=== block 1 ===
**Block 1: where the registers sit**

Other sequential cells in the stronger gray, the rest of the logic in the fainter gray.
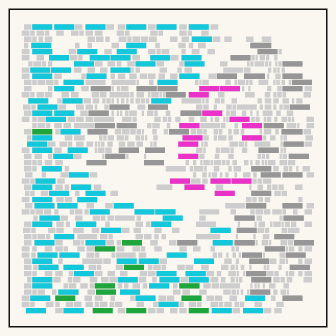
**Block 1: track usage over the die**

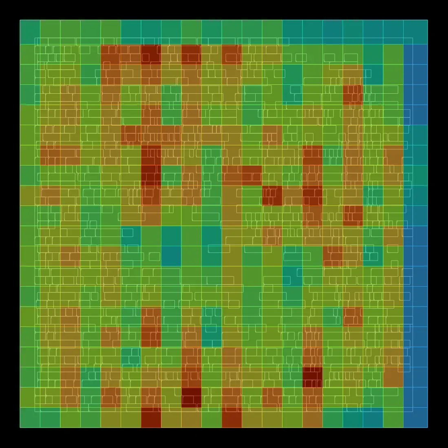
### src/rtl/motion_update_broadcaster.sv
// Sending end of the motion-update broadcast bus: walks every grid cell, reads its count and
// records through the 2-cycle read port, and rebroadcasts each record framed by enable.
module motion_update_broadcaster #(
  parameter int unsigned DATA_WIDTH    = 32,
  parameter int unsigned ADDR_WIDTH    = 8,
  parameter int unsigned CELL_ID_WIDTH = 4,
  parameter int unsigned CELL_X_NUM    = 4,
  parameter int unsigned CELL_Y_NUM    = 4,
  parameter int unsigned CELL_Z_NUM    = 4,
  parameter int unsigned MAX_PARTICLE  = 219,
  parameter int unsigned RECV_GUARD    = 3
) (
  input  logic                       clk,
  input  logic                       rst,
  input  logic                       in_start,
  input  logic [3*DATA_WIDTH-1:0]    in_particle_info,
  input  logic [3*CELL_ID_WIDTH-1:0] in_dst_cell,
  output logic [3*CELL_ID_WIDTH-1:0] out_rd_cell_id,
  output logic [ADDR_WIDTH-1:0]      out_rd_address,
  output logic                       out_rden,
  output logic                       out_motion_update_enable,
  output logic [3*DATA_WIDTH-1:0]    out_data,
  output logic [3*CELL_ID_WIDTH-1:0] out_data_dst_cell,
  output logic                       out_data_valid,
  output logic                       out_busy,
  output logic                       out_done,
  output logic [15:0]                out_total_count
);

  localparam int unsigned RecW = 3 * DATA_WIDTH;
  localparam int unsigned CidW = 3 * CELL_ID_WIDTH;

  localparam logic [ADDR_WIDTH-1:0]    MaxCnt  = ADDR_WIDTH'(MAX_PARTICLE);
  localparam logic [CELL_ID_WIDTH-1:0] CellOne = CELL_ID_WIDTH'(1);
  localparam logic [CELL_ID_WIDTH-1:0] XLast   = CELL_ID_WIDTH'(CELL_X_NUM);
  localparam logic [CELL_ID_WIDTH-1:0] YLast   = CELL_ID_WIDTH'(CELL_Y_NUM);
  localparam logic [CELL_ID_WIDTH-1:0] ZLast   = CELL_ID_WIDTH'(CELL_Z_NUM);
  localparam logic [15:0]              GuardLast = (RECV_GUARD == 0) ? 16'd0 : 16'(RECV_GUARD - 1);

  typedef enum logic [2:0] {
    StIdle,
    StRdCnt,
    StWaitCnt,
    StStream,
    StDrain,
    StNext,
    StGuard,
    StDone
  } state_e;

  state_e                  r_state, w_state_nxt;
  logic                    r_wait, w_wait_nxt;
  logic [ADDR_WIDTH-1:0]   r_count, w_count_nxt;
  logic [ADDR_WIDTH-1:0]   r_addr, w_addr_nxt;
  logic [CELL_ID_WIDTH-1:0] r_cx, r_cy, r_cz;
  logic [CELL_ID_WIDTH-1:0] w_cx_nxt, w_cy_nxt, w_cz_nxt;
  logic [15:0]             r_guard, w_guard_nxt;
  logic                    r_enable, w_enable_nxt;
  logic                    r_busy, w_busy_nxt;
  logic                    r_done, w_done_nxt;
  logic                    w_clr_total;

  logic [1:0]              r_vld_pipe;
  logic                    r_valid;
  logic [RecW-1:0]         r_data;
  logic [CidW-1:0]         r_dst;
  logic [15:0]             r_total;

  logic [ADDR_WIDTH-1:0]   w_raw_cnt;
  logic [ADDR_WIDTH-1:0]   w_cnt_sat;
  logic                    w_last_cell;

  assign w_raw_cnt   = in_particle_info[ADDR_WIDTH-1:0];
  assign w_cnt_sat   = (w_raw_cnt > MaxCnt) ? MaxCnt : w_raw_cnt;
  assign w_last_cell = (r_cx == XLast) && (r_cy == YLast) && (r_cz == ZLast);

  always_comb begin
    w_state_nxt  = r_state;
    w_wait_nxt   = r_wait;
    w_count_nxt  = r_count;
    w_addr_nxt   = r_addr;
    w_cx_nxt     = r_cx;
    w_cy_nxt     = r_cy;
    w_cz_nxt     = r_cz;
    w_guard_nxt  = r_guard;
    w_enable_nxt = r_enable;
    w_busy_nxt   = r_busy;
    w_done_nxt   = 1'b0;
    w_clr_total  = 1'b0;

    unique case (r_state)
      StIdle: begin
        if (in_start) begin
          w_state_nxt  = StRdCnt;
          w_enable_nxt = 1'b1;
          w_busy_nxt   = 1'b1;
          w_clr_total  = 1'b1;
          w_cx_nxt     = CellOne;
          w_cy_nxt     = CellOne;
          w_cz_nxt     = CellOne;
        end
      end
      StRdCnt: begin
        w_state_nxt = StWaitCnt;
        w_wait_nxt  = 1'b0;
      end
      StWaitCnt: begin
        // Count read issued in StRdCnt lands on the second wait cycle.
        if (!r_wait) begin
          w_wait_nxt = 1'b1;
        end else begin
          w_count_nxt = w_cnt_sat;
          w_addr_nxt  = ADDR_WIDTH'(1);
          w_state_nxt = (w_cnt_sat == '0) ? StNext : StStream;
        end
      end
      StStream: begin
        if (r_addr == r_count) begin
          w_state_nxt = StDrain;
          w_wait_nxt  = 1'b0;
        end else begin
          w_addr_nxt = r_addr + ADDR_WIDTH'(1);
        end
      end
      StDrain: begin
        if (!r_wait) begin
          w_wait_nxt = 1'b1;
        end else begin
          w_state_nxt = StNext;
        end
      end
      StNext: begin
        if (w_last_cell) begin
          w_state_nxt  = (RECV_GUARD == 0) ? StDone : StGuard;
          w_enable_nxt = 1'b0;
          w_guard_nxt  = '0;
        end else begin
          w_state_nxt = StRdCnt;
          if (r_cz != ZLast) begin
            w_cz_nxt = r_cz + CellOne;
          end else begin
            w_cz_nxt = CellOne;
            if (r_cy != YLast) begin
              w_cy_nxt = r_cy + CellOne;
            end else begin
              w_cy_nxt = CellOne;
              w_cx_nxt = r_cx + CellOne;
            end
          end
        end
      end
      StGuard: begin
        if (r_guard == GuardLast) begin
          w_state_nxt = StDone;
        end else begin
          w_guard_nxt = r_guard + 16'd1;
        end
      end
      StDone: begin
        w_state_nxt = StIdle;
        w_busy_nxt  = 1'b0;
        w_done_nxt  = 1'b1;
      end
      default: begin
        w_state_nxt = StIdle;
      end
    endcase
  end

  always_ff @(posedge clk or negedge rst) begin
    if (!rst) begin
      r_state  <= StIdle;
      r_wait   <= 1'b0;
      r_count  <= '0;
      r_addr   <= '0;
      r_cx     <= CellOne;
      r_cy     <= CellOne;
      r_cz     <= CellOne;
      r_guard  <= '0;
      r_enable <= 1'b0;
      r_busy   <= 1'b0;
      r_done   <= 1'b0;
    end else begin
      r_state  <= w_state_nxt;
      r_wait   <= w_wait_nxt;
      r_count  <= w_count_nxt;
      r_addr   <= w_addr_nxt;
      r_cx     <= w_cx_nxt;
      r_cy     <= w_cy_nxt;
      r_cz     <= w_cz_nxt;
      r_guard  <= w_guard_nxt;
      r_enable <= w_enable_nxt;
      r_busy   <= w_busy_nxt;
      r_done   <= w_done_nxt;
    end
  end

  // Only particle reads enter the valid pipe; count reads never reach the bus.
  always_ff @(posedge clk or negedge rst) begin
    if (!rst) begin
      r_vld_pipe <= '0;
      r_valid    <= 1'b0;
      r_data     <= '0;
      r_dst      <= '0;
      r_total    <= '0;
    end else begin
      r_vld_pipe <= {r_vld_pipe[0], (r_state == StStream)};
      r_valid    <= r_vld_pipe[1];
      r_data     <= r_vld_pipe[1] ? in_particle_info : '0;
      r_dst      <= r_vld_pipe[1] ? in_dst_cell : '0;
      if (w_clr_total) begin
        r_total <= '0;
      end else if (r_vld_pipe[1] && (r_total != 16'hFFFF)) begin
        r_total <= r_total + 16'd1;
      end
    end
  end

  assign out_rden                 = (r_state == StRdCnt) || (r_state == StStream);
  assign out_rd_address           = (r_state == StStream) ? r_addr : '0;
  assign out_rd_cell_id           = {r_cx, r_cy, r_cz};
  assign out_motion_update_enable = r_enable;
  assign out_data                 = r_data;
  assign out_data_dst_cell        = r_dst;
  assign out_data_valid           = r_valid;
  assign out_busy                 = r_busy;
  assign out_done                 = r_done;
  assign out_total_count          = r_total;

endmodule
### config.mk
export PLATFORM = sky130hd
export DESIGN_NAME = motion_update_broadcaster
export DESIGN_NICKNAME = d
export VERILOG_FILES = /design/src/rtl/motion_update_broadcaster.sv
export SDC_FILE = /design/constraint.sdc
export NUM_CORES = 1
export LEC_CHECK = 0
export CAP_MARGIN = 15
export CORE_MARGIN = 5
export CORE_UTILIZATION = 43
export DETAILED_ROUTE_END_ITERATION = 8
export HOLD_SLACK_MARGIN = 0.03
export PLACE_DENSITY_LB_ADDON = 0.25
export SLEW_MARGIN = 15
export SYNTH_ARGS = -nofsm -noshare
export SYNTH_HDL_FRONTEND = slang
export SYNTH_SLANG_ARGS = --single-unit
### constraint.sdc
create_clock -name clk -period 2.6 [get_ports clk]
set_input_delay 0.52 -clock clk [delete_from_list [all_inputs] [get_ports clk]]
set_output_delay 0.52 -clock clk [all_outputs]
set_load 0.01 [all_outputs]
==> summary.txt <==
Notes on the physical implementation.

- The run finished with clean final reports.
- The largest driver fanout on the critical path is 10, for reference.
- The internal reg-to-reg setup slack is between 0.4 and 0.5 ns, for reference.
- The flow inserted around 220 tap cells.
- In this run the number of cells on the critical path is 3.
- The count of H-tree levels built during CTS is 4, for reference.
- Entering global routing, the biggest net connects slightly below 80 pins.
- Summing over every cut layer, the via total after detailed routing is 5421.
- Counting distinct cell types in the post-synthesis netlist gives 53.
- For reference, the final report shows the hold violation count at 0.
- For reference, the critical path is launched at r_state[2]$_DFFE_PN0P_.
- The number of buffers between clock root and the deepest sink is 2, for reference.
- The flop count is 178, for reference.
- The count of standard-cell rows is roughly 47, for reference.
- The number of warnings in the stage logs is 30, for reference.
- Setup repair after global routing left no endpoint under its margin.
- Per the area breakdown, the dominant cell category is flip-flops and latches.
- The synthesized instance count is ~630, for reference.
- Once layout is complete, the cells apart from fillers number ~1100.
- Looking at the clock tree report, the root buffer type is clkbuf_16.
- The power density over the cells is ~860 nW/um2, for reference.
- The path type of the worst setup path is reg2out, for reference.
- The report lists the number of cells resized after CTS as 0.
- Multi-input gates account for between 20% and 30% of the area.
- The yosys stat chip area is between 7000 and 8000 um2, for reference.
- The switching fraction of total power is a little under a third, for reference.
- The total nets after synthesis is 754, for reference.
- The buffering overhead is 25.2%, for reference.
- The leading area contributor after synthesis is dfrtp_1, for reference.
- The area of placed instances is 10000 um2, for reference.
- Counting plain and timing-repair buffers in the layout gives around 270.
- Counting the warning lines in the Yosys log gives 0.
- In the final layout, the fill cell count is 1301.
- The cell with the largest stage delay on the worst path is clkdlybuf4s50_1, for reference.
- The count of maximum capacitance violations is 0, for reference.
- The time the worst path needs with I/O delays and setup is 2.45 ns, for reference.
- The share of the Yosys chip area taken by registers is around three fifths.
- The routed layout reports a DRC error count of 0.
- Sequential cells account for between 40 and 50% of the total power.
- The heaviest power group is sequential cells, for reference.
- The top cell types in the final layout, fill and taps aside, are 258 x clkdlybuf4s50_1, 174 x dfrtp_1, 120 x and2_1.
- The detailed-router iteration count before antenna repair is 4, for reference.
- The number of hold buffers added after CTS was 0.
## Picture notes: 'where the registers sit' of block 1
Key: r_guard = magenta [placed flops 16]; out_data_dst_cell = green [placed flops 12]; out_data = cyan [placed flops 96]
Another 54 sequential cells are not colored.
final core utilization: 64.4%
register cell area after layout: 4460 um2

## Picture notes: 'track usage over the die' of block 1
overall global routing resource usage: 19.0%
wire length per cell: 16.2 um
routing usage on met1: 22.0%
met3 track demand over resource in global routing: 7.89%
GR met2 Demand/Resource: 32.1%

==> flip-flops by register name (all words and copies together) (netlist names), 2 cells and up <==
name               count
out_data              96
r_addr                 8
r_state                3
out_total_count       16
r_guard               16
r_cy                   4
r_count                8
r_cx                   4
out_data_dst_cell     12
r_vld_pipe             2
r_cz                   4
==> logic make-up (layout without fill, tap and decap cells) <==
kind of cell,after synthesis,count (layout),synth area share [%]
XOR/XNOR,22,22,2.68
buffers and inverters,42,316,2.35
multiplexers,10,10,1.41
AND-OR/OR-AND,78,78,6.93
AND/OR/NAND/NOR,293,293,23.0
flip-flops,178,178,61.9
adder cells (fa/ha/maj),10,10,1.74
==> metrics by stage <==
step,setup WS [ns],hold slack [ns]
4_1_cts,0.110,0.0842
5_1_grt,0.0529,0.110
2_1_floorplan,0.594,0.224
6_report,0.155,0.0753
3_3_place_gp,0.497,0.463
3_5_place_dp,0.488,0.450
==> routing by layer <==
| layer | GRT usage [%] | wire length (um) | vias to the layer above |
|---|---|---|---|
| met5 | 0 | 0 | - |
| met3 | 7.89 | 1450 | 22 |
| met4 | 6.18 | 370 | 0 |
| met2 | 32.1 | 9100 | 155 |
| met1 | 22.0 | 7370 | 2582 |
| li1 | - | - | 2662 |

=== block 2 ===
**Block 2: clock distribution**

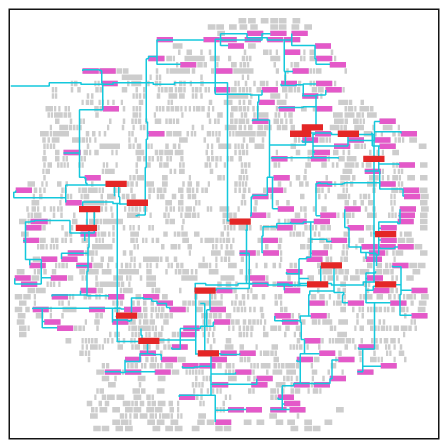
**Block 2: placement by cell class**

The bar under the picture is 50 um long.
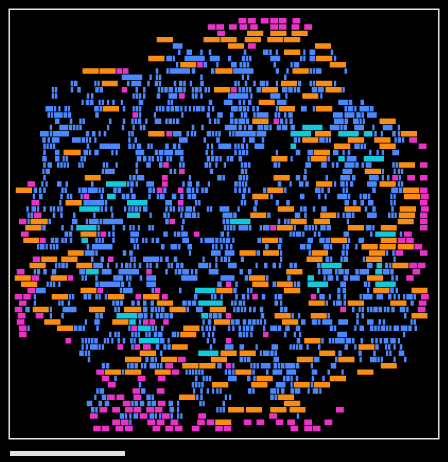
File: src/rtl/dpll_seq_pkg.sv
// dpll_seq_pkg: FSM states, register map, field positions and reset values shared by the
// PLL sequencer and its edge counter.
package dpll_seq_pkg;

   typedef enum logic [2:0] {
      ST_IDLE    = 3'd0,
      ST_HOLD    = 3'd1,
      ST_SETTLE  = 3'd2,
      ST_MEASURE = 3'd3,
      ST_COMPARE = 3'd4,
      ST_LOCKED  = 3'd5,
      ST_FAIL    = 3'd6
   } state_e;

   localparam logic [7:0] OFF_CTRL   = 8'h00;
   localparam logic [7:0] OFF_CFG    = 8'h04;
   localparam logic [7:0] OFF_MEAS   = 8'h08;
   localparam logic [7:0] OFF_STATUS = 8'h0C;

   localparam int CTRL_GO     = 0;
   localparam int CTRL_STOP   = 1;
   localparam int CTRL_IRQ_EN = 2;

   localparam int CFG_DIV_LSB    = 0;
   localparam int CFG_HOLD_LSB   = 8;
   localparam int CFG_SETTLE_LSB = 16;

   localparam int MEAS_EXP_LSB   = 0;
   localparam int MEAS_TOL_LSB   = 16;
   localparam int MEAS_RETRY_LSB = 24;

   localparam int STAT_LOCKED_BIT = 3;
   localparam int STAT_FAIL_BIT   = 4;
   localparam int STAT_LOST_BIT   = 5;
   localparam int STAT_RETRY_LSB  = 8;
   localparam int STAT_COUNT_LSB  = 16;

   localparam logic [31:0] CTRL_RST  = 32'h0000_0000;
   localparam logic [31:0] CFG_RST   = 32'h0100_1004;
   localparam logic [31:0] MEAS_RST  = 32'h0000_0000;
   localparam logic [31:0] CFG_MASK  = 32'hFFFF_FF1F;
   localparam logic [31:0] MEAS_MASK = 32'h0FFF_FFFF;

   function automatic logic [31:0] apply_sel(input logic [31:0] old_val,
                                             input logic [31:0] new_val,
                                             input logic [3:0]  sel);
      logic [31:0] res;
      for (int b = 0; b < 4; b++) begin
         res[8*b +: 8] = sel[b] ? new_val[8*b +: 8] : old_val[8*b +: 8];
      end
      return res;
   endfunction

endpackage

File: src/rtl/dpll_edge_counter.sv
// dpll_edge_counter: brings the PLL feedback into the bus clock domain and counts its
// rising edges while the window is open, saturating at 0xFFFF.
module dpll_edge_counter
   import dpll_seq_pkg::*;
(
   input  logic        clk,
   input  logic        resetb,
   input  logic        fb_i,
   input  logic        clr_i,
   input  logic        en_i,
   output logic [15:0] count_o
);
   logic [2:0]  sync_q, sync_d;
   logic [15:0] count_q, count_d;
   logic        rise_s;

   // A rising edge is seen between the second and third synchronizer flops.
   always_comb begin
      sync_d = {sync_q[1:0], fb_i};
      rise_s = sync_q[1] & ~sync_q[2];
      if (clr_i) begin
         count_d = 16'd0;
      end else if (en_i && rise_s && (count_q != 16'hFFFF)) begin
         count_d = count_q + 16'd1;
      end else begin
         count_d = count_q;
      end
   end

   // Synchronizer and counter state.
   always_ff @(posedge clk) begin
      if (!resetb) begin
         sync_q  <= 3'd0;
         count_q <= 16'd0;
      end else begin
         sync_q  <= sync_d;
         count_q <= count_d;
      end
   end

   assign count_o = count_q;

endmodule

File: src/rtl/dpll_seq.sv
// dpll_seq: Wishbone-programmed power-up sequencer and lock monitor for the user-area PLL.
// Drives the PLL reset/enable/divider, counts feedback edges per window and tracks lock.
module dpll_seq
   import dpll_seq_pkg::*;
#(
   parameter logic [31:0] BASE_ADR = 32'h3000_0000,
   parameter int unsigned WIN_LOG2 = 10
) (
   input  logic        wb_clk_i,
   input  logic        resetb,
   input  logic        wbs_stb_i,
   input  logic        wbs_cyc_i,
   input  logic        wbs_we_i,
   input  logic [3:0]  wbs_sel_i,
   input  logic [31:0] wbs_adr_i,
   input  logic [31:0] wbs_dat_i,
   output logic        wbs_ack_o,
   output logic [31:0] wbs_dat_o,
   input  logic        fb_i,
   output logic        pll_resetb_o,
   output logic        pll_enable_o,
   output logic [4:0]  pll_div_o,
   output logic        irq_o
);
   localparam logic [15:0] WIN_LAST = 16'((32'd1 << WIN_LOG2) - 32'd1);

   state_e      state_q, state_d;
   logic [15:0] timer_q, timer_d;
   logic        irq_en_q, irq_en_d;
   logic [31:0] cfg_q, cfg_d, meas_q, meas_d;
   logic        locked_q, locked_d, fail_q, fail_d, lost_q, lost_d;
   logic [3:0]  retry_q, retry_d;
   logic [15:0] last_count_q, last_count_d;
   logic [4:0]  div_q, div_d;
   logic        ack_q, ack_d, enable_q, enable_d, pll_rstb_q, pll_rstb_d, irq_q, irq_d;
   logic [31:0] dat_q, dat_d, rdata_s;
   logic        req_s, wr_ctrl_s, wr_cfg_s, wr_meas_s, wr_stat_s;
   logic        go_s, stop_s, clr_fail_s, clr_lost_s;
   logic [15:0] count_s;
   logic        cnt_clr_s, cnt_en_s, hold_done_s, settle_done_s, win_done_s, hit_s;
   logic [16:0] diff_s;
   logic [4:0]  retry_inc_s;

   assign cnt_en_s  = (state_q == ST_MEASURE);
   assign cnt_clr_s = (state_q != ST_MEASURE) && (state_q != ST_COMPARE);

   dpll_edge_counter u_edge_counter (
      .clk     (wb_clk_i),
      .resetb  (resetb),
      .fb_i    (fb_i),
      .clr_i   (cnt_clr_s),
      .en_i    (cnt_en_s),
      .count_o (count_s)
   );

   // Wishbone decode, register writes and read mux; writes land on the acking edge.
   always_comb begin
      req_s      = wbs_stb_i & wbs_cyc_i & ~ack_q & (wbs_adr_i[31:8] == BASE_ADR[31:8]);
      wr_ctrl_s  = req_s & wbs_we_i & (wbs_adr_i[7:0] == OFF_CTRL);
      wr_cfg_s   = req_s & wbs_we_i & (wbs_adr_i[7:0] == OFF_CFG);
      wr_meas_s  = req_s & wbs_we_i & (wbs_adr_i[7:0] == OFF_MEAS);
      wr_stat_s  = req_s & wbs_we_i & (wbs_adr_i[7:0] == OFF_STATUS);
      go_s       = wr_ctrl_s & wbs_sel_i[0] & wbs_dat_i[CTRL_GO];
      stop_s     = wr_ctrl_s & wbs_sel_i[0] & wbs_dat_i[CTRL_STOP];
      clr_fail_s = wr_stat_s & wbs_sel_i[0] & wbs_dat_i[STAT_FAIL_BIT];
      clr_lost_s = wr_stat_s & wbs_sel_i[0] & wbs_dat_i[STAT_LOST_BIT];
      irq_en_d   = (wr_ctrl_s & wbs_sel_i[0]) ? wbs_dat_i[CTRL_IRQ_EN] : irq_en_q;
      cfg_d      = wr_cfg_s  ? (apply_sel(cfg_q,  wbs_dat_i, wbs_sel_i) & CFG_MASK)  : cfg_q;
      meas_d     = wr_meas_s ? (apply_sel(meas_q, wbs_dat_i, wbs_sel_i) & MEAS_MASK) : meas_q;

      rdata_s = 32'd0;
      case (wbs_adr_i[7:0])
         OFF_CTRL:   rdata_s[CTRL_IRQ_EN] = irq_en_q;
         OFF_CFG:    rdata_s = cfg_q;
         OFF_MEAS:   rdata_s = meas_q;
         OFF_STATUS: begin
            rdata_s[2:0]                   = state_q;
            rdata_s[STAT_LOCKED_BIT]       = locked_q;
            rdata_s[STAT_FAIL_BIT]         = fail_q;
            rdata_s[STAT_LOST_BIT]         = lost_q;
            rdata_s[STAT_RETRY_LSB +: 4]   = retry_q;
            rdata_s[STAT_COUNT_LSB +: 16]  = last_count_q;
         end
         default:    rdata_s = 32'd0;
      endcase
      ack_d = req_s;
      dat_d = (req_s & ~wbs_we_i) ? rdata_s : 32'd0;
   end

   // Sequencer: next state, timers, lock bookkeeping and registered PLL outputs.
   always_comb begin
      hold_done_s   = ({1'b0, timer_q} + 17'd1) >= {9'd0, cfg_q[CFG_HOLD_LSB +: 8]};
      settle_done_s = ({1'b0, timer_q} + 17'd1) >= {1'b0, cfg_q[CFG_SETTLE_LSB +: 16]};
      win_done_s    = (timer_q == WIN_LAST);
      diff_s = ({1'b0, count_s} >= {1'b0, meas_q[MEAS_EXP_LSB +: 16]})
             ? ({1'b0, count_s} - {1'b0, meas_q[MEAS_EXP_LSB +: 16]})
             : ({1'b0, meas_q[MEAS_EXP_LSB +: 16]} - {1'b0, count_s});
      hit_s       = diff_s <= {9'd0, meas_q[MEAS_TOL_LSB +: 8]};
      retry_inc_s = {1'b0, retry_q} + 5'd1;

      state_d      = state_q;
      timer_d      = timer_q + 16'd1;
      div_d        = div_q;
      locked_d     = locked_q;
      fail_d       = fail_q & ~clr_fail_s;
      lost_d       = lost_q & ~clr_lost_s;
      retry_d      = retry_q;
      last_count_d = last_count_q;

      case (state_q)
         ST_IDLE, ST_FAIL: begin
            if (go_s) begin
               state_d = ST_HOLD;
               timer_d = 16'd0;
               div_d   = cfg_q[CFG_DIV_LSB +: 5];
               retry_d = 4'd0;
            end else begin
               timer_d = 16'd0;
            end
         end
         ST_HOLD: begin
            if (hold_done_s) begin
               state_d = ST_SETTLE;
               timer_d = 16'd0;
            end else begin
               state_d = ST_HOLD;
            end
         end
         ST_SETTLE: begin
            if (settle_done_s) begin
               state_d = ST_MEASURE;
               timer_d = 16'd0;
            end else begin
               state_d = ST_SETTLE;
            end
         end
         ST_MEASURE: begin
            if (win_done_s) begin
               state_d = ST_COMPARE;
               timer_d = 16'd0;
            end else begin
               state_d = ST_MEASURE;
            end
         end
         ST_COMPARE: begin
            last_count_d = count_s;
            timer_d      = 16'd0;
            if (hit_s) begin
               state_d  = ST_LOCKED;
               locked_d = 1'b1;
            end else if (locked_q) begin
               state_d  = ST_HOLD;
               div_d    = cfg_q[CFG_DIV_LSB +: 5];
               lost_d   = 1'b1;
               locked_d = 1'b0;
               retry_d  = 4'd0;
            end else if (retry_inc_s >= {1'b0, meas_q[MEAS_RETRY_LSB +: 4]}) begin
               state_d = ST_FAIL;
               fail_d  = 1'b1;
               retry_d = retry_inc_s[3:0];
            end else begin
               state_d = ST_HOLD;
               div_d   = cfg_q[CFG_DIV_LSB +: 5];
               retry_d = retry_inc_s[3:0];
            end
         end
         ST_LOCKED: begin
            state_d = ST_MEASURE;
            timer_d = 16'd0;
         end
         default: begin
            state_d = ST_IDLE;
            timer_d = 16'd0;
         end
      endcase

      if (stop_s) begin
         state_d  = ST_IDLE;
         timer_d  = 16'd0;
         locked_d = 1'b0;
      end else begin
         locked_d = locked_d;
      end

      enable_d   = (state_d != ST_IDLE) && (state_d != ST_FAIL);
      pll_rstb_d = enable_d && (state_d != ST_HOLD);
      irq_d      = irq_en_d & (fail_d | lost_d);
   end

   // All block state; synchronous active-low reset.
   always_ff @(posedge wb_clk_i) begin
      if (!resetb) begin
         state_q      <= ST_IDLE;
         timer_q      <= 16'd0;
         irq_en_q     <= CTRL_RST[CTRL_IRQ_EN];
         cfg_q        <= CFG_RST;
         meas_q       <= MEAS_RST;
         locked_q     <= 1'b0;
         fail_q       <= 1'b0;
         lost_q       <= 1'b0;
         retry_q      <= 4'd0;
         last_count_q <= 16'd0;
         div_q        <= 5'd0;
         ack_q        <= 1'b0;
         dat_q        <= 32'd0;
         enable_q     <= 1'b0;
         pll_rstb_q   <= 1'b0;
         irq_q        <= 1'b0;
      end else begin
         state_q      <= state_d;
         timer_q      <= timer_d;
         irq_en_q     <= irq_en_d;
         cfg_q        <= cfg_d;
         meas_q       <= meas_d;
         locked_q     <= locked_d;
         fail_q       <= fail_d;
         lost_q       <= lost_d;
         retry_q      <= retry_d;
         last_count_q <= last_count_d;
         div_q        <= div_d;
         ack_q        <= ack_d;
         dat_q        <= dat_d;
         enable_q     <= enable_d;
         pll_rstb_q   <= pll_rstb_d;
         irq_q        <= irq_d;
      end
   end

   assign wbs_ack_o    = ack_q;
   assign wbs_dat_o    = dat_q;
   assign pll_enable_o = enable_q;
   assign pll_resetb_o = pll_rstb_q;
   assign pll_div_o    = div_q;
   assign irq_o        = irq_q;

endmodule
File: config.mk
export PLATFORM = sky130hd
export DESIGN_NAME = dpll_seq
export DESIGN_NICKNAME = d
export VERILOG_FILES = /design/src/rtl/dpll_seq_pkg.sv /design/src/rtl/dpll_edge_counter.sv /design/src/rtl/dpll_seq.sv
export SDC_FILE = /design/constraint.sdc
export NUM_CORES = 1
export LEC_CHECK = 0
export ABC_AREA = 1
export CELL_PAD_IN_SITES_DETAIL_PLACEMENT = 0
export CELL_PAD_IN_SITES_GLOBAL_PLACEMENT = 1
export CORE_MARGIN = 1.5
export CORE_UTILIZATION = 30
export DETAILED_ROUTE_END_ITERATION = 8
export PLACE_DENSITY = 0.69
export SYNTH_ARGS = -nofsm -noshare
export SYNTH_HDL_FRONTEND = slang
export SYNTH_HIERARCHICAL = 1
export SYNTH_SLANG_ARGS = --single-unit
File: constraint.sdc
create_clock -name wb_clk_i -period 4.3 [get_ports wb_clk_i]
set_clock_uncertainty 0.15 [all_clocks]
set_input_delay 0.86 -clock wb_clk_i [delete_from_list [all_inputs] [get_ports wb_clk_i]]
set_output_delay 0.86 -clock wb_clk_i [all_outputs]
set_load 0.02 [all_outputs]
==> summary.txt <==
Notes on the physical implementation.

- The total vias in the final route is 10128, for reference.
- The pre-CTS setup slack is between 0.15 and 0.2 ns, for reference.
- The port buffer count is between 100 and 150, for reference.
- The total overflow left after global routing is 0.
- The worst hold path class is reg2reg, for reference.
- In this design, the largest share of critical-path delay is due to simple AND/OR/NAND/NOR gates.
- The achievable frequency is around 250 MHz, for reference.
- The count of synthesis-stage warnings from yosys is 6, for reference.
- The total CTS buffers is 17, for reference.
- The initial utilization of the core area, before any placement, comes to roughly 31%.
- On the worst setup and hold paths after CTS, the clock-pin slew comes to ~0.07 ns.
- Per the detail_route report, DRC violations left total 0.
- The cell with the largest stage delay on the worst path is ha_2, for reference.
- When the netlist entered floorplanning its net count stood at about 1700.
- At the worst endpoint, the required time is 4.50 ns.
- The yosys stat chip area is around 10000 um2, for reference.
- The width of the chip is ~190 um, for reference.
- The average routed wire per standard cell is roughly 17 um, for reference.
- The path type of the worst setup path is reg2reg, for reference.
- The main area contributors are dfxtp_1 32%, nand2_1 12%, inv_1 9.8%, ha_1 8.9%, nor2_1 7.2%.
- The vertical die dimension is 186 um, for reference.
- For reference, the final report shows the hold violation count at 0.
- The setup TNS is 0 ns, for reference.
- The peak supply drop is between 0.2 and 0.3 mV, for reference.
- The number of storage elements in the synthesis netlist is roughly 160, for reference.
- Following the worst setup path forward leads to its endpoint at pll_div_o[2]$_SDFFE_PN0P_.
- Per STA, the startpoint of the critical path is meas_q[15]$_SDFFE_PN0P_.
- The synthesized netlist handed to floorplanning was reported with a cell count of about 1500.
- The synthesized design contains 0 enable-type register cells.
- The first detailed-routing pass took 5 iterations.
- The run finished with clean final reports.
- The overall routed net length is about 37000 um, for reference.
- The leakage power is between 5 and 6 nW, for reference.
- The clock tree has to reach 160 sinks.
- Subtracting the final worst setup slack from the clock period gives ~4 ns.
- The number of pins with negative max-slew slack in the final report is 0, for reference.
- Once detail routing completed, the nets flagged for antenna violations numbered 0.
- The post-route total power is ~3.2 mW, for reference.
- The cell area after synthesis is 10000 um2, for reference.
- Global routing consumed, on the met1 layer, 29.4% of the routing resources.
- In the synthesized netlist the dominant register cell turns out to be dfxtp_1.
- The area of placed instances is ~12000 um2, for reference.
- The arrival time of data at the worst endpoint is listed as between 4 and 5 ns.
- The final timing summary puts the cycle share of the worst path at 91.5%.
Notes on 'clock distribution' of block 2 above:
Key: cells driving clock nets = red [count 17]; flip-flops = magenta [count 160]; clock wires = cyan [length 2450 um]
There are 18 routed clock nets.
clk latency late pin: 0.45 ns
Clock power frac: 49.6%
clock group power: 1.58 mW

Notes on 'placement by cell class' of block 2 above:
Key: other buffers and delay cells = magenta [cells 159, share of their area 12%]; flops = orange [cells 160, share of their area 26%]; all other logic = blue [cells 1316, share of their area 56%]; clock drivers and dummy loads = cyan [cells 32, share of their area 4.9%]
site row count: 66
sequential portion of the cell area: 25.3%
core area: 32700 um2
cell area after layout: 12700 um2

## state kept, by name, indices dropped and copies added (netlist names), 4 cells and up
name,flops
wbs_dat_o,32
cfg_q,29
meas_q,28
last_count_q,16
timer_q,16
u_edge_counter/count_o,16
pll_div_o,5
retry_q,4
## layout make-up
type	count	area share [%]
sequential	160	25.3
clock inverter	14	1.33
multi-input combinational	1038	45.8
clock buffer	18	3.38
inverter	278	8.24
tap	442	4.36
timing repair buffer	159	11.6
## kinds of logic (layout without fill, tap and decap cells)
family	Yosys count	after routing	share of synthesized area, %
flip-flops	160	160	32.0
XOR/XNOR	17	17	1.49
buffers and inverters	312	469	11.9
adder cells (fa/ha/maj)	73	73	9.28
AND-OR/OR-AND	246	246	14.3
AND/OR/NAND/NOR	701	702	31.0
## power by group
group	leakage (nW)	total (mW)	internal (mW)	switching (mW)
sequential	1.29	1.48	1.48	0.000635
clock	0.285	1.58	0.830	0.746
combinational	3.96	0.121	0.0675	0.0537
total	5.53	3.18	2.38	0.801

=== block 3 ===
**Block 3: power grid**

Pins as bars on the die edge. Tap cells in gray.
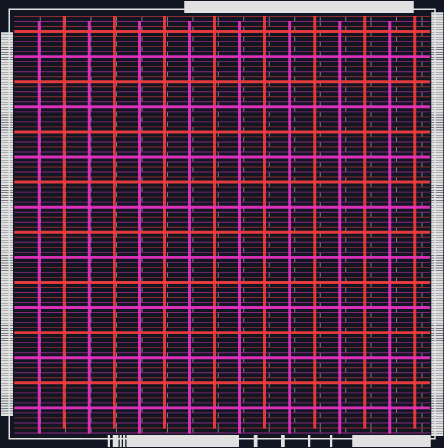
**Block 3: where the registers sit**

Other sequential cells in the stronger gray, the rest of the logic in the fainter gray.
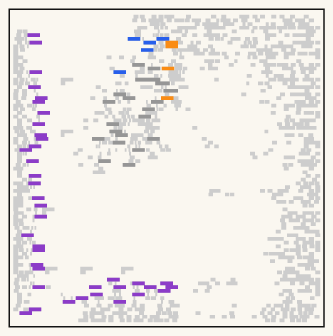
===== config.mk =====
export PLATFORM = sky130hd
export DESIGN_NAME = ccu_snoop_collector
export DESIGN_NICKNAME = d
export VERILOG_FILES = /design/src/rtl/ccu_snoop_collector.sv
export SDC_FILE = /design/constraint.sdc
export NUM_CORES = 1
export LEC_CHECK = 0
export ABC_CLOCK_PERIOD_IN_PS = 4700
export CORE_AREA = 2 2 228 230
export CTS_CLUSTER_SIZE = 14
export DETAILED_ROUTE_END_ITERATION = 8
export DIE_AREA = 0 0 230 232
export PLACE_DENSITY = 0.5
export SYNTH_ARGS = -nofsm -noshare
export SYNTH_HDL_FRONTEND = slang
export SYNTH_SLANG_ARGS = --single-unit

===== constraint.sdc =====
create_clock -name clk_i -period 4.7 [get_ports clk_i]
set_input_delay 0.47 -clock clk_i [delete_from_list [all_inputs] [get_ports clk_i]]
set_output_delay 0.47 -clock clk_i [all_outputs]
set_load 0.02 [all_outputs]

===== src/rtl/ccu_snoop_collector.sv =====
// ccu_snoop_collector
//   Snoop fan-out/fan-in stage. Takes one AC request plus a domain mask from
//   the upstream snoop controller, broadcasts the AC to every masked cached
//   master, ORs their CR responses into one merged CR, and then returns the CD
//   stream of the lowest-indexed data-transferring master. CD streams from the
//   other data-transferring masters are drained and dropped. One snoop is in
//   flight at a time.
//
// Ports
//   clk_i             clock, everything on its rising edge
//   rst_ni            asynchronous active-low reset
//   slv_snoop_req_i   AC/CR-ready/CD-ready from the upstream controller
//   slv_snoop_resp_o  AC-ready, merged CR and forwarded CD to the controller
//   domain_mask_i     target masters, qualified by slv_snoop_req_i.ac_valid
//   mst_snoop_req_o   per-master AC/CR-ready/CD-ready
//   mst_snoop_resp_i  per-master AC-ready/CR/CD
//
// Build option
//   CCU_SNOOP_MULTI_DIRTY_ERR_EN : when defined, more than one PassDirty CR in
//   a transaction sets merged Error (PassDirty stays set). When undefined,
//   PassDirty is a plain OR and Error is never injected.

package ccu_snoop_pkg;
  typedef struct packed {
    logic [31:0] addr;
    logic [3:0]  snoop;
    logic [2:0]  prot;
  } ac_t;

  typedef struct packed {
    logic [63:0] data;
    logic        last;
  } cd_t;

  // Bit 0 is DataTransfer, matching the ACE CRRESP layout.
  typedef struct packed {
    logic was_unique;
    logic is_shared;
    logic pass_dirty;
    logic error;
    logic data_transfer;
  } cr_resp_t;

  localparam int CR_W   = $bits(cr_resp_t);
  localparam int CR_DT  = 0;
  localparam int CR_ERR = 1;
  localparam int CR_PD  = 2;

  typedef struct packed {
    logic ac_valid;
    ac_t  ac;
    logic cd_ready;
    logic cr_ready;
  } snoop_req_t;

  typedef struct packed {
    logic     ac_ready;
    logic     cr_valid;
    cr_resp_t cr_resp;
    logic     cd_valid;
    cd_t      cd;
  } snoop_resp_t;
endpackage

module ccu_snoop_collector
  import ccu_snoop_pkg::*;
#(
  parameter int unsigned N_MST = 4
) (
  input  logic              clk_i,
  input  logic              rst_ni,
  input  snoop_req_t        slv_snoop_req_i,
  output snoop_resp_t       slv_snoop_resp_o,
  input  logic [N_MST-1:0]  domain_mask_i,
  output snoop_req_t        mst_snoop_req_o [N_MST],
  input  snoop_resp_t       mst_snoop_resp_i [N_MST]
);

  localparam logic [2:0] ST_IDLE       = 3'd0;
  localparam logic [2:0] ST_AC_SEND    = 3'd1;
  localparam logic [2:0] ST_CR_COLLECT = 3'd2;
  localparam logic [2:0] ST_CR_OUT     = 3'd3;
  localparam logic [2:0] ST_CD_FWD     = 3'd4;

  localparam int SRC_W = (N_MST > 1) ? $clog2(N_MST) : 1;

  logic [2:0]       r_state, w_state_next;
  ac_t              r_ac;
  logic [N_MST-1:0] r_mask, r_ac_done, r_cr_done, r_cd_done, r_dt;
  logic [CR_W-1:0]  r_merge, w_merge_next;
  logic [SRC_W-1:0] r_src, w_src;

  logic             w_slv_ac_hs;
  logic [N_MST-1:0] w_ac_valid, w_cr_ready, w_cd_ready;
  logic [N_MST-1:0] w_ac_hs, w_cr_hs, w_cr_dt, w_cr_pd, w_cd_last_hs;

  assign w_slv_ac_hs = slv_snoop_req_i.ac_valid && (r_state == ST_IDLE);

  // Per-master request generation and handshake detection.
  for (genvar gi = 0; gi < N_MST; gi++) begin : g_mst
    assign w_ac_valid[gi] = (r_state == ST_AC_SEND) && r_mask[gi] && !r_ac_done[gi];
    assign w_cr_ready[gi] = (r_state == ST_CR_COLLECT) && r_mask[gi] && !r_cr_done[gi];
    // Source port follows the upstream ready; every other data port is drained.
    assign w_cd_ready[gi] = (r_state == ST_CD_FWD) && r_dt[gi] && !r_cd_done[gi] &&
                            ((r_src == SRC_W'(gi)) ? slv_snoop_req_i.cd_ready : 1'b1);

    always_comb begin
      mst_snoop_req_o[gi]          = '0;
      mst_snoop_req_o[gi].ac       = r_ac;
      mst_snoop_req_o[gi].ac_valid = w_ac_valid[gi];
      mst_snoop_req_o[gi].cr_ready = w_cr_ready[gi];
      mst_snoop_req_o[gi].cd_ready = w_cd_ready[gi];
    end

    assign w_ac_hs[gi]      = w_ac_valid[gi] && mst_snoop_resp_i[gi].ac_ready;
    assign w_cr_hs[gi]      = w_cr_ready[gi] && mst_snoop_resp_i[gi].cr_valid;
    assign w_cr_dt[gi]      = w_cr_hs[gi] && mst_snoop_resp_i[gi].cr_resp.data_transfer;
    assign w_cr_pd[gi]      = w_cr_hs[gi] && mst_snoop_resp_i[gi].cr_resp.pass_dirty;
    assign w_cd_last_hs[gi] = w_cd_ready[gi] && mst_snoop_resp_i[gi].cd_valid &&
                              mst_snoop_resp_i[gi].cd.last;
  end

  // Merge of all CRs accepted this cycle into the running merge.
  always_comb begin
    w_merge_next = r_merge;
    for (int i = 0; i < N_MST; i++) begin
      if (w_cr_hs[i]) begin
        w_merge_next = w_merge_next | mst_snoop_resp_i[i].cr_resp;
      end
    end
`ifdef CCU_SNOOP_MULTI_DIRTY_ERR_EN
    // Second dirty owner: either two arrive together, or one arrives after an
    // earlier one was already merged.
    if (((w_cr_pd & (w_cr_pd - N_MST'(1))) != '0) || (r_merge[CR_PD] && (|w_cr_pd))) begin
      w_merge_next[CR_ERR] = 1'b1;
    end
`endif
  end

  // Lowest-index data-transferring master becomes the forwarding source.
  always_comb begin
    w_src = '0;
    for (int i = N_MST - 1; i >= 0; i--) begin
      if (r_dt[i]) w_src = SRC_W'(i);
    end
  end

  always_comb begin
    w_state_next = r_state;
    case (r_state)
      ST_IDLE:
        if (w_slv_ac_hs) w_state_next = (domain_mask_i == '0) ? ST_CR_OUT : ST_AC_SEND;
      ST_AC_SEND:
        if ((r_ac_done | w_ac_hs) == r_mask) w_state_next = ST_CR_COLLECT;
      ST_CR_COLLECT:
        if ((r_cr_done | w_cr_hs) == r_mask) w_state_next = ST_CR_OUT;
      ST_CR_OUT:
        if (slv_snoop_req_i.cr_ready) w_state_next = (|r_dt) ? ST_CD_FWD : ST_IDLE;
      ST_CD_FWD:
        if ((r_cd_done | w_cd_last_hs) == r_dt) w_state_next = ST_IDLE;
      default:
        w_state_next = ST_IDLE;
    endcase
  end

  always_ff @(posedge clk_i or negedge rst_ni) begin
    if (!rst_ni) begin
      r_state   <= ST_IDLE;
      r_ac      <= '0;
      r_mask    <= '0;
      r_ac_done <= '0;
      r_cr_done <= '0;
      r_cd_done <= '0;
      r_dt      <= '0;
      r_merge   <= '0;
      r_src     <= '0;
    end else begin
      r_state <= w_state_next;
      case (r_state)
        ST_IDLE: begin
          if (w_slv_ac_hs) begin
            r_ac      <= slv_snoop_req_i.ac;
            r_mask    <= domain_mask_i;
            r_ac_done <= '0;
            r_cr_done <= '0;
            r_cd_done <= '0;
            r_dt      <= '0;
            r_merge   <= '0;
          end
        end
        ST_AC_SEND:    r_ac_done <= r_ac_done | w_ac_hs;
        ST_CR_COLLECT: begin
          r_cr_done <= r_cr_done | w_cr_hs;
          r_dt      <= r_dt | w_cr_dt;
          r_merge   <= w_merge_next;
        end
        ST_CR_OUT:     if (slv_snoop_req_i.cr_ready) r_src <= w_src;
        ST_CD_FWD:     r_cd_done <= r_cd_done | w_cd_last_hs;
        default: ;
      endcase
    end
  end

  // Upstream response: merged CR while in CR_OUT, source CD while forwarding.
  always_comb begin
    slv_snoop_resp_o          = '0;
    slv_snoop_resp_o.ac_ready = (r_state == ST_IDLE);
    if (r_state == ST_CR_OUT) begin
      slv_snoop_resp_o.cr_valid = 1'b1;
      slv_snoop_resp_o.cr_resp  = cr_resp_t'(r_merge);
    end
    if ((r_state == ST_CD_FWD) && !r_cd_done[r_src]) begin
      slv_snoop_resp_o.cd_valid = mst_snoop_resp_i[r_src].cd_valid;
      slv_snoop_resp_o.cd       = mst_snoop_resp_i[r_src].cd;
    end
  end

endmodule


==> summary.txt <==
Notes on the physical implementation.

- The run finished with clean final reports.
- The number of buffers between clock root and the deepest sink is 2, for reference.
- Per the timing report, the achievable frequency comes out to approximately 270 MHz.
- The worst clock skew on the final layout is ~0.0053 ns, for reference.
- In the synthesized netlist, the cells that appear most often are 143 x nand2_1, 118 x buf_4, 69 x dfrtp_1.
- The pin closest to its max-slew limit shows a slew of 1.06 ns.
- The internal portion of the total power is between 3 and 4 mW.
- The arrival time at the worst endpoint is around 3.2 ns, for reference.
- The delay of the slowest cell on the worst path is a little over 0.6 ns, for reference.
- The tool flagged a number of max-cap violations equal to 0.
- Global routing consumed, over all layers together, roughly 14% of the routing resources.
- For reference, full adder, half adder and majority cells occupy 0% of the area reported after synthesis.
- The post-detailed-placement half-perimeter wirelength is about 34000 um, for reference.
- STA classifies the critical path startpoint as a register.
- The area growth from synthesis to layout is 95.2%, for reference.
- On the worst setup and hold paths after CTS, the clock-pin slew comes to approximately 0.060 ns.
- The detail route stage leaves a number of antenna-violating nets equal to 0.
- In this run, post-CTS hold repair placed 0 buffers.
- The total CTS buffers is 9, for reference.
- Entering global routing, the biggest net connects 73 pins.
- The fraction of registers with async set/reset is 100%, for reference.
- The largest individual stage delay along the critical path comes from the cell clkdlybuf4s50_1.
- The capture point of the critical path was reported as slv_snoop_resp_o[41].
- The number of setup violations in the final report is 0, for reference.
- In this run the count of I/O pins placed on the die edge is roughly 580.
- The worst register-to-register path begins at r_src[1]$_DFFE_PN0P_.
- The first global-routing pass estimated approximately 54000 um of wire.
- Summing over the stages, the warning tally comes to 26.
- The number of cells on the critical path is 5, for reference.
- The number of distinct library cells after synthesis is between 40 and 50, for reference.
- After Yosys synthesis, XOR and XNOR cells account for 0% of the synthesized area.
- Using the TritonRoute via totals, the vias-per-cell ratio works out to approximately 3.8.
- The leakage power is 4.43 nW, for reference.
- The global route total overflow is 0, for reference.
Notes on 'power grid' of block 3 above:
Key: VSS = magenta; VDD = red
The core has 83 rows. 16 straps on met4. 680 tap cells.
Peak VDD IR: 0.344 mV
core area: 50900 um2
die x size: 230 um
Chip Height: 232 um

Notes on 'where the registers sit' of block 3 above:
Key: mst_snoop_req_o = purple [placed flops 39]; r_merge = blue [placed flops 5, where north]; r_cd_done = orange [placed flops 4, where north]
Another 21 sequential cells are not colored.
register cell area after layout: 1730 um2
sequential portion of the cell area: 14.2%
final core utilization: 24.0%
Seq power: 1.16 mW

==> worst register-to-register path, delay by kind of cell, from the launching register on <==
family	cells	cell delay [ns]
and+or+nand+nor	3	0.55
buffers and inverters	1	0.72
DFF	1	0.40
AOI/OAI and AO/OA	2	0.45
==> metrics by stage <==
stage | std cells | instance area (um2) | worst slack (ns) | power [mW]
after detailed placement | 1738 | 11900 | 1.42 | 4.89
after global routing | 1760 | 12200 | 0.864 | 5.87
after CTS | 1754 | 12200 | 1.00 | 5.69
final | 1764 | 12200 | 1.05 | 5.57
after global placement | 1738 | 11900 | 1.48 | 4.90
after floorplan | 631 | 6250 | 2.54 | 3.52
==> layer usage <==
metal  routed length (um)  share of wire (%)  global-route usage [%]  vias to the layer above
li1                     -                  -                       -                     2977
met1                13000                 32                    13.2                     3114
met2                22300                 55                    28.8                      438
met3                 3860                9.5                    5.48                       91
met4                 1130                2.8                    5.06                       28
met5                  182               0.45                       0                        -
==> area by class of cell <==
type,instances,area (um2)
multi-input cells,393,3380
diodes,10,25.0
inverters,10,37.5
repair buffers,586,5860
well taps,680,851
clock inverters,7,83.8
fillers,5491,38700
clock buffers,9,225
flip-flops and latches,69,1730

=== block 4 ===
**Block 4: where the registers sit**

Other sequential cells in the stronger gray, the rest of the logic in the fainter gray.
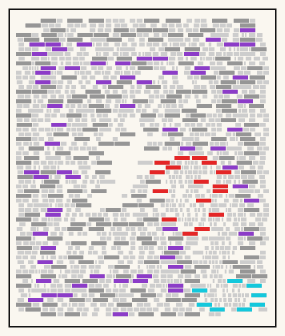
**Block 4: track usage over the die**

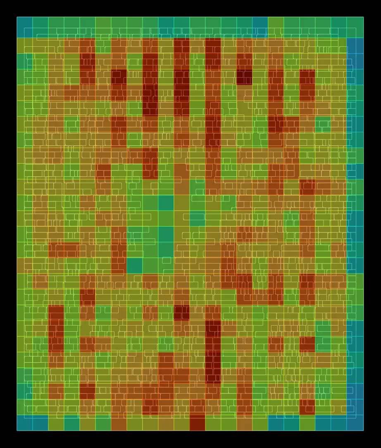
**Block 4: placement by cell class**

The bar under the picture is 50 um long.
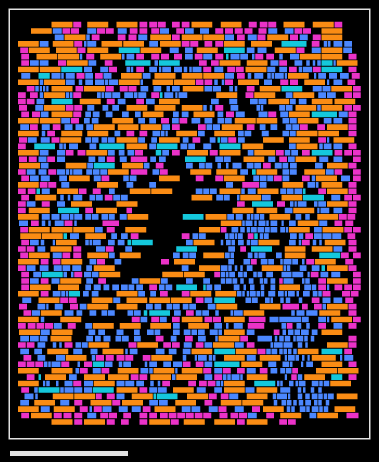
==> src/rtl/complex_accumulate_sequencer.sv <==
// Sequencer that streams complex operands through an external pipelined adder
// as a running accumulation, generating the start window and result strobe.
module complex_accumulate_sequencer #(
  parameter int ADD_LATENCY = 7,
  parameter int COUNT_W     = 16
) (
  input  logic               clk,
  input  logic               rst_n,
  input  logic               go,
  input  logic               abort,
  input  logic [COUNT_W-1:0] length,
  input  logic               sub_mode,
  input  logic [63:0]        in_data,
  input  logic               in_valid,
  output logic               in_ready,
  output logic [63:0]        add_a,
  output logic [63:0]        add_b,
  output logic               add_op,
  output logic               add_ce,
  input  logic [63:0]        add_result,
  output logic               start,
  output logic               outsider15,
  output logic               busy,
  output logic               done,
  output logic [63:0]        sum,
  output logic               sum_valid
);

  typedef enum logic [2:0] {S_IDLE, S_FIRST, S_ISSUE, S_WAIT, S_DONE} state_t;

  // Strobe is registered, so it is armed one WAIT cycle before the result lands.
  localparam logic [7:0] WLAST = 8'(ADD_LATENCY - 1);

  state_t             state;
  logic [COUNT_W-1:0] remaining;
  logic [7:0]         wcnt;
  logic [63:0]        acc;
  logic               hs;

  assign in_ready = (state == S_FIRST) || (state == S_ISSUE);
  assign busy     = (state != S_IDLE);
  assign add_ce   = busy;
  assign hs       = in_valid & in_ready;

  always_ff @(posedge clk or negedge rst_n) begin
    if (!rst_n) begin
      state      <= S_IDLE;
      remaining  <= '0;
      wcnt       <= '0;
      acc        <= '0;
      add_a      <= '0;
      add_b      <= '0;
      add_op     <= 1'b0;
      start      <= 1'b0;
      outsider15 <= 1'b0;
      done       <= 1'b0;
      sum        <= '0;
      sum_valid  <= 1'b0;
    end else begin
      done       <= 1'b0;
      outsider15 <= 1'b0;
      if (abort) begin
        state     <= S_IDLE;
        start     <= 1'b0;
        sum_valid <= 1'b0;
        wcnt      <= '0;
      end else begin
        case (state)
          S_IDLE: if (go) begin
            start     <= 1'b1;
            sum_valid <= 1'b0;
            add_op    <= sub_mode;
            if (length == '0) begin
              sum       <= '0;
              sum_valid <= 1'b1;
              done      <= 1'b1;
              state     <= S_DONE;
            end else begin
              remaining <= length;
              state     <= S_FIRST;
            end
          end
          // First element bypasses the adder and seeds the accumulator.
          S_FIRST: if (hs) begin
            acc       <= in_data;
            remaining <= remaining - COUNT_W'(1);
            if (remaining == COUNT_W'(1)) begin
              sum       <= in_data;
              sum_valid <= 1'b1;
              done      <= 1'b1;
              state     <= S_DONE;
            end else begin
              state <= S_ISSUE;
            end
          end
          S_ISSUE: if (hs) begin
            add_a <= acc;
            add_b <= in_data;
            wcnt  <= '0;
            state <= S_WAIT;
          end
          S_WAIT: begin
            if (outsider15) begin
              acc       <= add_result;
              remaining <= remaining - COUNT_W'(1);
              if (remaining == COUNT_W'(1)) begin
                sum       <= add_result;
                sum_valid <= 1'b1;
                done      <= 1'b1;
                state     <= S_DONE;
              end else begin
                state <= S_ISSUE;
              end
            end else begin
              wcnt <= wcnt + 8'd1;
              if (wcnt == WLAST) outsider15 <= 1'b1;
            end
          end
          S_DONE: begin
            start <= 1'b0;
            state <= S_IDLE;
          end
          default: state <= S_IDLE;
        endcase
      end
    end
  end

endmodule

==> config.mk <==
export PLATFORM = sky130hd
export DESIGN_NAME = complex_accumulate_sequencer
export DESIGN_NICKNAME = d
export VERILOG_FILES = /design/src/rtl/complex_accumulate_sequencer.sv
export SDC_FILE = /design/constraint.sdc
export NUM_CORES = 1
export LEC_CHECK = 0
export CAP_MARGIN = 20
export CORE_ASPECT_RATIO = 1.2
export CORE_MARGIN = 3
export CORE_UTILIZATION = 54
export DETAILED_ROUTE_END_ITERATION = 10
export PLACE_DENSITY_LB_ADDON = 0.12
export SYNTH_ARGS = -nofsm -noshare
export SYNTH_HDL_FRONTEND = slang
export SYNTH_SLANG_ARGS = --single-unit
==> constraint.sdc <==
create_clock -name clk -period 4.73 [get_ports clk]
set_input_delay 1.419 -clock clk [delete_from_list [all_inputs] [get_ports clk]]
set_output_delay 1.419 -clock clk [all_outputs]
set_load 0.05 [all_outputs]
==> summary.txt <==
Notes on the physical implementation.

- The run finished with clean final reports.
- CTS built an H-tree with a depth of 1.
- The post-synth count of flops with an enable pin is 0.
- After clock tree synthesis, the repair step resized 0 gates.
- The number of global-route vias before repair is 11624, for reference.
- In this run, CTS created clock tree buffers numbering 30.
- The number of pins with negative max-slew slack in the final report is 0, for reference.
- The starting density of the core is approximately 56%, for reference.
- The pin count of the biggest net entering global routing is 104, for reference.
- The global placer's final weighted congestion is 0.878, for reference.
- Setup repair after global routing left no endpoint under its margin.
- The share of synthesized cell area in full adder, half adder and majority cells is less than 1%, for reference.
- The transition time recorded at the tightest slew-check pin is ~0.96 ns.
- For reference, the critical path cell chain is nor3_2 > buf_4 > inv_1 > clkdlybuf4s50_1.
- The area growth from synthesis to layout is 34.2%, for reference.
- The multiplexer fraction of the synthesized cell area is 20.0%, for reference.
- The tool flagged a number of max-cap violations equal to 0.
- After floorplanning, the die was sized to cover 27700 um2.
- Dividing the detail-routed via count by the number of cells gives roughly 6.2.
- The relative contribution of sequential cells to total power is between 30% and 40%, for reference.
- The script parses the final routing iteration and logs DRC violations as 0.
- The number of failing hold endpoints at the final stage is 0, for reference.
- The highest routing layer actually used is met4, for reference.
- The buffer cell driving the clock tree root is clkbuf_16, for reference.
- According to the Yosys statistics, the synthesized design has a chip area of 13900 um2.
- The detail route stage leaves a number of antenna-violating nets equal to 0.
- The heaviest power group is combinational logic, for reference.
- Sorting the Yosys area breakdown by cell type puts at the top dfrtp_1.
- The end of the critical path is busy, for reference.
- Looking at the global route congestion table, the highest-usage layer is met2.
- The first-pass GRT wire length is 64800 um, for reference.
- The number of buffers and inverters on the critical path is 3.
- The xor/xnor share of the synthesized area is 0.0631%, for reference.
- Sequential elements use around 52% of the synthesized area.
- The cell-mix breakdown from Yosys lists the compound-gate area share as between 10% and 20%.
- Wires add up to between 40000 and 50000 um.
- The portion of total power attributed to the clock network is 20.3%, for reference.
- The report shows a maximum critical-path fanout of 36.
- The worst setup path is launched from a register.
- The most common cell after layout, fill and taps aside is clkdlybuf4s50_1, for reference.
- The prevailing post-synth register cell is dfrtp_1, for reference.
- The cell-internal power is around 7 mW, for reference.
About 'where the registers sit' of block 4:
Key: acc = purple [placed flops 64, where all over the die]; remaining = red [placed flops 16, where east]; wcnt = cyan [placed flops 8, where south-east]
Seq power: 3.95 mW
register cell area after layout: 7210 um2
sequential portion of the cell area: 38.7%

About 'track usage over the die' of block 4:
wire length per cell: 22.2 um
routing usage on met1: 37.0%
final core utilization: 74.6%
met3 track demand over resource in global routing: 6.98%
GR met2 Demand/Resource: 47.9%

About 'placement by cell class' of block 4:
Key: flops = orange [cells 288, share of their area 40%]; all other logic = blue [cells 778, share of their area 34%]; other buffers and delay cells = magenta [cells 369, share of their area 20%]; clock drivers and dummy loads = cyan [cells 56, share of their area 5.8%]
cell area after layout: 18600 um2
site row count: 63
core area: 25000 um2

-- per-stage QoR --
stage	cells	hold slack (ns)	instance area, um2	setup WS, ns
CTS	1815	0.464	18600	0.641
finish	1817	0.466	18600	0.661
global route	1817	0.498	18600	0.528
floorplan	1187	0.424	13900	1.34
global placement	1759	0.448	17600	0.745
detailed placement	1759	0.448	17600	0.616
-- cell usage after synthesis (all sizes together), types with 5 or more instances --
master,number
dfrtp,288
mux2,131
mux2i,130
clkbuf,101
o21ai,81
nand2,75
o31ai,67
a22o,65
o41ai,64
buf,20
nor2,16
inv,13
a21oi,11
o22ai,11
nor3,10
a211oi,9
a221oi,9
nand3,9
nor4,9
a2bb2oi,8
or4,6
nand2b,5
-- layout make-up --
cell class	count	area (um2)	share of cell area (%)
Antenna cell	1	2.50	0.0134
Clock buffer	43	871	4.67
Clock inverter	13	193	1.03
Inverter	13	48.8	0.262
Multi-Input combinational cell	765	6170	33.1
Sequential cell	288	7210	38.7
Tap cell	325	407	2.18
Timing Repair Buffer	369	3730	20.0
-- state kept, by name, indices dropped and copies added, names as in the netlist, 3 cells and up --
signal and count:
wcnt 8, sum 64, state 3, acc 64, add_b 64, remaining 16, add_a 64

=== block 5 ===
**Block 5: placement by cell class**

The bar under the picture is 20 um long.
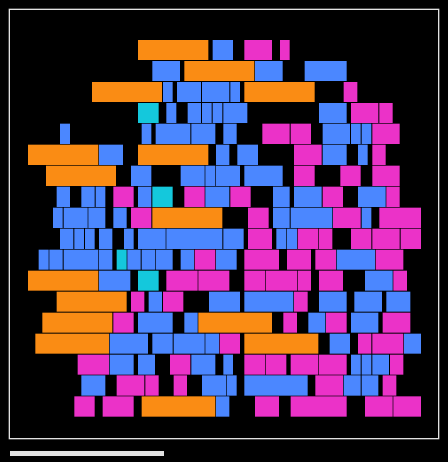
**src/rtl/eq_arbiter.sv**
```systemverilog
// Two-requester arbiter feeding a shared expression checker.
// Grant is held for a whole expression, ended by '=', length or idle timeout.
module eq_arbiter #(
    parameter int MAX_LEN = 16,
    parameter int TIMEOUT = 8
) (
    input  logic       clk,
    input  logic       reset,
    input  logic       req0_valid,
    input  logic [7:0] req0_data,
    output logic       req0_ready,
    input  logic       req1_valid,
    input  logic [7:0] req1_data,
    output logic       req1_ready,
    output logic       chk_valid,
    output logic [7:0] chk_data,
    input  logic       chk_ready,
    input  logic       chk_result,
    output logic       chk_clr,
    output logic       owner,
    output logic       done,
    output logic       done_ok,
    output logic       abort
);

    typedef enum logic [2:0] {
        IDLE,
        BUSY,
        DONE,
        ABORT,
        CLEAR
    } state_t;

    localparam logic [4:0] MAX_LEN_C = 5'(MAX_LEN);
    localparam logic [4:0] TIMEOUT_C = 5'(TIMEOUT);
    localparam logic [7:0] EQ_CHAR   = 8'h3D;

    state_t     state_q, state_d;
    logic       owner_q, owner_d;
    logic       last_q, last_d;
    logic [4:0] len_cnt_q, len_cnt_d;
    logic [4:0] idle_cnt_q, idle_cnt_d;

    logic       busy;
    logic       own_valid;
    logic [7:0] own_data;
    logic       xfer;

    always_comb begin
        busy       = (state_q == BUSY);
        own_valid  = owner_q ? req1_valid : req0_valid;
        own_data   = owner_q ? req1_data : req0_data;
        chk_valid  = busy & own_valid;
        chk_data   = busy ? own_data : 8'h00;
        req0_ready = busy & ~owner_q & chk_ready;
        req1_ready = busy & owner_q & chk_ready;
        xfer       = chk_valid & chk_ready;
        done       = (state_q == DONE);
        abort      = (state_q == ABORT);
        chk_clr    = (state_q == CLEAR);
        done_ok    = done & chk_result;
        owner      = owner_q;
    end

    always_comb begin
        state_d    = state_q;
        owner_d    = owner_q;
        last_d     = last_q;
        len_cnt_d  = len_cnt_q;
        idle_cnt_d = idle_cnt_q;
        unique case (state_q)
            IDLE: begin
                if (req0_valid | req1_valid) begin
                    // On contention the requester that did not go last wins
                    if (req0_valid & req1_valid) owner_d = ~last_q;
                    else                         owner_d = req1_valid;
                    len_cnt_d  = 5'd0;
                    idle_cnt_d = 5'd0;
                    state_d    = BUSY;
                end
            end
            BUSY: begin
                if (xfer) begin
                    idle_cnt_d = 5'd0;
                    if (own_data == EQ_CHAR) begin
                        state_d = DONE;
                    end else begin
                        len_cnt_d = len_cnt_q + 5'd1;
                        if (len_cnt_d == MAX_LEN_C) state_d = ABORT;
                    end
                end else if (!own_valid) begin
                    idle_cnt_d = idle_cnt_q + 5'd1;
                    if (idle_cnt_d == TIMEOUT_C) state_d = ABORT;
                end
            end
            DONE:  state_d = CLEAR;
            ABORT: state_d = CLEAR;
            CLEAR: begin
                last_d  = owner_q;
                state_d = IDLE;
            end
            default: state_d = IDLE;
        endcase
    end

    always_ff @(posedge clk or negedge reset) begin
        if (!reset) begin
            state_q    <= IDLE;
            owner_q    <= 1'b0;
            last_q     <= 1'b1;
            len_cnt_q  <= 5'd0;
            idle_cnt_q <= 5'd0;
        end else begin
            state_q    <= state_d;
            owner_q    <= owner_d;
            last_q     <= last_d;
            len_cnt_q  <= len_cnt_d;
            idle_cnt_q <= idle_cnt_d;
        end
    end

endmodule

```
**config.mk**
```make
export PLATFORM = sky130hd
export DESIGN_NAME = eq_arbiter
export DESIGN_NICKNAME = d
export VERILOG_FILES = /design/src/rtl/eq_arbiter.sv
export SDC_FILE = /design/constraint.sdc
export NUM_CORES = 1
export LEC_CHECK = 0
export CORE_MARGIN = 2
export CORE_UTILIZATION = 39
export DETAILED_ROUTE_END_ITERATION = 10
export GPL_ROUTABILITY_DRIVEN = 1
export PLACE_DENSITY = 0.74
export RECOVER_POWER = 25
export SYNTH_ARGS = -nofsm -noshare
export SYNTH_HDL_FRONTEND = slang
export SYNTH_SLANG_ARGS = --single-unit
export TNS_END_PERCENT = 10
```
**constraint.sdc**
```tcl
create_clock -name clk -period 1.6 [get_ports clk]
set_input_delay 0.48 -clock clk [delete_from_list [all_inputs] [get_ports clk]]
set_output_delay 0.48 -clock clk [all_outputs]
set_load 0.01 [all_outputs]
```
==> summary.txt <==
Notes on the physical implementation.

- The average routed wire per standard cell is around 15 um, for reference.
- The power report shows net switching accounting for 37.0% of the total.
- The number of buffer and inverter instances along the worst setup path is 2, for reference.
- The clock net in this run drives a total of 15 sinks.
- Cells with a size suffix above 1 make up 43.5% of the layout.
- The leakage power is around 0.8 nW, for reference.
- Setup violations remaining at the end of the flow were counted as 22.
- Per the power-grid run, VDD falls by no more than 0.701 mV.
- After layout the clock buffers and inverters come to under 10% of cell area.
- The vertical die dimension is approximately 56 um, for reference.
- The fraction of area in registers is about 22%, for reference.
- The fraction of registers with async set/reset is 100%, for reference.
- The flow ran to the end, but the final reports show violations.
- The worst setup path is launched from a register.
- The time the worst path needs with I/O delays and setup is between 1.5 and 2 ns, for reference.
- The switching power total is ~490 uW, for reference.
- Looking at the cell usage after synthesis, the top flip-flop cell is dfrtp_1.
- The family with the most delay on the worst path is flip-flops, for reference.
- The largest registers in the layout are idle_cnt_q (5), len_cnt_q (5), state_q (3).
- In the post-route analysis, the smallest setup slack over all paths is -0.261 ns.
- The final reports fail on setup timing.
About 'placement by cell class' of block 5:
Key: all other logic = blue [cells 99, share of their area 43%]; clock drivers and dummy loads = cyan [cells 4, share of their area 1.5%]; flops = orange [cells 15, share of their area 22%]; other buffers and delay cells = magenta [cells 68, share of their area 33%]
cell area after layout: 1750 um2
core area: 2500 um2

## power by group through the flow
stage / Clock (mW) / Sequential, mW / Combinational (mW)
4_1_cts: 0.221 / 0.570 / 0.501
3_3_place_gp: 0 / 0.568 / 0.485
2_1_floorplan: 0 / 0.550 / 0.291
5_1_grt: 0.236 / 0.591 / 0.597
3_5_place_dp: 0 / 0.577 / 0.507
6_report: 0.222 / 0.574 / 0.541
## worst min-delay path by stage
stage / startpoint / endpoint / slack (ns) / depth (start not counted)
2_1_floorplan: reset / idle_cnt_q[0]$_DFFE_PN0P_ / 0.18 / 0
3_3_place_gp: idle_cnt_q[1]$_DFFE_PN0P_ / idle_cnt_q[1]$_DFFE_PN0P_ / 0.52 / 2
3_5_place_dp: idle_cnt_q[1]$_DFFE_PN0P_ / idle_cnt_q[1]$_DFFE_PN0P_ / 0.53 / 2
4_1_cts: reset / len_cnt_q[4]$_DFFE_PN0P_ / 0.50 / 2
5_1_grt: idle_cnt_q[2]$_DFFE_PN0P_ / idle_cnt_q[2]$_DFFE_PN0P_ / 0.58 / 1
6_report: idle_cnt_q[1]$_DFFE_PN0P_ / idle_cnt_q[1]$_DFFE_PN0P_ / 0.54 / 2

=== block 6 ===
**Block 6: clock distribution**

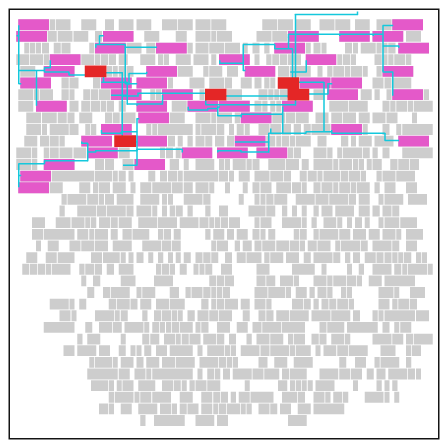
**Block 6: where the registers sit**

Other sequential cells in the stronger gray, the rest of the logic in the fainter gray.
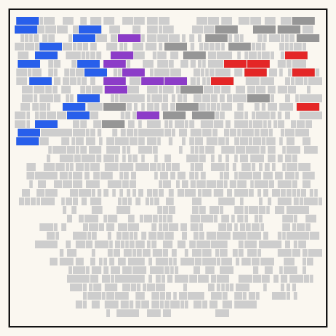
--- config.mk ---
export PLATFORM = sky130hd
export DESIGN_NAME = cac_fns_seq_decoder
export DESIGN_NICKNAME = d
export VERILOG_FILES = /design/src/rtl/cac_fns_pkg.sv /design/src/rtl/cac_ftf_check.sv /design/src/rtl/cac_fns_seq_decoder.sv
export SDC_FILE = /design/constraint.sdc
export NUM_CORES = 1
export LEC_CHECK = 0
export CORE_MARGIN = 1
export CORE_UTILIZATION = 64
export CTS_CLUSTER_DIAMETER = 80
export DETAILED_ROUTE_END_ITERATION = 6
export MAX_ROUTING_LAYER = met4
export PLACE_DENSITY = 0.86
export SYNTH_ARGS = -nofsm -noshare
export SYNTH_HDL_FRONTEND = slang
export SYNTH_SLANG_ARGS = --single-unit
export TNS_END_PERCENT = 5
--- constraint.sdc ---
create_clock -name clock -period 20 [get_ports clock]
set_input_delay 4 -clock clock [delete_from_list [all_inputs] [get_ports clock]]
set_output_delay 4 -clock clock [all_outputs]
set_load 0.01 [all_outputs]
--- src/rtl/cac_fns_pkg.sv ---
// Shared constants, state type and FNS/FTF helper functions for the
// Fibonacci-numeral-system CAC coder/decoder pair.
package cac_fns_pkg;

   localparam int unsigned FNS_WIRES = 9;
   localparam int unsigned FNS_BLEN  = 7;

   typedef enum logic [1:0] {
      IDLE   = 2'd0,
      DECODE = 2'd1,
      DONE   = 2'd2
   } state_e;

   // Fibonacci weight of wire k: w[0]=w[1]=1, w[k]=w[k-1]+w[k-2]
   function automatic logic [FNS_BLEN-1:0] fns_weight(input int unsigned k);
      logic [31:0] a;
      logic [31:0] b;
      logic [31:0] t;
      a = 32'd1;
      b = 32'd1;
      for (int unsigned i = 2; i < 32; i++) begin
         if (i <= k) begin
            t = a + b;
            a = b;
            b = t;
         end
      end
      return FNS_BLEN'(b);
   endfunction

   // An odd wire set to 1 needs both even neighbours set to 1
   function automatic logic ftf_violation(input logic [31:0] word,
                                          input int unsigned wires);
      logic v;
      v = 1'b0;
      for (int unsigned m = 1; m < 16; m++) begin
         if (m <= (wires - 1) / 2) begin
            if (!word[5'(2*m)] && word[5'(2*m-1)])
               v = 1'b1;
            if (word[5'(2*m-1)] && !word[5'(2*m-2)])
               v = 1'b1;
         end
      end
      return v;
   endfunction

endpackage

--- src/rtl/cac_ftf_check.sv ---
// Combinational forbidden-transition-free check of one codeword; shared
// between the coder and decoder sides.
module cac_ftf_check
   import cac_fns_pkg::*;
#(
   parameter int unsigned WIRES = FNS_WIRES
) (
   input  logic [WIRES-1:0] i_word,
   output logic             o_violation_c
);

   assign o_violation_c = ftf_violation(32'(i_word), WIRES);

endmodule

--- src/rtl/cac_fns_seq_decoder.sv ---
// Handshaked bit-serial FNS decoder: accumulates Fibonacci weights MSB wire
// first and keeps a saturating count of FTF-violating codewords.
module cac_fns_seq_decoder
   import cac_fns_pkg::*;
#(
   parameter int unsigned WIRES = FNS_WIRES,
   parameter int unsigned BLEN  = FNS_BLEN,
   parameter int unsigned CNT_W = 16
) (
   input  logic             clock,
   input  logic             reset,
   input  logic [WIRES-1:0] tsv_in,
   input  logic             in_valid,
   output logic             in_ready,
   output logic [BLEN-1:0]  data_out,
   output logic             ftf_err,
   output logic             out_valid,
   input  logic             out_ready,
   input  logic             err_clear,
   output logic [CNT_W-1:0] err_count
);

   localparam int unsigned KW = (WIRES > 1) ? $clog2(WIRES) : 1;

   state_e           r_state,  w_state_nxt;
   logic [WIRES-1:0] r_word,   w_word_nxt;
   logic [BLEN-1:0]  r_acc,    w_acc_nxt;
   logic [KW-1:0]    r_k,      w_k_nxt;
   logic             r_flag,   w_flag_nxt;
   logic [BLEN-1:0]  r_data,   w_data_nxt;
   logic             r_err,    w_err_nxt;
   logic             r_ovalid, w_ovalid_nxt;
   logic [CNT_W-1:0] r_cnt,    w_cnt_nxt;

   logic             w_ftf;
   logic             w_accept;
   logic             w_bit;
   logic [BLEN-1:0]  w_sum;

   cac_ftf_check #(
      .WIRES (WIRES)
   ) u_ftf (
      .i_word        (tsv_in),
      .o_violation_c (w_ftf)
   );

   // In DONE the sink's ready is forwarded so retire and accept share an edge
   assign in_ready = !reset && ((r_state == IDLE) || ((r_state == DONE) && out_ready));
   assign w_accept = in_valid && in_ready;

   assign w_bit = r_word[r_k];
   assign w_sum = r_acc + (w_bit ? BLEN'(fns_weight(32'(r_k))) : '0);

   // Next-state and datapath update
   always_comb begin
      w_state_nxt  = r_state;
      w_word_nxt   = r_word;
      w_acc_nxt    = r_acc;
      w_k_nxt      = r_k;
      w_flag_nxt   = r_flag;
      w_data_nxt   = r_data;
      w_err_nxt    = r_err;
      w_ovalid_nxt = r_ovalid;
      w_cnt_nxt    = r_cnt;

      case (r_state)
         IDLE: begin
            if (w_accept) begin
               w_state_nxt = DECODE;
               w_word_nxt  = tsv_in;
               w_flag_nxt  = w_ftf;
               w_acc_nxt   = '0;
               w_k_nxt     = KW'(WIRES - 1);
            end
         end
         DECODE: begin
            w_acc_nxt = w_sum;
            w_k_nxt   = r_k - KW'(1);
            if (r_k == '0) begin
               w_state_nxt  = DONE;
               w_data_nxt   = w_sum;
               w_err_nxt    = r_flag;
               w_ovalid_nxt = 1'b1;
            end
         end
         DONE: begin
            if (out_ready) begin
               w_ovalid_nxt = 1'b0;
               if (in_valid) begin
                  w_state_nxt = DECODE;
                  w_word_nxt  = tsv_in;
                  w_flag_nxt  = w_ftf;
                  w_acc_nxt   = '0;
                  w_k_nxt     = KW'(WIRES - 1);
               end else begin
                  w_state_nxt = IDLE;
               end
            end
         end
         default: begin
            w_state_nxt = IDLE;
         end
      endcase

      // Clear wins over a same-edge increment
      if (err_clear)
         w_cnt_nxt = '0;
      else if (w_accept && w_ftf && !(&r_cnt))
         w_cnt_nxt = r_cnt + CNT_W'(1);
   end

   always_ff @(posedge clock) begin
      if (reset) begin
         r_state  <= IDLE;
         r_word   <= '0;
         r_acc    <= '0;
         r_k      <= '0;
         r_flag   <= 1'b0;
         r_data   <= '0;
         r_err    <= 1'b0;
         r_ovalid <= 1'b0;
         r_cnt    <= '0;
      end else begin
         r_state  <= w_state_nxt;
         r_word   <= w_word_nxt;
         r_acc    <= w_acc_nxt;
         r_k      <= w_k_nxt;
         r_flag   <= w_flag_nxt;
         r_data   <= w_data_nxt;
         r_err    <= w_err_nxt;
         r_ovalid <= w_ovalid_nxt;
         r_cnt    <= w_cnt_nxt;
      end
   end

   assign data_out  = r_data;
   assign ftf_err   = r_err;
   assign out_valid = r_ovalid;
   assign err_count = r_cnt;

endmodule
==> summary.txt <==
Notes on the physical implementation.

- In this run the critical register-to-register path is captured at r_acc[6]$_SDFFE_PP0P_.
- The family with the most delay on the worst path is AND-OR/OR-AND gates, for reference.
- The number of placed instances, taps included is 970, for reference.
- After synthesis, the share of flip-flops with an asynchronous set or reset is 0%.
- The most critical min-delay path falls under reg2reg.
- The flow ran to the end, and the final reports show no timing, DRC or antenna violations.
- After synthesis the cells add up to just over 6000 um2.
- Clock tree synthesis inserted a total of 5 buffers.
- The total nets after synthesis is 918, for reference.
- The xor/xnor share of the synthesized area is about 6.6%, for reference.
- The post-synthesis compound-gate area fraction is 26.8%, for reference.
- Hold analysis shows the worst path with a depth of 2.
- The worst register-to-register path depth is between 50 and 60.
- Internal power comes to approximately 380 uW.
- The final report lists the setup-violating endpoint count as 0.
- TritonCTS built the clock tree.
- The number of buffers between clock root and the deepest sink is 2, for reference.
- The mean area per synthesized cell is ~7.4 um2, for reference.
- The cell count in the Yosys report is 832, for reference.
- At the end of the flow, the number of nets in the layout was between 900 and 1000.
- The main area contributors are dfxtp_1 16%, ha_1 13%, nor2_1 6.6%, nand2_1 6.5%, a21oi_1 5.9%.
- Buffers inserted to repair hold after CTS numbered 0.
Notes on 'clock distribution' of block 6 above:
Key: flip-flops = magenta [count 48]; cells driving clock nets = red [count 5]; clock wires = cyan [length 540 um]
There are 6 routed clock nets.
clk latency late pin: 0.30 ns
Clock power frac: 7.9%
clock group power: 61.3 uW
worst-case clock skew: 0.00931 ns

Notes on 'where the registers sit' of block 6 above:
Key: r_word = purple [placed flops 9]; r_acc = red [placed flops 7, where north-east]; err_count = blue [placed flops 16, where north-west]
Seq power: 103 uW
sequential portion of the cell area: 14.5%

==> area by class of cell <==
cell class | instances | area [um2]
multi-input combinational | 706 | 4800
fill | 752 | 2660
sequential | 48 | 961
timing repair buffer | 49 | 465
tap | 129 | 161
inverter | 38 | 143
clock buffer | 6 | 82.6
clock inverter | 2 | 15.0
==> worst max-delay path by stage <==
stage	from	end	slack, ns
after global placement	r_k[2]$_SDFFE_PP0P_	r_acc[6]$_SDFFE_PP0P_	7.93
after floorplan	r_k[3]$_SDFFE_PP0P_	r_acc[6]$_SDFFE_PP0P_	8.82
after detailed placement	r_k[2]$_SDFFE_PP0P_	r_acc[6]$_SDFFE_PP0P_	7.56
after global routing	r_k[2]$_SDFFE_PP0P_	r_acc[6]$_SDFFE_PP0P_	6.21
after CTS	r_k[2]$_SDFFE_PP0P_	r_acc[6]$_SDFFE_PP0P_	7.51
final	r_k[2]$_SDFFE_PP0P_	r_acc[6]$_SDFFE_PP0P_	7.31
==> state kept, by name (all words and copies together), names as in the netlist <==
| signal | count |
|---|---|
| r_state | 2 |
| r_flag | 1 |
| r_word | 9 |
| r_acc | 7 |
| data_out | 7 |
| out_valid | 1 |
| r_k | 4 |
| err_count | 16 |
| ftf_err | 1 |

=== block 7 ===
==> src/rtl/prio_enc_pkg.sv <==
// Shared constants and helpers for the priority event encoder family.
package prio_enc_pkg;

  localparam logic MODE_FIXED = 1'b0;
  localparam logic MODE_RR    = 1'b1;

  // One bit of the onehot(idx) decode: true when position pos is the decoded index.
  function automatic logic onehot_bit(input logic [31:0] idx, input logic [31:0] pos);
    return (idx == pos);
  endfunction

endpackage

==> src/rtl/prio_pick.sv <==
// Combinational picker: rotate the request vector by base, search, then un-rotate the hit.
module prio_pick
  import prio_enc_pkg::*;
#(
  parameter int N     = 8,
  parameter int IDX_W = $clog2(N)
) (
  input  logic [N-1:0]     vec,
  input  logic [IDX_W-1:0] base,
  input  logic             mode,
  output logic             found,
  output logic [IDX_W-1:0] idx
);

  int         w_b;
  int         w_sel;
  logic [N-1:0] w_rot;

  // Fixed mode searches the unrotated vector for its highest bit; round-robin
  // searches upward from base, so the first hit after rotation wins.
  always_comb begin
    w_b   = (mode == MODE_RR) ? int'(base) : 0;
    w_rot = N'({vec, vec} >> w_b);
    w_sel = 0;
    found = 1'b0;
    for (int j = 0; j < N; j++) begin
      if (w_rot[j]) begin
        if (mode == MODE_FIXED || !found) w_sel = j;
        found = 1'b1;
      end
    end
    idx = IDX_W'((w_sel + w_b) % N);
  end

endmodule

==> src/rtl/prio_event_encoder.sv <==
// Sticky pending register feeding a valid/ready output slot; one event index per transfer.
module prio_event_encoder
  import prio_enc_pkg::*;
#(
  parameter int N     = 8,
  parameter int IDX_W = $clog2(N)
) (
  input  logic             clk,
  input  logic             rst,
  input  logic [N-1:0]     req,
  input  logic [N-1:0]     mask,
  input  logic             mode,
  output logic             out_valid,
  output logic [IDX_W-1:0] out_idx,
  input  logic             out_ready,
  output logic [N-1:0]     pending,
  output logic             any_pending
);

  logic [N-1:0]     r_pending;
  logic             r_out_valid;
  logic [IDX_W-1:0] r_out_idx;
  logic [IDX_W-1:0] r_last;

  logic [N-1:0]     w_oh;
  logic [N-1:0]     w_clr;
  logic [N-1:0]     w_cand;
  logic             w_xfer;
  logic             w_reload;
  logic [IDX_W-1:0] w_last_eff;
  logic [IDX_W-1:0] w_base;
  logic             w_found;
  logic [IDX_W-1:0] w_pick_idx;

  for (genvar gi = 0; gi < N; gi++) begin : g_oh
    assign w_oh[gi] = onehot_bit(32'(r_out_idx), 32'(gi));
  end

  assign w_xfer   = r_out_valid & out_ready;
  assign w_reload = ~r_out_valid | w_xfer;
  assign w_clr    = w_xfer ? w_oh : '0;
  assign w_cand   = r_pending & mask & ~w_clr;

  // The index leaving on this edge already counts as the last one served,
  // so back-to-back round-robin transfers advance without a bubble.
  assign w_last_eff = w_xfer ? r_out_idx : r_last;
  assign w_base     = (w_last_eff == IDX_W'(N - 1)) ? '0 : w_last_eff + IDX_W'(1);

  prio_pick #(
    .N     (N),
    .IDX_W (IDX_W)
  ) u_pick (
    .vec   (w_cand),
    .base  (w_base),
    .mode  (mode),
    .found (w_found),
    .idx   (w_pick_idx)
  );

  // Pending capture and output slot update
  always_ff @(posedge clk) begin
    if (rst) begin
      r_pending   <= '0;
      r_out_valid <= 1'b0;
      r_out_idx   <= '0;
      r_last      <= IDX_W'(N - 1);
    end else begin
      r_pending <= (r_pending & ~w_clr) | req;
      if (w_xfer) r_last <= r_out_idx;
      if (w_reload) begin
        r_out_valid <= w_found;
        if (w_found) r_out_idx <= w_pick_idx;
      end
    end
  end

  assign out_valid   = r_out_valid;
  assign out_idx     = r_out_idx;
  assign pending     = r_pending;
  assign any_pending = |(r_pending & mask);

endmodule

==> config.mk <==
export PLATFORM = sky130hd
export DESIGN_NAME = prio_event_encoder
export DESIGN_NICKNAME = d
export VERILOG_FILES = /design/src/rtl/prio_enc_pkg.sv /design/src/rtl/prio_pick.sv /design/src/rtl/prio_event_encoder.sv
export SDC_FILE = /design/constraint.sdc
export NUM_CORES = 1
export LEC_CHECK = 0
export CAP_MARGIN = 20
export CORE_ASPECT_RATIO = 1.4
export CORE_MARGIN = 2
export CORE_UTILIZATION = 45
export CTS_BUF_LIST = sky130_fd_sc_hd__clkbuf_8
export DETAILED_ROUTE_END_ITERATION = 6
export PLACE_DENSITY_LB_ADDON = 0.1
export SETUP_SLACK_MARGIN = 0.05
export SYNTH_ARGS = -nofsm -noshare
export SYNTH_HDL_FRONTEND = slang
export SYNTH_HIERARCHICAL = 1
export SYNTH_SLANG_ARGS = --single-unit
==> constraint.sdc <==
create_clock -name clk -period 5.25 [get_ports clk]
set_input_delay 0.525 -clock clk [delete_from_list [all_inputs] [get_ports clk]]
set_output_delay 0.525 -clock clk [all_outputs]
set_load 0.01 [all_outputs]
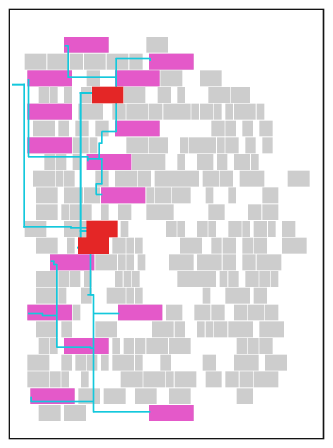
**Above:** block 7 (clock distribution).
Key: flip-flops = magenta [count 15]; cells driving clock nets = red [count 3]; clock wires = cyan [length 220 um]
There are 4 routed clock nets.
clock group power: 95.7 uW
worst-case clock skew: 0.00114 ns
clk latency late pin: 0.25 ns
Clock power frac: 13.5%

==> summary.txt <==
Notes on the physical implementation.

- The run finished with clean final reports.
- The number of distinct library cells after synthesis is about 50, for reference.
- The number of antenna violations at the first check in global routing is 0, for reference.
- The global route total overflow is 0, for reference.
- The number of setup violations in the final report is 0, for reference.
- Of the cells placed in the final design, the portion with a size suffix greater than 1 is under 10%.
- The port buffer count is 32, for reference.
- The cell-internal power is between 300 and 400 uW, for reference.
- The count of synthesis-stage warnings from yosys is 6, for reference.
- The share of synthesized cell area in full adder, half adder and majority cells is between 3 and 4%, for reference.
- The number of failing hold endpoints at the final stage is 0, for reference.
- The relative contribution of sequential cells to total power is 21.5%, for reference.
- The highest supply drop recorded on VDD is ~0.28 mV.
- Of all nets on the critical path, the largest fanout is 7.
- The share of the synthesized area in the top cell type is roughly 22%, for reference.
- Across all setup checks in the final design, the least slack found is a little under 0.4 ns.
- The synthesized netlist has a Yosys-reported chip area of between 1000 and 1500 um2.
- The post-cts hold-fix buffer tally is 0, for reference.
- The met2 layer usage reported by global route is roughly two fifths, for reference.
- The DRC violation total left in the routed layout is recorded as 0.
- The OpenROAD report gives the critical path a data arrival time of 5.04 ns.
- The root buffer cell chosen for the clock tree is clkbuf_8.
- The area of placed instances is roughly 1700 um2, for reference.
- The cell count in the Yosys report is 185, for reference.
- The vertical die dimension is 69.6 um, for reference.
- Switching power as a fraction of the total was reported as 45.0%.
- The count of maximum capacitance violations is 0, for reference.
- 0 antenna diodes ended up in the layout.
- Setup repair after global routing left no endpoint under its margin.
- Looking at the cell usage after synthesis, the top flip-flop cell is dfxtp_1.
- The highest routing layer actually used is met4, for reference.
- Note that the worst hold path type here is reg2reg.
- Per the detail_route report, vias per standard cell equal between 6 and 7.
- The most critical hold endpoint after final layout shows a slack of a little under 0.5 ns.
- In the layout the commonest cells are 32 x clkdlybuf4s50_1, 23 x nor2_1, 15 x inv_1, 15 x dfxtp_1, 13 x o22ai_1.
- The number of buffer and inverter instances along the worst setup path is 2, for reference.
- The non-filler instance count after layout is 252, for reference.
- Per Yosys stat, the portion of area used by sequential elements is between 20% and 30%.
- Subtracting the final worst setup slack from the clock period gives ~4.9 ns.
- The total CTS buffers is 3, for reference.
- The sum of met3 wire segment lengths after detailed routing is around 230 um, for reference.
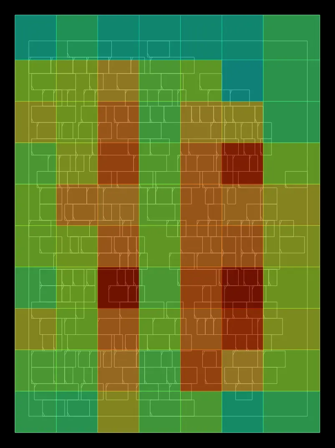
**Above:** block 7 (track usage over the die).
peak-usage layer in the global routing report: met2
final core utilization: 60.5%
met3 track demand over resource in global routing: 2.59%
routing usage on met1: 28.2%
overall global routing resource usage: 23.8%

cell type report:
| type | instances | area share, % |
|---|---|---|
| inverters | 15 | 3.20 |
| repair buffers | 33 | 18.6 |
| clock inverters | 1 | 0.285 |
| multi-input cells | 148 | 55.8 |
| clock buffers | 3 | 2.35 |
| flip-flops and latches | 15 | 17.1 |
| well taps | 37 | 2.63 |
path summary, 6_finish.rpt:
check        slack (ns)                 endpoint              startpoint  depth (start not counted)
max                0.39  out_idx[2]$_SDFFE_PP0P_               out_ready                         18
min                0.49    pending[1]$_SDFF_PP0_   pending[1]$_SDFF_PP0_                          2
max reg2reg        0.79  out_idx[2]$_SDFFE_PP0P_  out_valid$_SDFFE_PP0P_                         17
min reg2reg        0.49    pending[1]$_SDFF_PP0_   pending[1]$_SDFF_PP0_                          2
synthesized netlist by cell type (2+ instances only):
master	n
buf_2	3
o211a_1	2
ha_1	2
o22ai_1	13
nor4_1	2
nor3_1	6
dfxtp_1	15
inv_1	15
a21oi_1	12
nand2_1	12
buf_6	2
o21ai_0	7
a211oi_1	5
xnor2_1	2
mux2i_1	6
and3_1	4
o21ai_1	4
nand3b_1	4
mux2_1	6
nor2_1	23
nand2b_1	10
nand3_1	2

=== block 8 ===
--- src/rtl/sbox_layer_pkg.sv ---
// Shared constants and helpers for the PRESENT-style S-box layer and its pLayer partner.
// Holds the permutation sizes, the round-counter seed and the 4-bit S-box table.
package sbox_layer_pkg;

    localparam int          N_SBOX    = 11;
    localparam int          N_ROUNDS  = 45;
    localparam logic [5:0]  LFSR_SEED = 6'h05;

    function automatic logic [3:0] sbox_lookup(input logic [3:0] nibble);
        logic [3:0] sub;
        case (nibble)
            4'h0: sub = 4'hE;
            4'h1: sub = 4'hD;
            4'h2: sub = 4'hB;
            4'h3: sub = 4'h0;
            4'h4: sub = 4'h2;
            4'h5: sub = 4'h1;
            4'h6: sub = 4'h4;
            4'h7: sub = 4'hF;
            4'h8: sub = 4'h7;
            4'h9: sub = 4'hA;
            4'hA: sub = 4'h8;
            4'hB: sub = 4'h5;
            4'hC: sub = 4'h9;
            4'hD: sub = 4'hC;
            4'hE: sub = 4'h3;
            default: sub = 4'h6;
        endcase
        return sub;
    endfunction

    function automatic logic [5:0] bitrev6(input logic [5:0] value);
        logic [5:0] rev;
        for (int i = 0; i < 6; i++) begin
            rev[i] = value[5-i];
        end
        return rev;
    endfunction

    // Round-constant LFSR: shift left, feedback taps on bits 5 and 4.
    function automatic logic [5:0] lfsr_step(input logic [5:0] value);
        return {value[4:0], value[5] ^ value[4]};
    endfunction

endpackage

--- src/rtl/sbox_layer_sbox4.sv ---
// Combinational 4-bit S-box; the byte layer instantiates one per nibble.
module sbox4
    import sbox_layer_pkg::*;
(
    input  logic [3:0] nibble,
    output logic [3:0] sub
);

    assign sub = sbox_lookup(nibble);

endmodule

--- src/rtl/sbox_layer.sv ---
// Byte-serial S-box layer: injects the round constant on the first and last byte of each
// round, substitutes both nibbles and hands the result to pLayer through a one-deep register.
module sbox_layer
    import sbox_layer_pkg::*;
#(
    parameter int         nSBox     = N_SBOX,
    parameter int         nRounds   = N_ROUNDS,
    parameter logic [5:0] LFSR_INIT = LFSR_SEED
) (
    input  logic        clk,
    input  logic        rst,
    input  logic        start,
    input  logic        in_valid,
    output logic        in_ready,
    input  logic [7:0]  state_in,
    output logic        out_valid,
    input  logic        out_ready,
    output logic [7:0]  state_out,
    output logic [31:0] index,
    output logic        perm_done
);

    localparam int BW = (nSBox   > 1) ? $clog2(nSBox)   : 1;
    localparam int RW = (nRounds > 1) ? $clog2(nRounds) : 1;

    logic [BW-1:0] bcnt_reg, bcnt_next;
    logic [RW-1:0] rcnt_reg, rcnt_next;
    logic [5:0]    lfsr_reg, lfsr_next;
    logic          out_valid_reg;
    logic [7:0]    state_out_reg;
    logic [31:0]   index_reg;
    logic          perm_done_reg;

    logic          accept;
    logic          last_byte;
    logic          last_round;
    logic [7:0]    mixed;
    logic [7:0]    subbed;

    assign in_ready   = (!out_valid_reg || out_ready) && !start && !rst;
    assign accept     = in_valid && in_ready;
    assign last_byte  = (bcnt_reg == BW'(nSBox - 1));
    assign last_round = (rcnt_reg == RW'(nRounds - 1));

    // Round constant goes in before substitution; both injections apply if nSBox is 1.
    always_comb begin
        mixed = state_in;
        if (bcnt_reg == '0) begin
            mixed = mixed ^ {2'b00, lfsr_reg};
        end
        if (last_byte) begin
            mixed = mixed ^ {bitrev6(lfsr_reg), 2'b00};
        end
    end

    generate
        for (genvar gi = 0; gi < 2; gi++) begin : g_nibble
            sbox4 u_sbox4 (
                .nibble (mixed[gi*4 +: 4]),
                .sub    (subbed[gi*4 +: 4])
            );
        end
    endgenerate

    // Counter/LFSR advance; start takes priority and never coincides with an acceptance.
    always_comb begin
        bcnt_next = bcnt_reg;
        rcnt_next = rcnt_reg;
        lfsr_next = lfsr_reg;
        if (start) begin
            bcnt_next = '0;
            rcnt_next = '0;
            lfsr_next = LFSR_INIT;
        end else if (accept) begin
            if (last_byte) begin
                bcnt_next = '0;
                if (last_round) begin
                    rcnt_next = '0;
                    lfsr_next = LFSR_INIT;
                end else begin
                    rcnt_next = rcnt_reg + 1'b1;
                    lfsr_next = lfsr_step(lfsr_reg);
                end
            end else begin
                bcnt_next = bcnt_reg + 1'b1;
            end
        end
    end

    always_ff @(posedge clk) begin
        if (rst) begin
            bcnt_reg      <= '0;
            rcnt_reg      <= '0;
            lfsr_reg      <= LFSR_INIT;
            out_valid_reg <= 1'b0;
            state_out_reg <= 8'h00;
            index_reg     <= 32'd0;
            perm_done_reg <= 1'b0;
        end else begin
            bcnt_reg      <= bcnt_next;
            rcnt_reg      <= rcnt_next;
            lfsr_reg      <= lfsr_next;
            perm_done_reg <= accept && last_byte && last_round;
            if (accept) begin
                out_valid_reg <= 1'b1;
                state_out_reg <= subbed;
                index_reg     <= 32'(bcnt_reg);
            end else if (out_ready) begin
                out_valid_reg <= 1'b0;
            end
        end
    end

    assign out_valid = out_valid_reg;
    assign state_out = state_out_reg;
    assign index     = index_reg;
    assign perm_done = perm_done_reg;

endmodule

--- config.mk ---
export PLATFORM = sky130hd
export DESIGN_NAME = sbox_layer
export DESIGN_NICKNAME = d
export VERILOG_FILES = /design/src/rtl/sbox_layer_pkg.sv /design/src/rtl/sbox_layer_sbox4.sv /design/src/rtl/sbox_layer.sv
export SDC_FILE = /design/constraint.sdc
export NUM_CORES = 1
export LEC_CHECK = 0
export ABC_CLOCK_PERIOD_IN_PS = 8500
export CORE_MARGIN = 5
export CORE_UTILIZATION = 51
export DETAILED_ROUTE_END_ITERATION = 10
export PLACE_DENSITY = 0.87
export SLEW_MARGIN = 20
export SYNTH_ARGS = -nofsm -noshare
export SYNTH_HDL_FRONTEND = slang
export SYNTH_HIERARCHICAL = 1
export SYNTH_SLANG_ARGS = --single-unit
--- constraint.sdc ---
create_clock -name clk -period 8.5 [get_ports clk]
set_input_delay 0.85 -clock clk [delete_from_list [all_inputs] [get_ports clk]]
set_output_delay 0.85 -clock clk [all_outputs]
set_load 0.01 [all_outputs]
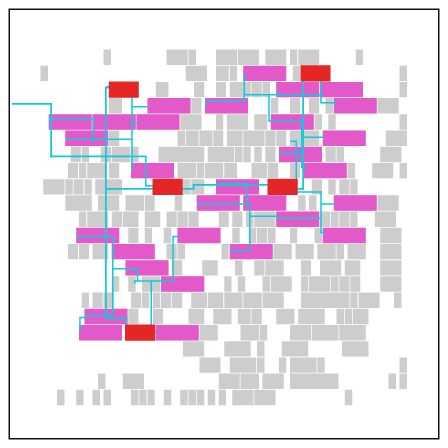
**Above:** block 8 (clock distribution).
Key: cells driving clock nets = red [count 5]; flip-flops = magenta [count 30]; clock wires = cyan [length 361 um]
There are 6 routed clock nets.
Clock power frac: 37.4%
worst-case clock skew: 0.00701 ns
clk latency late pin: 0.29 ns
clock group power: 116 uW

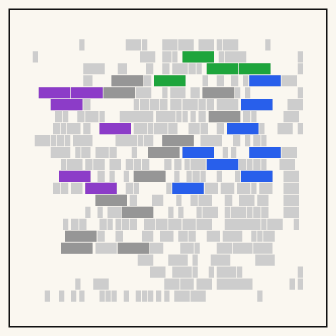
**Above:** block 8 (where the registers sit).
Other sequential cells in the stronger gray, the rest of the logic in the fainter gray.
Key: index = green [placed flops 4]; rcnt_reg = purple [placed flops 6]; state_out = blue [placed flops 8, where east]
Another 12 sequential cells are not colored.
Seq power: 145 uW
final core utilization: 59.1%
register cell area after layout: 601 um2

-- cell usage after synthesis (2+ instances only) --
master and number:
buf_2 3, mux4_2 2, or4_1 2, o21ai_0 6
buf_6 3, and2_1 2, dfxtp_1 30, nand4_1 2
xor2_1 2, nand2_1 40, ha_1 10, xnor2_1 10
mux2i_1 8, clkbuf_1 5, a21oi_1 28, nand3b_1 2
nand3_1 9, a22oi_1 5, nor2_1 10, nor3_1 3
clkbuf_2 3, inv_1 8, buf_4 28
-- worst max-delay path, cell delays in order --
cell and delay [ns]:
clkdlybuf4s50_1 0.66, nor2_1 0.67, and2_1 0.22, clkdlybuf4s50_1 0.53
-- stage by stage --
step                utilization (%)  hold WS (ns)  cells
floorplan                         -         0.447    268
global placement               56.6         0.446    301
detailed placement             56.6         0.446    301
CTS                            59.1         0.454    309
global route                   59.1         0.473    309
finish                         59.1         0.454    309
-- metal layers --
metal	global-route usage [%]	routed length (um)
met4	7.93	88
met1	17.3	1580
met3	3.65	193
met5	0	0
met2	24.5	1830
-- where the power goes --
part	switching, mW	total, mW	internal (mW)
registers	0.00171	0.145	0.143
clock network	0.0513	0.116	0.0651
logic	0.0277	0.0500	0.0223
total	0.0807	0.311	0.230
==> summary.txt <==
Notes on the physical implementation.

- The flow ran to the end, and the final reports show no timing, DRC or antenna violations.
- Measured along the y axis, the die boundary spans 71.8 um.
- The tool warning count for the run is 33.
- The mean area per synthesized cell is approximately 8 um2, for reference.
- The number of flip-flops in the largest register is 8, for reference.
- The count of standard-cell rows is 22, for reference.
- The number of distinct library cells after synthesis is around 43, for reference.
- The achievable frequency is 264 MHz, for reference.
- For this run, the script counts the antenna cells in the layout as 0.
- The post-layout worst setup margin is ~4.7 ns, for reference.
- Of all cell types, the one taking the most synthesized area is dfxtp_1.
- The relative slew slack is roughly 43%, for reference.
- Per the Yosys statistics, synthesis produced approximately 240 cells.
- Once placement finished, the instance area stood at approximately 2100 um2.
- In this run the worst setup path terminates at in_ready.
- The core region is 3690 um2.
- The number of failing hold endpoints at the final stage is 0, for reference.
- The worst register-to-register path has a setup slack of ~5.3 ns.
- The CTS sink count is 30, for reference.
- The area of all placed cells without fillers is between 2000 and 2500 um2, for reference.
- In the final layout, non-clock buffers account for between 10% and 20% of the cell area.
- The total CTS buffers is 5, for reference.
- The main area contributors are dfxtp_1 31%, buf_4 11%, nand2_1 7.7%, a21oi_1 7.2%, ha_1 6.4%.
- Yosys mapped a number of flops with a built-in enable equal to 0.
- The peak supply drop is between 0.09 and 0.1 mV, for reference.
- Yosys reports the multiplexer fraction of the synthesized area as 6.41%.
- By startpoint and endpoint, the worst setup path is classified as in2out.
- The port buffer count is 27, for reference.
- The number of setup violations in the final report is 0, for reference.
- The synthesized instance count is ~240, for reference.

=== block 9 ===
===== config.mk =====
export PLATFORM = sky130hd
export DESIGN_NAME = fifo_write_arbiter
export DESIGN_NICKNAME = d
export VERILOG_FILES = /design/src/rtl/fifo_write_arbiter_pkg.sv /design/src/rtl/fifo_write_arbiter.sv
export SDC_FILE = /design/constraint.sdc
export NUM_CORES = 1
export LEC_CHECK = 0
export CORE_MARGIN = 1.5
export CORE_UTILIZATION = 29
export CTS_CLUSTER_SIZE = 8
export DETAILED_ROUTE_END_ITERATION = 12
export PLACE_DENSITY = 0.88
export SLEW_MARGIN = 25
export SYNTH_ARGS = -nofsm -noshare
export SYNTH_HDL_FRONTEND = slang
export SYNTH_SLANG_ARGS = --single-unit

===== constraint.sdc =====
create_clock -name i_clock -period 2.5 [get_ports i_clock]
set_clock_uncertainty 0.15 [all_clocks]
set_input_delay 0.5 -clock i_clock [delete_from_list [all_inputs] [get_ports i_clock]]
set_output_delay 0.5 -clock i_clock [all_outputs]
set_load 0.02 [all_outputs]

===== src/rtl/fifo_write_arbiter_pkg.sv =====
// Shared types and constants for the fifo_32 write-port arbiter.
package fifo_write_arbiter_pkg;

  localparam int FIFO_DATA_WIDTH = 32;

  typedef enum logic [1:0] {
    ST_IDLE   = 2'd0,
    ST_GRANT0 = 2'd1,
    ST_GRANT1 = 2'd2
  } arb_state_e;

  // One-hot grant vector for a given arbiter state; idle gives 2'b00.
  function automatic logic [1:0] grant_of(arb_state_e s);
    case (s)
      ST_GRANT0: grant_of = 2'b01;
      ST_GRANT1: grant_of = 2'b10;
      default:   grant_of = 2'b00;
    endcase
  endfunction

endpackage


===== src/rtl/fifo_write_arbiter.sv =====
// Two-requester round-robin arbiter for the fifo_32 write port.
// Bounded bursts per grant; the FIFO full flag stalls transfers in the same cycle.
module fifo_write_arbiter
  import fifo_write_arbiter_pkg::*;
#(
  parameter int DATA_WIDTH = FIFO_DATA_WIDTH,
  parameter int MAX_BURST  = 16
) (
  input  logic                  i_clock,
  input  logic                  i_reset,
  input  logic                  i_req0Valid,
  input  logic [DATA_WIDTH-1:0] i_req0Data,
  input  logic                  i_req0Last,
  output logic                  o_req0Ready,
  input  logic                  i_req1Valid,
  input  logic [DATA_WIDTH-1:0] i_req1Data,
  input  logic                  i_req1Last,
  output logic                  o_req1Ready,
  input  logic                  i_fifoFull,
  output logic                  o_fifoWriteEnable,
  output logic [DATA_WIDTH-1:0] o_fifoWriteData,
  output logic [1:0]            o_grant
);

  localparam int CW = $clog2(MAX_BURST + 1);
  localparam logic [CW-1:0] BURST_LIMIT = CW'(MAX_BURST);

  arb_state_e            state_q, state_d;
  logic [CW-1:0]         cnt_q, cnt_d;
  logic                  last_served_q, last_served_d; // 1: req1 was served last

  logic                  sel_valid;
  logic                  sel_last;
  logic [DATA_WIDTH-1:0] sel_data;
  logic                  other_valid;
  logic                  xfer;
  logic                  release_grant;
  logic [CW-1:0]         cnt_inc;

  // Datapath: ready/strobe decode and data mux for the granted requester.
  always_comb begin
    sel_valid   = 1'b0;
    sel_last    = 1'b0;
    sel_data    = '0;
    other_valid = 1'b0;
    case (state_q)
      ST_GRANT0: begin
        sel_valid   = i_req0Valid;
        sel_last    = i_req0Last;
        sel_data    = i_req0Data;
        other_valid = i_req1Valid;
      end
      ST_GRANT1: begin
        sel_valid   = i_req1Valid;
        sel_last    = i_req1Last;
        sel_data    = i_req1Data;
        other_valid = i_req0Valid;
      end
      default: ;
    endcase
    o_req0Ready       = (state_q == ST_GRANT0) && !i_fifoFull;
    o_req1Ready       = (state_q == ST_GRANT1) && !i_fifoFull;
    xfer              = sel_valid && (o_req0Ready || o_req1Ready);
    o_fifoWriteEnable = xfer;
    o_fifoWriteData   = xfer ? sel_data : '0;
    o_grant           = grant_of(state_q);
  end

  // Next-state: idle tie-break by last served; release on Last, burst limit or dropped valid.
  always_comb begin
    state_d       = state_q;
    cnt_d         = cnt_q;
    last_served_d = last_served_q;
    release_grant = 1'b0;
    cnt_inc       = cnt_q + 1'b1;
    case (state_q)
      ST_IDLE: begin
        if (i_req0Valid && (!i_req1Valid || last_served_q)) state_d = ST_GRANT0;
        else if (i_req1Valid)                                state_d = ST_GRANT1;
      end
      ST_GRANT0, ST_GRANT1: begin
        // While full everything is frozen, including the dropped-valid release.
        if (!i_fifoFull) begin
          if (xfer) cnt_d = cnt_inc;
          release_grant = (xfer && (sel_last || cnt_inc == BURST_LIMIT)) || !sel_valid;
          if (release_grant) begin
            cnt_d         = '0;
            last_served_d = (state_q == ST_GRANT1);
            if (other_valid) state_d = (state_q == ST_GRANT0) ? ST_GRANT1 : ST_GRANT0;
            else             state_d = ST_IDLE;
          end
        end
      end
      default: begin
        state_d = ST_IDLE;
        cnt_d   = '0;
      end
    endcase
  end

  // State registers with synchronous reset; req0 wins the first tie after reset.
  always_ff @(posedge i_clock) begin
    if (i_reset) begin
      state_q       <= ST_IDLE;
      cnt_q         <= '0;
      last_served_q <= 1'b1;
    end else begin
      state_q       <= state_d;
      cnt_q         <= cnt_d;
      last_served_q <= last_served_d;
    end
  end

endmodule

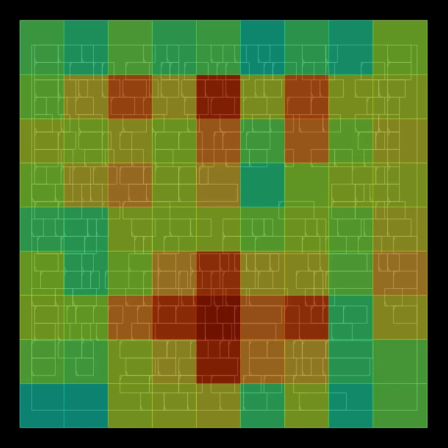
**Above:** block 9 (track usage over the die).
overall global routing resource usage: 22.1%
GR met2 Demand/Resource: 40.5%
wire length per cell: 13.9 um
peak-usage layer in the global routing report: met2
final core utilization: 63.4%

==> summary.txt <==
Notes on the physical implementation.

- The flow ran to the end, and the final reports show no timing, DRC or antenna violations.
- The chip area line in the Yosys stat output reads approximately 1100 um2.
- The post-synth register bit count is 8.
- After layout, the inverter instance count without clock inverters stands at 6.
- The pin count of the biggest net entering global routing is 38, for reference.
- Per the CTS log, the root buffer master is clkbuf_8.
- The portion of total power attributed to the clock network is approximately 13%, for reference.
- Once the clock tree was built, the resizer swapped roughly 140 gates to a different size.
- The family with the most delay on the worst path is buffers and inverters, for reference.
- The critical path crosses 6 cells after its start point.
- The power in combinational cells is around 920 uW, for reference.
- The synthesized netlist occupies a cell area of approximately 1100 um2.
- The flow inserted 46 tap cells.
- Setup repair after global routing left no endpoint under its margin.
- The number of global-route vias before repair is 1610.
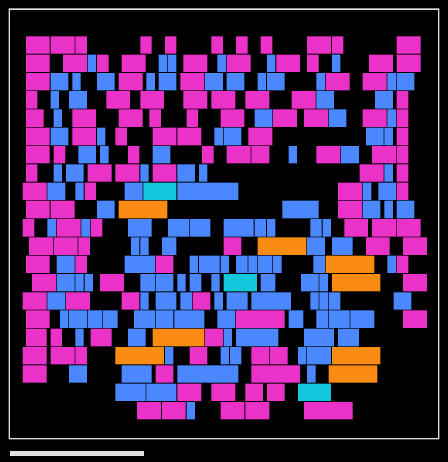
**Above:** block 9 (placement by cell class).
The bar under the picture is 20 um long.
Key: flops = orange [cells 8, share of their area 7.6%]; other buffers and delay cells = magenta [cells 121, share of their area 49%]; all other logic = blue [cells 132, share of their area 41%]; cells driving clock nets = cyan [cells 3, share of their area 1.9%]
site row count: 21
core area: 3440 um2
sequential portion of the cell area: 7.39%
cell area after layout: 2180 um2

## sequential cells by signal, indices dropped and copies added, names as in the netlist
register and count:
cnt_q 5, last_served_q 1, state_q 2
## through the flow
stage	power, mW	std cells
final	1.26	310
after global routing	1.37	310
after CTS	1.26	310
after detailed placement	1.03	307
after global placement	1.01	307
after floorplan	0.702	153
## cell usage in the layout (no fill, tap or decap), types with 2 or more instances in the layout
| cell type | netlist | final |
|---|---|---|
| nand2_1 | 6 | 6 |
| ha_4 | 0 | 2 |
| buf_4 | 1 | 13 |
| dlygate4sd2_1 | 0 | 2 |
| nand4b_1 | 3 | 3 |
| a21oi_1 | 2 | 2 |
| inv_2 | 0 | 2 |
| o21ai_0 | 2 | 2 |
| nor2_1 | 42 | 42 |
| buf_12 | 0 | 3 |
| buf_2 | 1 | 30 |
| a22oi_1 | 34 | 34 |
| clkbuf_8 | 0 | 3 |
| nand3_1 | 5 | 5 |
| nor2b_1 | 3 | 3 |
| inv_1 | 6 | 4 |
| dfxtp_1 | 8 | 7 |
| mux2i_1 | 2 | 2 |
| ha_1 | 7 | 5 |
| clkdlybuf4s50_1 | 0 | 72 |
| a31oi_1 | 2 | 2 |
| o31ai_1 | 2 | 2 |

=== block 10 ===
## src/rtl/imem_arbiter_if.sv

```systemverilog
// imem_arbiter_if: fetch, debug and ROM signals shared by the instruction-ROM arbiter
interface imem_arbiter_if #(
  parameter int ADDR_W = 32,
  parameter int DATA_W = 32
);
  logic              if_req;
  logic [ADDR_W-1:0] if_addr;
  logic              if_flush;
  logic              if_gnt;
  logic              if_rvalid;
  logic [DATA_W-1:0] if_rdata;
  logic              dbg_req;
  logic [ADDR_W-1:0] dbg_addr;
  logic              dbg_gnt;
  logic              dbg_rvalid;
  logic [DATA_W-1:0] dbg_rdata;
  logic              rom_ce;
  logic [ADDR_W-1:0] rom_addr;
  logic [DATA_W-1:0] rom_inst;
  modport slave (
    input  if_req, if_addr, if_flush, dbg_req, dbg_addr, rom_inst,
    output if_gnt, if_rvalid, if_rdata, dbg_gnt, dbg_rvalid, dbg_rdata, rom_ce, rom_addr
  );
  modport master (
    output if_req, if_addr, if_flush, dbg_req, dbg_addr, rom_inst,
    input  if_gnt, if_rvalid, if_rdata, dbg_gnt, dbg_rvalid, dbg_rdata, rom_ce, rom_addr
  );
endinterface

```

## src/rtl/imem_arbiter.sv

```systemverilog
// imem_arbiter: IF-priority ROM arbiter with debug starvation guard and registered responses
module imem_arbiter #(
  parameter int ADDR_W       = 32,
  parameter int DATA_W       = 32,
  parameter int STARVE_LIMIT = 4
) (
  input  logic           clk,
  input  logic           rst,
  imem_arbiter_if.slave  bus
);
  localparam logic [3:0] LIM = 4'(STARVE_LIMIT);
  logic              if_rvalid_q, if_rvalid_d;
  logic              dbg_rvalid_q, dbg_rvalid_d;
  logic [DATA_W-1:0] if_rdata_q, if_rdata_d;
  logic [DATA_W-1:0] dbg_rdata_q, dbg_rdata_d;
  logic [3:0]        starve_cnt_q, starve_cnt_d;
  logic              force_dbg, if_gnt, dbg_gnt;
  // grants are gated by rst so nothing reaches the ROM while held in reset
  always_comb begin
    force_dbg    = rst && bus.dbg_req && (starve_cnt_q == LIM);
    dbg_gnt      = rst && bus.dbg_req && (!bus.if_req || force_dbg);
    if_gnt       = rst && bus.if_req && !dbg_gnt;
    if_rvalid_d  = if_gnt && !bus.if_flush;
    dbg_rvalid_d = dbg_gnt;
    if_rdata_d   = if_gnt ? bus.rom_inst : if_rdata_q;
    dbg_rdata_d  = dbg_gnt ? bus.rom_inst : dbg_rdata_q;
    starve_cnt_d = (!bus.dbg_req || dbg_gnt) ? 4'd0 :
                   (starve_cnt_q == LIM) ? starve_cnt_q : starve_cnt_q + 4'd1;
  end
  always_ff @(posedge clk or negedge rst) begin
    if (!rst) begin
      if_rvalid_q  <= 1'b0;
      dbg_rvalid_q <= 1'b0;
      if_rdata_q   <= '0;
      dbg_rdata_q  <= '0;
      starve_cnt_q <= 4'd0;
    end else begin
      if_rvalid_q  <= if_rvalid_d;
      dbg_rvalid_q <= dbg_rvalid_d;
      if_rdata_q   <= if_rdata_d;
      dbg_rdata_q  <= dbg_rdata_d;
      starve_cnt_q <= starve_cnt_d;
    end
  end
  assign bus.if_gnt     = if_gnt;
  assign bus.dbg_gnt    = dbg_gnt;
  assign bus.rom_ce     = if_gnt || dbg_gnt;
  assign bus.rom_addr   = if_gnt ? bus.if_addr : dbg_gnt ? bus.dbg_addr : '0;
  assign bus.if_rvalid  = if_rvalid_q;
  assign bus.dbg_rvalid = dbg_rvalid_q;
  assign bus.if_rdata   = if_rdata_q;
  assign bus.dbg_rdata  = dbg_rdata_q;
endmodule

```

## src/flat_wrapper.sv

```systemverilog
// flat-port wrapper written by rule: the top's interface ports become plain ports
module imem_arbiter_flat 
#(
  parameter int ADDR_W       = 32,
  parameter int DATA_W       = 32,
  parameter int STARVE_LIMIT = 4
)
  (clk, rst, bus_if_req, bus_if_addr, bus_if_flush, bus_dbg_req, bus_dbg_addr, bus_rom_inst, bus_if_gnt, bus_if_rvalid, bus_if_rdata, bus_dbg_gnt, bus_dbg_rvalid, bus_dbg_rdata, bus_rom_ce, bus_rom_addr);
  imem_arbiter_if #(.ADDR_W(ADDR_W), .DATA_W(DATA_W)) bus_i ();
  input  logic clk;
  input  logic rst;
  input wire logic [$bits(bus_i.if_req)-1:0] bus_if_req;
  input wire logic [$bits(bus_i.if_addr)-1:0] bus_if_addr;
  input wire logic [$bits(bus_i.if_flush)-1:0] bus_if_flush;
  input wire logic [$bits(bus_i.dbg_req)-1:0] bus_dbg_req;
  input wire logic [$bits(bus_i.dbg_addr)-1:0] bus_dbg_addr;
  input wire logic [$bits(bus_i.rom_inst)-1:0] bus_rom_inst;
  output wire logic [$bits(bus_i.if_gnt)-1:0] bus_if_gnt;
  output wire logic [$bits(bus_i.if_rvalid)-1:0] bus_if_rvalid;
  output wire logic [$bits(bus_i.if_rdata)-1:0] bus_if_rdata;
  output wire logic [$bits(bus_i.dbg_gnt)-1:0] bus_dbg_gnt;
  output wire logic [$bits(bus_i.dbg_rvalid)-1:0] bus_dbg_rvalid;
  output wire logic [$bits(bus_i.dbg_rdata)-1:0] bus_dbg_rdata;
  output wire logic [$bits(bus_i.rom_ce)-1:0] bus_rom_ce;
  output wire logic [$bits(bus_i.rom_addr)-1:0] bus_rom_addr;
  assign bus_i.if_req = bus_if_req;
  assign bus_i.if_addr = bus_if_addr;
  assign bus_i.if_flush = bus_if_flush;
  assign bus_i.dbg_req = bus_dbg_req;
  assign bus_i.dbg_addr = bus_dbg_addr;
  assign bus_i.rom_inst = bus_rom_inst;
  assign bus_if_gnt = bus_i.if_gnt;
  assign bus_if_rvalid = bus_i.if_rvalid;
  assign bus_if_rdata = bus_i.if_rdata;
  assign bus_dbg_gnt = bus_i.dbg_gnt;
  assign bus_dbg_rvalid = bus_i.dbg_rvalid;
  assign bus_dbg_rdata = bus_i.dbg_rdata;
  assign bus_rom_ce = bus_i.rom_ce;
  assign bus_rom_addr = bus_i.rom_addr;
  imem_arbiter #(.ADDR_W(ADDR_W), .DATA_W(DATA_W), .STARVE_LIMIT(STARVE_LIMIT)) u_core (.clk(clk), .rst(rst), .bus(bus_i));
endmodule
```

## config.mk

```make
export PLATFORM = sky130hd
export DESIGN_NAME = imem_arbiter_flat
export DESIGN_NICKNAME = d
export VERILOG_FILES = /design/src/rtl/imem_arbiter_if.sv /design/src/rtl/imem_arbiter.sv /design/src/flat_wrapper.sv
export SDC_FILE = /design/constraint.sdc
export NUM_CORES = 1
export LEC_CHECK = 0
export CORE_AREA = 5 5 118 92
export DETAILED_ROUTE_END_ITERATION = 10
export DIE_AREA = 0 0 123 97
export GPL_TIMING_DRIVEN = 0
export HOLD_SLACK_MARGIN = 0.15
export PLACE_DENSITY = 0.76
export SYNTH_ARGS = -nofsm -noshare
export SYNTH_HDL_FRONTEND = slang
export SYNTH_SLANG_ARGS = --single-unit
```

## constraint.sdc

```tcl
create_clock -name clk -period 1.9 [get_ports clk]
set_input_delay 0.475 -clock clk [delete_from_list [all_inputs] [get_ports clk]]
set_output_delay 0.475 -clock clk [all_outputs]
set_load 0.02 [all_outputs]
```

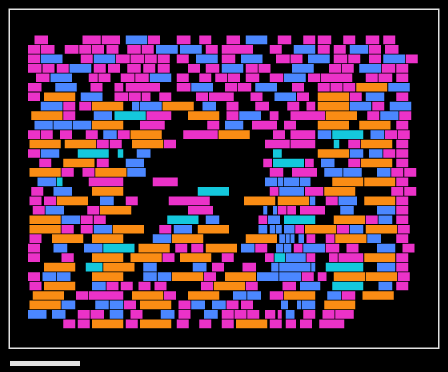
**Above:** block 10 (placement by cell class).
The bar under the picture is 20 um long.
Key: other buffers and delay cells = magenta [cells 248, share of their area 43%]; clock drivers and dummy loads = cyan [cells 16, share of their area 4.7%]; all other logic = blue [cells 124, share of their area 25%]; flops = orange [cells 70, share of their area 27%]
core area: 9500 um2
final core utilization: 69.3%

==> summary.txt <==
Notes on the physical implementation.

- Per the final layout report, the fraction of cells sized above drive strength 1 comes to 43.2%.
- The worst hold path class is in2async, for reference.
- The global routing report lists met1 layer usage as 23.2%.
- The post-route total power is around 5.7 mW, for reference.
- The clock tree from TritonCTS is built, for reference.
- The relative slew slack is approximately 59%, for reference.
- The transition at the pin with the smallest max-transition slack is approximately 0.61 ns, for reference.
- The number of setup violations in the final report is around 64, for reference.
- The clock latency at the later pin of the worst-skew pair is between 0.3 and 0.4 ns, for reference.
- The final layout contains routed wiring with a total length of approximately 12000 um.
- For reference, the post-synthesis area per instance comes to 14.8 um2.
- The post-layout period usage of the worst path is 131%, for reference.
- Of all the cell area in the finished design, the clock network holds under 10%.
- The heaviest power group is combinational logic, for reference.
- The total vias in the final route is about 2800, for reference.
- The power report lists the sequential group at ~1.9 mW.
- The area taken by sequential standard cells is reported as between 1500 and 2000 um2.
- Entering global routing, the biggest net connects 32 pins.
- The plain and repair buffers instantiated in the layout total 248.
- The number of warnings in the stage logs is 30, for reference.
- The relative contribution of sequential cells to total power is approximately 34%, for reference.
- The initial detailed-routing violation count is slightly above 90, for reference.
- Note, the detailed placer reported a final HPWL of between 8000 and 9000 um.
- In the detailed route, the total length drawn on met3 is 893 um.
- The cell count of the worst reg-to-reg path is 10, for reference.
- The design received a total of roughly 130 well taps at floorplan.
- Once routing completed, OpenROAD measured the worst setup slack at -0.586 ns.
- Looking at area per cell type in the netlist, the leader is dfrtp_1.
- The flow ran to the end, but the final reports show violations.
- The total routed wire length on the met1 layer is 4700 um, for reference.
- Per the post-CTS timing run, clock transition at the registers of the reported paths is roughly 0.060 ns.
- Yosys mapped the design onto 26 distinct sky130hd cell types.
- The number of antenna violations at the first check in global routing is 0, for reference.
- The net switching power in the latest report is about 1.6 mW.
- The area of all placed cells without fillers is 6590 um2, for reference.
- Cell internal power was estimated by the tool at between 4 and 5 mW.
- The final reports fail on setup timing.
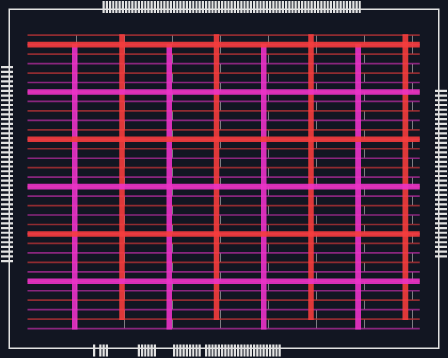
**Above:** block 10 (power grid).
Pins as bars on the die edge. Tap cells in gray.
Key: VDD = red; VSS = magenta
6 straps on met5. 202 signal pins sit on the boundary. 8 straps on met4. The core has 31 rows.
Chip Height: 97 um
die x size: 123 um

[synthesized netlist by cell type]
cell type / n
dfrtp_1: 70
mux2_2: 41
a22o_1: 32
mux2_1: 17
buf_4: 6
mux2_4: 6
buf_6: 5
buf_2: 3
nand3_1: 3
nor2b_1: 3
a21oi_2: 2
ha_1: 2
inv_1: 2
nand2_1: 2
nor2_1: 2
nor3_1: 2
o21a_1: 2
a21oi_1: 1
a31oi_1: 1
and3b_1: 1
clkbuf_1: 1
mux2i_1: 1
nand3b_2: 1
nand4_1: 1
nand4b_1: 1
xnor2_1: 1
[critical path: cells and delay by family, from the launching register on]
kind                     cells  cell delay (ns)
AND/OR/NAND/NOR              1             0.22
AND-OR/OR-AND                2             0.29
flip-flops                   1             0.40
adder cells (fa/ha/maj)      1             0.13
buffers and inverters        5             0.63
[what timing repair did]
action                                 CTS  global route
resized                                255            11
gates cloned                             5             2
setup endpoints to repair               58            77
hold buffers                             2             0
setup buffers                           16            12
endpoints found under the hold margin   14             0
pin swaps                                9            13
[sequential cells by signal, summed over array words and instances (netlist names)]
name,flops
u_core.bus.dbg_rvalid,1
u_core.bus.dbg_rdata,32
u_core.starve_cnt_q,4
u_core.bus.if_rvalid,1
u_core.bus.if_rdata,32

=== block 11 ===
**Block 11: where the registers sit**

Other sequential cells in the stronger gray, the rest of the logic in the fainter gray.
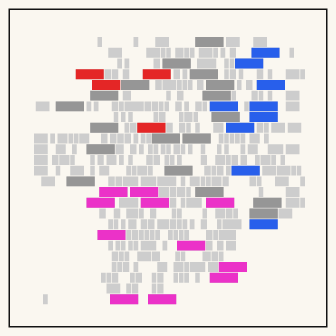
**Block 11: power grid**

Pins as bars on the die edge. Tap cells in gray.
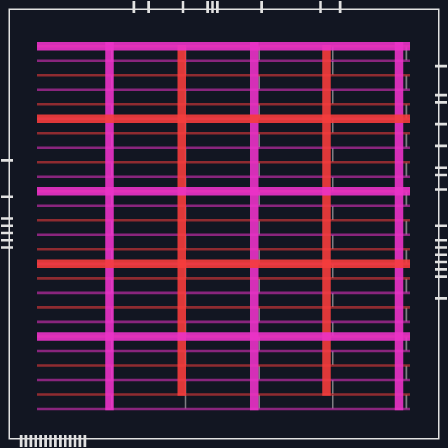
[src/rtl/itr_ctrl.sv]
// itr_ctrl: interrupt controller in front of the processor itr input.
// Latches rising edges of NSRC request lines as pending, masks them, picks the
// lowest enabled index, pulses itr for one cycle and holds the source in
// service until firmware acknowledges it or the service timer expires.
module itr_ctrl #(
  parameter int NSRC   = 4,
  parameter int NUBITS = 16,
  parameter int NBIOIN = 2,
  parameter int NBIOOU = 2,
  parameter int A_MSK  = 0,
  parameter int A_ACK  = 1,
  parameter int A_OVC  = 2,
  parameter int A_VEC  = 0,
  parameter int A_PND  = 1,
  parameter int TMOUT  = 1024
) (
  input  logic              clk,
  input  logic              rst,
  input  logic [NSRC-1:0]   src,
  input  logic [NUBITS-1:0] io_out,
  input  logic [NBIOOU-1:0] addr_out,
  input  logic              out_en,
  input  logic [NBIOIN-1:0] addr_in,
  input  logic              req_in,
  output logic [NUBITS-1:0] rd_data,
  output logic              rd_hit,
  output logic              itr
);

  localparam int VW = (NSRC > 1) ? $clog2(NSRC) : 1;
  localparam int TW = $clog2(TMOUT + 1);

  typedef enum logic [1:0] {IDLE, FIRE, SERV} state_t;

  state_t              state_q;
  logic [NSRC-1:0]     src_q, pnd_q, pnd_d, msk_q, ovr_q, ovr_d;
  logic [NSRC-1:0]     edg, act, vec_oh, ack_m, tmo_m, ovc_m;
  logic [VW-1:0]       vec_q, sel;
  logic [TW-1:0]       tcnt_q;
  logic                itr_q, rd_hit_q, rd_hit_d;
  logic [NUBITS-1:0]   rd_data_q, rd_data_d, vec_word;
  logic [2*NSRC+NUBITS-1:0] pnd_word;
  logic                wr_msk, wr_ack, wr_ovc, ack, tmo;
  logic                unused_io;

  // Upper data bits are not used by any register of this block.
  assign unused_io = ^io_out[NUBITS-1:NSRC];

  assign wr_msk = out_en && (addr_out == NBIOOU'(A_MSK));
  assign wr_ack = out_en && (addr_out == NBIOOU'(A_ACK));
  assign wr_ovc = out_en && (addr_out == NBIOOU'(A_OVC));

  // Ack only means something while a source is in service.
  assign ack = wr_ack && (state_q == SERV);
  assign tmo = (state_q == SERV) && !wr_ack && (tcnt_q == TW'(TMOUT - 1));

  assign edg    = src & ~src_q;
  assign act    = pnd_q & msk_q;
  assign vec_oh = NSRC'(1) << vec_q;
  assign ack_m  = {NSRC{ack}} & vec_oh;
  assign tmo_m  = {NSRC{tmo}} & vec_oh;
  assign ovc_m  = {NSRC{wr_ovc}} & io_out[NSRC-1:0];

  // Pending/overrun next state: new edges beat ack clears and overrun clears;
  // an edge coinciding with the ack of its own source is not an overrun.
  always_comb begin
    pnd_d = (pnd_q & ~ack_m) | edg;
    ovr_d = (ovr_q & ~ovc_m) | (edg & pnd_q & ~ack_m) | tmo_m;
  end

  // Lowest-index enabled pending source.
  always_comb begin
    sel = '0;
    for (int i = NSRC - 1; i >= 0; i--)
      if (act[i]) sel = VW'(i);
  end

  // Read mux for the two status words.
  always_comb begin
    vec_word             = '0;
    vec_word[NUBITS-1]   = (state_q != IDLE);
    vec_word[VW-1:0]     = vec_q;
    pnd_word             = {{NUBITS{1'b0}}, ovr_q, pnd_q};
    rd_hit_d             = 1'b0;
    rd_data_d            = rd_data_q;
    if (req_in && (addr_in == NBIOIN'(A_VEC))) begin
      rd_hit_d  = 1'b1;
      rd_data_d = vec_word;
    end else if (req_in && (addr_in == NBIOIN'(A_PND))) begin
      rd_hit_d  = 1'b1;
      rd_data_d = pnd_word[NUBITS-1:0];
    end
  end

  // Source history; also tracked during reset so a line high at release is no edge.
  always_ff @(posedge clk) src_q <= src;

  // Pending, overrun and mask registers.
  always_ff @(posedge clk) begin
    if (rst) begin
      pnd_q <= '0;
      ovr_q <= '0;
      msk_q <= '0;
    end else begin
      pnd_q <= pnd_d;
      ovr_q <= ovr_d;
      if (wr_msk) msk_q <= io_out[NSRC-1:0];
    end
  end

  // Service FSM with registered itr pulse.
  always_ff @(posedge clk) begin
    if (rst) begin
      state_q <= IDLE;
      vec_q   <= '0;
      tcnt_q  <= '0;
      itr_q   <= 1'b0;
    end else begin
      itr_q <= 1'b0;
      case (state_q)
        IDLE: if (|act) begin
          vec_q   <= sel;
          state_q <= FIRE;
        end
        FIRE: begin
          itr_q   <= 1'b1;
          tcnt_q  <= '0;
          state_q <= SERV;
        end
        SERV: begin
          if (ack || tmo) state_q <= IDLE;
          else            tcnt_q  <= tcnt_q + TW'(1);
        end
        default: state_q <= IDLE;
      endcase
    end
  end

  // Registered read port; data holds on misses.
  always_ff @(posedge clk) begin
    if (rst) begin
      rd_hit_q  <= 1'b0;
      rd_data_q <= '0;
    end else begin
      rd_hit_q  <= rd_hit_d;
      rd_data_q <= rd_data_d;
    end
  end

  assign itr     = itr_q;
  assign rd_hit  = rd_hit_q;
  assign rd_data = rd_data_q;

endmodule

[config.mk]
export PLATFORM = sky130hd
export DESIGN_NAME = itr_ctrl
export DESIGN_NICKNAME = d
export VERILOG_FILES = /design/src/rtl/itr_ctrl.sv
export SDC_FILE = /design/constraint.sdc
export NUM_CORES = 1
export LEC_CHECK = 0
export ABC_AREA = 1
export CORE_MARGIN = 5
export CORE_UTILIZATION = 39
export DETAILED_ROUTE_END_ITERATION = 8
export PLACE_DENSITY = 0.76
export SYNTH_ARGS = -nofsm -noshare
export SYNTH_HDL_FRONTEND = slang
export SYNTH_SLANG_ARGS = --single-unit
[constraint.sdc]
create_clock -name clk -period 1.7 [get_ports clk]
set_input_delay 0.425 -clock clk [delete_from_list [all_inputs] [get_ports clk]]
set_output_delay 0.425 -clock clk [all_outputs]
set_load 0.005 [all_outputs]
==> summary.txt <==
Notes on the physical implementation.

- The flow ran to the end, and the final reports show no timing, DRC or antenna violations.
- The post-detailed-route DRC marker count is 0, for reference.
- The worst min-delay path startpoint is rd_data[3]$_SDFFE_PP0N_, for reference.
- The pin count of the biggest net entering global routing is 15, for reference.
- The synthesized instance count is ~270, for reference.
- The xor/xnor share of the synthesized area is less than 1%, for reference.
- For the worst reg-to-reg path, the endpoint reported by OpenROAD is tcnt_q[3]$_SDFFE_PP0P_.
- The global placer's final weighted congestion is between 0.8 and 0.9, for reference.
- The clock reaches the later pin of the worst-skew pair after about 0.30 ns.
- In this run the critical path is formed by clkdlybuf4s50_1.
- The number of antenna violations at the first check in global routing is 0.
- The number of pins with negative max-slew slack in the final report is 0, for reference.
- Yosys reported a register bit count of 42.
- The family with the most delay on the worst path is buffers and inverters, for reference.
- The total vias in the final route is about 1800, for reference.
- The main area contributors are dfxtp_1 44%, nand2_1 15%, a21oi_1 7.8%, inv_1 6.4%, nor2_1 5.7%.
- The cell area after synthesis is around 1900 um2, for reference.
- The share of the synthesized area in the top cell type is about 44%, for reference.
- Among all flip-flop cells after synthesis, the most frequent one is dfxtp_1.
- The power density over the cells is 760 nW/um2, for reference.
- Compared with the post-synthesis result, the final layout area differs by 26.7%.
- After detailed routing, the number of vias per cell comes to about 4.6.
- The fraction of layout instances using a drive strength above 1 is between 10% and 20%, for reference.
- The largest driver fanout on the critical path is 2, for reference.
- After filler insertion, the fill cell instance count of the layout stands at approximately 500.
- The clock H-tree reported by CTS has 2 levels.
- Summed over all cells, the static leakage comes to a little over 1 nW.
- The first global-routing pass estimated around 6900 um of wire.
- The count of maximum capacitance violations is 0, for reference.
- The met1 usage is 17.0%, for reference.
About 'where the registers sit' of block 11:
Key: rd_data = blue [placed flops 9]; msk_q = red [placed flops 4]; tcnt_q = magenta [placed flops 11]
Another 18 sequential cells are not colored.
register cell area after layout: 841 um2
final core utilization: 51.2%

About 'power grid' of block 11:
Key: VSS = magenta; VDD = red
67 tap cells. The core has 25 rows. 5 straps on met5. 46 signal pins sit on the boundary.
Peak VDD IR: 0.283 mV
die x size: 80.2 um
Chip Height: 80.2 um
core area: 4750 um2

==> flip-flops by register name, indices dropped and copies added, names as in the netlist <==
name / count
vec_q: 2
rd_hit: 1
tcnt_q: 11
msk_q: 4
ovr_q: 4
itr: 1
src_q: 4
rd_data: 9
pnd_q: 4
state_q: 2
==> where the power goes <==
group	total, mW	switching [mW]	leakage (nW)	internal (mW)
sequential	1.03	0.0203	0.342	1.01
combinational	0.180	0.0921	0.627	0.0875
clock	0.640	0.351	0.0441	0.288
total	1.85	0.464	1.01	1.39
==> per-stage QoR <==
stage          instance area (um2)  total power, mW  setup TNS [ns]  cells
6_report                      2440             1.85               0    388
2_1_floorplan                 1950             1.15               0    280
5_1_grt                       2440             1.94               0    388
3_3_place_gp                  2350             1.23          -0.164    380
4_1_cts                       2440             1.87               0    388
3_5_place_dp                  2350             1.23          -0.282    380
==> layout make-up <==
cell class                 count  area, um2  share of cell area [%]
inverter                      34        128                    5.24
multi-input combinational    194        906                    37.2
clock inverter                 3       21.3                   0.873
clock buffer                   5       68.8                    2.82
timing repair buffer          43        388                    15.9
tap                           67       83.8                    3.44
sequential                    42        841                    34.5

=== block 12 ===
**Block 12: power grid**

Pins as bars on the die edge. Tap cells in gray.
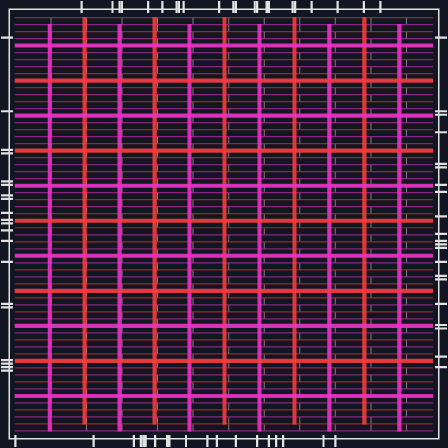
**Block 12: track usage over the die**

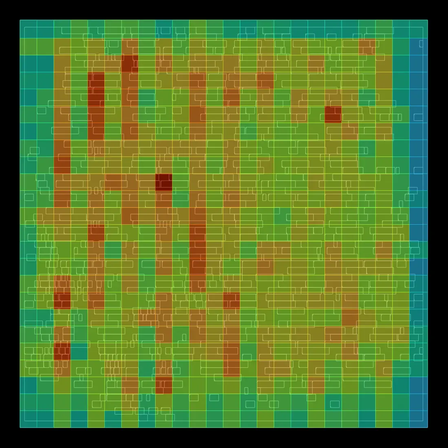
### src/rtl/link_flit_buffer.sv
// rtl/link_flit_buffer.sv - packet-aware link input buffer with Req/Ack or credit flow control
module link_flit_buffer #(
  parameter int DATA_WIDTH     = 32,
  parameter int DEPTH          = 8,
  parameter int CREDIT_MODE    = 0,
  parameter int INIT_CREDITS   = 8,
  parameter int MAX_PACKET_LEN = 8,
  parameter int LEN_LSB        = 0
) (
  input  logic                         Clock,
  input  logic                         nReset,
  input  logic                         S_Req,
  output logic                         S_Ack,
  input  logic [DATA_WIDTH-1:0]        S_Data,
  output logic                         S_Credit,
  output logic                         M_Req,
  input  logic                         M_Ack,
  output logic [DATA_WIDTH-1:0]        M_Data,
  output logic                         M_Last,
  input  logic                         M_Credit,
  output logic [$clog2(DEPTH+1)-1:0]   Level,
  output logic [$clog2(DEPTH+1)-1:0]   Pkt_Count,
  output logic                         Overflow
);

  localparam int AW = $clog2(DEPTH);
  localparam int CW = $clog2(DEPTH + 1);
  localparam int LW = $clog2(MAX_PACKET_LEN + 1);
  localparam int KW = $clog2(INIT_CREDITS + 1);

  localparam logic [CW-1:0] DEPTH_C   = CW'(DEPTH);
  localparam logic [LW-1:0] MAX_LEN_C = LW'(MAX_PACKET_LEN);
  localparam logic [KW-1:0] INIT_C    = KW'(INIT_CREDITS);
  localparam logic [LW-1:0] ONE_LEN   = LW'(1);

  typedef enum logic {
    HEADER = 1'b0,
    BODY   = 1'b1
  } frame_state_t;

  // storage: flit plus tail marker in the top bit
  logic [DATA_WIDTH:0] mem [DEPTH];

  logic [AW-1:0]   wr_ptr, rd_ptr;
  logic [CW-1:0]   level_q, pkt_q;
  logic [KW-1:0]   credits_q, credits_d;
  logic [KW:0]     credit_sum;
  logic            ovf_q, s_credit_q;
  logic            full, empty;
  logic            wr_en, rd_en, drop;
  logic            tail_bit;
  logic            tail_wr, tail_rd;
  logic [DATA_WIDTH:0] head;

  frame_state_t    state_q, state_d;
  logic [LW-1:0]   remaining_q, remaining_d;
  logic [LW-1:0]   hdr_len;

  assign full    = (level_q == DEPTH_C);
  assign empty   = (level_q == '0);
  assign head    = mem[rd_ptr];
  assign hdr_len = S_Data[LEN_LSB +: LW];
  assign tail_wr = wr_en & tail_bit;
  assign tail_rd = rd_en & head[DATA_WIDTH];

  // port handshakes: which flavour of flow control decides write and pop
  always_comb begin
    S_Ack = 1'b0;
    M_Req = 1'b0;
    wr_en = 1'b0;
    rd_en = 1'b0;
    drop  = 1'b0;
    if (CREDIT_MODE != 0) begin
      // upstream trusts its credits, so a flit arriving while full is lost
      wr_en = S_Req & ~full;
      drop  = S_Req & full;
      M_Req = ~empty & (credits_q != '0);
      rd_en = M_Req;
    end else begin
      // full refuses even if a pop happens this cycle: no bypass path
      S_Ack = S_Req & ~full;
      wr_en = S_Ack;
      M_Req = ~empty;
      rd_en = M_Req & M_Ack;
    end
  end

  // downstream credit counter, saturating at the downstream buffer depth
  always_comb begin
    credit_sum = {1'b0, credits_q} + {{KW{1'b0}}, M_Credit} - {{KW{1'b0}}, rd_en};
    credits_d  = credits_q;
    if (CREDIT_MODE != 0) begin
      if (credit_sum > {1'b0, INIT_C}) begin
        credits_d = INIT_C;
      end else begin
        credits_d = credit_sum[KW-1:0];
      end
    end
  end

  // framer next state: header length sets the body count, last body flit is the tail
  always_comb begin
    state_d     = state_q;
    remaining_d = remaining_q;
    tail_bit    = 1'b0;
    case (state_q)
      HEADER: begin
        if ((hdr_len <= ONE_LEN) || (hdr_len > MAX_LEN_C)) begin
          // zero, one or out-of-range length: treat as a single-flit packet
          tail_bit = 1'b1;
        end else if (wr_en) begin
          remaining_d = hdr_len - ONE_LEN;
          state_d     = BODY;
        end
      end
      BODY: begin
        tail_bit = (remaining_q == ONE_LEN);
        if (wr_en) begin
          remaining_d = remaining_q - ONE_LEN;
          if (tail_bit) begin
            state_d = HEADER;
          end
        end
      end
      default: begin
        state_d = HEADER;
      end
    endcase
  end

  // framer state register
  always_ff @(posedge Clock) begin
    if (!nReset) begin
      state_q     <= HEADER;
      remaining_q <= '0;
    end else begin
      state_q     <= state_d;
      remaining_q <= remaining_d;
    end
  end

  // storage array write; contents are not reset
  always_ff @(posedge Clock) begin
    if (wr_en) begin
      mem[wr_ptr] <= {tail_bit, S_Data};
    end
  end

  // pointers, occupancy and complete-packet count
  always_ff @(posedge Clock) begin
    if (!nReset) begin
      wr_ptr  <= '0;
      rd_ptr  <= '0;
      level_q <= '0;
      pkt_q   <= '0;
    end else begin
      if (wr_en) begin
        wr_ptr <= wr_ptr + AW'(1);
      end
      if (rd_en) begin
        rd_ptr <= rd_ptr + AW'(1);
      end
      case ({wr_en, rd_en})
        2'b10:   level_q <= level_q + CW'(1);
        2'b01:   level_q <= level_q - CW'(1);
        default: level_q <= level_q;
      endcase
      case ({tail_wr, tail_rd})
        2'b10:   pkt_q <= pkt_q + CW'(1);
        2'b01:   pkt_q <= pkt_q - CW'(1);
        default: pkt_q <= pkt_q;
      endcase
    end
  end

  // credit bookkeeping, upstream credit return and sticky overflow flag
  always_ff @(posedge Clock) begin
    if (!nReset) begin
      credits_q  <= INIT_C;
      s_credit_q <= 1'b0;
      ovf_q      <= 1'b0;
    end else begin
      credits_q  <= credits_d;
      s_credit_q <= rd_en & (CREDIT_MODE != 0);
      ovf_q      <= ovf_q | drop;
    end
  end

  assign M_Data    = empty ? '0 : head[DATA_WIDTH-1:0];
  assign M_Last    = ~empty & head[DATA_WIDTH];
  assign Level     = level_q;
  assign Pkt_Count = pkt_q;
  assign Overflow  = ovf_q;
  assign S_Credit  = s_credit_q;

endmodule

### config.mk
export PLATFORM = sky130hd
export DESIGN_NAME = link_flit_buffer
export DESIGN_NICKNAME = d
export VERILOG_FILES = /design/src/rtl/link_flit_buffer.sv
export SDC_FILE = /design/constraint.sdc
export NUM_CORES = 1
export LEC_CHECK = 0
export CAP_MARGIN = 10
export CORE_MARGIN = 1.5
export CORE_UTILIZATION = 43
export DETAILED_ROUTE_END_ITERATION = 6
export GPL_ROUTABILITY_DRIVEN = 0
export PLACE_DENSITY = 0.58
export SYNTH_ARGS = -nofsm -noshare
export SYNTH_HDL_FRONTEND = slang
export SYNTH_SLANG_ARGS = --single-unit
### constraint.sdc
create_clock -name Clock -period 6.4 [get_ports Clock]
set_input_delay 1.92 -clock Clock [delete_from_list [all_inputs] [get_ports Clock]]
set_output_delay 1.92 -clock Clock [all_outputs]
set_load 0.005 [all_outputs]
==> summary.txt <==
Notes on the physical implementation.

- The cell count in the Yosys report is 578, for reference.
- The cell area after synthesis is ~11000 um2, for reference.
- The family with the most delay on the worst path is AND-OR/OR-AND gates, for reference.
- The pre-CTS setup slack is 0.558 ns, for reference.
- The number of setup violations in the final report is 0, for reference.
- The post-detailed-placement half-perimeter wirelength is 12300 um, for reference.
- Setup slack closes at roughly 1.1 ns.
- For reference, simple AND, OR, NAND and NOR cells occupy 4.51% of the area reported after synthesis.
- The multiplexer fraction of the synthesized cell area is between 15 and 20%, for reference.
- The main logic family after synthesis is multiplexers, for reference.
- The area growth from synthesis to layout is 18.3%, for reference.
- The worst clock skew on the final layout is 0.00806 ns, for reference.
- Per the synthesis report, the number of distinct cell types is approximately 46.
- The final-stage net count is between 700 and 800, for reference.
- The pin count of the biggest net entering global routing is between 60 and 70, for reference.
- The critical path endpoint has a required time of between 6 and 7 ns.
- The count of nets left with antenna violations after detail routing is 0, for reference.
- The fraction of final cell area spent on clock buffers and inverters in this run is under 10%.
- The run finished with clean final reports.
About 'power grid' of block 12:
Key: VDD = red; VSS = magenta
11 straps on met5. 82 signal pins sit on the boundary.
Chip Height: 166 um
core area: 26100 um2
Peak VDD IR: 0.192 mV
die x size: 166 um

About 'track usage over the die' of block 12:
routing usage on met1: 21.3%
wire length per cell: 21.6 um
met3 track demand over resource in global routing: 2.79%
GR met2 Demand/Resource: 28.9%

-- power by group --
group | switching [mW] | leakage, nW | internal [mW]
clock network | 0.649 | 0.404 | 0.858
logic | 0.469 | 1.26 | 0.608
registers | 0.126 | 2.58 | 2.16
-- layout by cell type (no fill, tap or decap), drive strengths merged, types with 11 or more instances in the layout --
master,count
clkbuf,34
nor2,39
inv,11
clkinv,11
ha,13
clkdlybuf4s50,78
buf,17
mux4,66
mux2i,40
edfxtp,264
and2,11
nand2,19
dfxtp,22
-- layer usage --
layer / vias to the layer above / wire, um
met1: 2875 / 9610
met3: 39 / 868
met5: - / 0
met4: 0 / 415
li1: 2516 / -
met2: 107 / 11300
-- final timing paths --
path,startpoint,end,slack (ns),depth (start not counted)
worst max-delay path,S_Data[0],Pkt_Count[2]$_SDFFE_PN0P_,1.09,14
worst min-delay path,Pkt_Count[3]$_SDFFE_PN0P_,Pkt_Count[3]$_SDFFE_PN0P_,0.47,2
worst max register to register,register,Pkt_Count[2]$_SDFFE_PN0P_,3.01,10
worst min register to register,Pkt_Count[3]$_SDFFE_PN0P_,Pkt_Count[3]$_SDFFE_PN0P_,0.47,2

=== block 13 ===
**Block 13: clock distribution**

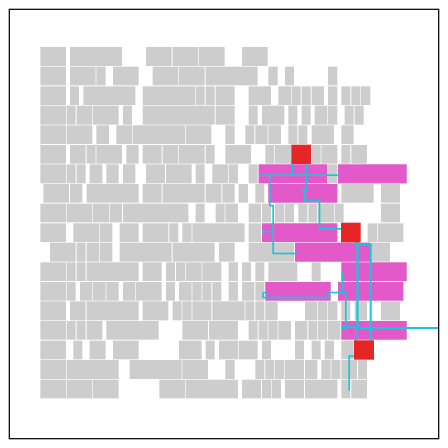
**Block 13: track usage over the die**

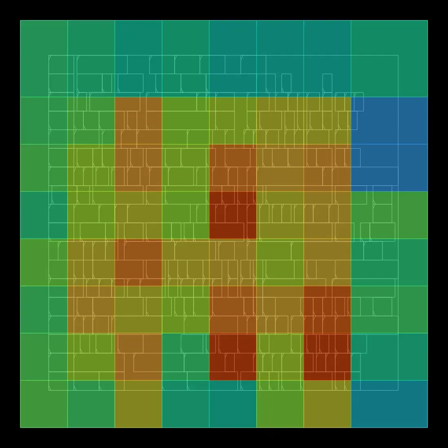
--- src/rtl/fifo_arb_pkg.sv ---
`default_nettype none
// ============================================================================
// Module      : fifo_arb_pkg
// Description : Shared types and constants for the FIFO write arbiter:
//               FSM state encoding, beat counter width, default parameters.
// Revision    : 1.0 - initial release
// ============================================================================
package fifo_arb_pkg;

    // Arbiter FSM state encoding
    typedef enum logic [0:0] {
        IDLE  = 1'b0,
        BURST = 1'b1
    } arb_state_t;

    // Width of the per-burst beat counter (saturates at all-ones)
    localparam int BEAT_W = 4;

    // Default parameter values for the arbiter top
    localparam int DEF_DATA_WIDTH = 8;
    localparam int DEF_NUM_REQ    = 4;
    localparam int DEF_BURST_MAX  = 4;

endpackage : fifo_arb_pkg
`default_nettype wire

--- src/rtl/fifo_wr_arbiter_rr_picker.sv ---
`default_nettype none
// ============================================================================
// Module      : rr_picker
// Description : Combinational round-robin search. Returns the first set bit
//               of i_req starting at i_last+1 and wrapping modulo NUM_REQ.
// Revision    : 1.0 - initial release
// ============================================================================
module rr_picker
    import fifo_arb_pkg::*;
#(
    parameter int NUM_REQ = DEF_NUM_REQ,
    parameter int IDX_W   = $clog2(NUM_REQ)
) (
    input  logic [NUM_REQ-1:0] i_req,
    input  logic [IDX_W-1:0]   i_last,
    output logic               o_found,
    output logic [IDX_W-1:0]   o_next
);

    // Scan candidates from farthest to nearest so the nearest hit wins
    always_comb begin
        o_found = 1'b0;
        o_next  = '0;
        for (int k = NUM_REQ; k >= 1; k--) begin
            if (i_req[IDX_W'((int'(i_last) + k) % NUM_REQ)]) begin
                o_found = 1'b1;
                o_next  = IDX_W'((int'(i_last) + k) % NUM_REQ);
            end
        end
    end

endmodule : rr_picker
`default_nettype wire

--- src/rtl/fifo_wr_arbiter.sv ---
`default_nettype none
// ============================================================================
// Module      : fifo_wr_arbiter
// Description : Round-robin arbiter granting bursts from NUM_REQ requesters
//               into a single FIFO write port. Zero-latency data path,
//               burst ends on last, BURST_MAX beats or almost-full.
// Revision    : 1.0 - initial release
// ============================================================================
module fifo_wr_arbiter
    import fifo_arb_pkg::*;
#(
    parameter int DATA_WIDTH = DEF_DATA_WIDTH,
    parameter int NUM_REQ    = DEF_NUM_REQ,
    parameter int BURST_MAX  = DEF_BURST_MAX
) (
    input  logic                          clk,
    input  logic                          rst,
    input  logic [NUM_REQ-1:0]            req_valid,
    input  logic [NUM_REQ*DATA_WIDTH-1:0] req_data,
    input  logic [NUM_REQ-1:0]            req_last,
    output logic [NUM_REQ-1:0]            req_ready,
    input  logic                          fifo_full,
    input  logic                          fifo_almost_full,
    output logic                          fifo_wr_en,
    output logic [DATA_WIDTH-1:0]         fifo_data_in,
    output logic [$clog2(NUM_REQ)-1:0]    grant_id,
    output logic                          busy,
    output logic [BEAT_W-1:0]             beat_count
);

    localparam int IDX_W = $clog2(NUM_REQ);

    arb_state_t        r_state;
    logic [IDX_W-1:0]  r_grant_id;
    logic [IDX_W-1:0]  r_last_grant;
    logic [BEAT_W-1:0] r_beat_count;

    logic              w_found;
    logic [IDX_W-1:0]  w_next;
    logic              w_in_burst;
    logic              w_gnt_valid;
    logic              w_gnt_last;
    logic              w_xfer;
    logic              w_end_burst;
    logic [BEAT_W-1:0] w_beat_inc;

    rr_picker #(
        .NUM_REQ (NUM_REQ),
        .IDX_W   (IDX_W)
    ) u_rr_picker (
        .i_req   (req_valid),
        .i_last  (r_last_grant),
        .o_found (w_found),
        .o_next  (w_next)
    );

    assign w_in_burst = (r_state == BURST);

    // Select the grantee's valid/last/data and drive its ready bit
    always_comb begin
        w_gnt_valid  = 1'b0;
        w_gnt_last   = 1'b0;
        req_ready    = '0;
        fifo_data_in = '0;
        for (int i = 0; i < NUM_REQ; i++) begin
            if (r_grant_id == IDX_W'(i)) begin
                w_gnt_valid  = req_valid[i];
                w_gnt_last   = req_last[i];
                req_ready[i] = w_in_burst && !fifo_full;
                if (w_in_burst && !fifo_full && req_valid[i]) begin
                    fifo_data_in = req_data[i*DATA_WIDTH +: DATA_WIDTH];
                end
            end
        end
    end

    // A beat moves only when the grantee is valid and the FIFO has room
    assign w_xfer      = w_in_burst && w_gnt_valid && !fifo_full;
    assign fifo_wr_en  = w_xfer;
    assign w_beat_inc  = (r_beat_count == {BEAT_W{1'b1}}) ? r_beat_count
                                                           : r_beat_count + BEAT_W'(1);
    assign w_end_burst = w_xfer && (w_gnt_last
                                    || (w_beat_inc == BEAT_W'(BURST_MAX))
                                    || fifo_almost_full);

    assign grant_id   = r_grant_id;
    assign beat_count = r_beat_count;
    assign busy       = w_in_burst;

    // Arbiter FSM: grant in IDLE, count and terminate beats in BURST
    always_ff @(posedge clk or posedge rst) begin
        if (rst) begin
            r_state      <= IDLE;
            r_grant_id   <= '0;
            r_last_grant <= IDX_W'(NUM_REQ - 1);
            r_beat_count <= '0;
        end else begin
            case (r_state)
                IDLE: begin
                    if (w_found && !fifo_full) begin
                        r_grant_id   <= w_next;
                        r_beat_count <= '0;
                        r_state      <= BURST;
                    end
                end
                BURST: begin
                    if (!w_gnt_valid) begin
                        // Grantee dropped out: release without a transfer
                        r_state      <= IDLE;
                        r_last_grant <= r_grant_id;
                    end else if (w_xfer) begin
                        r_beat_count <= w_beat_inc;
                        if (w_end_burst) begin
                            r_state      <= IDLE;
                            r_last_grant <= r_grant_id;
                        end
                    end
                    // FIFO full with a valid grantee: hold everything
                end
                default: r_state <= IDLE;
            endcase
        end
    end

endmodule : fifo_wr_arbiter
`default_nettype wire

--- config.mk ---
export PLATFORM = sky130hd
export DESIGN_NAME = fifo_wr_arbiter
export DESIGN_NICKNAME = d
export VERILOG_FILES = /design/src/rtl/fifo_arb_pkg.sv /design/src/rtl/fifo_wr_arbiter_rr_picker.sv /design/src/rtl/fifo_wr_arbiter.sv
export SDC_FILE = /design/constraint.sdc
export NUM_CORES = 1
export LEC_CHECK = 0
export ABC_AREA = 1
export CAP_MARGIN = 15
export CORE_MARGIN = 4
export CORE_UTILIZATION = 40
export CTS_CLUSTER_SIZE = 20
export DETAILED_ROUTE_END_ITERATION = 8
export PLACE_DENSITY = 0.85
export SLEW_MARGIN = 0
export SYNTH_ARGS = -nofsm -noshare
export SYNTH_HDL_FRONTEND = slang
export SYNTH_SLANG_ARGS = --single-unit
--- constraint.sdc ---
create_clock -name clk -period 2.9 [get_ports clk]
set_input_delay 0.725 -clock clk [delete_from_list [all_inputs] [get_ports clk]]
set_output_delay 0.725 -clock clk [all_outputs]
set_load 0.1 [all_outputs]
==> summary.txt <==
Notes on the physical implementation.

- The run finished with clean final reports.
- By area the synthesized netlist is led by nand2_1 23%, dfrtp_1 17%, nand3_1 15%, nand4_1 6.5%, dfstp_2 5.0%.
- The power report lists cell-internal power as about 680 uW.
- The flop count is 9, for reference.
- Setup repair after global routing left no endpoint under its margin.
- Summing all flip-flop and latch instances after layout gives ~240 um2.
- By instance count after routing, the leading logic cell types are 65 x nand2_1, 42 x clkdlybuf4s50_1, 30 x nand3_1.
- The yosys stat chip area is ~1100 um2, for reference.
- The cell with the largest stage delay on the worst path is clkdlybuf4s50_1, for reference.
- The cell count in the Yosys report is approximately 180, for reference.
- TritonRoute reported its final design rule violation total as 0.
- The setup check on the worst reg-to-reg path leaves a slack of ~1.2 ns.
- The worst min-delay path startpoint is r_last_grant[1]$_DFFE_PP1P_, for reference.
- Counting the clock-network buffers in the layout gives 4.
- The nature of the critical path endpoint is an output port, for reference.
- The cell count after synthesis came out at roughly 180.
- The buffering overhead is roughly 43%, for reference.
- The number of global-route vias before repair is 1409, for reference.
- The vertical die dimension is slightly below 60 um, for reference.
- Per the post-synthesis stats, the area per cell is around 6 um2.
- The pre-CTS setup slack is -0.0370 ns, for reference.
- After the first detailed-routing iteration, the DRC count stood at 42.
- The net switching power in the latest report is 1.04 mW.
- The data required time reported for the critical path is between 2 and 2.5 ns.
- The total CTS buffers is 3, for reference.
- The most common logic cell in the final layout is nand2_1.
- The post-layout worst setup margin is roughly 0.096 ns, for reference.
- After clock tree synthesis, the flow added hold-fix buffers numbering 0.
- The arrival time of data at the worst endpoint is listed as approximately 2.1 ns.
- The fraction of registers with async set/reset is 100%, for reference.
- The synthesis log from Yosys contains 0 warnings.
- The number of storage elements in the synthesis netlist is 9, for reference.
- The number of cells on the critical path is 7, for reference.
- For the worst reg-to-reg path, the endpoint reported by OpenROAD is r_last_grant[0]$_DFFE_PP1P_.
- The timing report gives the clock slew at the launch and capture registers of the worst setup and hold paths as around 0.060 ns.
- Along the critical path, the tally of buffer and inverter instances is 4.
- The filler cell count is roughly 160, for reference.
- By count the netlist is led by 65 x nand2_1, 31 x nand3_1, 14 x nor2_1.
- Summing all multi-input logic gate instances after layout gives about 760 um2.
- The worst hold path depth is 2, for reference.
Notes on 'clock distribution' of block 13 above:
Key: flip-flops = magenta [count 9]; cells driving clock nets = red [count 3]; clock wires = cyan [length 131 um]
Position of the flops: east.
Clock power frac: 5.6%
clk latency late pin: 0.26 ns

Notes on 'track usage over the die' of block 13 above:
overall global routing resource usage: 20.4%
wire length per cell: 12.1 um
GR met2 Demand/Resource: 36.5%
peak-usage layer in the global routing report: met2
final core utilization: 80.0%

metrics by stage:
stage	total power, mW	area, um2
after floorplan	1.26	1110
after global placement	1.60	1940
after detailed placement	1.62	1940
after CTS	1.72	1970
after global routing	1.85	2000
final	1.72	2000
sequential cells by signal, indices dropped and copies added, names as in the netlist:
register      flops
r_last_grant      2
busy              1
grant_id          2
beat_count        4
power groups by stage:
| stage | Clock, mW | Combinational, mW | Sequential [mW] |
|---|---|---|---|
| finish | 0.0969 | 1.31 | 0.309 |
| detailed placement | 0 | 1.31 | 0.309 |
| global placement | 0 | 1.29 | 0.307 |
| CTS | 0.0996 | 1.31 | 0.309 |
| global route | 0.113 | 1.41 | 0.322 |
| floorplan | 0 | 0.767 | 0.491 |
kinds of logic (layout without fill, tap and decap cells):
group,count (synthesis),after routing,share of synthesized area (%)
and+or+nand+nor,133,133,59.8
buffers and inverters,24,97,10.4
AOI/OAI and AO/OA,9,9,6.37
DFF,9,9,21.5
adders and majority gates,1,1,1.18
xor gates and xnor gates,1,1,0.826
metal layers:
layer  GRT usage (%)  vias to the layer above
li1                -                      734
met1            21.4                      639
met2            36.5                       62
met3            9.37                        4
met4            5.70                        0
met5               0                        -

=== block 14 ===
--- src/rtl/mem_port_arbiter_pkg.sv ---
// Shared pipeline package: memory-port request/response structs and the
// response-state encoding used by mem_port_arbiter.
package mem_port_arbiter_pkg;

    localparam int MEM_ARB_CNT_W = 4;

    typedef enum logic [1:0] {
        IDLE  = 2'd0,
        IF_RD = 2'd1,
        LS_RD = 2'd2,
        LS_WR = 2'd3
    } rsp_state_e;

    // Stage-register view of one request presented to the RAM port
    typedef struct packed {
        logic        req;
        logic        we;
        logic [31:0] addr;
        logic [31:0] wdata;
    } mem_req_t;

    typedef struct packed {
        logic        valid;
        logic [31:0] data;
    } mem_rsp_t;

endpackage

--- src/rtl/mem_port_arbiter.sv ---
// Arbitrates fetch and load/store onto one synchronous single-port RAM.
// Define MEM_ARB_STARVE_GUARD_EN to let a starved fetch win over load/store.
module mem_port_arbiter
    import mem_port_arbiter_pkg::*;
#(
    parameter int STARVE_LIMIT = 4
) (
    input  logic        clk,
    input  logic        reset_n,
    input  logic        if_req,
    input  logic [31:0] if_addr,
    output logic        if_gnt,
    output logic        if_rvalid,
    output logic [31:0] if_rdata,
    input  logic        ls_req,
    input  logic        ls_we,
    input  logic [31:0] ls_addr,
    input  logic [31:0] ls_wdata,
    output logic        ls_gnt,
    output logic        ls_rvalid,
    output logic [31:0] ls_rdata,
    output logic        ram_en,
    output logic        ram_we,
    output logic [31:0] ram_addr,
    output logic [31:0] ram_wdata,
    input  logic [31:0] ram_rdata
);

`ifdef MEM_ARB_STARVE_GUARD_EN
    localparam bit GUARD_EN = 1'b1;
`else
    localparam bit GUARD_EN = 1'b0;
`endif

    rsp_state_e                 rsp_st_q, rsp_st_d;
    logic [MEM_ARB_CNT_W-1:0]   starve_cnt_q, starve_cnt_d;
    logic                       starve_hit;
    logic                       fetch_priority;
    mem_req_t                   sel;

    // Grants are gated by reset_n so nothing reaches the RAM while held in reset
    always_comb begin
        starve_hit     = (int'(starve_cnt_q) >= STARVE_LIMIT);
        fetch_priority = GUARD_EN && if_req && starve_hit;
        ls_gnt         = reset_n && ls_req && !fetch_priority;
        if_gnt         = reset_n && if_req && !ls_gnt;

        sel = '0;
        if (ls_gnt) begin
            sel = '{req: 1'b1, we: ls_we, addr: ls_addr, wdata: ls_wdata};
        end else if (if_gnt) begin
            sel = '{req: 1'b1, we: 1'b0, addr: if_addr, wdata: 32'h0};
        end

        rsp_st_d = IDLE;
        if (ls_gnt) begin
            rsp_st_d = ls_we ? LS_WR : LS_RD;
        end else if (if_gnt) begin
            rsp_st_d = IF_RD;
        end

        starve_cnt_d = starve_cnt_q;
        if (if_gnt || !if_req) begin
            starve_cnt_d = '0;
        end else if (ls_gnt && (starve_cnt_q != '1)) begin
            starve_cnt_d = starve_cnt_q + 1'b1;
        end
    end

    assign ram_en    = sel.req;
    assign ram_we    = sel.we;
    assign ram_addr  = sel.addr;
    assign ram_wdata = sel.wdata;

    always_ff @(posedge clk or negedge reset_n) begin
        if (!reset_n) begin
            rsp_st_q     <= IDLE;
            starve_cnt_q <= '0;
        end else begin
            rsp_st_q     <= rsp_st_d;
            starve_cnt_q <= starve_cnt_d;
        end
    end

    // Response routing depends only on the registered state
    assign if_rvalid = (rsp_st_q == IF_RD);
    assign ls_rvalid = (rsp_st_q == LS_RD);
    assign if_rdata  = if_rvalid ? ram_rdata : 32'h0;
    assign ls_rdata  = ls_rvalid ? ram_rdata : 32'h0;

endmodule

--- config.mk ---
export PLATFORM = sky130hd
export DESIGN_NAME = mem_port_arbiter
export DESIGN_NICKNAME = d
export VERILOG_FILES = /design/src/rtl/mem_port_arbiter_pkg.sv /design/src/rtl/mem_port_arbiter.sv
export SDC_FILE = /design/constraint.sdc
export NUM_CORES = 1
export LEC_CHECK = 0
export CAP_MARGIN = 5
export CORE_AREA = 2 2 104 106
export DETAILED_ROUTE_END_ITERATION = 8
export DIE_AREA = 0 0 106 108
export GPL_ROUTABILITY_DRIVEN = 0
export PLACE_DENSITY = 0.55
export SYNTH_ARGS = -nofsm -noshare
export SYNTH_HDL_FRONTEND = slang
export SYNTH_SLANG_ARGS = --single-unit
--- constraint.sdc ---
create_clock -name clk -period 1.93 [get_ports clk]
set_input_delay 0.4825 -clock clk [delete_from_list [all_inputs] [get_ports clk]]
set_output_delay 0.4825 -clock clk [all_outputs]
set_load 0.005 [all_outputs]
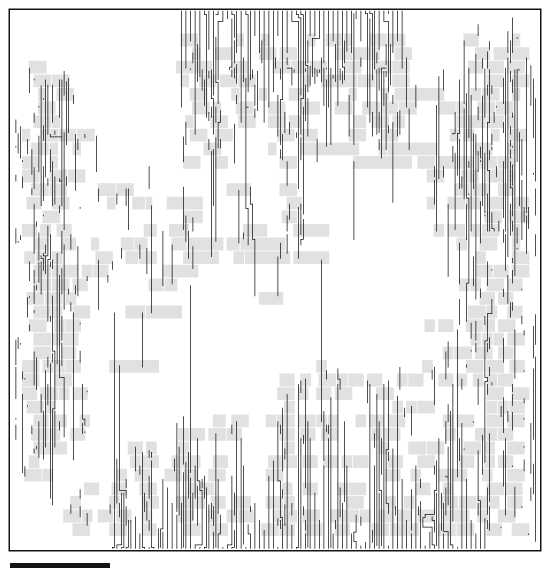
**Above:** block 14 (M2 wires).
The bar under the picture is 20 um long. Cells faint in the background.
The longest straight run is 46.9 um. 496 nets have wire on it.
total number of vias: 2367
aggregate routed wire length: 8870 um
GR met2 Demand/Resource: 28.2%

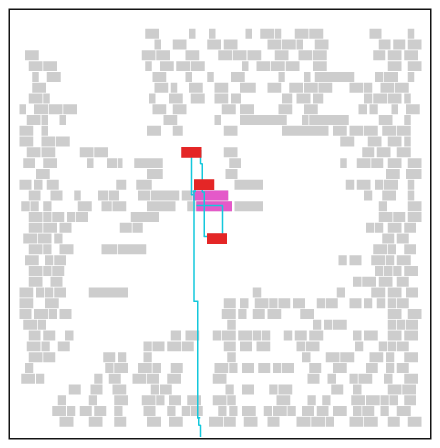
**Above:** block 14 (clock distribution).
Key: flip-flops = magenta [count 2]; clock wires = cyan [length 122 um]; cells driving clock nets = red [count 3]
There are 4 routed clock nets.
clock group power: 163 uW
Clock power frac: 17.3%

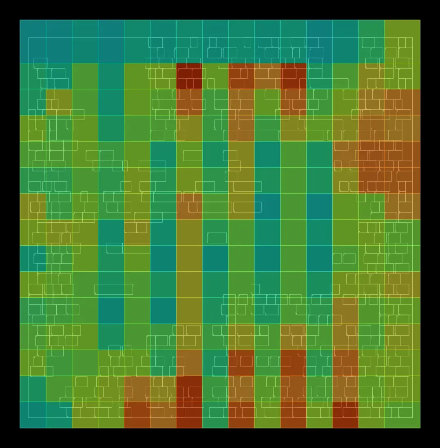
**Above:** block 14 (track usage over the die).
routing usage on met1: 14.1%
met3 track demand over resource in global routing: 3.13%

-- synth_stat cells, types with 2 or more instances --
cell type  number  share of area (%)
a32o_1         31                 26
clkbuf_1       10                3.1
and2_1         66                 34
buf_6           9                8.4
buf_2           5                2.1
and3_1         32                 17
dfrtp_1         2                4.2
nor2b_1         3                1.6
-- layout make-up --
type                            instances  share of cell area [%]
Clock buffer                            3                    1.02
Sequential cell                         2                    1.24
Timing Repair Buffer                  290                    68.9
Multi-Input combinational cell        137                    24.6
Tap cell                              136                    4.20
Inverter                                1                  0.0926
-- logic make-up after synthesis --
kind of cell	Yosys count	synth area share, %
buffers and inverters	25	13.9
flip-flops	2	4.15
AND/OR/NAND/NOR	103	53.8
multiplexers	1	0.831
AND-OR/OR-AND	33	27.3
-- power breakdown --
part | switching [mW] | total, mW | leakage, nW | internal, mW
registers | 0.00162 | 0.0463 | 0.0258 | 0.0447
clock network | 0.0310 | 0.163 | 0.0216 | 0.132
logic | 0.226 | 0.732 | 2.02 | 0.506
-- tightest hold or removal path, stage by stage --
cell and delay (ns):
buf_4 0.10, buf_12 0.15, buf_4 0.13
==> summary.txt <==
Notes on the physical implementation.

- Per the detail_route report, DRC violations left total 0.
- The most critical setup path has its startpoint at rsp_st_q[0]$_DFF_PN0_.
- The count of cells in the finished layout, fillers not included, comes to around 570.
- The average routed wire per standard cell is around 16 um, for reference.
- The run finished, with violations left.
- The synthesized netlist has a Yosys-reported chip area of 1200 um2.
- The buffer cell driving the clock tree root is clkbuf_8, for reference.
- At the worst endpoint, the arrival time is between 1.5 and 2 ns.
- Once detail routing completed, the nets flagged for antenna violations numbered 0.
- After routing, the total negative slack on setup checks comes to -3.06 ns.
- The checks that failed: setup timing.
- The post-route total power is ~940 uW, for reference.
- In this run the standard cell core region covers 10200 um2.
- The number of setup violations in the final report is 25, for reference.
- The number of global-route vias before repair is ~2300.
- The nature of the critical path endpoint is an output port, for reference.
- The relative slew slack is about nine tenths, for reference.
- The number of storage elements in the synthesis netlist is 2, for reference.
- The total routed wire length on the met1 layer is 3060 um, for reference.
- The prevailing post-synth register cell is dfrtp_1, for reference.
- The area growth from synthesis to layout is 236%, for reference.
- Counting the fill cells in the layout gives 1085.
- Leaving out fill and tap cells, the most frequent cells in the layout are 155 x clkdlybuf4s50_1, 75 x dlygate4sd2_1, 65 x and2_1.
- The finished design was reported to have a net count of around 570.
- After layout, the worst setup slack is -0.158 ns.
- The first-pass GRT wire length is 12500 um, for reference.
- For reference, the critical path is captured by if_rdata[29].

=== block 15 ===
**Block 15: clock distribution**

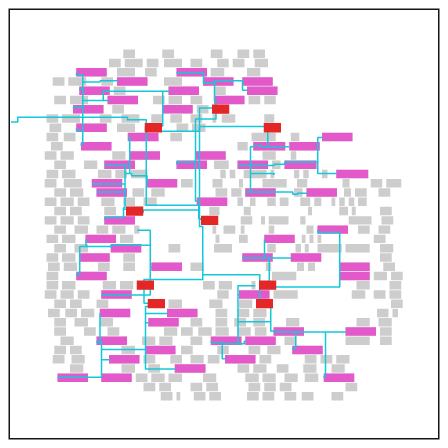
**Block 15: placement by cell class**

The bar under the picture is 50 um long.
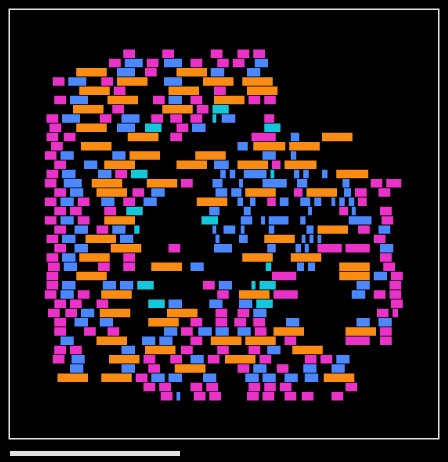
===== src/rtl/mem_bus_arbiter.sv =====
// Two-port memory bus arbiter: CPU (port 0) and debug/loader (port 1) share one
// word-addressed memory port with round-robin tie-breaking and fixed wait states.
module mem_bus_arbiter #(
    parameter int unsigned WAIT_CYCLES = 2,
    parameter int unsigned ADDR_W      = 16,
    parameter int unsigned DATA_W      = 16
) (
    input  logic              clock,
    input  logic              reset_L,
    input  logic              cpu_req,
    input  logic              cpu_we,
    input  logic [ADDR_W-1:0] cpu_addr,
    input  logic [DATA_W-1:0] cpu_wdata,
    output logic              cpu_done,
    input  logic              dbg_req,
    input  logic              dbg_we,
    input  logic [ADDR_W-1:0] dbg_addr,
    input  logic [DATA_W-1:0] dbg_wdata,
    output logic              dbg_done,
    output logic [DATA_W-1:0] rdata,
    output logic [ADDR_W-1:0] mem_addr,
    output logic [DATA_W-1:0] mem_wdata,
    output logic              mem_re_L,
    output logic              mem_we_L,
    input  logic [DATA_W-1:0] mem_rdata,
    output logic              busy
);

    typedef enum logic [1:0] {IDLE, ACCESS, DONE} stateT;
    typedef enum logic {CPU = 1'b0, DBG = 1'b1} portT;

    localparam logic [ADDR_W-1:0] WORD_MASK = ~ADDR_W'(1);
    localparam logic [3:0]        CNT_INIT  = 4'(WAIT_CYCLES - 1);

    stateT             state;
    portT              owner;
    portT              lastGrant;
    logic              weQ;
    logic [3:0]        cnt;

    logic              pickDbg;
    logic              selWe;
    logic [ADDR_W-1:0] selAddr;
    logic [DATA_W-1:0] selWdata;

    // Debug wins when alone, or on a tie when the CPU was granted last.
    always_comb begin
        pickDbg  = dbg_req && (!cpu_req || lastGrant == CPU);
        selWe    = pickDbg ? dbg_we    : cpu_we;
        selAddr  = pickDbg ? dbg_addr  : cpu_addr;
        selWdata = pickDbg ? dbg_wdata : cpu_wdata;
    end

    always_ff @(posedge clock or negedge reset_L) begin
        if (!reset_L) begin
            state     <= IDLE;
            owner     <= CPU;
            lastGrant <= DBG;
            weQ       <= 1'b0;
            cnt       <= '0;
            mem_re_L  <= 1'b1;
            mem_we_L  <= 1'b1;
            mem_addr  <= '0;
            mem_wdata <= '0;
            rdata     <= '0;
            cpu_done  <= 1'b0;
            dbg_done  <= 1'b0;
            busy      <= 1'b0;
        end else begin
            case (state)
                IDLE: begin
                    if (cpu_req || dbg_req) begin
                        owner     <= pickDbg ? DBG : CPU;
                        lastGrant <= pickDbg ? DBG : CPU;
                        weQ       <= selWe;
                        mem_addr  <= selAddr & WORD_MASK;
                        mem_wdata <= selWdata;
                        mem_re_L  <= selWe;
                        mem_we_L  <= ~selWe;
                        cnt       <= CNT_INIT;
                        busy      <= 1'b1;
                        state     <= ACCESS;
                    end
                end
                ACCESS: begin
                    if (cnt == '0) begin
                        mem_re_L <= 1'b1;
                        mem_we_L <= 1'b1;
                        if (!weQ) rdata <= mem_rdata;
                        cpu_done <= (owner == CPU);
                        dbg_done <= (owner == DBG);
                        state    <= DONE;
                    end else begin
                        cnt <= cnt - 4'd1;
                    end
                end
                DONE: begin
                    cpu_done <= 1'b0;
                    dbg_done <= 1'b0;
                    busy     <= 1'b0;
                    state    <= IDLE;
                end
                default: state <= IDLE;
            endcase
        end
    end

endmodule


===== config.mk =====
export PLATFORM = sky130hd
export DESIGN_NAME = mem_bus_arbiter
export DESIGN_NICKNAME = d
export VERILOG_FILES = /design/src/rtl/mem_bus_arbiter.sv
export SDC_FILE = /design/constraint.sdc
export NUM_CORES = 1
export LEC_CHECK = 0
export ABC_CLOCK_PERIOD_IN_PS = 1900
export CELL_PAD_IN_SITES_DETAIL_PLACEMENT = 1
export CELL_PAD_IN_SITES_GLOBAL_PLACEMENT = 2
export CORE_MARGIN = 10
export CORE_UTILIZATION = 26
export CTS_CLUSTER_SIZE = 10
export DETAILED_ROUTE_END_ITERATION = 10
export GPL_ROUTABILITY_DRIVEN = 0
export HOLD_SLACK_MARGIN = 0.08
export PLACE_DENSITY = 0.84
export SETUP_SLACK_MARGIN = 0.1
export SYNTH_ARGS = -nofsm -noshare
export SYNTH_HDL_FRONTEND = slang
export SYNTH_SLANG_ARGS = --single-unit

===== constraint.sdc =====
create_clock -name clock -period 1.9 [get_ports clock]
set_input_delay 0.285 -clock clock [delete_from_list [all_inputs] [get_ports clock]]
set_output_delay 0.285 -clock clock [all_outputs]
set_load 0.02 [all_outputs]

==> summary.txt <==
Notes on the physical implementation.

- Counting buffers and inverters, the worst setup path is 6 cells deep.
- The largest driver fanout on the critical path is 16, for reference.
- Yosys shows that the main logic family after synthesis is multiplexers.
- The number of global-route vias before repair is approximately 2600, for reference.
- A synthesized cell averages roughly 14 um2.
- The clock tree from TritonCTS is built, for reference.
- The post-layout worst setup margin is 0.239 ns, for reference.
- The area growth from synthesis to layout is 61.4%, for reference.
- In this run the tools logged warnings totalling 28.
- The post-layout period usage of the worst path is 87.4%, for reference.
- The arrival time at the worst endpoint is about 1.9 ns, for reference.
- The number of cells on the worst reg-to-reg path is 6.
- The power report attributes to the sequential group a share of between 30% and 40%.
- The data required time reported for the critical path is approximately 2.1 ns.
- The total nets after synthesis is slightly below 300, for reference.
- The number of antenna violations at the first check in global routing is 0, for reference.
- The count of standard-cell rows is 38, for reference.
- The overall routed net length is roughly 8800 um, for reference.
- After the last flow step, the layout net total stands at roughly 440.
- The count of synthesis-stage warnings from yosys is 0, for reference.
- The count of nets left with antenna violations after detail routing is 0, for reference.
- The peak supply drop is slightly above 0.6 mV, for reference.
- The worst hold slack after final layout is 0.492 ns, for reference.
- The via density per instance is roughly 4.5, for reference.
- The detailed router finished its first iteration with roughly 56 violations.
- The non-filler instance count after layout is between 400 and 500, for reference.
- The synthesized instance count is between 200 and 250, for reference.
- STA lists the startpoint of the worst register-to-register path as cnt[0]$_DFFE_PN0P_.
- The worst hold path class is in2async, for reference.
- The number of setup violations in the final report is 0, for reference.
- In this run the worst setup path begins at cnt[0]$_DFFE_PN0P_.
- The flow ran to the end, and the final reports show no timing, DRC or antenna violations.
- The portion of synthesized area spent on multiplexers is between 30 and 40%.
- The yosys stat chip area is ~2900 um2, for reference.
- The cell with the largest stage delay on the worst path is dfrtp_1, for reference.
- The path type of the worst setup path is reg2reg, for reference.
- Summed over all instances, the cell type with the most area after synthesis is dfrtp_1.
- For this run, the register share of the synthesized area comes to around 53%.
- The global-route total usage across every layer is between 10 and 15%, for reference.
- In this run, placement finished with an instance count of 479.
- The worst-case reg-to-reg setup slack stands at about 0.24 ns.
- The first-pass GRT wire length is 14200 um, for reference.
- Summed over its instances, the top area cell type makes up 50.0% of the synthesized netlist area.
- The achievable frequency is approximately 600 MHz, for reference.
About 'clock distribution' of block 15:
Key: clock wires = cyan [length 924 um]; flip-flops = magenta [count 61]; cells driving clock nets = red [count 9]
There are 10 routed clock nets.
clk latency late pin: 0.33 ns
Clock power frac: 13.3%

About 'placement by cell class' of block 15:
Key: all other logic = blue [cells 132, share of their area 29%]; other buffers and delay cells = magenta [cells 147, share of their area 34%]; flops = orange [cells 61, share of their area 34%]; clock drivers and dummy loads = cyan [cells 15, share of their area 3.5%]
cell area after layout: 4690 um2
sequential portion of the cell area: 32.6%
core area: 10900 um2
final core utilization: 43.1%

[cell type report]
cell class                      instances  area, um2
Inverter                                7       26.3
Tap cell                              140        175
Clock buffer                           13        149
Sequential cell                        61       1530
Multi-Input combinational cell        125       1280
Clock inverter                          2       10.0
Fill cell                            1147       6200
Timing Repair Buffer                  147       1520
[through the flow]
step                      util (%)  cell area, um2  setup TNS (ns)  total power [mW]
after floorplan                  -            2910               0              4.58
after global placement        41.5            4520          -0.682              6.36
after detailed placement      41.5            4520           -1.16              6.48
after CTS                     43.0            4680               0              7.50
after global routing          43.1            4690               0              7.88
final                         43.1            4690               0              7.35
[power by group through the flow]
stage	Clock (mW)	Combinational [mW]	Sequential (mW)
5_1_grt	1.09	4.29	2.50
3_5_place_dp	0	4.06	2.42
6_report	0.975	3.98	2.39
3_3_place_gp	0	3.99	2.37
2_1_floorplan	0	1.55	3.03
4_1_cts	1.02	4.07	2.41
[metal layers]
| metal | global-route usage, % | part of all wire, % |
|---|---|---|
| met2 | 18.8 | 50 |
| met4 | 2.85 | 0.85 |
| met3 | 5.75 | 9.0 |
| met1 | 12.0 | 40 |
| met5 | 0 | 0 |

=== block 16 ===
**Block 16: track usage over the die**

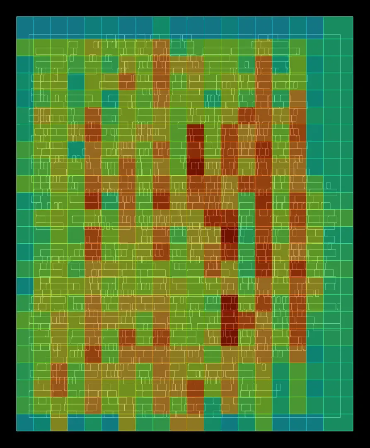
===== config.mk =====
export PLATFORM = sky130hd
export DESIGN_NAME = qdiv_seq
export DESIGN_NICKNAME = d
export VERILOG_FILES = /design/src/rtl/qdiv_pkg.sv /design/src/rtl/qdiv_step.sv /design/src/rtl/qdiv_seq.sv
export SDC_FILE = /design/constraint.sdc
export NUM_CORES = 1
export LEC_CHECK = 0
export ABC_CLOCK_PERIOD_IN_PS = 4200
export CAP_MARGIN = 20
export CORE_ASPECT_RATIO = 1.25
export CORE_MARGIN = 5
export CORE_UTILIZATION = 47
export CTS_CLUSTER_DIAMETER = 30
export CTS_CLUSTER_SIZE = 25
export DETAILED_ROUTE_END_ITERATION = 16
export PLACE_DENSITY = 0.68
export SYNTH_ARGS = -nofsm -noshare
export SYNTH_HDL_FRONTEND = slang
export SYNTH_HIERARCHICAL = 1
export SYNTH_SLANG_ARGS = --single-unit
export TNS_END_PERCENT = 30

===== constraint.sdc =====
create_clock -name i_clk -period 4.2 [get_ports i_clk]
set_clock_uncertainty 0.1 [all_clocks]
set_input_delay 0.63 -clock i_clk [delete_from_list [all_inputs] [get_ports i_clk]]
set_output_delay 0.63 -clock i_clk [all_outputs]
set_load 0.005 [all_outputs]

===== src/rtl/qdiv_pkg.sv =====
// Shared definitions for the sequential signed-magnitude Q-format divider.
// Default word geometry and the FSM encoding shared with the multiplier-side control.
package qdiv_pkg;

    localparam int DEF_Q = 24;
    localparam int DEF_N = 32;

    typedef enum logic [1:0] {
        ST_IDLE = 2'd0,
        ST_CALC = 2'd1,
        ST_DONE = 2'd2
    } qdiv_state_t;

endpackage


===== src/rtl/qdiv_step.sv =====
// One restoring radix-2 division step: shift a dividend bit into the partial
// remainder, trial-subtract the divisor magnitude, keep or restore.
module qdiv_step #(
    parameter int N = 32
) (
    input  logic [N-1:0] rem_in,
    input  logic         bit_in,
    input  logic [N-2:0] divisor,
    output logic [N-1:0] rem_out,
    output logic         q_bit
);

    logic [N:0] shifted;
    logic [N:0] diff;

    // The remainder stays below the divisor magnitude (< 2^(N-1)), so the
    // shifted value fits in N bits and diff[N] is a valid borrow flag.
    always_comb begin
        shifted = {rem_in, bit_in};
        diff    = shifted - {2'b00, divisor};
        q_bit   = ~diff[N];
        rem_out = q_bit ? diff[N-1:0] : shifted[N-1:0];
    end

endmodule


===== src/rtl/qdiv_seq.sv =====
// Sequential signed-magnitude fixed-point divider (restoring, one quotient bit
// per clock). Result magnitude = floor((|a| << Q) / |b|), saturated on overflow;
// divide-by-zero short-circuits straight to DONE with a saturated result.
module qdiv_seq
    import qdiv_pkg::*;
#(
    parameter int Q = DEF_Q,
    parameter int N = DEF_N
) (
    input  logic         i_clk,
    input  logic         i_rst_n,
    input  logic         i_start,
    input  logic [N-1:0] i_dividend,
    input  logic [N-1:0] i_divisor,
    output logic         o_busy,
    output logic         o_done,
    output logic [N-1:0] o_quotient,
    output logic         o_ovr
);

    localparam int ITER  = N - 1 + Q;
    localparam int CNT_W = $clog2(ITER + 1);

    qdiv_state_t state_q, state_d;

    logic [CNT_W-1:0] cnt_q;
    logic [ITER-1:0]  shreg_q;
    logic [ITER-1:0]  quot_q;
    logic [ITER-1:0]  quot_nxt;
    logic [N-1:0]     rem_q;
    logic [N-1:0]     rem_nxt;
    logic [N-2:0]     div_mag_q;
    logic             sign_q;
    logic             q_bit;

    logic             accept;
    logic             div_zero;
    logic             sign_new;
    logic             last_step;

    // Quotient bits above the magnitude field mean the result cannot be represented.
    function automatic logic quot_ovf(input logic [ITER-1:0] q);
        return |q[ITER-1:N-1];
    endfunction

    // Saturate an ITER-bit quotient into the N-1 bit magnitude field.
    function automatic logic [N-2:0] sat_mag(input logic [ITER-1:0] q);
        return quot_ovf(q) ? {(N-1){1'b1}} : q[N-2:0];
    endfunction

    assign accept    = (state_q == ST_IDLE) && i_start;
    assign div_zero  = (i_divisor[N-2:0] == '0);
    assign sign_new  = i_dividend[N-1] ^ i_divisor[N-1];
    assign last_step = (state_q == ST_CALC) && (cnt_q == CNT_W'(ITER - 1));
    assign quot_nxt  = {quot_q[ITER-2:0], q_bit};

    assign o_busy = (state_q == ST_CALC);
    assign o_done = (state_q == ST_DONE);

    qdiv_step #(
        .N(N)
    ) u_step (
        .rem_in  (rem_q),
        .bit_in  (shreg_q[ITER-1]),
        .divisor (div_mag_q),
        .rem_out (rem_nxt),
        .q_bit   (q_bit)
    );

    // Next-state logic: a zero divisor bypasses the iteration entirely.
    always_comb begin
        state_d = state_q;
        case (state_q)
            ST_IDLE: begin
                if (i_start) begin
                    state_d = div_zero ? ST_DONE : ST_CALC;
                end
            end
            ST_CALC: begin
                if (last_step) begin
                    state_d = ST_DONE;
                end
            end
            ST_DONE: begin
                state_d = ST_IDLE;
            end
            default: begin
                state_d = ST_IDLE;
            end
        endcase
    end

    // Control state, iteration counter and the held result outputs.
    always_ff @(posedge i_clk or negedge i_rst_n) begin
        if (!i_rst_n) begin
            state_q    <= ST_IDLE;
            cnt_q      <= '0;
            o_quotient <= '0;
            o_ovr      <= 1'b0;
        end else begin
            state_q <= state_d;
            if (accept) begin
                cnt_q <= '0;
                if (div_zero) begin
                    o_quotient <= {sign_new, {(N-1){1'b1}}};
                    o_ovr      <= 1'b1;
                end
            end else if (state_q == ST_CALC) begin
                cnt_q <= cnt_q + CNT_W'(1);
                if (last_step) begin
                    o_quotient <= {sign_q, sat_mag(quot_nxt)};
                    o_ovr      <= quot_ovf(quot_nxt);
                end
            end
        end
    end

    // Datapath: operand capture on accept, then one restoring step per CALC cycle.
    always_ff @(posedge i_clk) begin
        if (accept) begin
            shreg_q   <= {i_dividend[N-2:0], {Q{1'b0}}};
            rem_q     <= '0;
            quot_q    <= '0;
            div_mag_q <= i_divisor[N-2:0];
            sign_q    <= sign_new;
        end else if (state_q == ST_CALC) begin
            shreg_q <= {shreg_q[ITER-2:0], 1'b0};
            rem_q   <= rem_nxt;
            quot_q  <= quot_nxt;
        end
    end

endmodule

==> summary.txt <==
Notes on the physical implementation.

- The run finished with clean final reports.
- The filler cell count is ~1800, for reference.
- The number of distinct library cells after synthesis is approximately 65, for reference.
- The number of placed instances, taps included is around 1300, for reference.
- The number of antenna diodes in the final layout is 0.
- For flop-to-flop paths, the worst setup slack is slightly below 0.8 ns.
- Per the OpenROAD floorplan log, the area of the die is between 20000 and 25000 um2.
- Entering global routing, the biggest net connects between 90 and 100 pins.
- By area, the combinational part of the netlist is dominated by simple AND/OR/NAND/NOR gates.
- Counting instances in the post-synthesis netlist gives the leading cell types as 291 x nand2_1, 111 x a21oi_1, 86 x dfxtp_1.
- In this run the tightest slew margin relative to its limit is 34.2%.
- The prevailing post-synth register cell is dfxtp_1, for reference.
- The buffer cell driving the clock tree root is clkbuf_16, for reference.
- The H-tree generated during clock tree synthesis spans 4 levels.
- Measured along the y axis, the die boundary spans 168 um.
- The CTS sink count is ~190, for reference.
- For the sequential group, total power comes out at approximately 1.9 mW.
- In this run the biggest area consumer among cell types represents 20.2% of the synthesized area.
- The endpoint identified for the worst register-to-register timing path is rem_q[14]$_SDFFE_PP0N_.
- For reference, the top cells by area after synthesis are edfxtp_1 20%, dfxtp_1 18%, nand2_1 12%, dfrtp_1 11%, a21oi_1 5.9%.
- The mapped netlist covers around 9400 um2.
- The count of nets left with antenna violations after detail routing is 0, for reference.
- In the power breakdown, the internal column shows roughly 2.8 mW.
- The starting density of the core is 47.9%, for reference.
- According to the Yosys statistics, the synthesized design has a chip area of between 9000 and 10000 um2.
- The post-layout worst setup margin is 0.785 ns, for reference.
- The share of synthesized cell area in full adder, half adder and majority cells is under 10%, for reference.
- The post-cts hold-fix buffer tally is 0, for reference.
- The nature of the critical path endpoint is a register, for reference.
- In the layout the tool counted multi-input logic cells amounting to about 720.
- The total CTS buffers is 17, for reference.
- Across the whole layout, multi-input logic makes up 38.0% of the cell area.
- The width of the chip is 136 um, for reference.
## Picture notes: 'track usage over the die' of block 16
final core utilization: 56.9%
met3 track demand over resource in global routing: 3.54%
GR met2 Demand/Resource: 32.3%
overall global routing resource usage: 18.5%
routing usage on met1: 22.9%

## routing by layer
metal,GRT usage (%),wire length (um),share of wire (%),vias up
met3,3.54,622,3.0,26
met1,22.9,8750,42,3507
li1,-,-,-,3683
met2,32.3,10900,53,120
met4,5.79,358,1.7,0
met5,0,0,0,-
## worst max-delay path by stage
stage	from	to	slack, ns	depth (start not counted)
6_report	shreg_q[54]$_DFFE_PP_	rem_q[14]$_SDFFE_PP0N_	0.79	13
5_1_grt	shreg_q[54]$_DFFE_PP_	rem_q[26]$_SDFFE_PP0N_	0.53	14
4_1_cts	shreg_q[54]$_DFFE_PP_	rem_q[14]$_SDFFE_PP0N_	0.79	13
3_5_place_dp	div_mag_q[0]$_DFFE_PP_	rem_q[14]$_SDFFE_PP0N_	0.82	12
3_3_place_gp	shreg_q[54]$_DFFE_PP_	rem_q[8]$_SDFFE_PP0N_	0.90	13
2_1_floorplan	shreg_q[54]$_DFFE_PP_	rem_q[10]$_SDFFE_PP0N_	1.04	13
## state kept, by name, summed over array words and instances, names as in the netlist
name,cells
cnt_q,6
div_mag_q,31
o_ovr,1
o_quotient,32
quot_q,54
rem_q,32
shreg_q,31
sign_q,1
state_q,2

=== block 17 ===
===== src/rtl/game_pkg.sv =====
// Shared game constants: state encoding, level width and default ball timing.
// Imported by the tick scheduler, ball and score blocks.
package game_pkg;

    typedef enum logic [1:0] {
        ST_IDLE   = 2'd0,
        ST_SERVE  = 2'd1,
        ST_RALLY  = 2'd2,
        ST_PAUSED = 2'd3
    } game_state_t;

    localparam int LEVEL_W       = 4;
    localparam int MAX_LEVEL_CAP = 15;

    localparam int DEF_PERIOD_WIDTH   = 20;
    localparam int DEF_BASE_PERIOD    = 500000;
    localparam int DEF_MIN_PERIOD     = 100000;
    localparam int DEF_PERIOD_STEP    = 50000;
    localparam int DEF_HITS_PER_LEVEL = 4;
    localparam int DEF_SERVE_STEPS    = 100;

endpackage


===== src/rtl/period_prescaler.sv =====
// Counts 0..period-1 with a runtime period; wrap flags the last count of each cycle.
// Latency: wrap is combinational from the count register; count returns to 0 on the next edge.
// Backpressure: none; enable low freezes the count, clear forces it to 0.
module period_prescaler #(
    parameter int WIDTH = 20
) (
    input  logic             clock,
    input  logic             reset_n,
    input  logic [WIDTH-1:0] period,
    input  logic             enable,
    input  logic             clear,
    output logic             wrap
);

    logic [WIDTH-1:0] count;

    assign wrap = enable && (count == period - WIDTH'(1));

    always_ff @(posedge clock or negedge reset_n) begin
        if (!reset_n) begin
            count <= '0;
        end else if (clear || wrap) begin
            count <= '0;
        end else if (enable) begin
            count <= count + WIDTH'(1);
        end
    end

endmodule


===== src/rtl/rally_tick_scheduler.sv =====
// Ball timebase: serve/rally/pause FSM driving a prescaler whose period shrinks with speed level.
// Latency: step_tick and serve_ready are registered, one cycle after the prescaler wrap.
// Backpressure: none; event pulses are consumed the cycle they arrive, by fixed priority.
module rally_tick_scheduler
    import game_pkg::*;
#(
    parameter int PERIOD_WIDTH   = DEF_PERIOD_WIDTH,
    parameter int BASE_PERIOD    = DEF_BASE_PERIOD,
    parameter int MIN_PERIOD     = DEF_MIN_PERIOD,
    parameter int PERIOD_STEP    = DEF_PERIOD_STEP,
    parameter int HITS_PER_LEVEL = DEF_HITS_PER_LEVEL,
    parameter int SERVE_STEPS    = DEF_SERVE_STEPS
) (
    input  logic                    clock,
    input  logic                    reset_n,
    input  logic                    start,
    input  logic                    stop,
    input  logic                    pause_toggle,
    input  logic                    hit,
    input  logic                    miss,
    output logic                    step_tick,
    output logic                    serve_ready,
    output logic [1:0]              state,
    output logic [LEVEL_W-1:0]      level,
    output logic [PERIOD_WIDTH-1:0] period
);

    localparam int MAX_RAW   = (BASE_PERIOD - MIN_PERIOD) / PERIOD_STEP;
    localparam int MAX_LEVEL = (MAX_RAW > MAX_LEVEL_CAP) ? MAX_LEVEL_CAP : MAX_RAW;
    localparam int SCW       = $clog2(SERVE_STEPS + 1);
    localparam int HCW       = $clog2(HITS_PER_LEVEL + 1);
    localparam int PW4       = PERIOD_WIDTH + 4;

    game_state_t       cur_st;
    game_state_t       ret_st;
    logic [SCW-1:0]    serve_cnt;
    logic [HCW-1:0]    hit_cnt;
    logic              wrap;

    logic do_stop, do_miss, do_pause, do_hit, do_start;
    logic pre_en, pre_clr;

    // Widened product so high levels saturate to MIN_PERIOD instead of underflowing.
    logic [PW4-1:0]          lvl_prod;
    logic [PERIOD_WIDTH-1:0] target;

    assign lvl_prod = PW4'(level) * PW4'(PERIOD_STEP);
    assign target   = (lvl_prod >= PW4'(BASE_PERIOD - MIN_PERIOD)) ?
                      PERIOD_WIDTH'(MIN_PERIOD) :
                      PERIOD_WIDTH'(PW4'(BASE_PERIOD) - lvl_prod);

    assign do_stop  = stop;
    assign do_miss  = miss && (cur_st == ST_RALLY) && !stop;
    assign do_pause = pause_toggle && (cur_st != ST_IDLE) && !stop && !do_miss;
    assign do_hit   = hit && (cur_st == ST_RALLY) && !stop && !miss && !pause_toggle;
    assign do_start = start && (cur_st == ST_IDLE) && !stop;

    // Freezing on the pause cycle itself keeps the resumed cycle length exact.
    assign pre_en  = ((cur_st == ST_SERVE) || (cur_st == ST_RALLY)) && !do_stop && !do_miss && !do_pause;
    assign pre_clr = (cur_st == ST_IDLE) || do_stop || do_miss || do_start;

    period_prescaler #(
        .WIDTH (PERIOD_WIDTH)
    ) u_prescaler (
        .clock   (clock),
        .reset_n (reset_n),
        .period  (period),
        .enable  (pre_en),
        .clear   (pre_clr),
        .wrap    (wrap)
    );

    assign state = cur_st;

    always_ff @(posedge clock or negedge reset_n) begin
        if (!reset_n) begin
            cur_st      <= ST_IDLE;
            ret_st      <= ST_SERVE;
            level       <= '0;
            hit_cnt     <= '0;
            serve_cnt   <= '0;
            period      <= PERIOD_WIDTH'(BASE_PERIOD);
            step_tick   <= 1'b0;
            serve_ready <= 1'b0;
        end else begin
            step_tick   <= (cur_st == ST_RALLY) && wrap;
            serve_ready <= (cur_st == ST_SERVE) && wrap && (serve_cnt == SCW'(1));
            if (wrap) begin
                period <= target;
            end
            if (do_stop) begin
                cur_st  <= ST_IDLE;
                level   <= '0;
                hit_cnt <= '0;
                period  <= PERIOD_WIDTH'(BASE_PERIOD);
            end else if (do_start || do_miss) begin
                cur_st    <= ST_SERVE;
                serve_cnt <= SCW'(SERVE_STEPS);
                level     <= '0;
                hit_cnt   <= '0;
                period    <= PERIOD_WIDTH'(BASE_PERIOD);
            end else if (do_pause) begin
                if (cur_st == ST_PAUSED) begin
                    cur_st <= ret_st;
                end else begin
                    ret_st <= cur_st;
                    cur_st <= ST_PAUSED;
                end
            end else begin
                if (do_hit) begin
                    if (hit_cnt == HCW'(HITS_PER_LEVEL - 1)) begin
                        hit_cnt <= '0;
                        if (level < LEVEL_W'(MAX_LEVEL)) begin
                            level <= level + LEVEL_W'(1);
                        end
                    end else begin
                        hit_cnt <= hit_cnt + HCW'(1);
                    end
                end
                if (wrap && (cur_st == ST_SERVE)) begin
                    serve_cnt <= serve_cnt - SCW'(1);
                    if (serve_cnt == SCW'(1)) begin
                        cur_st <= ST_RALLY;
                    end
                end
            end
        end
    end

endmodule


===== config.mk =====
export PLATFORM = sky130hd
export DESIGN_NAME = rally_tick_scheduler
export DESIGN_NICKNAME = d
export VERILOG_FILES = /design/src/rtl/game_pkg.sv /design/src/rtl/period_prescaler.sv /design/src/rtl/rally_tick_scheduler.sv
export SDC_FILE = /design/constraint.sdc
export NUM_CORES = 1
export LEC_CHECK = 0
export CORE_MARGIN = 2
export CORE_UTILIZATION = 53
export CTS_CLUSTER_SIZE = 20
export DETAILED_ROUTE_END_ITERATION = 10
export HOLD_SLACK_MARGIN = 0.03
export PLACE_DENSITY = 0.76
export SLEW_MARGIN = 20
export SYNTH_ARGS = -nofsm -noshare
export SYNTH_HDL_FRONTEND = slang
export SYNTH_SLANG_ARGS = --single-unit

===== constraint.sdc =====
create_clock -name clock -period 3.6 [get_ports clock]
set_clock_uncertainty 0.2 [all_clocks]
set_input_delay 0.54 -clock clock [delete_from_list [all_inputs] [get_ports clock]]
set_output_delay 0.54 -clock clock [all_outputs]
set_load 0.02 [all_outputs]

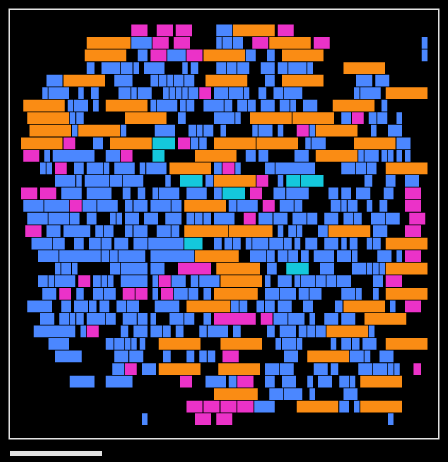
**Above:** block 17 (placement by cell class).
The bar under the picture is 20 um long.
Key: flops = orange [cells 56, share of their area 29%]; all other logic = blue [cells 389, share of their area 58%]; other buffers and delay cells = magenta [cells 55, share of their area 11%]; clock drivers and dummy loads = cyan [cells 8, share of their area 2.0%]
site row count: 32
final core utilization: 64.5%
sequential portion of the cell area: 28.5%
cell area after layout: 4950 um2
core area: 7690 um2

==> summary.txt <==
Notes on the physical implementation.

- The run finished with clean final reports.
- The most common logic cells in the final layout are 53 x nor2_1, 48 x dfrtp_1, 33 x xnor2_1.
- The first-pass GRT wire length is between 15000 and 20000 um, for reference.
- Total global-route track usage over all layers is approximately 23%.
- Summing the sequential cell areas from Yosys gives between 30% and 40% of the chip area.
- The worst register-to-register path begins at level[3]$_DFFE_PN0P_.
- The most common cell after layout, fill and taps aside is nor2_1, for reference.
- The clock network area share is 1.94%, for reference.
- The startpoint of the worst setup timing path is level[3]$_DFFE_PN0P_, for reference.
- In the routed layout, each cell is associated on average with a via count of 5.93.
- The design draws about 1.1 mW.
- The pin closest to its max-slew limit shows a slew of about 0.88 ns.
- The area growth from synthesis to layout is 18.5%, for reference.
- The overall die size recorded for this design is between 8000 and 9000 um2.
- In this run the critical path is formed by ha_2 > xor2_1 > ha_1 > a21o_1 > ha_4 > nand4_1 > a31oi_1 > o21ai_0 > a21boi_0 > xnor2_1 > o311ai_4 > buf_12 > o31ai_2.
- The synthesized netlist occupies a cell area of ~4200 um2.
- The routed design shows a wire length per standard cell of 16.1 um.
- In this run, the number of DRC markers left after iteration 0 of detailed routing was around 210.
- Summing the areas of all compound-gate instances in the mapped netlist gives approximately 15% of the synthesized area.
- The number of placed instances, taps included is 597, for reference.
- The mean area per synthesized cell is roughly 9.1 um2, for reference.
- STA classifies the critical path endpoint as a register.
- The vertical die dimension is about 93 um, for reference.
- The netlist uses approximately 66 different library cells.
- The prevailing post-synth register cell is dfrtp_1, for reference.
- Leaving out the clock tree, the finished layout contains an inverter count of 18.
- Walking the critical path from launch to capture passes 13 cell instances.
- The number of buffer and inverter instances along the worst setup path is 1, for reference.
- The post-detailed-placement half-perimeter wirelength is around 7300 um, for reference.
- Per the TritonCTS log, the buffer count is 5.
- The multi-input combinational cells in the finished layout cover a total of 2740 um2.
- The leakage power is 2.08 nW, for reference.
- The path type of the worst setup path is reg2reg, for reference.
- The clock input transition at the sequential cells of the worst setup and hold paths is roughly 0.12 ns, for reference.
- For this block, the via count after detailed routing is between 3000 and 4000.
- The number of global-route vias before repair is approximately 3400, for reference.
- The area of placed instances is roughly 4700 um2, for reference.
- The overall routed net length is approximately 9800 um, for reference.
- Post-CTS repair ended up resizing 0 cells.
- The biggest area consumer among cell classes is combinational gates, for reference.
- For this run, the script counts the antenna cells in the layout as 0.
- Counting endpoints that fail hold in the final report gives 0.
- The capture point of the worst register-to-register path is recorded as period[6]$_DFFE_PN0P_.
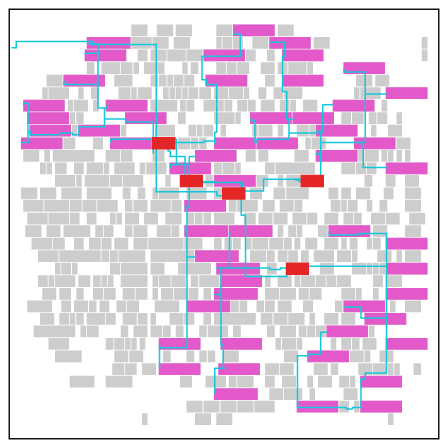
**Above:** block 17 (clock distribution).
Key: flip-flops = magenta [count 56]; cells driving clock nets = red [count 5]; clock wires = cyan [length 684 um]
Position of the flops: all over the die. There are 6 routed clock nets.
clk latency late pin: 0.32 ns
clock group power: 372 uW
Clock power frac: 32.5%

==> registers in the layout (all words and copies together), names as in the netlist <==
signal,count
hit_cnt,3
level,4
period,16
ret_st,2
serve_cnt,7
serve_ready,1
state,2
step_tick,1
u_prescaler.count,20
==> power groups by stage <==
stage,combinational [mW],sequential (mW),clock [mW]
finish,0.121,0.651,0.372
global route,0.136,0.653,0.399
CTS,0.122,0.651,0.373
detailed placement,0.121,0.663,0
global placement,0.118,0.662,0
floorplan,0.0740,0.665,0
==> cell usage after synthesis (13+ instances only) <==
cell type  count  area (um2)
a31oi_1       13        81.3
xor2_1        26         228
nor3_1        15        75.1
inv_1         18        67.6
nand2_1       21        78.8
o21ai_0       14        70.1
ha_1          30         375
nand4_1       14        87.6
xnor2_1       36         315
nand3_1       17        85.1
dfrtp_1       48        1200
a21oi_1       21         105
nor2_1        54         203
==> layer usage <==
metal | track usage, % | part of all wire, %
met2 | 37.9 | 50
met3 | 3.17 | 4.1
met5 | 0 | 0
met1 | 30.3 | 43
met4 | 7.11 | 2.3

=== block 18 ===
**Block 18: track usage over the die**

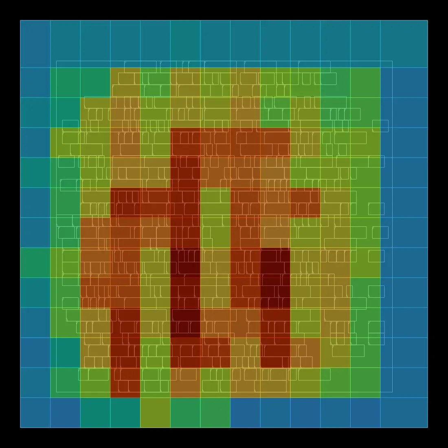
--- src/rtl/approx_seq_divider.sv ---
// Multi-cycle 2N/N restoring divider with approximate subtractor cells in the lower-left triangle.
// ROWS_PER_CYCLE quotient rows are resolved per clock, MSB row first, behind valid/ready handshakes.
module approx_seq_divider #(
  parameter int N              = 8,
  parameter int APPROX_K       = 6,
  parameter int ROWS_PER_CYCLE = 1
) (
  input  logic             clk,
  input  logic             rst,
  input  logic             in_valid,
  output logic             in_ready,
  input  logic [2*N-1:0]   n,
  input  logic [N-1:0]     d,
  output logic             out_valid,
  input  logic             out_ready,
  output logic [N-1:0]     q,
  output logic [N-1:0]     r,
  output logic             dbz,
  output logic             ovf
);

  localparam int IDX_W = (N > 1) ? $clog2(N) : 1;
  localparam logic [IDX_W-1:0] TOP_ROW    = IDX_W'(N - 1);
  localparam logic [IDX_W-1:0] LAST_SLICE = IDX_W'(ROWS_PER_CYCLE - 1);
  localparam logic [IDX_W-1:0] ROW_STEP   = IDX_W'(ROWS_PER_CYCLE);

  typedef enum logic [1:0] {
    IDLE_S = 2'd0,
    BUSY_S = 2'd1,
    DONE_S = 2'd2
  } state_e;

  state_e             state_r;
  state_e             state_next_s;
  logic [N-1:0]       rem_r;
  logic [N-1:0]       lo_r;
  logic [N-1:0]       div_r;
  logic [N-1:0]       qacc_r;
  logic [IDX_W-1:0]   row_r;
  logic               dbz_acc_r;
  logic               ovf_acc_r;
  logic               in_ready_r;
  logic               out_valid_r;
  logic [N-1:0]       q_r;
  logic [N-1:0]       r_r;
  logic               dbz_r;
  logic               ovf_r;

  logic [N-1:0]       rem_s;
  logic [N-1:0]       qacc_s;
  logic [N:0]         row_res_s;
  logic [IDX_W-1:0]   idx_s;

  // One restoring row: returns {quotient bit, next partial remainder}.
  function automatic logic [N:0] row_eval(
    input logic [N-1:0] rem_prev,
    input logic         nbit,
    input logic [N-1:0] dv,
    input int           row
  );
    logic [N-1:0] p;
    logic [N-1:0] diff;
    logic         bin;
    logic         qbit;
    p    = {rem_prev[N-2:0], nbit};
    diff = {N{1'b0}};
    bin  = 1'b0;
    for (int j = 0; j < N; j++) begin
      if (row + j < APPROX_K) begin
        diff[j] = p[j] & ~dv[j] & ~bin;
        bin     = ~p[j] & dv[j];
      end else begin
        diff[j] = p[j] ^ dv[j] ^ bin;
        bin     = (~p[j] & dv[j]) | (~(p[j] ^ dv[j]) & bin);
      end
    end
    qbit = rem_prev[N-1] | ~bin;
    return {qbit, (qbit ? diff : p)};
  endfunction

  // Row slice: chains ROWS_PER_CYCLE rows starting at the current row index.
  always_comb begin
    rem_s     = rem_r;
    qacc_s    = qacc_r;
    row_res_s = {(N+1){1'b0}};
    idx_s     = row_r;
    for (int k = 0; k < ROWS_PER_CYCLE; k++) begin
      idx_s         = row_r - IDX_W'(k);
      row_res_s     = row_eval(rem_s, lo_r[idx_s], div_r, int'(idx_s));
      qacc_s[idx_s] = row_res_s[N];
      rem_s         = row_res_s[N-1:0];
    end
  end

  // Next-state logic.
  always_comb begin
    state_next_s = state_r;
    case (state_r)
      IDLE_S: begin
        if (in_valid && in_ready_r) begin
          state_next_s = BUSY_S;
        end else begin
          state_next_s = IDLE_S;
        end
      end
      BUSY_S: begin
        if (row_r == LAST_SLICE) begin
          state_next_s = DONE_S;
        end else begin
          state_next_s = BUSY_S;
        end
      end
      DONE_S: begin
        if (out_valid_r && out_ready) begin
          state_next_s = IDLE_S;
        end else begin
          state_next_s = DONE_S;
        end
      end
      default: state_next_s = IDLE_S;
    endcase
  end

  // State register.
  always_ff @(posedge clk) begin
    if (rst) begin
      state_r <= IDLE_S;
    end else begin
      state_r <= state_next_s;
    end
  end

  // Working registers and registered result/handshake outputs.
  always_ff @(posedge clk) begin
    if (rst) begin
      rem_r       <= {N{1'b0}};
      lo_r        <= {N{1'b0}};
      div_r       <= {N{1'b0}};
      qacc_r      <= {N{1'b0}};
      row_r       <= {IDX_W{1'b0}};
      dbz_acc_r   <= 1'b0;
      ovf_acc_r   <= 1'b0;
      in_ready_r  <= 1'b1;
      out_valid_r <= 1'b0;
      q_r         <= {N{1'b0}};
      r_r         <= {N{1'b0}};
      dbz_r       <= 1'b0;
      ovf_r       <= 1'b0;
    end else begin
      in_ready_r <= (state_next_s == IDLE_S);
      case (state_r)
        IDLE_S: begin
          if (in_valid && in_ready_r) begin
            rem_r     <= n[2*N-1:N];
            lo_r      <= n[N-1:0];
            div_r     <= d;
            qacc_r    <= {N{1'b0}};
            row_r     <= TOP_ROW;
            dbz_acc_r <= (d == {N{1'b0}});
            ovf_acc_r <= (n[2*N-1:N] >= d);
          end
        end
        BUSY_S: begin
          rem_r  <= rem_s;
          qacc_r <= qacc_s;
          if (row_r != LAST_SLICE) begin
            row_r <= row_r - ROW_STEP;
          end
        end
        DONE_S: begin
          // Results are published one cycle after the last row settles.
          if (!out_valid_r) begin
            q_r         <= qacc_r;
            r_r         <= rem_r;
            dbz_r       <= dbz_acc_r;
            ovf_r       <= ovf_acc_r;
            out_valid_r <= 1'b1;
          end else if (out_ready) begin
            out_valid_r <= 1'b0;
          end
        end
        default: begin
          out_valid_r <= 1'b0;
        end
      endcase
    end
  end

  assign in_ready  = in_ready_r;
  assign out_valid = out_valid_r;
  assign q         = q_r;
  assign r         = r_r;
  assign dbz       = dbz_r;
  assign ovf       = ovf_r;

endmodule

--- config.mk ---
export PLATFORM = sky130hd
export DESIGN_NAME = approx_seq_divider
export DESIGN_NICKNAME = d
export VERILOG_FILES = /design/src/rtl/approx_seq_divider.sv
export SDC_FILE = /design/constraint.sdc
export NUM_CORES = 1
export LEC_CHECK = 0
export CORE_MARGIN = 8
export CORE_UTILIZATION = 55
export DETAILED_ROUTE_END_ITERATION = 8
export PLACE_DENSITY = 0.84
export SETUP_SLACK_MARGIN = 0.2
export SLEW_MARGIN = 20
export SYNTH_ARGS = -nofsm -noshare
export SYNTH_HDL_FRONTEND = slang
export SYNTH_SLANG_ARGS = --single-unit
export TNS_END_PERCENT = 20
--- constraint.sdc ---
create_clock -name clk -period 7.4 [get_ports clk]
set_clock_uncertainty 0.2 [all_clocks]
set_input_delay 1.48 -clock clk [delete_from_list [all_inputs] [get_ports clk]]
set_output_delay 1.48 -clock clk [all_outputs]
set_load 0.05 [all_outputs]
==> summary.txt <==
Notes on the physical implementation.

- The number of cells reported by Yosys stat comes to around 410.
- At the later pin of the worst-skew pair, clock insertion delay measures approximately 0.35 ns.
- The floorplan step set the die height to 93.7 um.
- In this run the register-to-register setup slack is roughly 0.95 ns.
- The CTS sink count is approximately 60, for reference.
- Entering global routing, the biggest net connects 56 pins.
- The number of setup violations in the final report is 0, for reference.
- For this run, the detailed router reports a per-instance via density of ~5.8.
- The starting density of the core is a little under three fifths, for reference.
- In this run, power in the clock network comes to 338 uW.
- The post-synth tally of flip-flops with integrated enable is 0, for reference.
- The count of nets left with antenna violations after detail routing is 0, for reference.
- The post-cts sizing count is 0, for reference.
- OpenSTA, run right after detailed placement, puts the worst setup slack at 0.853 ns.
- The number of warnings in the stage logs is just over 40, for reference.
- The final layout contains routed wiring with a total length of around 8300 um.
- The path type of the worst setup path is reg2reg, for reference.
- The launch point of the critical path was reported as row_r[1]$_SDFFE_PP0P_.
- The most common logic cells in the final layout are 86 x nand2_1, 59 x dfxtp_1, 53 x a21oi_1.
- The run finished with clean final reports.
Notes on 'track usage over the die' of block 18 above:
routing usage on met1: 23.8%
wire length per cell: 16.1 um
overall global routing resource usage: 20.1%
met3 track demand over resource in global routing: 2.80%
GR met2 Demand/Resource: 33.8%

## area by class of cell
cell class,count,area [um2]
inverters,30,113
repair buffers,48,473
clock inverters,4,73.8
multi-input cells,292,1920
well taps,75,93.8
flip-flops and latches,59,1180
clock buffers,11,151
fillers,493,1880
## worst min-delay path, stage by stage (launching register included)
cell and delay, ns:
dfxtp_1 0.31, nand2_1 0.05, a21oi_1 0.05
## sequential cells by signal, indices dropped and copies added, names as in the netlist
signal     cells
dbz            1
dbz_acc_r      1
div_r          8
in_ready       1
lo_r           8
out_valid      1
ovf            1
ovf_acc_r      1
q              8
qacc_r         8
r              8
rem_r          8
row_r          3
state_r        2
## routing by layer
metal  part of all wire, %  wire length, um  GRT usage, %  vias up
li1                      -                -             -     1463
met5                     0                0             0        -
met3                   7.3              608          2.80       14
met4                   2.1              171          11.8        0
met2                    50             4130          33.8      103
met1                    41             3430          23.8     1409
## kinds of logic after synthesis
logic type | share of synthesized area, %
buffers and inverters | 7.09
xor gates and xnor gates | 0.528
adders and majority gates | 13.7
AOI/OAI and AO/OA | 18.1
and+or+nand+nor | 21.2
DFF | 35.6
muxes | 3.81

=== block 19 ===
**Block 19: power grid**

Pins as bars on the die edge. Tap cells in gray.
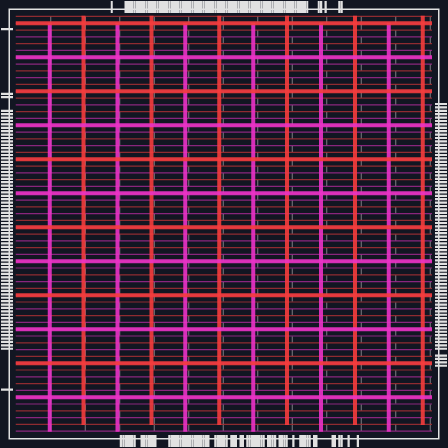
**Block 19: placement by cell class**

The bar under the picture is 50 um long.
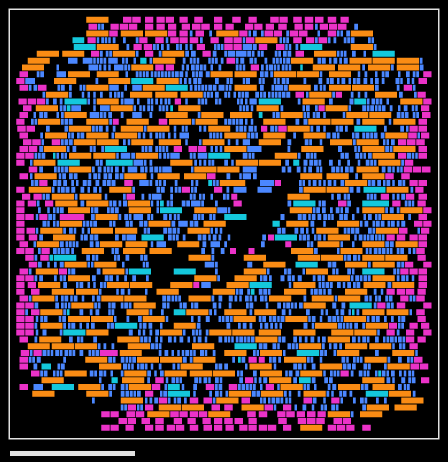
**Block 19: where the registers sit**

Other sequential cells in the stronger gray, the rest of the logic in the fainter gray.
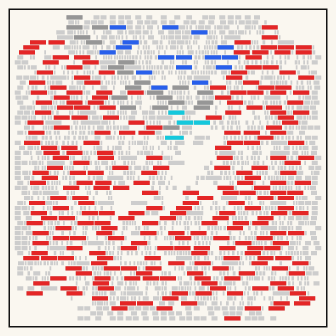
==> config.mk <==
export PLATFORM = sky130hd
export DESIGN_NAME = vector_store_unit_flat
export DESIGN_NICKNAME = d
export VERILOG_FILES = /design/src/rtl/vector_store_unit_if.sv /design/src/rtl/vector_store_unit.sv /design/src/flat_wrapper.sv
export SDC_FILE = /design/constraint.sdc
export NUM_CORES = 1
export LEC_CHECK = 0
export ABC_AREA = 1
export CAP_MARGIN = 20
export CORE_MARGIN = 2
export CORE_UTILIZATION = 52
export DETAILED_ROUTE_END_ITERATION = 10
export GPL_ROUTABILITY_DRIVEN = 0
export PLACE_DENSITY = 0.78
export SLEW_MARGIN = 20
export SYNTH_ARGS = -nofsm -noshare
export SYNTH_HDL_FRONTEND = slang
export SYNTH_SLANG_ARGS = --single-unit
==> constraint.sdc <==
create_clock -name clk -period 12.9 [get_ports clk]
set_clock_uncertainty 0.2 [all_clocks]
set_input_delay 1.29 -clock clk [delete_from_list [all_inputs] [get_ports clk]]
set_output_delay 1.29 -clock clk [all_outputs]
set_load 0.01 [all_outputs]
==> src/rtl/vector_store_unit_if.sv <==
// Memory write port of the vector store unit: valid/ack handshake carrying one lane per beat.
interface vector_store_unit_if #(
  parameter int ADDR_WIDTH = 16,
  parameter int LANE_WIDTH = 16
) ();
  logic                  mem_we;
  logic [ADDR_WIDTH-1:0] mem_addr;
  logic [LANE_WIDTH-1:0] mem_wdata;
  logic                  mem_ack;

  modport master (
    output mem_we,
    output mem_addr,
    output mem_wdata,
    input  mem_ack
  );

  modport slave (
    input  mem_we,
    input  mem_addr,
    input  mem_wdata,
    output mem_ack
  );
endinterface

==> src/rtl/vector_store_unit.sv <==
// VST execution unit: captures a vector and base address, then writes it out one lane per beat.
// Define VST_STRIDE_EN to add a per-store address stride; otherwise lanes go to consecutive words.
module vector_store_unit #(
  parameter int LANES      = 16,
  parameter int LANE_WIDTH = 16,
  parameter int ADDR_WIDTH = 16
) (
  input  logic                        clk,
  input  logic                        rst,
  input  logic                        start,
  input  logic [LANES*LANE_WIDTH-1:0] vec_data,
  input  logic [ADDR_WIDTH-1:0]       base_addr,
`ifdef VST_STRIDE_EN
  input  logic [ADDR_WIDTH-1:0]       stride,
`endif
  output logic                        busy,
  output logic                        done,
  vector_store_unit_if.master         mem
);

  localparam int LANE_BITS = (LANES > 1) ? $clog2(LANES) : 1;
  localparam logic [LANE_BITS-1:0] LAST_LANE = LANE_BITS'(LANES - 1);

  localparam logic [1:0] IDLE  = 2'b00;
  localparam logic [1:0] WRITE = 2'b01;
  localparam logic [1:0] DONE  = 2'b10;

  logic [1:0]                            state_q, state_d;
  logic [LANE_BITS-1:0]                  lane_q, lane_d;
  logic [LANE_BITS-1:0]                  lane_inc;
  logic [LANES-1:0][LANE_WIDTH-1:0]      vec_q, vec_d;
  logic [ADDR_WIDTH-1:0]                 addr_q, addr_d;
  logic [LANE_WIDTH-1:0]                 wdata_q, wdata_d;
  logic                                  we_q, we_d;
  logic                                  busy_q, busy_d;
  logic                                  done_q, done_d;
  logic [ADDR_WIDTH-1:0]                 step;

`ifdef VST_STRIDE_EN
  logic [ADDR_WIDTH-1:0]                 stride_q, stride_d;

  always_comb begin
    stride_d = stride_q;
    if (state_q == IDLE && start) begin
      stride_d = stride;
    end
  end

  always_ff @(posedge clk or posedge rst) begin
    if (rst) begin
      stride_q <= '0;
    end else begin
      stride_q <= stride_d;
    end
  end

  assign step = stride_q;
`else
  assign step = ADDR_WIDTH'(1);
`endif

  assign lane_inc = lane_q + 1'b1;

  // The address advances by one step per accepted beat, so lane i lands at base + i*step mod 2^ADDR_WIDTH.
  always_comb begin
    state_d = state_q;
    lane_d  = lane_q;
    vec_d   = vec_q;
    addr_d  = addr_q;
    wdata_d = wdata_q;
    we_d    = we_q;
    busy_d  = busy_q;
    done_d  = 1'b0;

    case (state_q)
      IDLE: begin
        if (start) begin
          state_d = WRITE;
          lane_d  = '0;
          vec_d   = vec_data;
          addr_d  = base_addr;
          wdata_d = vec_data[LANE_WIDTH-1:0];
          we_d    = 1'b1;
          busy_d  = 1'b1;
        end
      end

      WRITE: begin
        if (mem.mem_ack) begin
          if (lane_q == LAST_LANE) begin
            state_d = DONE;
            lane_d  = '0;
            addr_d  = '0;
            wdata_d = '0;
            we_d    = 1'b0;
            done_d  = 1'b1;
          end else begin
            lane_d  = lane_inc;
            addr_d  = addr_q + step;
            wdata_d = vec_q[lane_inc];
          end
        end
      end

      DONE: begin
        state_d = IDLE;
        busy_d  = 1'b0;
      end

      default: begin
        state_d = IDLE;
        lane_d  = '0;
        addr_d  = '0;
        wdata_d = '0;
        we_d    = 1'b0;
        busy_d  = 1'b0;
      end
    endcase
  end

  always_ff @(posedge clk or posedge rst) begin
    if (rst) begin
      state_q <= IDLE;
      lane_q  <= '0;
      vec_q   <= '0;
      addr_q  <= '0;
      wdata_q <= '0;
      we_q    <= 1'b0;
      busy_q  <= 1'b0;
      done_q  <= 1'b0;
    end else begin
      state_q <= state_d;
      lane_q  <= lane_d;
      vec_q   <= vec_d;
      addr_q  <= addr_d;
      wdata_q <= wdata_d;
      we_q    <= we_d;
      busy_q  <= busy_d;
      done_q  <= done_d;
    end
  end

  assign busy          = busy_q;
  assign done          = done_q;
  assign mem.mem_we    = we_q;
  assign mem.mem_addr  = addr_q;
  assign mem.mem_wdata = wdata_q;

endmodule

==> src/flat_wrapper.sv <==
// flat-port wrapper written by rule: the top's interface ports become plain ports
module vector_store_unit_flat 
#(
  parameter int LANES      = 16,
  parameter int LANE_WIDTH = 16,
  parameter int ADDR_WIDTH = 16
)
  (clk, rst, start, vec_data, base_addr, busy, done, mem_mem_we, mem_mem_addr, mem_mem_wdata, mem_mem_ack);
  vector_store_unit_if #(.ADDR_WIDTH(ADDR_WIDTH), .LANE_WIDTH(LANE_WIDTH)) mem_i ();
  input  logic clk;
  input  logic rst;
  input  logic start;
  input  logic [LANES*LANE_WIDTH-1:0] vec_data;
  input  logic [ADDR_WIDTH-1:0] base_addr;
  output logic busy;
  output logic done;
  output wire logic [$bits(mem_i.mem_we)-1:0] mem_mem_we;
  output wire logic [$bits(mem_i.mem_addr)-1:0] mem_mem_addr;
  output wire logic [$bits(mem_i.mem_wdata)-1:0] mem_mem_wdata;
  input wire logic [$bits(mem_i.mem_ack)-1:0] mem_mem_ack;
  assign mem_mem_we = mem_i.mem_we;
  assign mem_mem_addr = mem_i.mem_addr;
  assign mem_mem_wdata = mem_i.mem_wdata;
  assign mem_i.mem_ack = mem_mem_ack;
  vector_store_unit #(.LANES(LANES), .LANE_WIDTH(LANE_WIDTH), .ADDR_WIDTH(ADDR_WIDTH)) u_core (.clk(clk), .rst(rst), .start(start), .vec_data(vec_data), .base_addr(base_addr), .busy(busy), .done(done), .mem(mem_i));
endmodule
==> summary.txt <==
Notes on the physical implementation.

- The number of pins with negative max-slew slack in the final report is 0, for reference.
- The cell sequence reported for the critical path is clkdlybuf4s50_1 > nand2_4 > buf_4 > buf_4 > buf_4 > nor2_1 > a21oi_1.
- The largest register by flop count is u_core.vec_q.
- The global route total overflow is 0, for reference.
- The later pin in the worst-skew pair is clocked with a latency of about 0.56 ns.
- For the finished layout, the period the worst path requires is roughly 4.5 ns.
- The CTS sink count is about 300, for reference.
- In the final report, the number of endpoints failing setup comes to 0.
- Wire segments on met2 add up to 20800 um in the final route.
- The well-tap cell count is between 300 and 400, for reference.
- During synthesis, Yosys emitted a total of 0 warnings.
- The power report attributes to the combinational group a share of about a quarter.
- The number of warnings in the stage logs is 38, for reference.
- The switching power total is around 850 uW, for reference.
- The buffering overhead is between 10% and 20%, for reference.
- The worst path meets setup with 8.41 ns of slack.
- The tightest hold path in the finished design has a slack of between 0.2 and 0.3 ns.
- The number of setup buffers added after CTS is 0, for reference.
- The post-synthesis sequential area ratio is roughly half, for reference.
- The layout buffer count excluding clock buffers is roughly 330, for reference.
- After the flow finishes, the layout carries non-filler instances totaling 2573.
- Total power for the finished layout comes to around 2.7 mW.
- The count of nets left with antenna violations after detail routing is 0, for reference.
- CTS added clock buffers totalling 31.
- The share of the synthesized area in the top cell type is about half, for reference.
- The run finished with clean final reports.
- Per the summary, power density relative to cell area is 141 nW/um2.
- The leakage power is about 9.5 nW, for reference.
- The post-detailed-route DRC marker count is 0, for reference.
- The leading area contributor after synthesis is dfrtp_1, for reference.
- The relative contribution of sequential cells to total power is 40.0%, for reference.
- The number of global-route vias before repair came to ~13000.
- The number of antenna violations at the first check in global routing is 3, for reference.
- Entering global routing, the biggest net connects roughly 160 pins.
- The heaviest power group is sequential cells, for reference.
- The transition at the pin with the smallest max-transition slack is approximately 1.1 ns, for reference.
- The area of all placed cells without fillers is ~19000 um2, for reference.
Notes on 'power grid' of block 19 above:
Key: VDD = red; VSS = magenta
378 tap cells. 12 straps on met4. 12 straps on met5. 311 signal pins sit on the boundary. 62 met1 rails follow the rows.
core area: 27600 um2
die x size: 171 um
Chip Height: 171 um
Peak VDD IR: 0.0754 mV

Notes on 'placement by cell class' of block 19 above:
Key: flops = orange [cells 297, share of their area 41%]; clock drivers and dummy loads = cyan [cells 56, share of their area 5.5%]; all other logic = blue [cells 1511, share of their area 36%]; other buffers and delay cells = magenta [cells 325, share of their area 18%]
final core utilization: 68.1%
site row count: 61

Notes on 'where the registers sit' of block 19 above:
Key: u_core.lane_q = cyan [placed flops 4]; u_core.vec_q = red [placed flops 256, where all over the die]; u_core.mem.mem_addr = blue [placed flops 16, where north]
Another 21 sequential cells are not colored.
sequential portion of the cell area: 39.5%
register cell area after layout: 7440 um2
Seq power: 1.06 mW

logic make-up (layout without fill, tap and decap cells):
family | Yosys count | after routing | share of synthesized area [%]
xor gates and xnor gates | 5 | 5 | 0.404
muxes | 32 | 32 | 2.48
and+or+nand+nor | 968 | 968 | 27.0
DFF | 297 | 297 | 51.1
other | 0 | 6 | 0
buffers and inverters | 366 | 632 | 10.0
adders and majority gates | 2 | 2 | 0.172
AOI/OAI and AO/OA | 253 | 253 | 8.82
worst max-delay path: cells and delay by family:
kind	cells	cell delay, ns
buffers and inverters	4	2.81
AND/OR/NAND/NOR	2	0.37
AND-OR/OR-AND	1	0.14
cell usage in the layout (no fill, tap or decap), drive strengths merged, types with 2 or more instances in the layout:
cell type	netlist	final
xor2	4	4
o21ai	19	19
nor3	4	4
diode	0	6
dfrtp	297	297
nand3	222	222
buf	80	15
clkinv	0	6
clkinvlp	0	3
bufinv	0	2
ha	2	2
clkdlybuf4s50	0	310
mux2	32	32
nand2	496	496
a21oi	230	230
nor2	245	245
clkbuf	35	43
inv	251	253

=== block 20 ===
File: src/rtl/pwm_peripheral.sv
`default_nettype none
// ============================================================================
// Module   : pwm_peripheral
// Purpose  : Fixed-frequency 8-bit PWM driving 16 enable/mode-gated outputs.
//            Optional macro PWM_SHADOW_EN: duty is latched at period boundary.
// Revision : 1.0 - initial release
// ============================================================================
module pwm_peripheral #(
    parameter int CLK_DIV = 13
) (
    input  logic        clk,
    input  logic        rst,
    input  logic [7:0]  en_out_7_0,
    input  logic [7:0]  en_out_15_8,
    input  logic [7:0]  en_pwm_7_0,
    input  logic [7:0]  en_pwm_15_8,
    input  logic [7:0]  pwm_duty,
    output logic [15:0] out,
    output logic        period_start
);

    localparam int                 c_PRE_W   = (CLK_DIV > 1) ? $clog2(CLK_DIV) : 1;
    localparam logic [c_PRE_W-1:0] c_PRE_MAX = c_PRE_W'(CLK_DIV - 1);

    logic [c_PRE_W-1:0] r_pre;
    logic [7:0]         r_cnt;
    logic               w_tick;
    logic [7:0]         w_duty_act;
    logic               w_lvl;
    logic [15:0]        w_en_out;
    logic [15:0]        w_en_pwm;
    logic [15:0]        w_out_nxt;

    assign w_tick = (r_pre == c_PRE_MAX);

    always_ff @(posedge clk) begin
        if (rst) begin
            r_pre <= '0;
            r_cnt <= 8'd0;
        end else begin
            r_pre <= w_tick ? '0 : r_pre + c_PRE_W'(1);
            if (w_tick) begin
                r_cnt <= r_cnt + 8'd1;
            end
        end
    end

`ifdef PWM_SHADOW_EN
    logic [7:0] r_duty_act;

    // Loaded only on the last cycle of a period so every period is whole.
    always_ff @(posedge clk) begin
        if (rst) begin
            r_duty_act <= 8'h00;
        end else if (w_tick && (r_cnt == 8'hFF)) begin
            r_duty_act <= pwm_duty;
        end
    end

    assign w_duty_act = r_duty_act;
`else
    assign w_duty_act = pwm_duty;
`endif

    // 0xFF is special-cased so full scale is truly 100 %, not 255/256.
    assign w_lvl     = (w_duty_act == 8'hFF) || (r_cnt < w_duty_act);
    assign w_en_out  = {en_out_15_8, en_out_7_0};
    assign w_en_pwm  = {en_pwm_15_8, en_pwm_7_0};
    assign w_out_nxt = w_en_out & (~w_en_pwm | {16{w_lvl}});

    always_ff @(posedge clk) begin
        if (rst) begin
            out          <= 16'h0000;
            period_start <= 1'b0;
        end else begin
            out          <= w_out_nxt;
            period_start <= (r_pre == '0) && (r_cnt == 8'd0);
        end
    end

endmodule
`default_nettype wire

File: config.mk
export PLATFORM = sky130hd
export DESIGN_NAME = pwm_peripheral
export DESIGN_NICKNAME = d
export VERILOG_FILES = /design/src/rtl/pwm_peripheral.sv
export SDC_FILE = /design/constraint.sdc
export NUM_CORES = 1
export LEC_CHECK = 0
export ABC_CLOCK_PERIOD_IN_PS = 2200
export CORE_AREA = 2 2 60 62
export CTS_BUF_LIST = sky130_fd_sc_hd__clkbuf_2 sky130_fd_sc_hd__clkbuf_4 sky130_fd_sc_hd__clkbuf_8
export CTS_CLUSTER_DIAMETER = 30
export DETAILED_ROUTE_END_ITERATION = 16
export DIE_AREA = 0 0 62 64
export GPL_TIMING_DRIVEN = 0
export PLACE_DENSITY = 0.79
export SETUP_SLACK_MARGIN = 0.1
export SLEW_MARGIN = 15
export SYNTH_ARGS = -nofsm -noshare
export SYNTH_HDL_FRONTEND = slang
export SYNTH_SLANG_ARGS = --single-unit
File: constraint.sdc
create_clock -name clk -period 2.2 [get_ports clk]
set_input_delay 0.44 -clock clk [delete_from_list [all_inputs] [get_ports clk]]
set_output_delay 0.44 -clock clk [all_outputs]
set_load 0.02 [all_outputs]
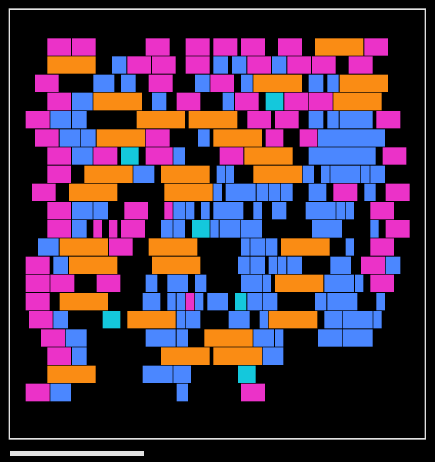
**Above:** block 20 (placement by cell class).
The bar under the picture is 20 um long.
Key: other buffers and delay cells = magenta [cells 64, share of their area 30%]; flops = orange [cells 29, share of their area 29%]; all other logic = blue [cells 110, share of their area 38%]; clock drivers and dummy loads = cyan [cells 6, share of their area 2.1%]
sequential portion of the cell area: 28.1%
site row count: 21
final core utilization: 62.9%

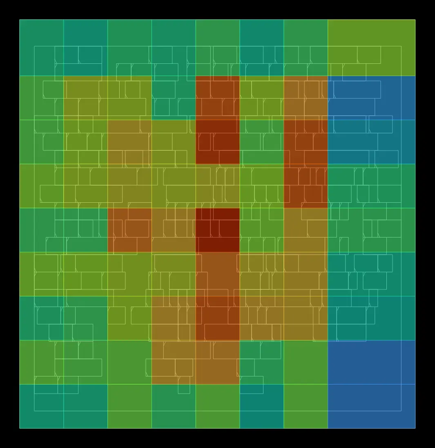
**Above:** block 20 (track usage over the die).
GR met2 Demand/Resource: 32.4%
wire length per cell: 12.5 um

==> summary.txt <==
Notes on the physical implementation.

- The flow ran to the end, and the final reports show no timing, DRC or antenna violations.
- The overall routed net length is approximately 3200 um, for reference.
- The required arrival time at the worst endpoint is about 2.5 ns, for reference.
- The number of setup buffers added after CTS is 0, for reference.
- The share of the final layout cell area in multi-input gates is a little over a third, for reference.
- Of all the cell area in the finished design, the clock network holds under 10%.
- The layout summary lists the proportion of cells stronger than drive strength 1 as between 10% and 20%.
- The worst-case IR drop observed on VDD is roughly 0.29 mV.
- The power density over the cells is ~500 nW/um2, for reference.
- Synthesis produced approximately 140 cells.
- The number of warnings in the stage logs is 28, for reference.
- The number of nets in the synthesized netlist is roughly 200.
- Yosys attributes the largest share of cell area to dfxtp_1 42%, ha_1 10%, nand2b_1 7.3%, a21oi_2 6.4%, a21oi_1 4.4%.
- The area of placed instances is 2010 um2, for reference.
- The end of the critical path is out[4]$_SDFF_PP0_, for reference.
- The clock passes through at most 2 buffers.
- The worst register-to-register path has a setup slack of 0.45 ns.
- The achievable frequency is approximately 500 MHz, for reference.
- In the synthesized netlist, mux cells make up 0% of the area.
- The total CTS buffers is 5, for reference.
- After Yosys synthesis, XOR and XNOR cells account for approximately 3.8% of the synthesized area.
- The cell count of the worst reg-to-reg path is 6, for reference.
- The post-detailed-route DRC marker count is 0, for reference.
- The number of pins with negative max-slew slack in the final report is 0, for reference.
- The post-route total power is slightly above 1 mW, for reference.
- Counting the clock-network buffers in the layout gives 5.
- Global routing finished with a remaining overflow of 0.
- The number of antenna violations at the first check in global routing is 0, for reference.
- The CTS sink count is 29, for reference.
- The clock tree from TritonCTS is built, for reference.
- Counting flops and latches in the post-synthesis netlist gives 29.
- According to the dpl log, the detail-placed design has an HPWL of about 2600 um.
- In this run the clock root is driven by a clkbuf_4.
- The family with the most delay on the worst path is AND-OR/OR-AND gates, for reference.
- The main logic family after synthesis is simple AND/OR/NAND/NOR gates, for reference.
- The post-synthesis compound-gate area fraction is about 18%, for reference.
- Counting the warning lines in the Yosys log gives 0.
- After synthesis, the share of flip-flops with an asynchronous set or reset is 0%.
- The layout report lists the non-clock buffer share of cell area as 29.6%.
- The launch point of the worst register-to-register path is recorded as r_cnt[5]$_SDFFE_PP0P_.
per-layer routing:
layer	track usage (%)	up-vias	routed length [um]
met4	7.18	0	64
met3	8.30	9	268
met5	0	-	0
met2	32.4	47	1760
li1	-	627	-
met1	17.2	570	1100
through the flow:
| step | setup WS (ns) | instances | util, % |
|---|---|---|---|
| 3_5_place_dp | -0.229 | 247 | 61.1 |
| 6_report | 0.202 | 255 | 62.9 |
| 3_3_place_gp | -0.209 | 247 | 61.1 |
| 2_1_floorplan | 0.432 | 144 | - |
| 5_1_grt | 0.128 | 255 | 62.9 |
| 4_1_cts | 0.121 | 253 | 62.4 |
power breakdown:
group	switching, mW	leakage (nW)	internal [mW]
clock	0.167	0.0269	0.110
sequential	0.00924	0.239	0.547
combinational	0.0785	0.556	0.122
total	0.254	0.822	0.780
state kept, by name, summed over array words and instances, names as in the netlist:
signal	count
out	16
period_start	1
r_cnt	8
r_pre	4
worst reg2reg max path, cell delays in order, from the launching register on:
cell and delay (ns):
dfxtp_1 0.43, ha_1 0.28, a41o_1 0.23, a21oi_1 0.24, o32ai_4 0.16, buf_4 0.17, a21oi_1 0.16

=== block 21 ===
**Block 21: where the registers sit**

Other sequential cells in the stronger gray, the rest of the logic in the fainter gray.
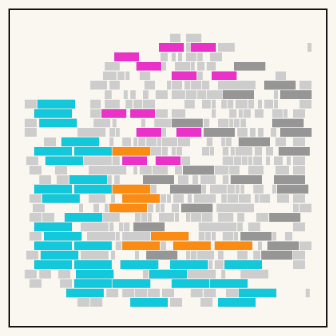
**Block 21: clock distribution**

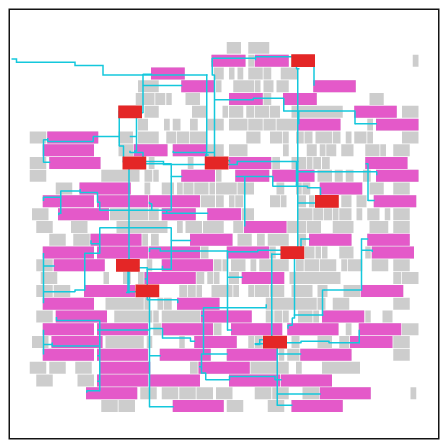
File: config.mk
export PLATFORM = sky130hd
export DESIGN_NAME = adc_ascii_framer
export DESIGN_NICKNAME = d
export VERILOG_FILES = /design/src/rtl/adc_ascii_framer.sv
export SDC_FILE = /design/constraint.sdc
export NUM_CORES = 1
export LEC_CHECK = 0
export CAP_MARGIN = 20
export CORE_MARGIN = 4
export CORE_UTILIZATION = 50
export CTS_CLUSTER_SIZE = 24
export DETAILED_ROUTE_END_ITERATION = 8
export GPL_TIMING_DRIVEN = 0
export HOLD_SLACK_MARGIN = 0.02
export PLACE_DENSITY = 0.77
export REMOVE_ABC_BUFFERS = 1
export SLEW_MARGIN = 20
export SYNTH_ARGS = -nofsm -noshare
export SYNTH_HDL_FRONTEND = slang
export SYNTH_SLANG_ARGS = --single-unit
export TNS_END_PERCENT = 50
File: constraint.sdc
create_clock -name clk -period 2.5 [get_ports clk]
set_input_delay 0.375 -clock clk [delete_from_list [all_inputs] [get_ports clk]]
set_output_delay 0.375 -clock clk [all_outputs]
set_load 0.01 [all_outputs]
File: src/rtl/adc_ascii_framer.sv
// adc_ascii_framer: captures CH_NUM ADC samples and streams them to uart_tx as a CSV ASCII line ending in CR/LF.
// Define REPORT_CHECKSUM_EN to insert "*HH" (XOR of the preceding frame bytes) before CR/LF.
module adc_ascii_framer #(
   parameter int         CH_NUM = 4,
   parameter int         DATA_W = 8,
   parameter int         NDIG   = 3,
   parameter logic [7:0] SEP    = 8'h2C
) (
   input  logic                       clk,
   input  logic                       n_rst,
   input  logic                       trig,
   input  logic [CH_NUM*DATA_W-1:0]   ch_data,
   input  logic                       tx_done,
   output logic                       tx_start,
   output logic [7:0]                 tx_data,
   output logic                       busy,
   output logic                       frame_done,
   output logic                       overrun
);
   localparam int CH_W  = (CH_NUM > 1) ? $clog2(CH_NUM) : 1;
   localparam int DIG_W = (NDIG > 1) ? $clog2(NDIG) : 1;
   localparam int CNT_W = $clog2(DATA_W + 1);
   localparam int BCD_W = NDIG * 4;

   typedef enum logic [2:0] {IDLE, CONV, SEND, WAIT, NEXT} state_t;
   typedef enum logic [2:0] {SEL_DIG, SEL_SEP, SEL_STAR, SEL_HX_HI, SEL_HX_LO, SEL_CR, SEL_LF} sel_t;

`ifdef REPORT_CHECKSUM_EN
   localparam sel_t SEL_TAIL = SEL_STAR;
`else
   localparam sel_t SEL_TAIL = SEL_CR;
`endif

   state_t                   state;
   sel_t                     sel;
   logic [CH_W-1:0]          ch;
   logic [DIG_W-1:0]         dig_idx;
   logic [CNT_W-1:0]         cnt;
   logic [CH_NUM*DATA_W-1:0] cap;
   logic [DATA_W-1:0]        sh;
   logic [DATA_W-1:0]        nxt_sample;
   logic [BCD_W-1:0]         bcd;
   logic [7:0]               byte_sel;

   // One double-dabble iteration: +3 on every digit >= 5, then shift in the next sample bit.
   function automatic logic [BCD_W-1:0] dabble_step(input logic [BCD_W-1:0] bcd_in,
                                                     input logic             in_bit);
      logic [BCD_W-1:0] adj;
      adj = bcd_in;
      for (int d = 0; d < NDIG; d++) begin
         if (adj[d*4 +: 4] >= 4'd5)
            adj[d*4 +: 4] = adj[d*4 +: 4] + 4'd3;
      end
      return {adj[BCD_W-2:0], in_bit};
   endfunction

`ifdef REPORT_CHECKSUM_EN
   logic [7:0] csum;

   function automatic logic [7:0] hex_ascii(input logic [3:0] nib);
      return (nib < 4'd10) ? (8'h30 + {4'h0, nib}) : (8'h37 + {4'h0, nib});
   endfunction
`endif

   assign overrun = trig & busy;

   always_comb begin
      nxt_sample = cap[((int'(ch) + 1) % CH_NUM) * DATA_W +: DATA_W];
   end

   always_comb begin
      byte_sel = 8'h00;
      case (sel)
         SEL_DIG:   byte_sel = 8'h30 + {4'h0, bcd[int'(dig_idx)*4 +: 4]};
         SEL_SEP:   byte_sel = SEP;
`ifdef REPORT_CHECKSUM_EN
         SEL_STAR:  byte_sel = 8'h2A;
         SEL_HX_HI: byte_sel = hex_ascii(csum[7:4]);
         SEL_HX_LO: byte_sel = hex_ascii(csum[3:0]);
`endif
         SEL_CR:    byte_sel = 8'h0D;
         SEL_LF:    byte_sel = 8'h0A;
         default:   byte_sel = 8'h00;
      endcase
   end

   always_ff @(posedge clk or negedge n_rst) begin
      if (!n_rst) begin
         state      <= IDLE;
         sel        <= SEL_DIG;
         ch         <= '0;
         dig_idx    <= '0;
         cnt        <= '0;
         busy       <= 1'b0;
         tx_start   <= 1'b0;
         tx_data    <= 8'h00;
         frame_done <= 1'b0;
      end else begin
         tx_start   <= 1'b0;
         frame_done <= 1'b0;
         case (state)
            IDLE: begin
               if (trig) begin
                  ch    <= '0;
                  cnt   <= '0;
                  busy  <= 1'b1;
                  state <= CONV;
               end
            end
            CONV: begin
               cnt <= cnt + 1'b1;
               if (cnt == CNT_W'(DATA_W - 1)) begin
                  sel     <= SEL_DIG;
                  dig_idx <= DIG_W'(NDIG - 1);
                  state   <= SEND;
               end
            end
            SEND: begin
               tx_data  <= byte_sel;
               tx_start <= 1'b1;
               state    <= WAIT;
            end
            WAIT: begin
               if (tx_done)
                  state <= NEXT;
            end
            NEXT: begin
               state <= SEND;
               case (sel)
                  SEL_DIG: begin
                     if (dig_idx != '0)
                        dig_idx <= dig_idx - 1'b1;
                     else if (ch != CH_W'(CH_NUM - 1))
                        sel <= SEL_SEP;
                     else
                        sel <= SEL_TAIL;
                  end
                  SEL_SEP: begin
                     ch    <= ch + 1'b1;
                     cnt   <= '0;
                     state <= CONV;
                  end
                  SEL_STAR:  sel <= SEL_HX_HI;
                  SEL_HX_HI: sel <= SEL_HX_LO;
                  SEL_HX_LO: sel <= SEL_CR;
                  SEL_CR:    sel <= SEL_LF;
                  default: begin
                     frame_done <= 1'b1;
                     busy       <= 1'b0;
                     state      <= IDLE;
                  end
               endcase
            end
            default: state <= IDLE;
         endcase
      end
   end

   // Sample capture and BCD conversion datapath; sequenced by the FSM, not reset.
   always_ff @(posedge clk) begin
      if (state == IDLE && trig) begin
         cap <= ch_data;
         sh  <= ch_data[DATA_W-1:0];
         bcd <= '0;
      end else if (state == CONV) begin
         bcd <= dabble_step(bcd, sh[DATA_W-1]);
         sh  <= sh << 1;
      end else if (state == NEXT && sel == SEL_SEP) begin
         sh  <= nxt_sample;
         bcd <= '0;
      end
   end

`ifdef REPORT_CHECKSUM_EN
   always_ff @(posedge clk) begin
      if (state == IDLE && trig)
         csum <= '0;
      else if (state == SEND && (sel == SEL_DIG || sel == SEL_SEP))
         csum <= csum ^ byte_sel;
   end
`endif

endmodule
==> summary.txt <==
Notes on the physical implementation.

- Per the GRT log, the top usage layer is met2.
- The synthesis report lists the most area-consuming cells as edfxtp_1 35%, dfrtp_1 17%, dfxtp_1 7.0%, mux4_2 5.2%, ha_1 3.3%.
- The largest driver fanout on the critical path is about 43, for reference.
- The nature of the critical path endpoint is a register, for reference.
- Logged for this run, the post-placement worst setup slack is -0.285 ns.
- Per the final timing report, the hold violations number 0.
- The run finished with clean final reports.
- The port buffer count is approximately 45, for reference.
- After Yosys synthesis, AND-OR and OR-AND compound gates account for 13.4% of the synthesized area.
- The met1 usage is between 20% and 30%, for reference.
- Entering global routing, the biggest net connects between 40 and 50 pins.
- On the critical path the data arrives at ~2.3 ns.
- CTS saw ~75 sinks.
- The report lists the cells along the critical path as or4b_1 > inv_4 > o21ai_0.
- The family with the most delay on the worst path is simple AND/OR/NAND/NOR gates, for reference.
- The post-cts hold-fix buffer tally is 0, for reference.
- After its last routability iteration, the placer logged a weighted congestion of roughly 0.78.
- The required arrival time at the worst endpoint is 2.58 ns, for reference.
About 'where the registers sit' of block 21:
Key: sh = orange [placed flops 8]; cap = cyan [placed flops 32]; bcd = magenta [placed flops 12]
Another 23 sequential cells are not colored.
register cell area after layout: 2020 um2
sequential portion of the cell area: 48.1%
Seq power: 2.02 mW
final core utilization: 64.2%

About 'clock distribution' of block 21:
Key: clock wires = cyan [length 946 um]; cells driving clock nets = red [count 9]; flip-flops = magenta [count 75]
Position of the flops: all over the die.
clk latency late pin: 0.35 ns
Clock power frac: 25.9%
worst-case clock skew: 0.0150 ns
clock group power: 1.26 mW

==> final cells by class <==
class,instances,area (um2)
Fill cell,495,2340
Sequential cell,75,2020
Multi-Input combinational cell,180,1290
Timing Repair Buffer,47,467
Clock inverter,7,146
Clock buffer,9,124
Tap cell,77,96.3
Inverter,12,52.6
==> cells in the mapped netlist, drive strengths merged (5+ instances only) <==
| library cell | instances |
|---|---|
| clkbuf | 6 |
| o21ai | 11 |
| dfxtp | 12 |
| o31ai | 6 |
| dfrtp | 23 |
| edfxtp | 40 |
| inv | 11 |
| ha | 9 |
| nand2 | 28 |
| buf | 12 |
| nor2 | 21 |
| o22ai | 5 |
| nand2b | 6 |
| mux4 | 8 |
| a21oi | 22 |
==> tightest hold or removal path: cells and delay by family, from the launching register on <==
family          cells  cell delay (ns)
compound gates      1             0.05
simple gates        1             0.05
flops               1             0.35
==> power by group <==
part           switching, mW  internal (mW)  total [mW]
registers              0.282           1.74        2.02
clock network          0.484          0.773        1.26
logic                  0.873          0.708        1.58
total                   1.64           3.22        4.86

=== block 22 ===
**Block 22: clock distribution**

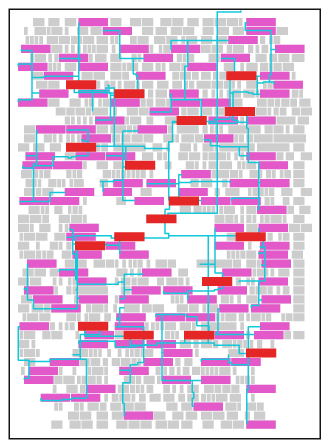
**Block 22: power grid**

Pins as bars on the die edge. Tap cells in gray.
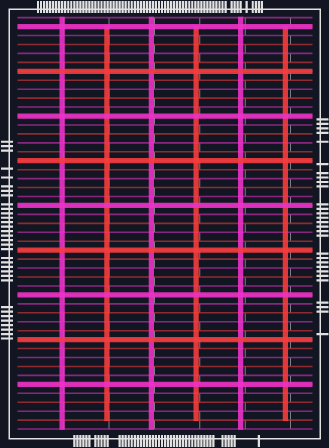
<file path="src/rtl/cpu_csr_access.sv">
// Zicsr read-modify-write sequencer between execute and the CSR register file.
// Optional `CPU_CSR_RO_CHECK_EN flags writes to read-only CSRs (addr[11:10]==2'b11) as illegal.
module cpu_csr_access (
  input  logic        clk_i,
  input  logic        reset_n_i,
  input  logic        req_valid_i,
  output logic        req_ready_o,
  input  logic [2:0]  req_op_i,
  input  logic [11:0] req_addr_i,
  input  logic [31:0] req_src_i,
  input  logic [4:0]  req_zimm_i,
  input  logic        req_rs1_zero_i,
  input  logic        req_rd_zero_i,
  output logic        rsp_valid_o,
  input  logic        rsp_ready_i,
  output logic [31:0] rsp_data_o,
  output logic        rsp_illegal_o,
  output logic [11:0] csr_read_addr_o,
  output logic        csr_read_enable_o,
  input  logic [31:0] csr_read_data_i,
  output logic [11:0] csr_write_addr_o,
  output logic [31:0] csr_write_data_o,
  output logic        csr_write_enable_o
);

  typedef enum logic [2:0] {
    S_IDLE,
    S_READ,
    S_MODIFY,
    S_WRITE,
    S_RESP
  } state_t;

  state_t      r_state;
  state_t      w_nextState;
  logic [1:0]  r_op;
  logic [11:0] r_addr;
  logic [31:0] r_operand;
  logic        r_needWrite;
  logic        r_illegal;
  logic [31:0] r_old;
  logic [31:0] r_wdata;

  logic        w_accept;
  logic        w_isRw;
  logic        w_opIllegal;
  logic        w_needRead;
  logic        w_needWrite;
  logic        w_roBlock;
  logic [31:0] w_operand;

  // op[1:0]: 01 write, 10 set bits, 11 clear bits; no carries anywhere
  function automatic logic [31:0] newValue(input logic [1:0] op,
                                           input logic [31:0] old,
                                           input logic [31:0] operand);
    case (op)
      2'b01:   newValue = operand;
      2'b10:   newValue = old | operand;
      default: newValue = old & ~operand;
    endcase
  endfunction

  assign w_accept    = req_valid_i && (r_state == S_IDLE);
  assign w_isRw      = (req_op_i[1:0] == 2'b01);
  assign w_opIllegal = (req_op_i[1:0] == 2'b00);
  assign w_operand   = req_op_i[2] ? {27'b0, req_zimm_i} : req_src_i;
  assign w_needRead  = !(w_isRw && req_rd_zero_i);
  assign w_needWrite = w_isRw || !req_rs1_zero_i;

`ifdef CPU_CSR_RO_CHECK_EN
  assign w_roBlock = (req_addr_i[11:10] == 2'b11) && w_needWrite;
`else
  assign w_roBlock = 1'b0;
`endif

  always_ff @(posedge clk_i or negedge reset_n_i) begin
    if (!reset_n_i) begin
      r_state <= S_IDLE;
    end else begin
      r_state <= w_nextState;
    end
  end

  // A read-only violation still performs the read so rd gets the old value
  always_comb begin
    w_nextState = r_state;
    case (r_state)
      S_IDLE: begin
        if (w_accept) begin
          if (w_opIllegal)     w_nextState = S_RESP;
          else if (w_needRead) w_nextState = S_READ;
          else if (w_roBlock)  w_nextState = S_RESP;
          else                 w_nextState = S_WRITE;
        end
      end
      S_READ:   w_nextState = S_MODIFY;
      S_MODIFY: w_nextState = (r_needWrite && !r_illegal) ? S_WRITE : S_RESP;
      S_WRITE:  w_nextState = S_RESP;
      S_RESP:   if (rsp_ready_i) w_nextState = S_IDLE;
      default:  w_nextState = S_IDLE;
    endcase
  end

  always_ff @(posedge clk_i or negedge reset_n_i) begin
    if (!reset_n_i) begin
      r_op        <= 2'b00;
      r_addr      <= 12'h000;
      r_operand   <= 32'h0;
      r_needWrite <= 1'b0;
      r_illegal   <= 1'b0;
      r_old       <= 32'h0;
      r_wdata     <= 32'h0;
    end else if (w_accept) begin
      r_op        <= req_op_i[1:0];
      r_addr      <= req_addr_i;
      r_operand   <= w_operand;
      r_needWrite <= w_needWrite;
      r_illegal   <= w_opIllegal || w_roBlock;
      r_old       <= 32'h0;
      r_wdata     <= newValue(req_op_i[1:0], 32'h0, w_operand);
    end else if (r_state == S_MODIFY) begin
      r_old       <= csr_read_data_i;
      r_wdata     <= newValue(r_op, csr_read_data_i, r_operand);
    end
  end

  assign req_ready_o        = (r_state == S_IDLE);
  assign csr_read_enable_o  = (r_state == S_READ);
  assign csr_write_enable_o = (r_state == S_WRITE);
  assign rsp_valid_o        = (r_state == S_RESP);
  assign rsp_data_o         = (r_state == S_RESP) ? r_old : 32'h0;
  assign rsp_illegal_o      = (r_state == S_RESP) && r_illegal;
  assign csr_read_addr_o    = r_addr;
  assign csr_write_addr_o   = r_addr;
  assign csr_write_data_o   = r_wdata;

endmodule
</file>
<file path="config.mk">
export PLATFORM = sky130hd
export DESIGN_NAME = cpu_csr_access
export DESIGN_NICKNAME = d
export VERILOG_FILES = /design/src/rtl/cpu_csr_access.sv
export SDC_FILE = /design/constraint.sdc
export NUM_CORES = 1
export LEC_CHECK = 0
export CAP_MARGIN = 0
export CORE_ASPECT_RATIO = 1.4
export CORE_MARGIN = 2
export CORE_UTILIZATION = 51
export DETAILED_ROUTE_END_ITERATION = 7
export GPL_TIMING_DRIVEN = 0
export PLACE_DENSITY = 0.87
export REMOVE_ABC_BUFFERS = 1
export SETUP_SLACK_MARGIN = 0.4
export SLEW_MARGIN = 20
export SYNTH_ARGS = -nofsm -noshare
export SYNTH_HDL_FRONTEND = slang
export SYNTH_SLANG_ARGS = --single-unit
</file>
<file path="constraint.sdc">
create_clock -name clk_i -period 5.06 [get_ports clk_i]
set_input_delay 0.759 -clock clk_i [delete_from_list [all_inputs] [get_ports clk_i]]
set_output_delay 0.759 -clock clk_i [all_outputs]
set_load 0.01 [all_outputs]
</file>
==> summary.txt <==
Notes on the physical implementation.

- The run finished with clean final reports.
- The global-route total usage across every layer is a little under 30%, for reference.
- The path type of the worst setup path is reg2out, for reference.
- Once the clock tree was built, the setup fixing pass inserted 0 buffers.
- The count of buffers added on input and output ports is 182.
- After its last routability iteration, the placer logged a weighted congestion of just over 0.8.
- The total vias in the final route is about 5500, for reference.
- The required time at the worst endpoint is listed as ~4.3 ns.
- According to the timing report, the arrival time at the worst endpoint equals between 2 and 3 ns.
- The most common logic cells in the final layout are 220 x nand2_1, 180 x clkdlybuf4s50_1, 115 x dfrtp_1.
- The non-filler instance count after layout is around 950, for reference.
- The number of pins with negative max-slew slack in the final report is 0, for reference.
- Clock tree synthesis inserted a total of 17 buffers.
- Setup repair after global routing left no endpoint under its margin.
- The chip occupies between 10000 and 15000 um2.
- The yosys stat chip area is 5800 um2, for reference.
- The most common cell after layout, fill and taps aside is nand2_1, for reference.
- A synthesized cell averages between 8 and 9 um2.
- The synthesized design contains between 100 and 150 register bits.
- The worst-case reg-to-reg setup slack stands at roughly 2.5 ns.
- For the final routed database, the setup TNS stands at 0 ns.
- The cell with the largest stage delay on the worst path is nor3_2, for reference.
About 'clock distribution' of block 22:
Key: flip-flops = magenta [count 115]; cells driving clock nets = red [count 17]; clock wires = cyan [length 1470 um]
There are 18 routed clock nets.
clk latency late pin: 0.41 ns
Clock power frac: 24.4%

About 'power grid' of block 22:
Key: VDD = red; VSS = magenta
47 met1 rails follow the rows. The core has 46 rows. 9 straps on met5.
core area: 11200 um2
Chip Height: 130 um
die x size: 94.1 um
Peak VDD IR: 0.350 mV

==> final cells by class <==
type / count / area, um2 / share of cell area (%)
sequential: 115 / 2880 / 34.8
multi-input combinational: 459 / 2580 / 31.3
timing repair buffer: 189 / 1950 / 23.6
clock buffer: 23 / 488 / 5.90
tap: 144 / 180 / 2.18
clock inverter: 9 / 150 / 1.82
inverter: 9 / 33.8 / 0.409
==> routing by layer <==
layer / up-vias / part of all wire, % / GRT usage [%] / routed length (um)
li1: 2510 / - / - / -
met1: 2683 / 37 / 33.6 / 6490
met2: 246 / 53 / 50.1 / 9390
met3: 53 / 5.8 / 6.41 / 1020
met4: 2 / 4.2 / 15.9 / 740
met5: - / 0.068 / 0 / 12
==> cells by family (layout without fill, tap and decap cells) <==
family	after synthesis	after routing	synth area share [%]
simple gates	302	302	24.2
fa+ha+maj	4	4	0.863
buf+inv	71	230	6.34
flops	115	115	49.6
compound gates	143	143	17.3
mux	10	10	1.73
==> through the flow <==
step / utilization, % / hold slack (ns)
3_3_place_gp: 66.5 / 0.469
4_1_cts: 73.4 / 0.246
3_5_place_dp: 67.7 / 0.486
5_1_grt: 73.7 / 0.261
6_report: 73.7 / 0.242
2_1_floorplan: - / 0.453

=== block 23 ===
**Block 23: where the registers sit**

Other sequential cells in the stronger gray, the rest of the logic in the fainter gray.
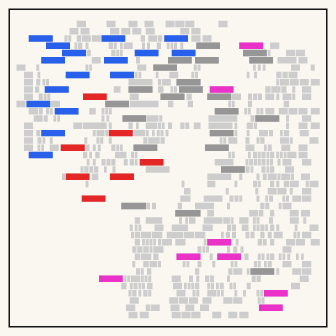
**Block 23: power grid**

Pins as bars on the die edge. Tap cells in gray.
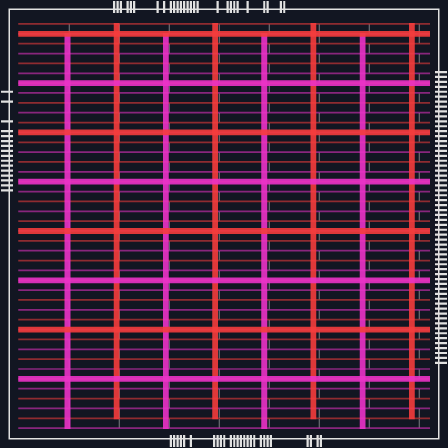
**config.mk**
```make
export PLATFORM = sky130hd
export DESIGN_NAME = mult_share_arbiter
export DESIGN_NICKNAME = d
export VERILOG_FILES = /design/src/rtl/mult_share_arbiter.sv
export SDC_FILE = /design/constraint.sdc
export NUM_CORES = 1
export LEC_CHECK = 0
export ABC_AREA = 1
export CAP_MARGIN = 20
export CORE_MARGIN = 2
export CORE_UTILIZATION = 25
export DETAILED_ROUTE_END_ITERATION = 6
export PLACE_DENSITY = 0.54
export SYNTH_ARGS = -nofsm -noshare
export SYNTH_HDL_FRONTEND = slang
export SYNTH_SLANG_ARGS = --single-unit
export TNS_END_PERCENT = 20
```
**constraint.sdc**
```tcl
create_clock -name clk -period 2.3 [get_ports clk]
set_input_delay 0.46 -clock clk [delete_from_list [all_inputs] [get_ports clk]]
set_output_delay 0.46 -clock clk [all_outputs]
set_load 0.01 [all_outputs]
```
**src/rtl/mult_share_arbiter.sv**
```systemverilog
// Round-robin arbiter/sequencer sharing one 8x8 multiplier among N_REQ requesters,
// with a watchdog that aborts a multiply whose ready flag never arrives.
module mult_share_arbiter #(
    parameter int unsigned N_REQ   = 4,
    parameter int unsigned TIMEOUT = 64
) (
    input  logic                 clk,
    input  logic                 reset,
    input  logic [N_REQ-1:0]     req,
    input  logic [8*N_REQ-1:0]   op_a,
    input  logic [8*N_REQ-1:0]   op_b,
    output logic [N_REQ-1:0]     gnt,
    output logic [N_REQ-1:0]     done,
    output logic                 err,
    output logic [15:0]          result,
    output logic                 mult_ld,
    output logic [7:0]           mult_a,
    output logic [7:0]           mult_b,
    input  logic                 mult_rdy,
    input  logic [15:0]          mult_result
);

    localparam int unsigned CW = $clog2(TIMEOUT + 1);
    localparam int unsigned PW = (N_REQ > 1) ? $clog2(N_REQ) : 1;

    typedef enum logic [1:0] {
        S_IDLE,
        S_LOAD,
        S_WAIT,
        S_DONE
    } state_t;

    state_t             state_q, state_d;
    logic [PW-1:0]      ptr_q, ptr_d;
    logic [CW-1:0]      cnt_q, cnt_d;
    logic [N_REQ-1:0]   gnt_q, gnt_d;
    logic [N_REQ-1:0]   done_q, done_d;
    logic               err_q, err_d;
    logic [15:0]        result_q, result_d;
    logic               mult_ld_q, mult_ld_d;
    logic [7:0]         mult_a_q, mult_a_d;
    logic [7:0]         mult_b_q, mult_b_d;

    logic [PW-1:0]      sel;
    logic               any_req;

    // Scan starts one past the last winner so the previous grantee is checked last.
    always_comb begin
        int unsigned cand;
        logic [PW-1:0] c_idx;
        sel     = ptr_q;
        any_req = 1'b0;
        for (int unsigned k = 1; k <= N_REQ; k++) begin
            cand  = (32'(ptr_q) + k) % N_REQ;
            c_idx = PW'(cand);
            if (!any_req && req[c_idx]) begin
                sel     = c_idx;
                any_req = 1'b1;
            end
        end
    end

    always_comb begin
        state_d   = state_q;
        ptr_d     = ptr_q;
        cnt_d     = cnt_q;
        gnt_d     = gnt_q;
        done_d    = '0;
        err_d     = 1'b0;
        result_d  = result_q;
        mult_ld_d = 1'b0;
        mult_a_d  = mult_a_q;
        mult_b_d  = mult_b_q;
        unique case (state_q)
            S_IDLE: begin
                if (any_req) begin
                    gnt_d     = N_REQ'(1) << sel;
                    mult_a_d  = op_a[8*sel +: 8];
                    mult_b_d  = op_b[8*sel +: 8];
                    ptr_d     = sel;
                    mult_ld_d = 1'b1;
                    state_d   = S_LOAD;
                end
            end
            S_LOAD: begin
                cnt_d   = '0;
                state_d = S_WAIT;
            end
            S_WAIT: begin
                cnt_d = cnt_q + 1'b1;
                // Ready takes priority over the watchdog when both land on the same edge.
                if (mult_rdy) begin
                    result_d = mult_result;
                    done_d   = gnt_q;
                    state_d  = S_DONE;
                end else if (cnt_q == CW'(TIMEOUT - 1)) begin
                    result_d = '0;
                    err_d    = 1'b1;
                    done_d   = gnt_q;
                    state_d  = S_DONE;
                end
            end
            S_DONE: begin
                gnt_d   = '0;
                state_d = S_IDLE;
            end
            default: state_d = S_IDLE;
        endcase
    end

    always_ff @(posedge clk or negedge reset) begin
        if (!reset) begin
            state_q   <= S_IDLE;
            ptr_q     <= PW'(N_REQ - 1);
            cnt_q     <= '0;
            gnt_q     <= '0;
            done_q    <= '0;
            err_q     <= 1'b0;
            result_q  <= '0;
            mult_ld_q <= 1'b0;
            mult_a_q  <= '0;
            mult_b_q  <= '0;
        end else begin
            state_q   <= state_d;
            ptr_q     <= ptr_d;
            cnt_q     <= cnt_d;
            gnt_q     <= gnt_d;
            done_q    <= done_d;
            err_q     <= err_d;
            result_q  <= result_d;
            mult_ld_q <= mult_ld_d;
            mult_a_q  <= mult_a_d;
            mult_b_q  <= mult_b_d;
        end
    end

    assign gnt     = gnt_q;
    assign done    = done_q;
    assign err     = err_q;
    assign result  = result_q;
    assign mult_ld = mult_ld_q;
    assign mult_a  = mult_a_q;
    assign mult_b  = mult_b_q;

endmodule

```
==> summary.txt <==
Notes on the physical implementation.

- STA lists the endpoint of the worst register-to-register path as mult_b[6]$_DFFE_PN0P_.
- In the final timing run, aggregate negative setup slack is 0 ns.
- The flow ran to the end, and the final reports show no timing, DRC or antenna violations.
- Among all flip-flop cells after synthesis, the most frequent one is dfrtp_1.
- The most common logic cells in the final layout are 153 x nand2_1, 127 x clkdlybuf4s50_1, 84 x nand3_1.
- The synth_stat.txt file lists the number of cells as ~440.
- Cell internal power was estimated by the tool at just over 4 mW.
- The beginning of the worst register-to-register path is ptr_q[0]$_DFFE_PN1P_, for reference.
- Setup repair after global routing left no endpoint under its margin.
- The routed layout has 3287 vias.
- The Yosys step of the flow raised 0 warnings.
- As logged by OpenROAD, the buffers inserted on ports number approximately 130.
- The end of the critical path is mult_b[6]$_DFFE_PN0P_, for reference.
- In the per-layer summary, the met1 wirelength comes to around 4700 um.
- Data on the critical path is required at its endpoint by between 2 and 2.5 ns.
- Synthesis handed over a netlist of about 440 instances.
- After clock tree synthesis, the repair step resized 0 gates.
- The number of global-route vias before repair is 3356, for reference.
- Per STA, the worst path is made up of buf_4 > nand2_1 > nand3_1 > nand2_2 > nand2_4 > nand2_4 > nand2_4 > buf_4 > nand3_1 > nand2_1 > nand2_1 > nand3_1 > nand2_1.
- Yosys reported a register bit count of 53.
- Timing would allow up to about 500 MHz.
Notes on 'where the registers sit' of block 23 above:
Key: cnt_q = red [placed flops 7, where west]; result = blue [placed flops 16, where north-west]; mult_b = magenta [placed flops 8]
Another 22 sequential cells are not colored.
final core utilization: 39.3%
sequential portion of the cell area: 26.7%

Notes on 'power grid' of block 23 above:
Key: VSS = magenta; VDD = red
8 straps on met5. The core has 41 rows. 172 tap cells.
die x size: 118 um
Chip Height: 118 um
core area: 12700 um2
Peak VDD IR: 0.507 mV

[per-stage QoR]
step                std cells  hold slack (ns)  area (um2)  util (%)
floorplan                 444            0.164        3250         -
global placement          740            0.459        4790      37.8
detailed placement        740            0.461        4790      37.8
CTS                       748            0.171        4980      39.3
global route              748            0.188        4980      39.3
finish                    748            0.158        4980      39.3
[metal layers]
metal	up-vias	global-route usage, %
li1	1655	-
met1	1511	19.8
met2	116	24.6
met3	5	3.73
met4	0	2.33
met5	-	0
[state kept, by name, summed over array words and instances (netlist names), 2 cells and up]
register,count
result,16
mult_a,8
mult_b,8
cnt_q,7
done,4
gnt,4
ptr_q,2
state_q,2
[final cells by class]
type,instances,share of cell area [%]
clock buffer,5,2.51
clock inverter,3,1.38
inverter,54,4.12
multi-input combinational,319,32.0
sequential,53,26.7
tap,172,4.32
timing repair buffer,142,29.0
[critical path: cells and delay by family (launching register included)]
kind	cells	cell delay [ns]
buffers and inverters	2	0.37
AND/OR/NAND/NOR	11	1.00
flip-flops	1	0.54

=== block 24 ===
**Block 24: placement by cell class**

The bar under the picture is 20 um long.
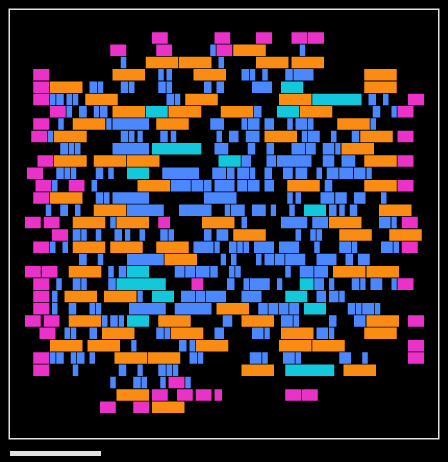
**Block 24: clock distribution**

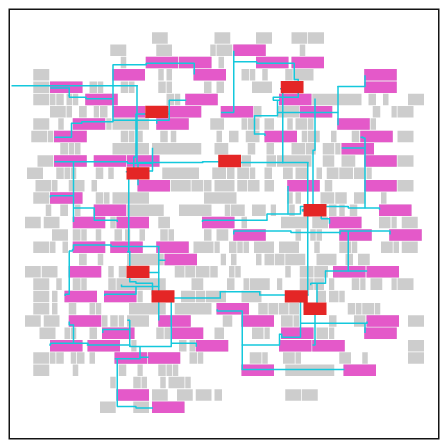
<file path="config.mk">
export PLATFORM = sky130hd
export DESIGN_NAME = nibble_add_sequencer
export DESIGN_NICKNAME = d
export VERILOG_FILES = /design/src/rtl/nibble_add_sequencer.sv
export SDC_FILE = /design/constraint.sdc
export NUM_CORES = 1
export LEC_CHECK = 0
export CORE_MARGIN = 3
export CORE_UTILIZATION = 40
export DETAILED_ROUTE_END_ITERATION = 10
export HOLD_SLACK_MARGIN = 0.15
export PLACE_DENSITY = 0.62
export SETUP_SLACK_MARGIN = 0.2
export SYNTH_ARGS = -nofsm -noshare
export SYNTH_HDL_FRONTEND = slang
export SYNTH_SLANG_ARGS = --single-unit
</file>
<file path="constraint.sdc">
create_clock -name clk -period 5.15 [get_ports clk]
set_clock_uncertainty 0.2 [all_clocks]
set_input_delay 1.03 -clock clk [delete_from_list [all_inputs] [get_ports clk]]
set_output_delay 1.03 -clock clk [all_outputs]
set_load 0.05 [all_outputs]
</file>
<file path="src/rtl/nibble_add_sequencer.sv">
// Wide add built from one shared 4-bit add-with-carry slice, LSB nibble first.
// Latency: NIBBLES cycles from accepted start to the one-cycle done pulse.
// Backpressure: start accepted only in IDLE or DONE; requests while busy are ignored.
module nibble_add_sequencer #(
   parameter int NIBBLES = 4
) (
   input  logic                 clk,
   input  logic                 rst,
   input  logic                 start,
   input  logic [4*NIBBLES-1:0] a,
   input  logic [4*NIBBLES-1:0] b,
   output logic                 busy,
   output logic                 done,
   output logic [4*NIBBLES-1:0] sum,
   output logic                 cout
);
   localparam int W    = 4 * NIBBLES;
   localparam int IDXW = (NIBBLES > 1) ? $clog2(NIBBLES) : 1;
   localparam logic [IDXW-1:0] LAST_IDX = IDXW'(NIBBLES - 1);

   typedef enum logic [1:0] {
      IDLE,
      RUN,
      DONE
   } state_t;

   state_t          state;
   state_t          state_nxt;
   logic [W-1:0]    op_a;
   logic [W-1:0]    op_b;
   logic [W-1:0]    partial;
   logic [W-1:0]    merged;
   logic [IDXW-1:0] idx;
   logic            carry;
   logic            accept;
   logic            last;
   logic [3:0]      nib_a;
   logic [3:0]      nib_b;
   logic [4:0]      slice;

   // Shared 4-bit slice on the current nibble, plus the partial sum with that nibble merged in.
   always_comb begin
      nib_a  = op_a[{idx, 2'b00} +: 4];
      nib_b  = op_b[{idx, 2'b00} +: 4];
      slice  = {1'b0, nib_a} + {1'b0, nib_b} + {4'b0000, carry};
      last   = (idx == LAST_IDX);
      merged = partial;
      merged[{idx, 2'b00} +: 4] = slice[3:0];
   end

   // State register.
   always_ff @(posedge clk) begin
      if (rst) begin
         state <= IDLE;
      end else begin
         state <= state_nxt;
      end
   end

   // Next-state and status outputs; DONE doubles as an accept slot for back-to-back ops.
   always_comb begin
      state_nxt = state;
      busy      = 1'b0;
      done      = 1'b0;
      accept    = 1'b0;
      case (state)
         IDLE: begin
            if (start) begin
               accept    = 1'b1;
               state_nxt = RUN;
            end
         end
         RUN: begin
            busy = 1'b1;
            if (last) begin
               state_nxt = DONE;
            end
         end
         DONE: begin
            done = 1'b1;
            if (start) begin
               accept    = 1'b1;
               state_nxt = RUN;
            end else begin
               state_nxt = IDLE;
            end
         end
         default: state_nxt = IDLE;
      endcase
   end

   // Operand capture, nibble walk, and publishing of the result only on the final nibble.
   always_ff @(posedge clk) begin
      if (rst) begin
         op_a    <= '0;
         op_b    <= '0;
         partial <= '0;
         carry   <= 1'b0;
         idx     <= '0;
         sum     <= '0;
         cout    <= 1'b0;
      end else if (accept) begin
         op_a    <= a;
         op_b    <= b;
         partial <= '0;
         carry   <= 1'b0;
         idx     <= '0;
      end else if (state == RUN) begin
         partial <= merged;
         carry   <= slice[4];
         idx     <= idx + 1'b1;
         if (last) begin
            sum  <= merged;
            cout <= slice[4];
         end
      end
   end

endmodule

</file>
==> summary.txt <==
Notes on the physical implementation.

- The run finished with clean final reports.
- The final-stage net count is around 450, for reference.
- By area the synthesized netlist is led by dfxtp_1 45%, nand2_1 9.6%, a21oi_1 7.2%, mux4_2 5.7%, nor2_1 3.9%.
- The routed design shows a wire length per standard cell of 13.7 um.
- According to the report, the first pass of detailed routing completed in 4 iterations.
- The cell count in the Yosys report is around 360, for reference.
- The number of warnings in the stage logs is 31, for reference.
- The launching element type of the critical path is a register, for reference.
- Leaving out fill and tap cells, the most frequent cells in the layout are 80 x nand2_1, 70 x dfxtp_1, 52 x clkdlybuf4s50_1.
- Per the power-grid run, VDD falls by no more than roughly 0.16 mV.
- The number of antenna violations at the first check in global routing is 0, for reference.
- The clock buffer count is 11, for reference.
- The well-tap cell count is approximately 100, for reference.
- The buffer cell driving the clock tree root is clkbuf_8, for reference.
- The mean area per synthesized cell is between 8 and 9 um2, for reference.
- The first global-routing pass estimated approximately 12000 um of wire.
- The number of buffers between clock root and the deepest sink is 2, for reference.
- Combinational power for this build is roughly 150 uW.
- Registers take about 1400 um2.
- The transition at the pin with the smallest max-transition slack is 1.16 ns, for reference.
- The layout report gives the multi-input gate share of total cell area as 40.1%.
- The multiplexer fraction of the synthesized cell area is 5.74%, for reference.
- Subtracting the final worst setup slack from the clock period gives between 3 and 4 ns.
- RePlAce ended its routability-driven mode at a weighted congestion of 0.837.
- Per report_power, the sequential group accounts for 43.3% of the total.
- Detailed routing placed a total of ~3200 um of wire on met2.
- Per the final report, the share of cell area in non-clock buffers is a little over an eighth.
- In this run the layout overhead on the synthesized area is reported as 26.1%.
Notes on 'placement by cell class' of block 24 above:
Key: flops = orange [cells 70, share of their area 37%]; other buffers and delay cells = magenta [cells 55, share of their area 14%]; clock drivers and dummy loads = cyan [cells 16, share of their area 7.3%]; all other logic = blue [cells 264, share of their area 42%]
cell area after layout: 3960 um2
site row count: 31

Notes on 'clock distribution' of block 24 above:
Key: cells driving clock nets = red [count 9]; clock wires = cyan [length 891 um]; flip-flops = magenta [count 70]
There are 10 routed clock nets.
clk latency late pin: 0.34 ns
clock group power: 609 uW
Clock power frac: 45.9%

per-stage QoR:
stage	hold WS [ns]	cells	total power, mW	worst slack [ns]
2_1_floorplan	0.232	360	0.682	2.06
3_3_place_gp	0.240	488	0.732	2.06
3_5_place_dp	0.245	488	0.733	1.98
4_1_cts	0.256	504	1.34	1.78
5_1_grt	0.278	504	1.38	1.65
6_report	0.253	504	1.33	1.79
worst paths after layout:
kind | to | slack, ns | cells past startpoint | start
hold / removal | op_a[13]$_SDFFE_PP0P_ | 0.25 | 2 | op_a[13]$_SDFFE_PP0P_
setup reg to reg | partial[5]$_SDFFE_PP0P_ | 1.98 | 7 | idx[1]$_SDFFE_PP0P_
hold reg to reg | op_a[13]$_SDFFE_PP0P_ | 0.25 | 2 | op_a[13]$_SDFFE_PP0P_
setup / recovery | busy | 1.79 | 3 | state[0]$_SDFFE_PP0P_
worst max-delay path: cells and delay by family (launching register included):
family | cells | cell delay [ns]
buffers and inverters | 2 | 1.28
DFF | 1 | 0.40
and+or+nand+nor | 1 | 0.11
flip-flops by register name (all words and copies together), names as in the netlist:
signal	flops
op_b	16
cout	1
carry	1
partial	16
idx	2
sum	16
state	2
op_a	16


==> layout pictures side by side <==
Clock distribution.
Plate I
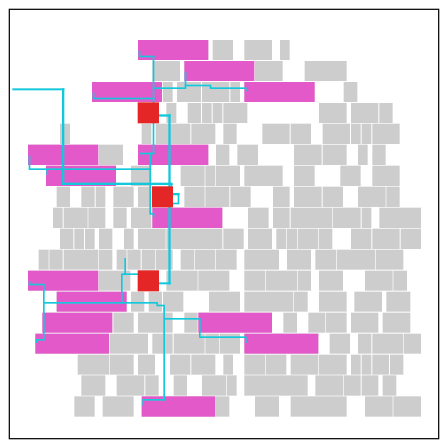
Plate II
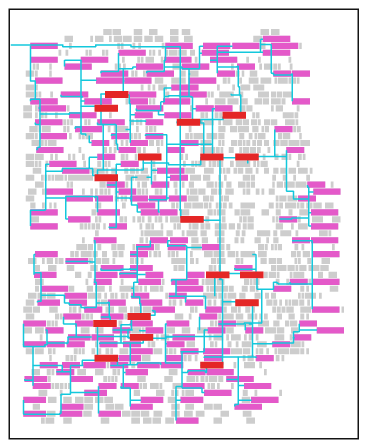
Plate III
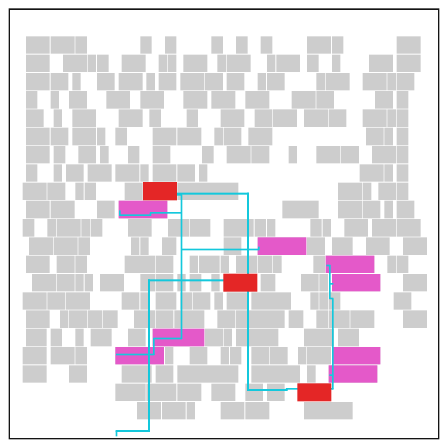
Plate IV
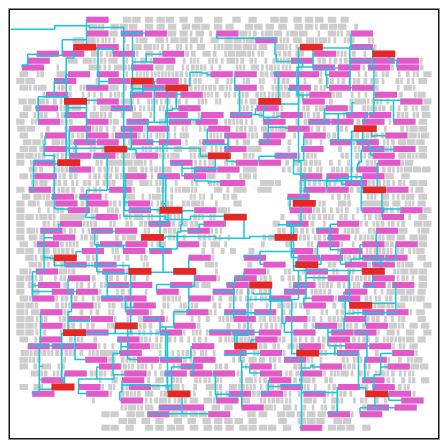
Plate V
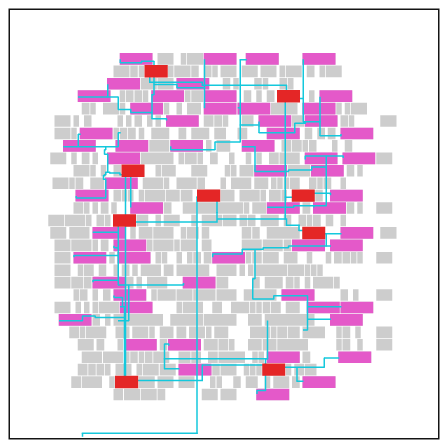
Plate VI
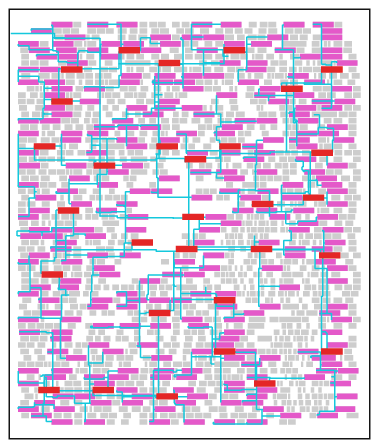
For block 4, see Plate VI.
For block 5, see Plate I.
For block 18, see Plate V.
For block 16, see Plate II.
For block 9, see Plate III.
For block 19, see Plate IV.
Of these, fewest sequential cells: Plate III

Key to Plate III:
Key: clock wires = cyan [length 172 um]; flip-flops = magenta [count 8]; cells driving clock nets = red [count 3]
There are 4 routed clock nets.


==> gallery <==
Where the registers sit.
Other sequential cells in the stronger gray, the rest of the logic in the fainter gray.
shot_01.png
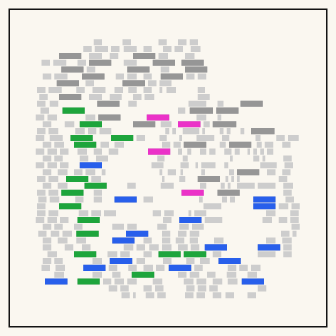
shot_02.png
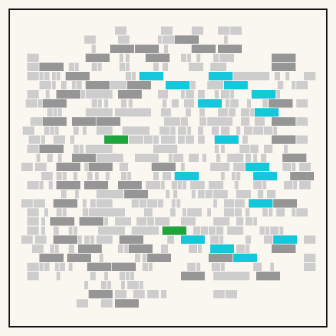
shot_03.png
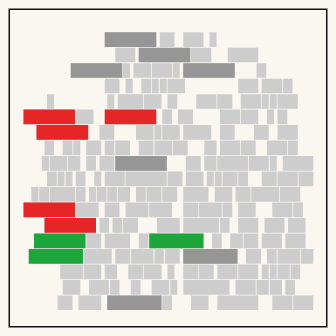
shot_04.png
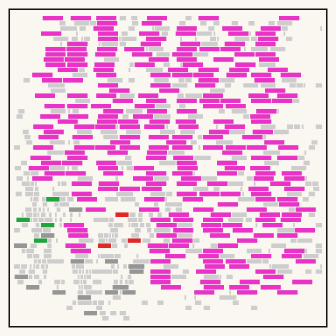
shot_05.png
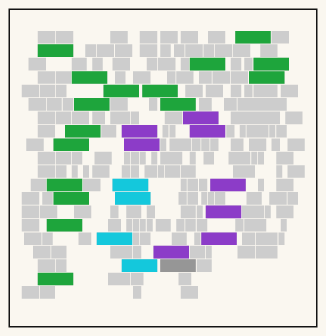
shot_06.png
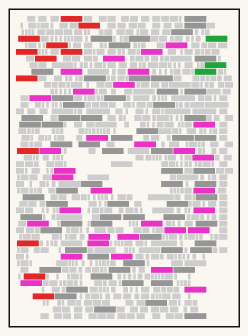
The one with the fewest sequential cells is shot_03.png.
The one with the fewest cells is shot_03.png.
Block 12 is shot_04.png.
Block 5 is shot_03.png.
Block 24 is shot_02.png.
Block 15 is shot_01.png.
Block 22 is shot_06.png.
Block 20 is shot_05.png.

Key to shot_05.png:
Key: r_cnt = purple [placed flops 8]; r_pre = cyan [placed flops 4]; out = green [placed flops 16]
Another 1 sequential cells are not colored.

Power figures rest on the tool's default switching activity, not on a simulated workload.
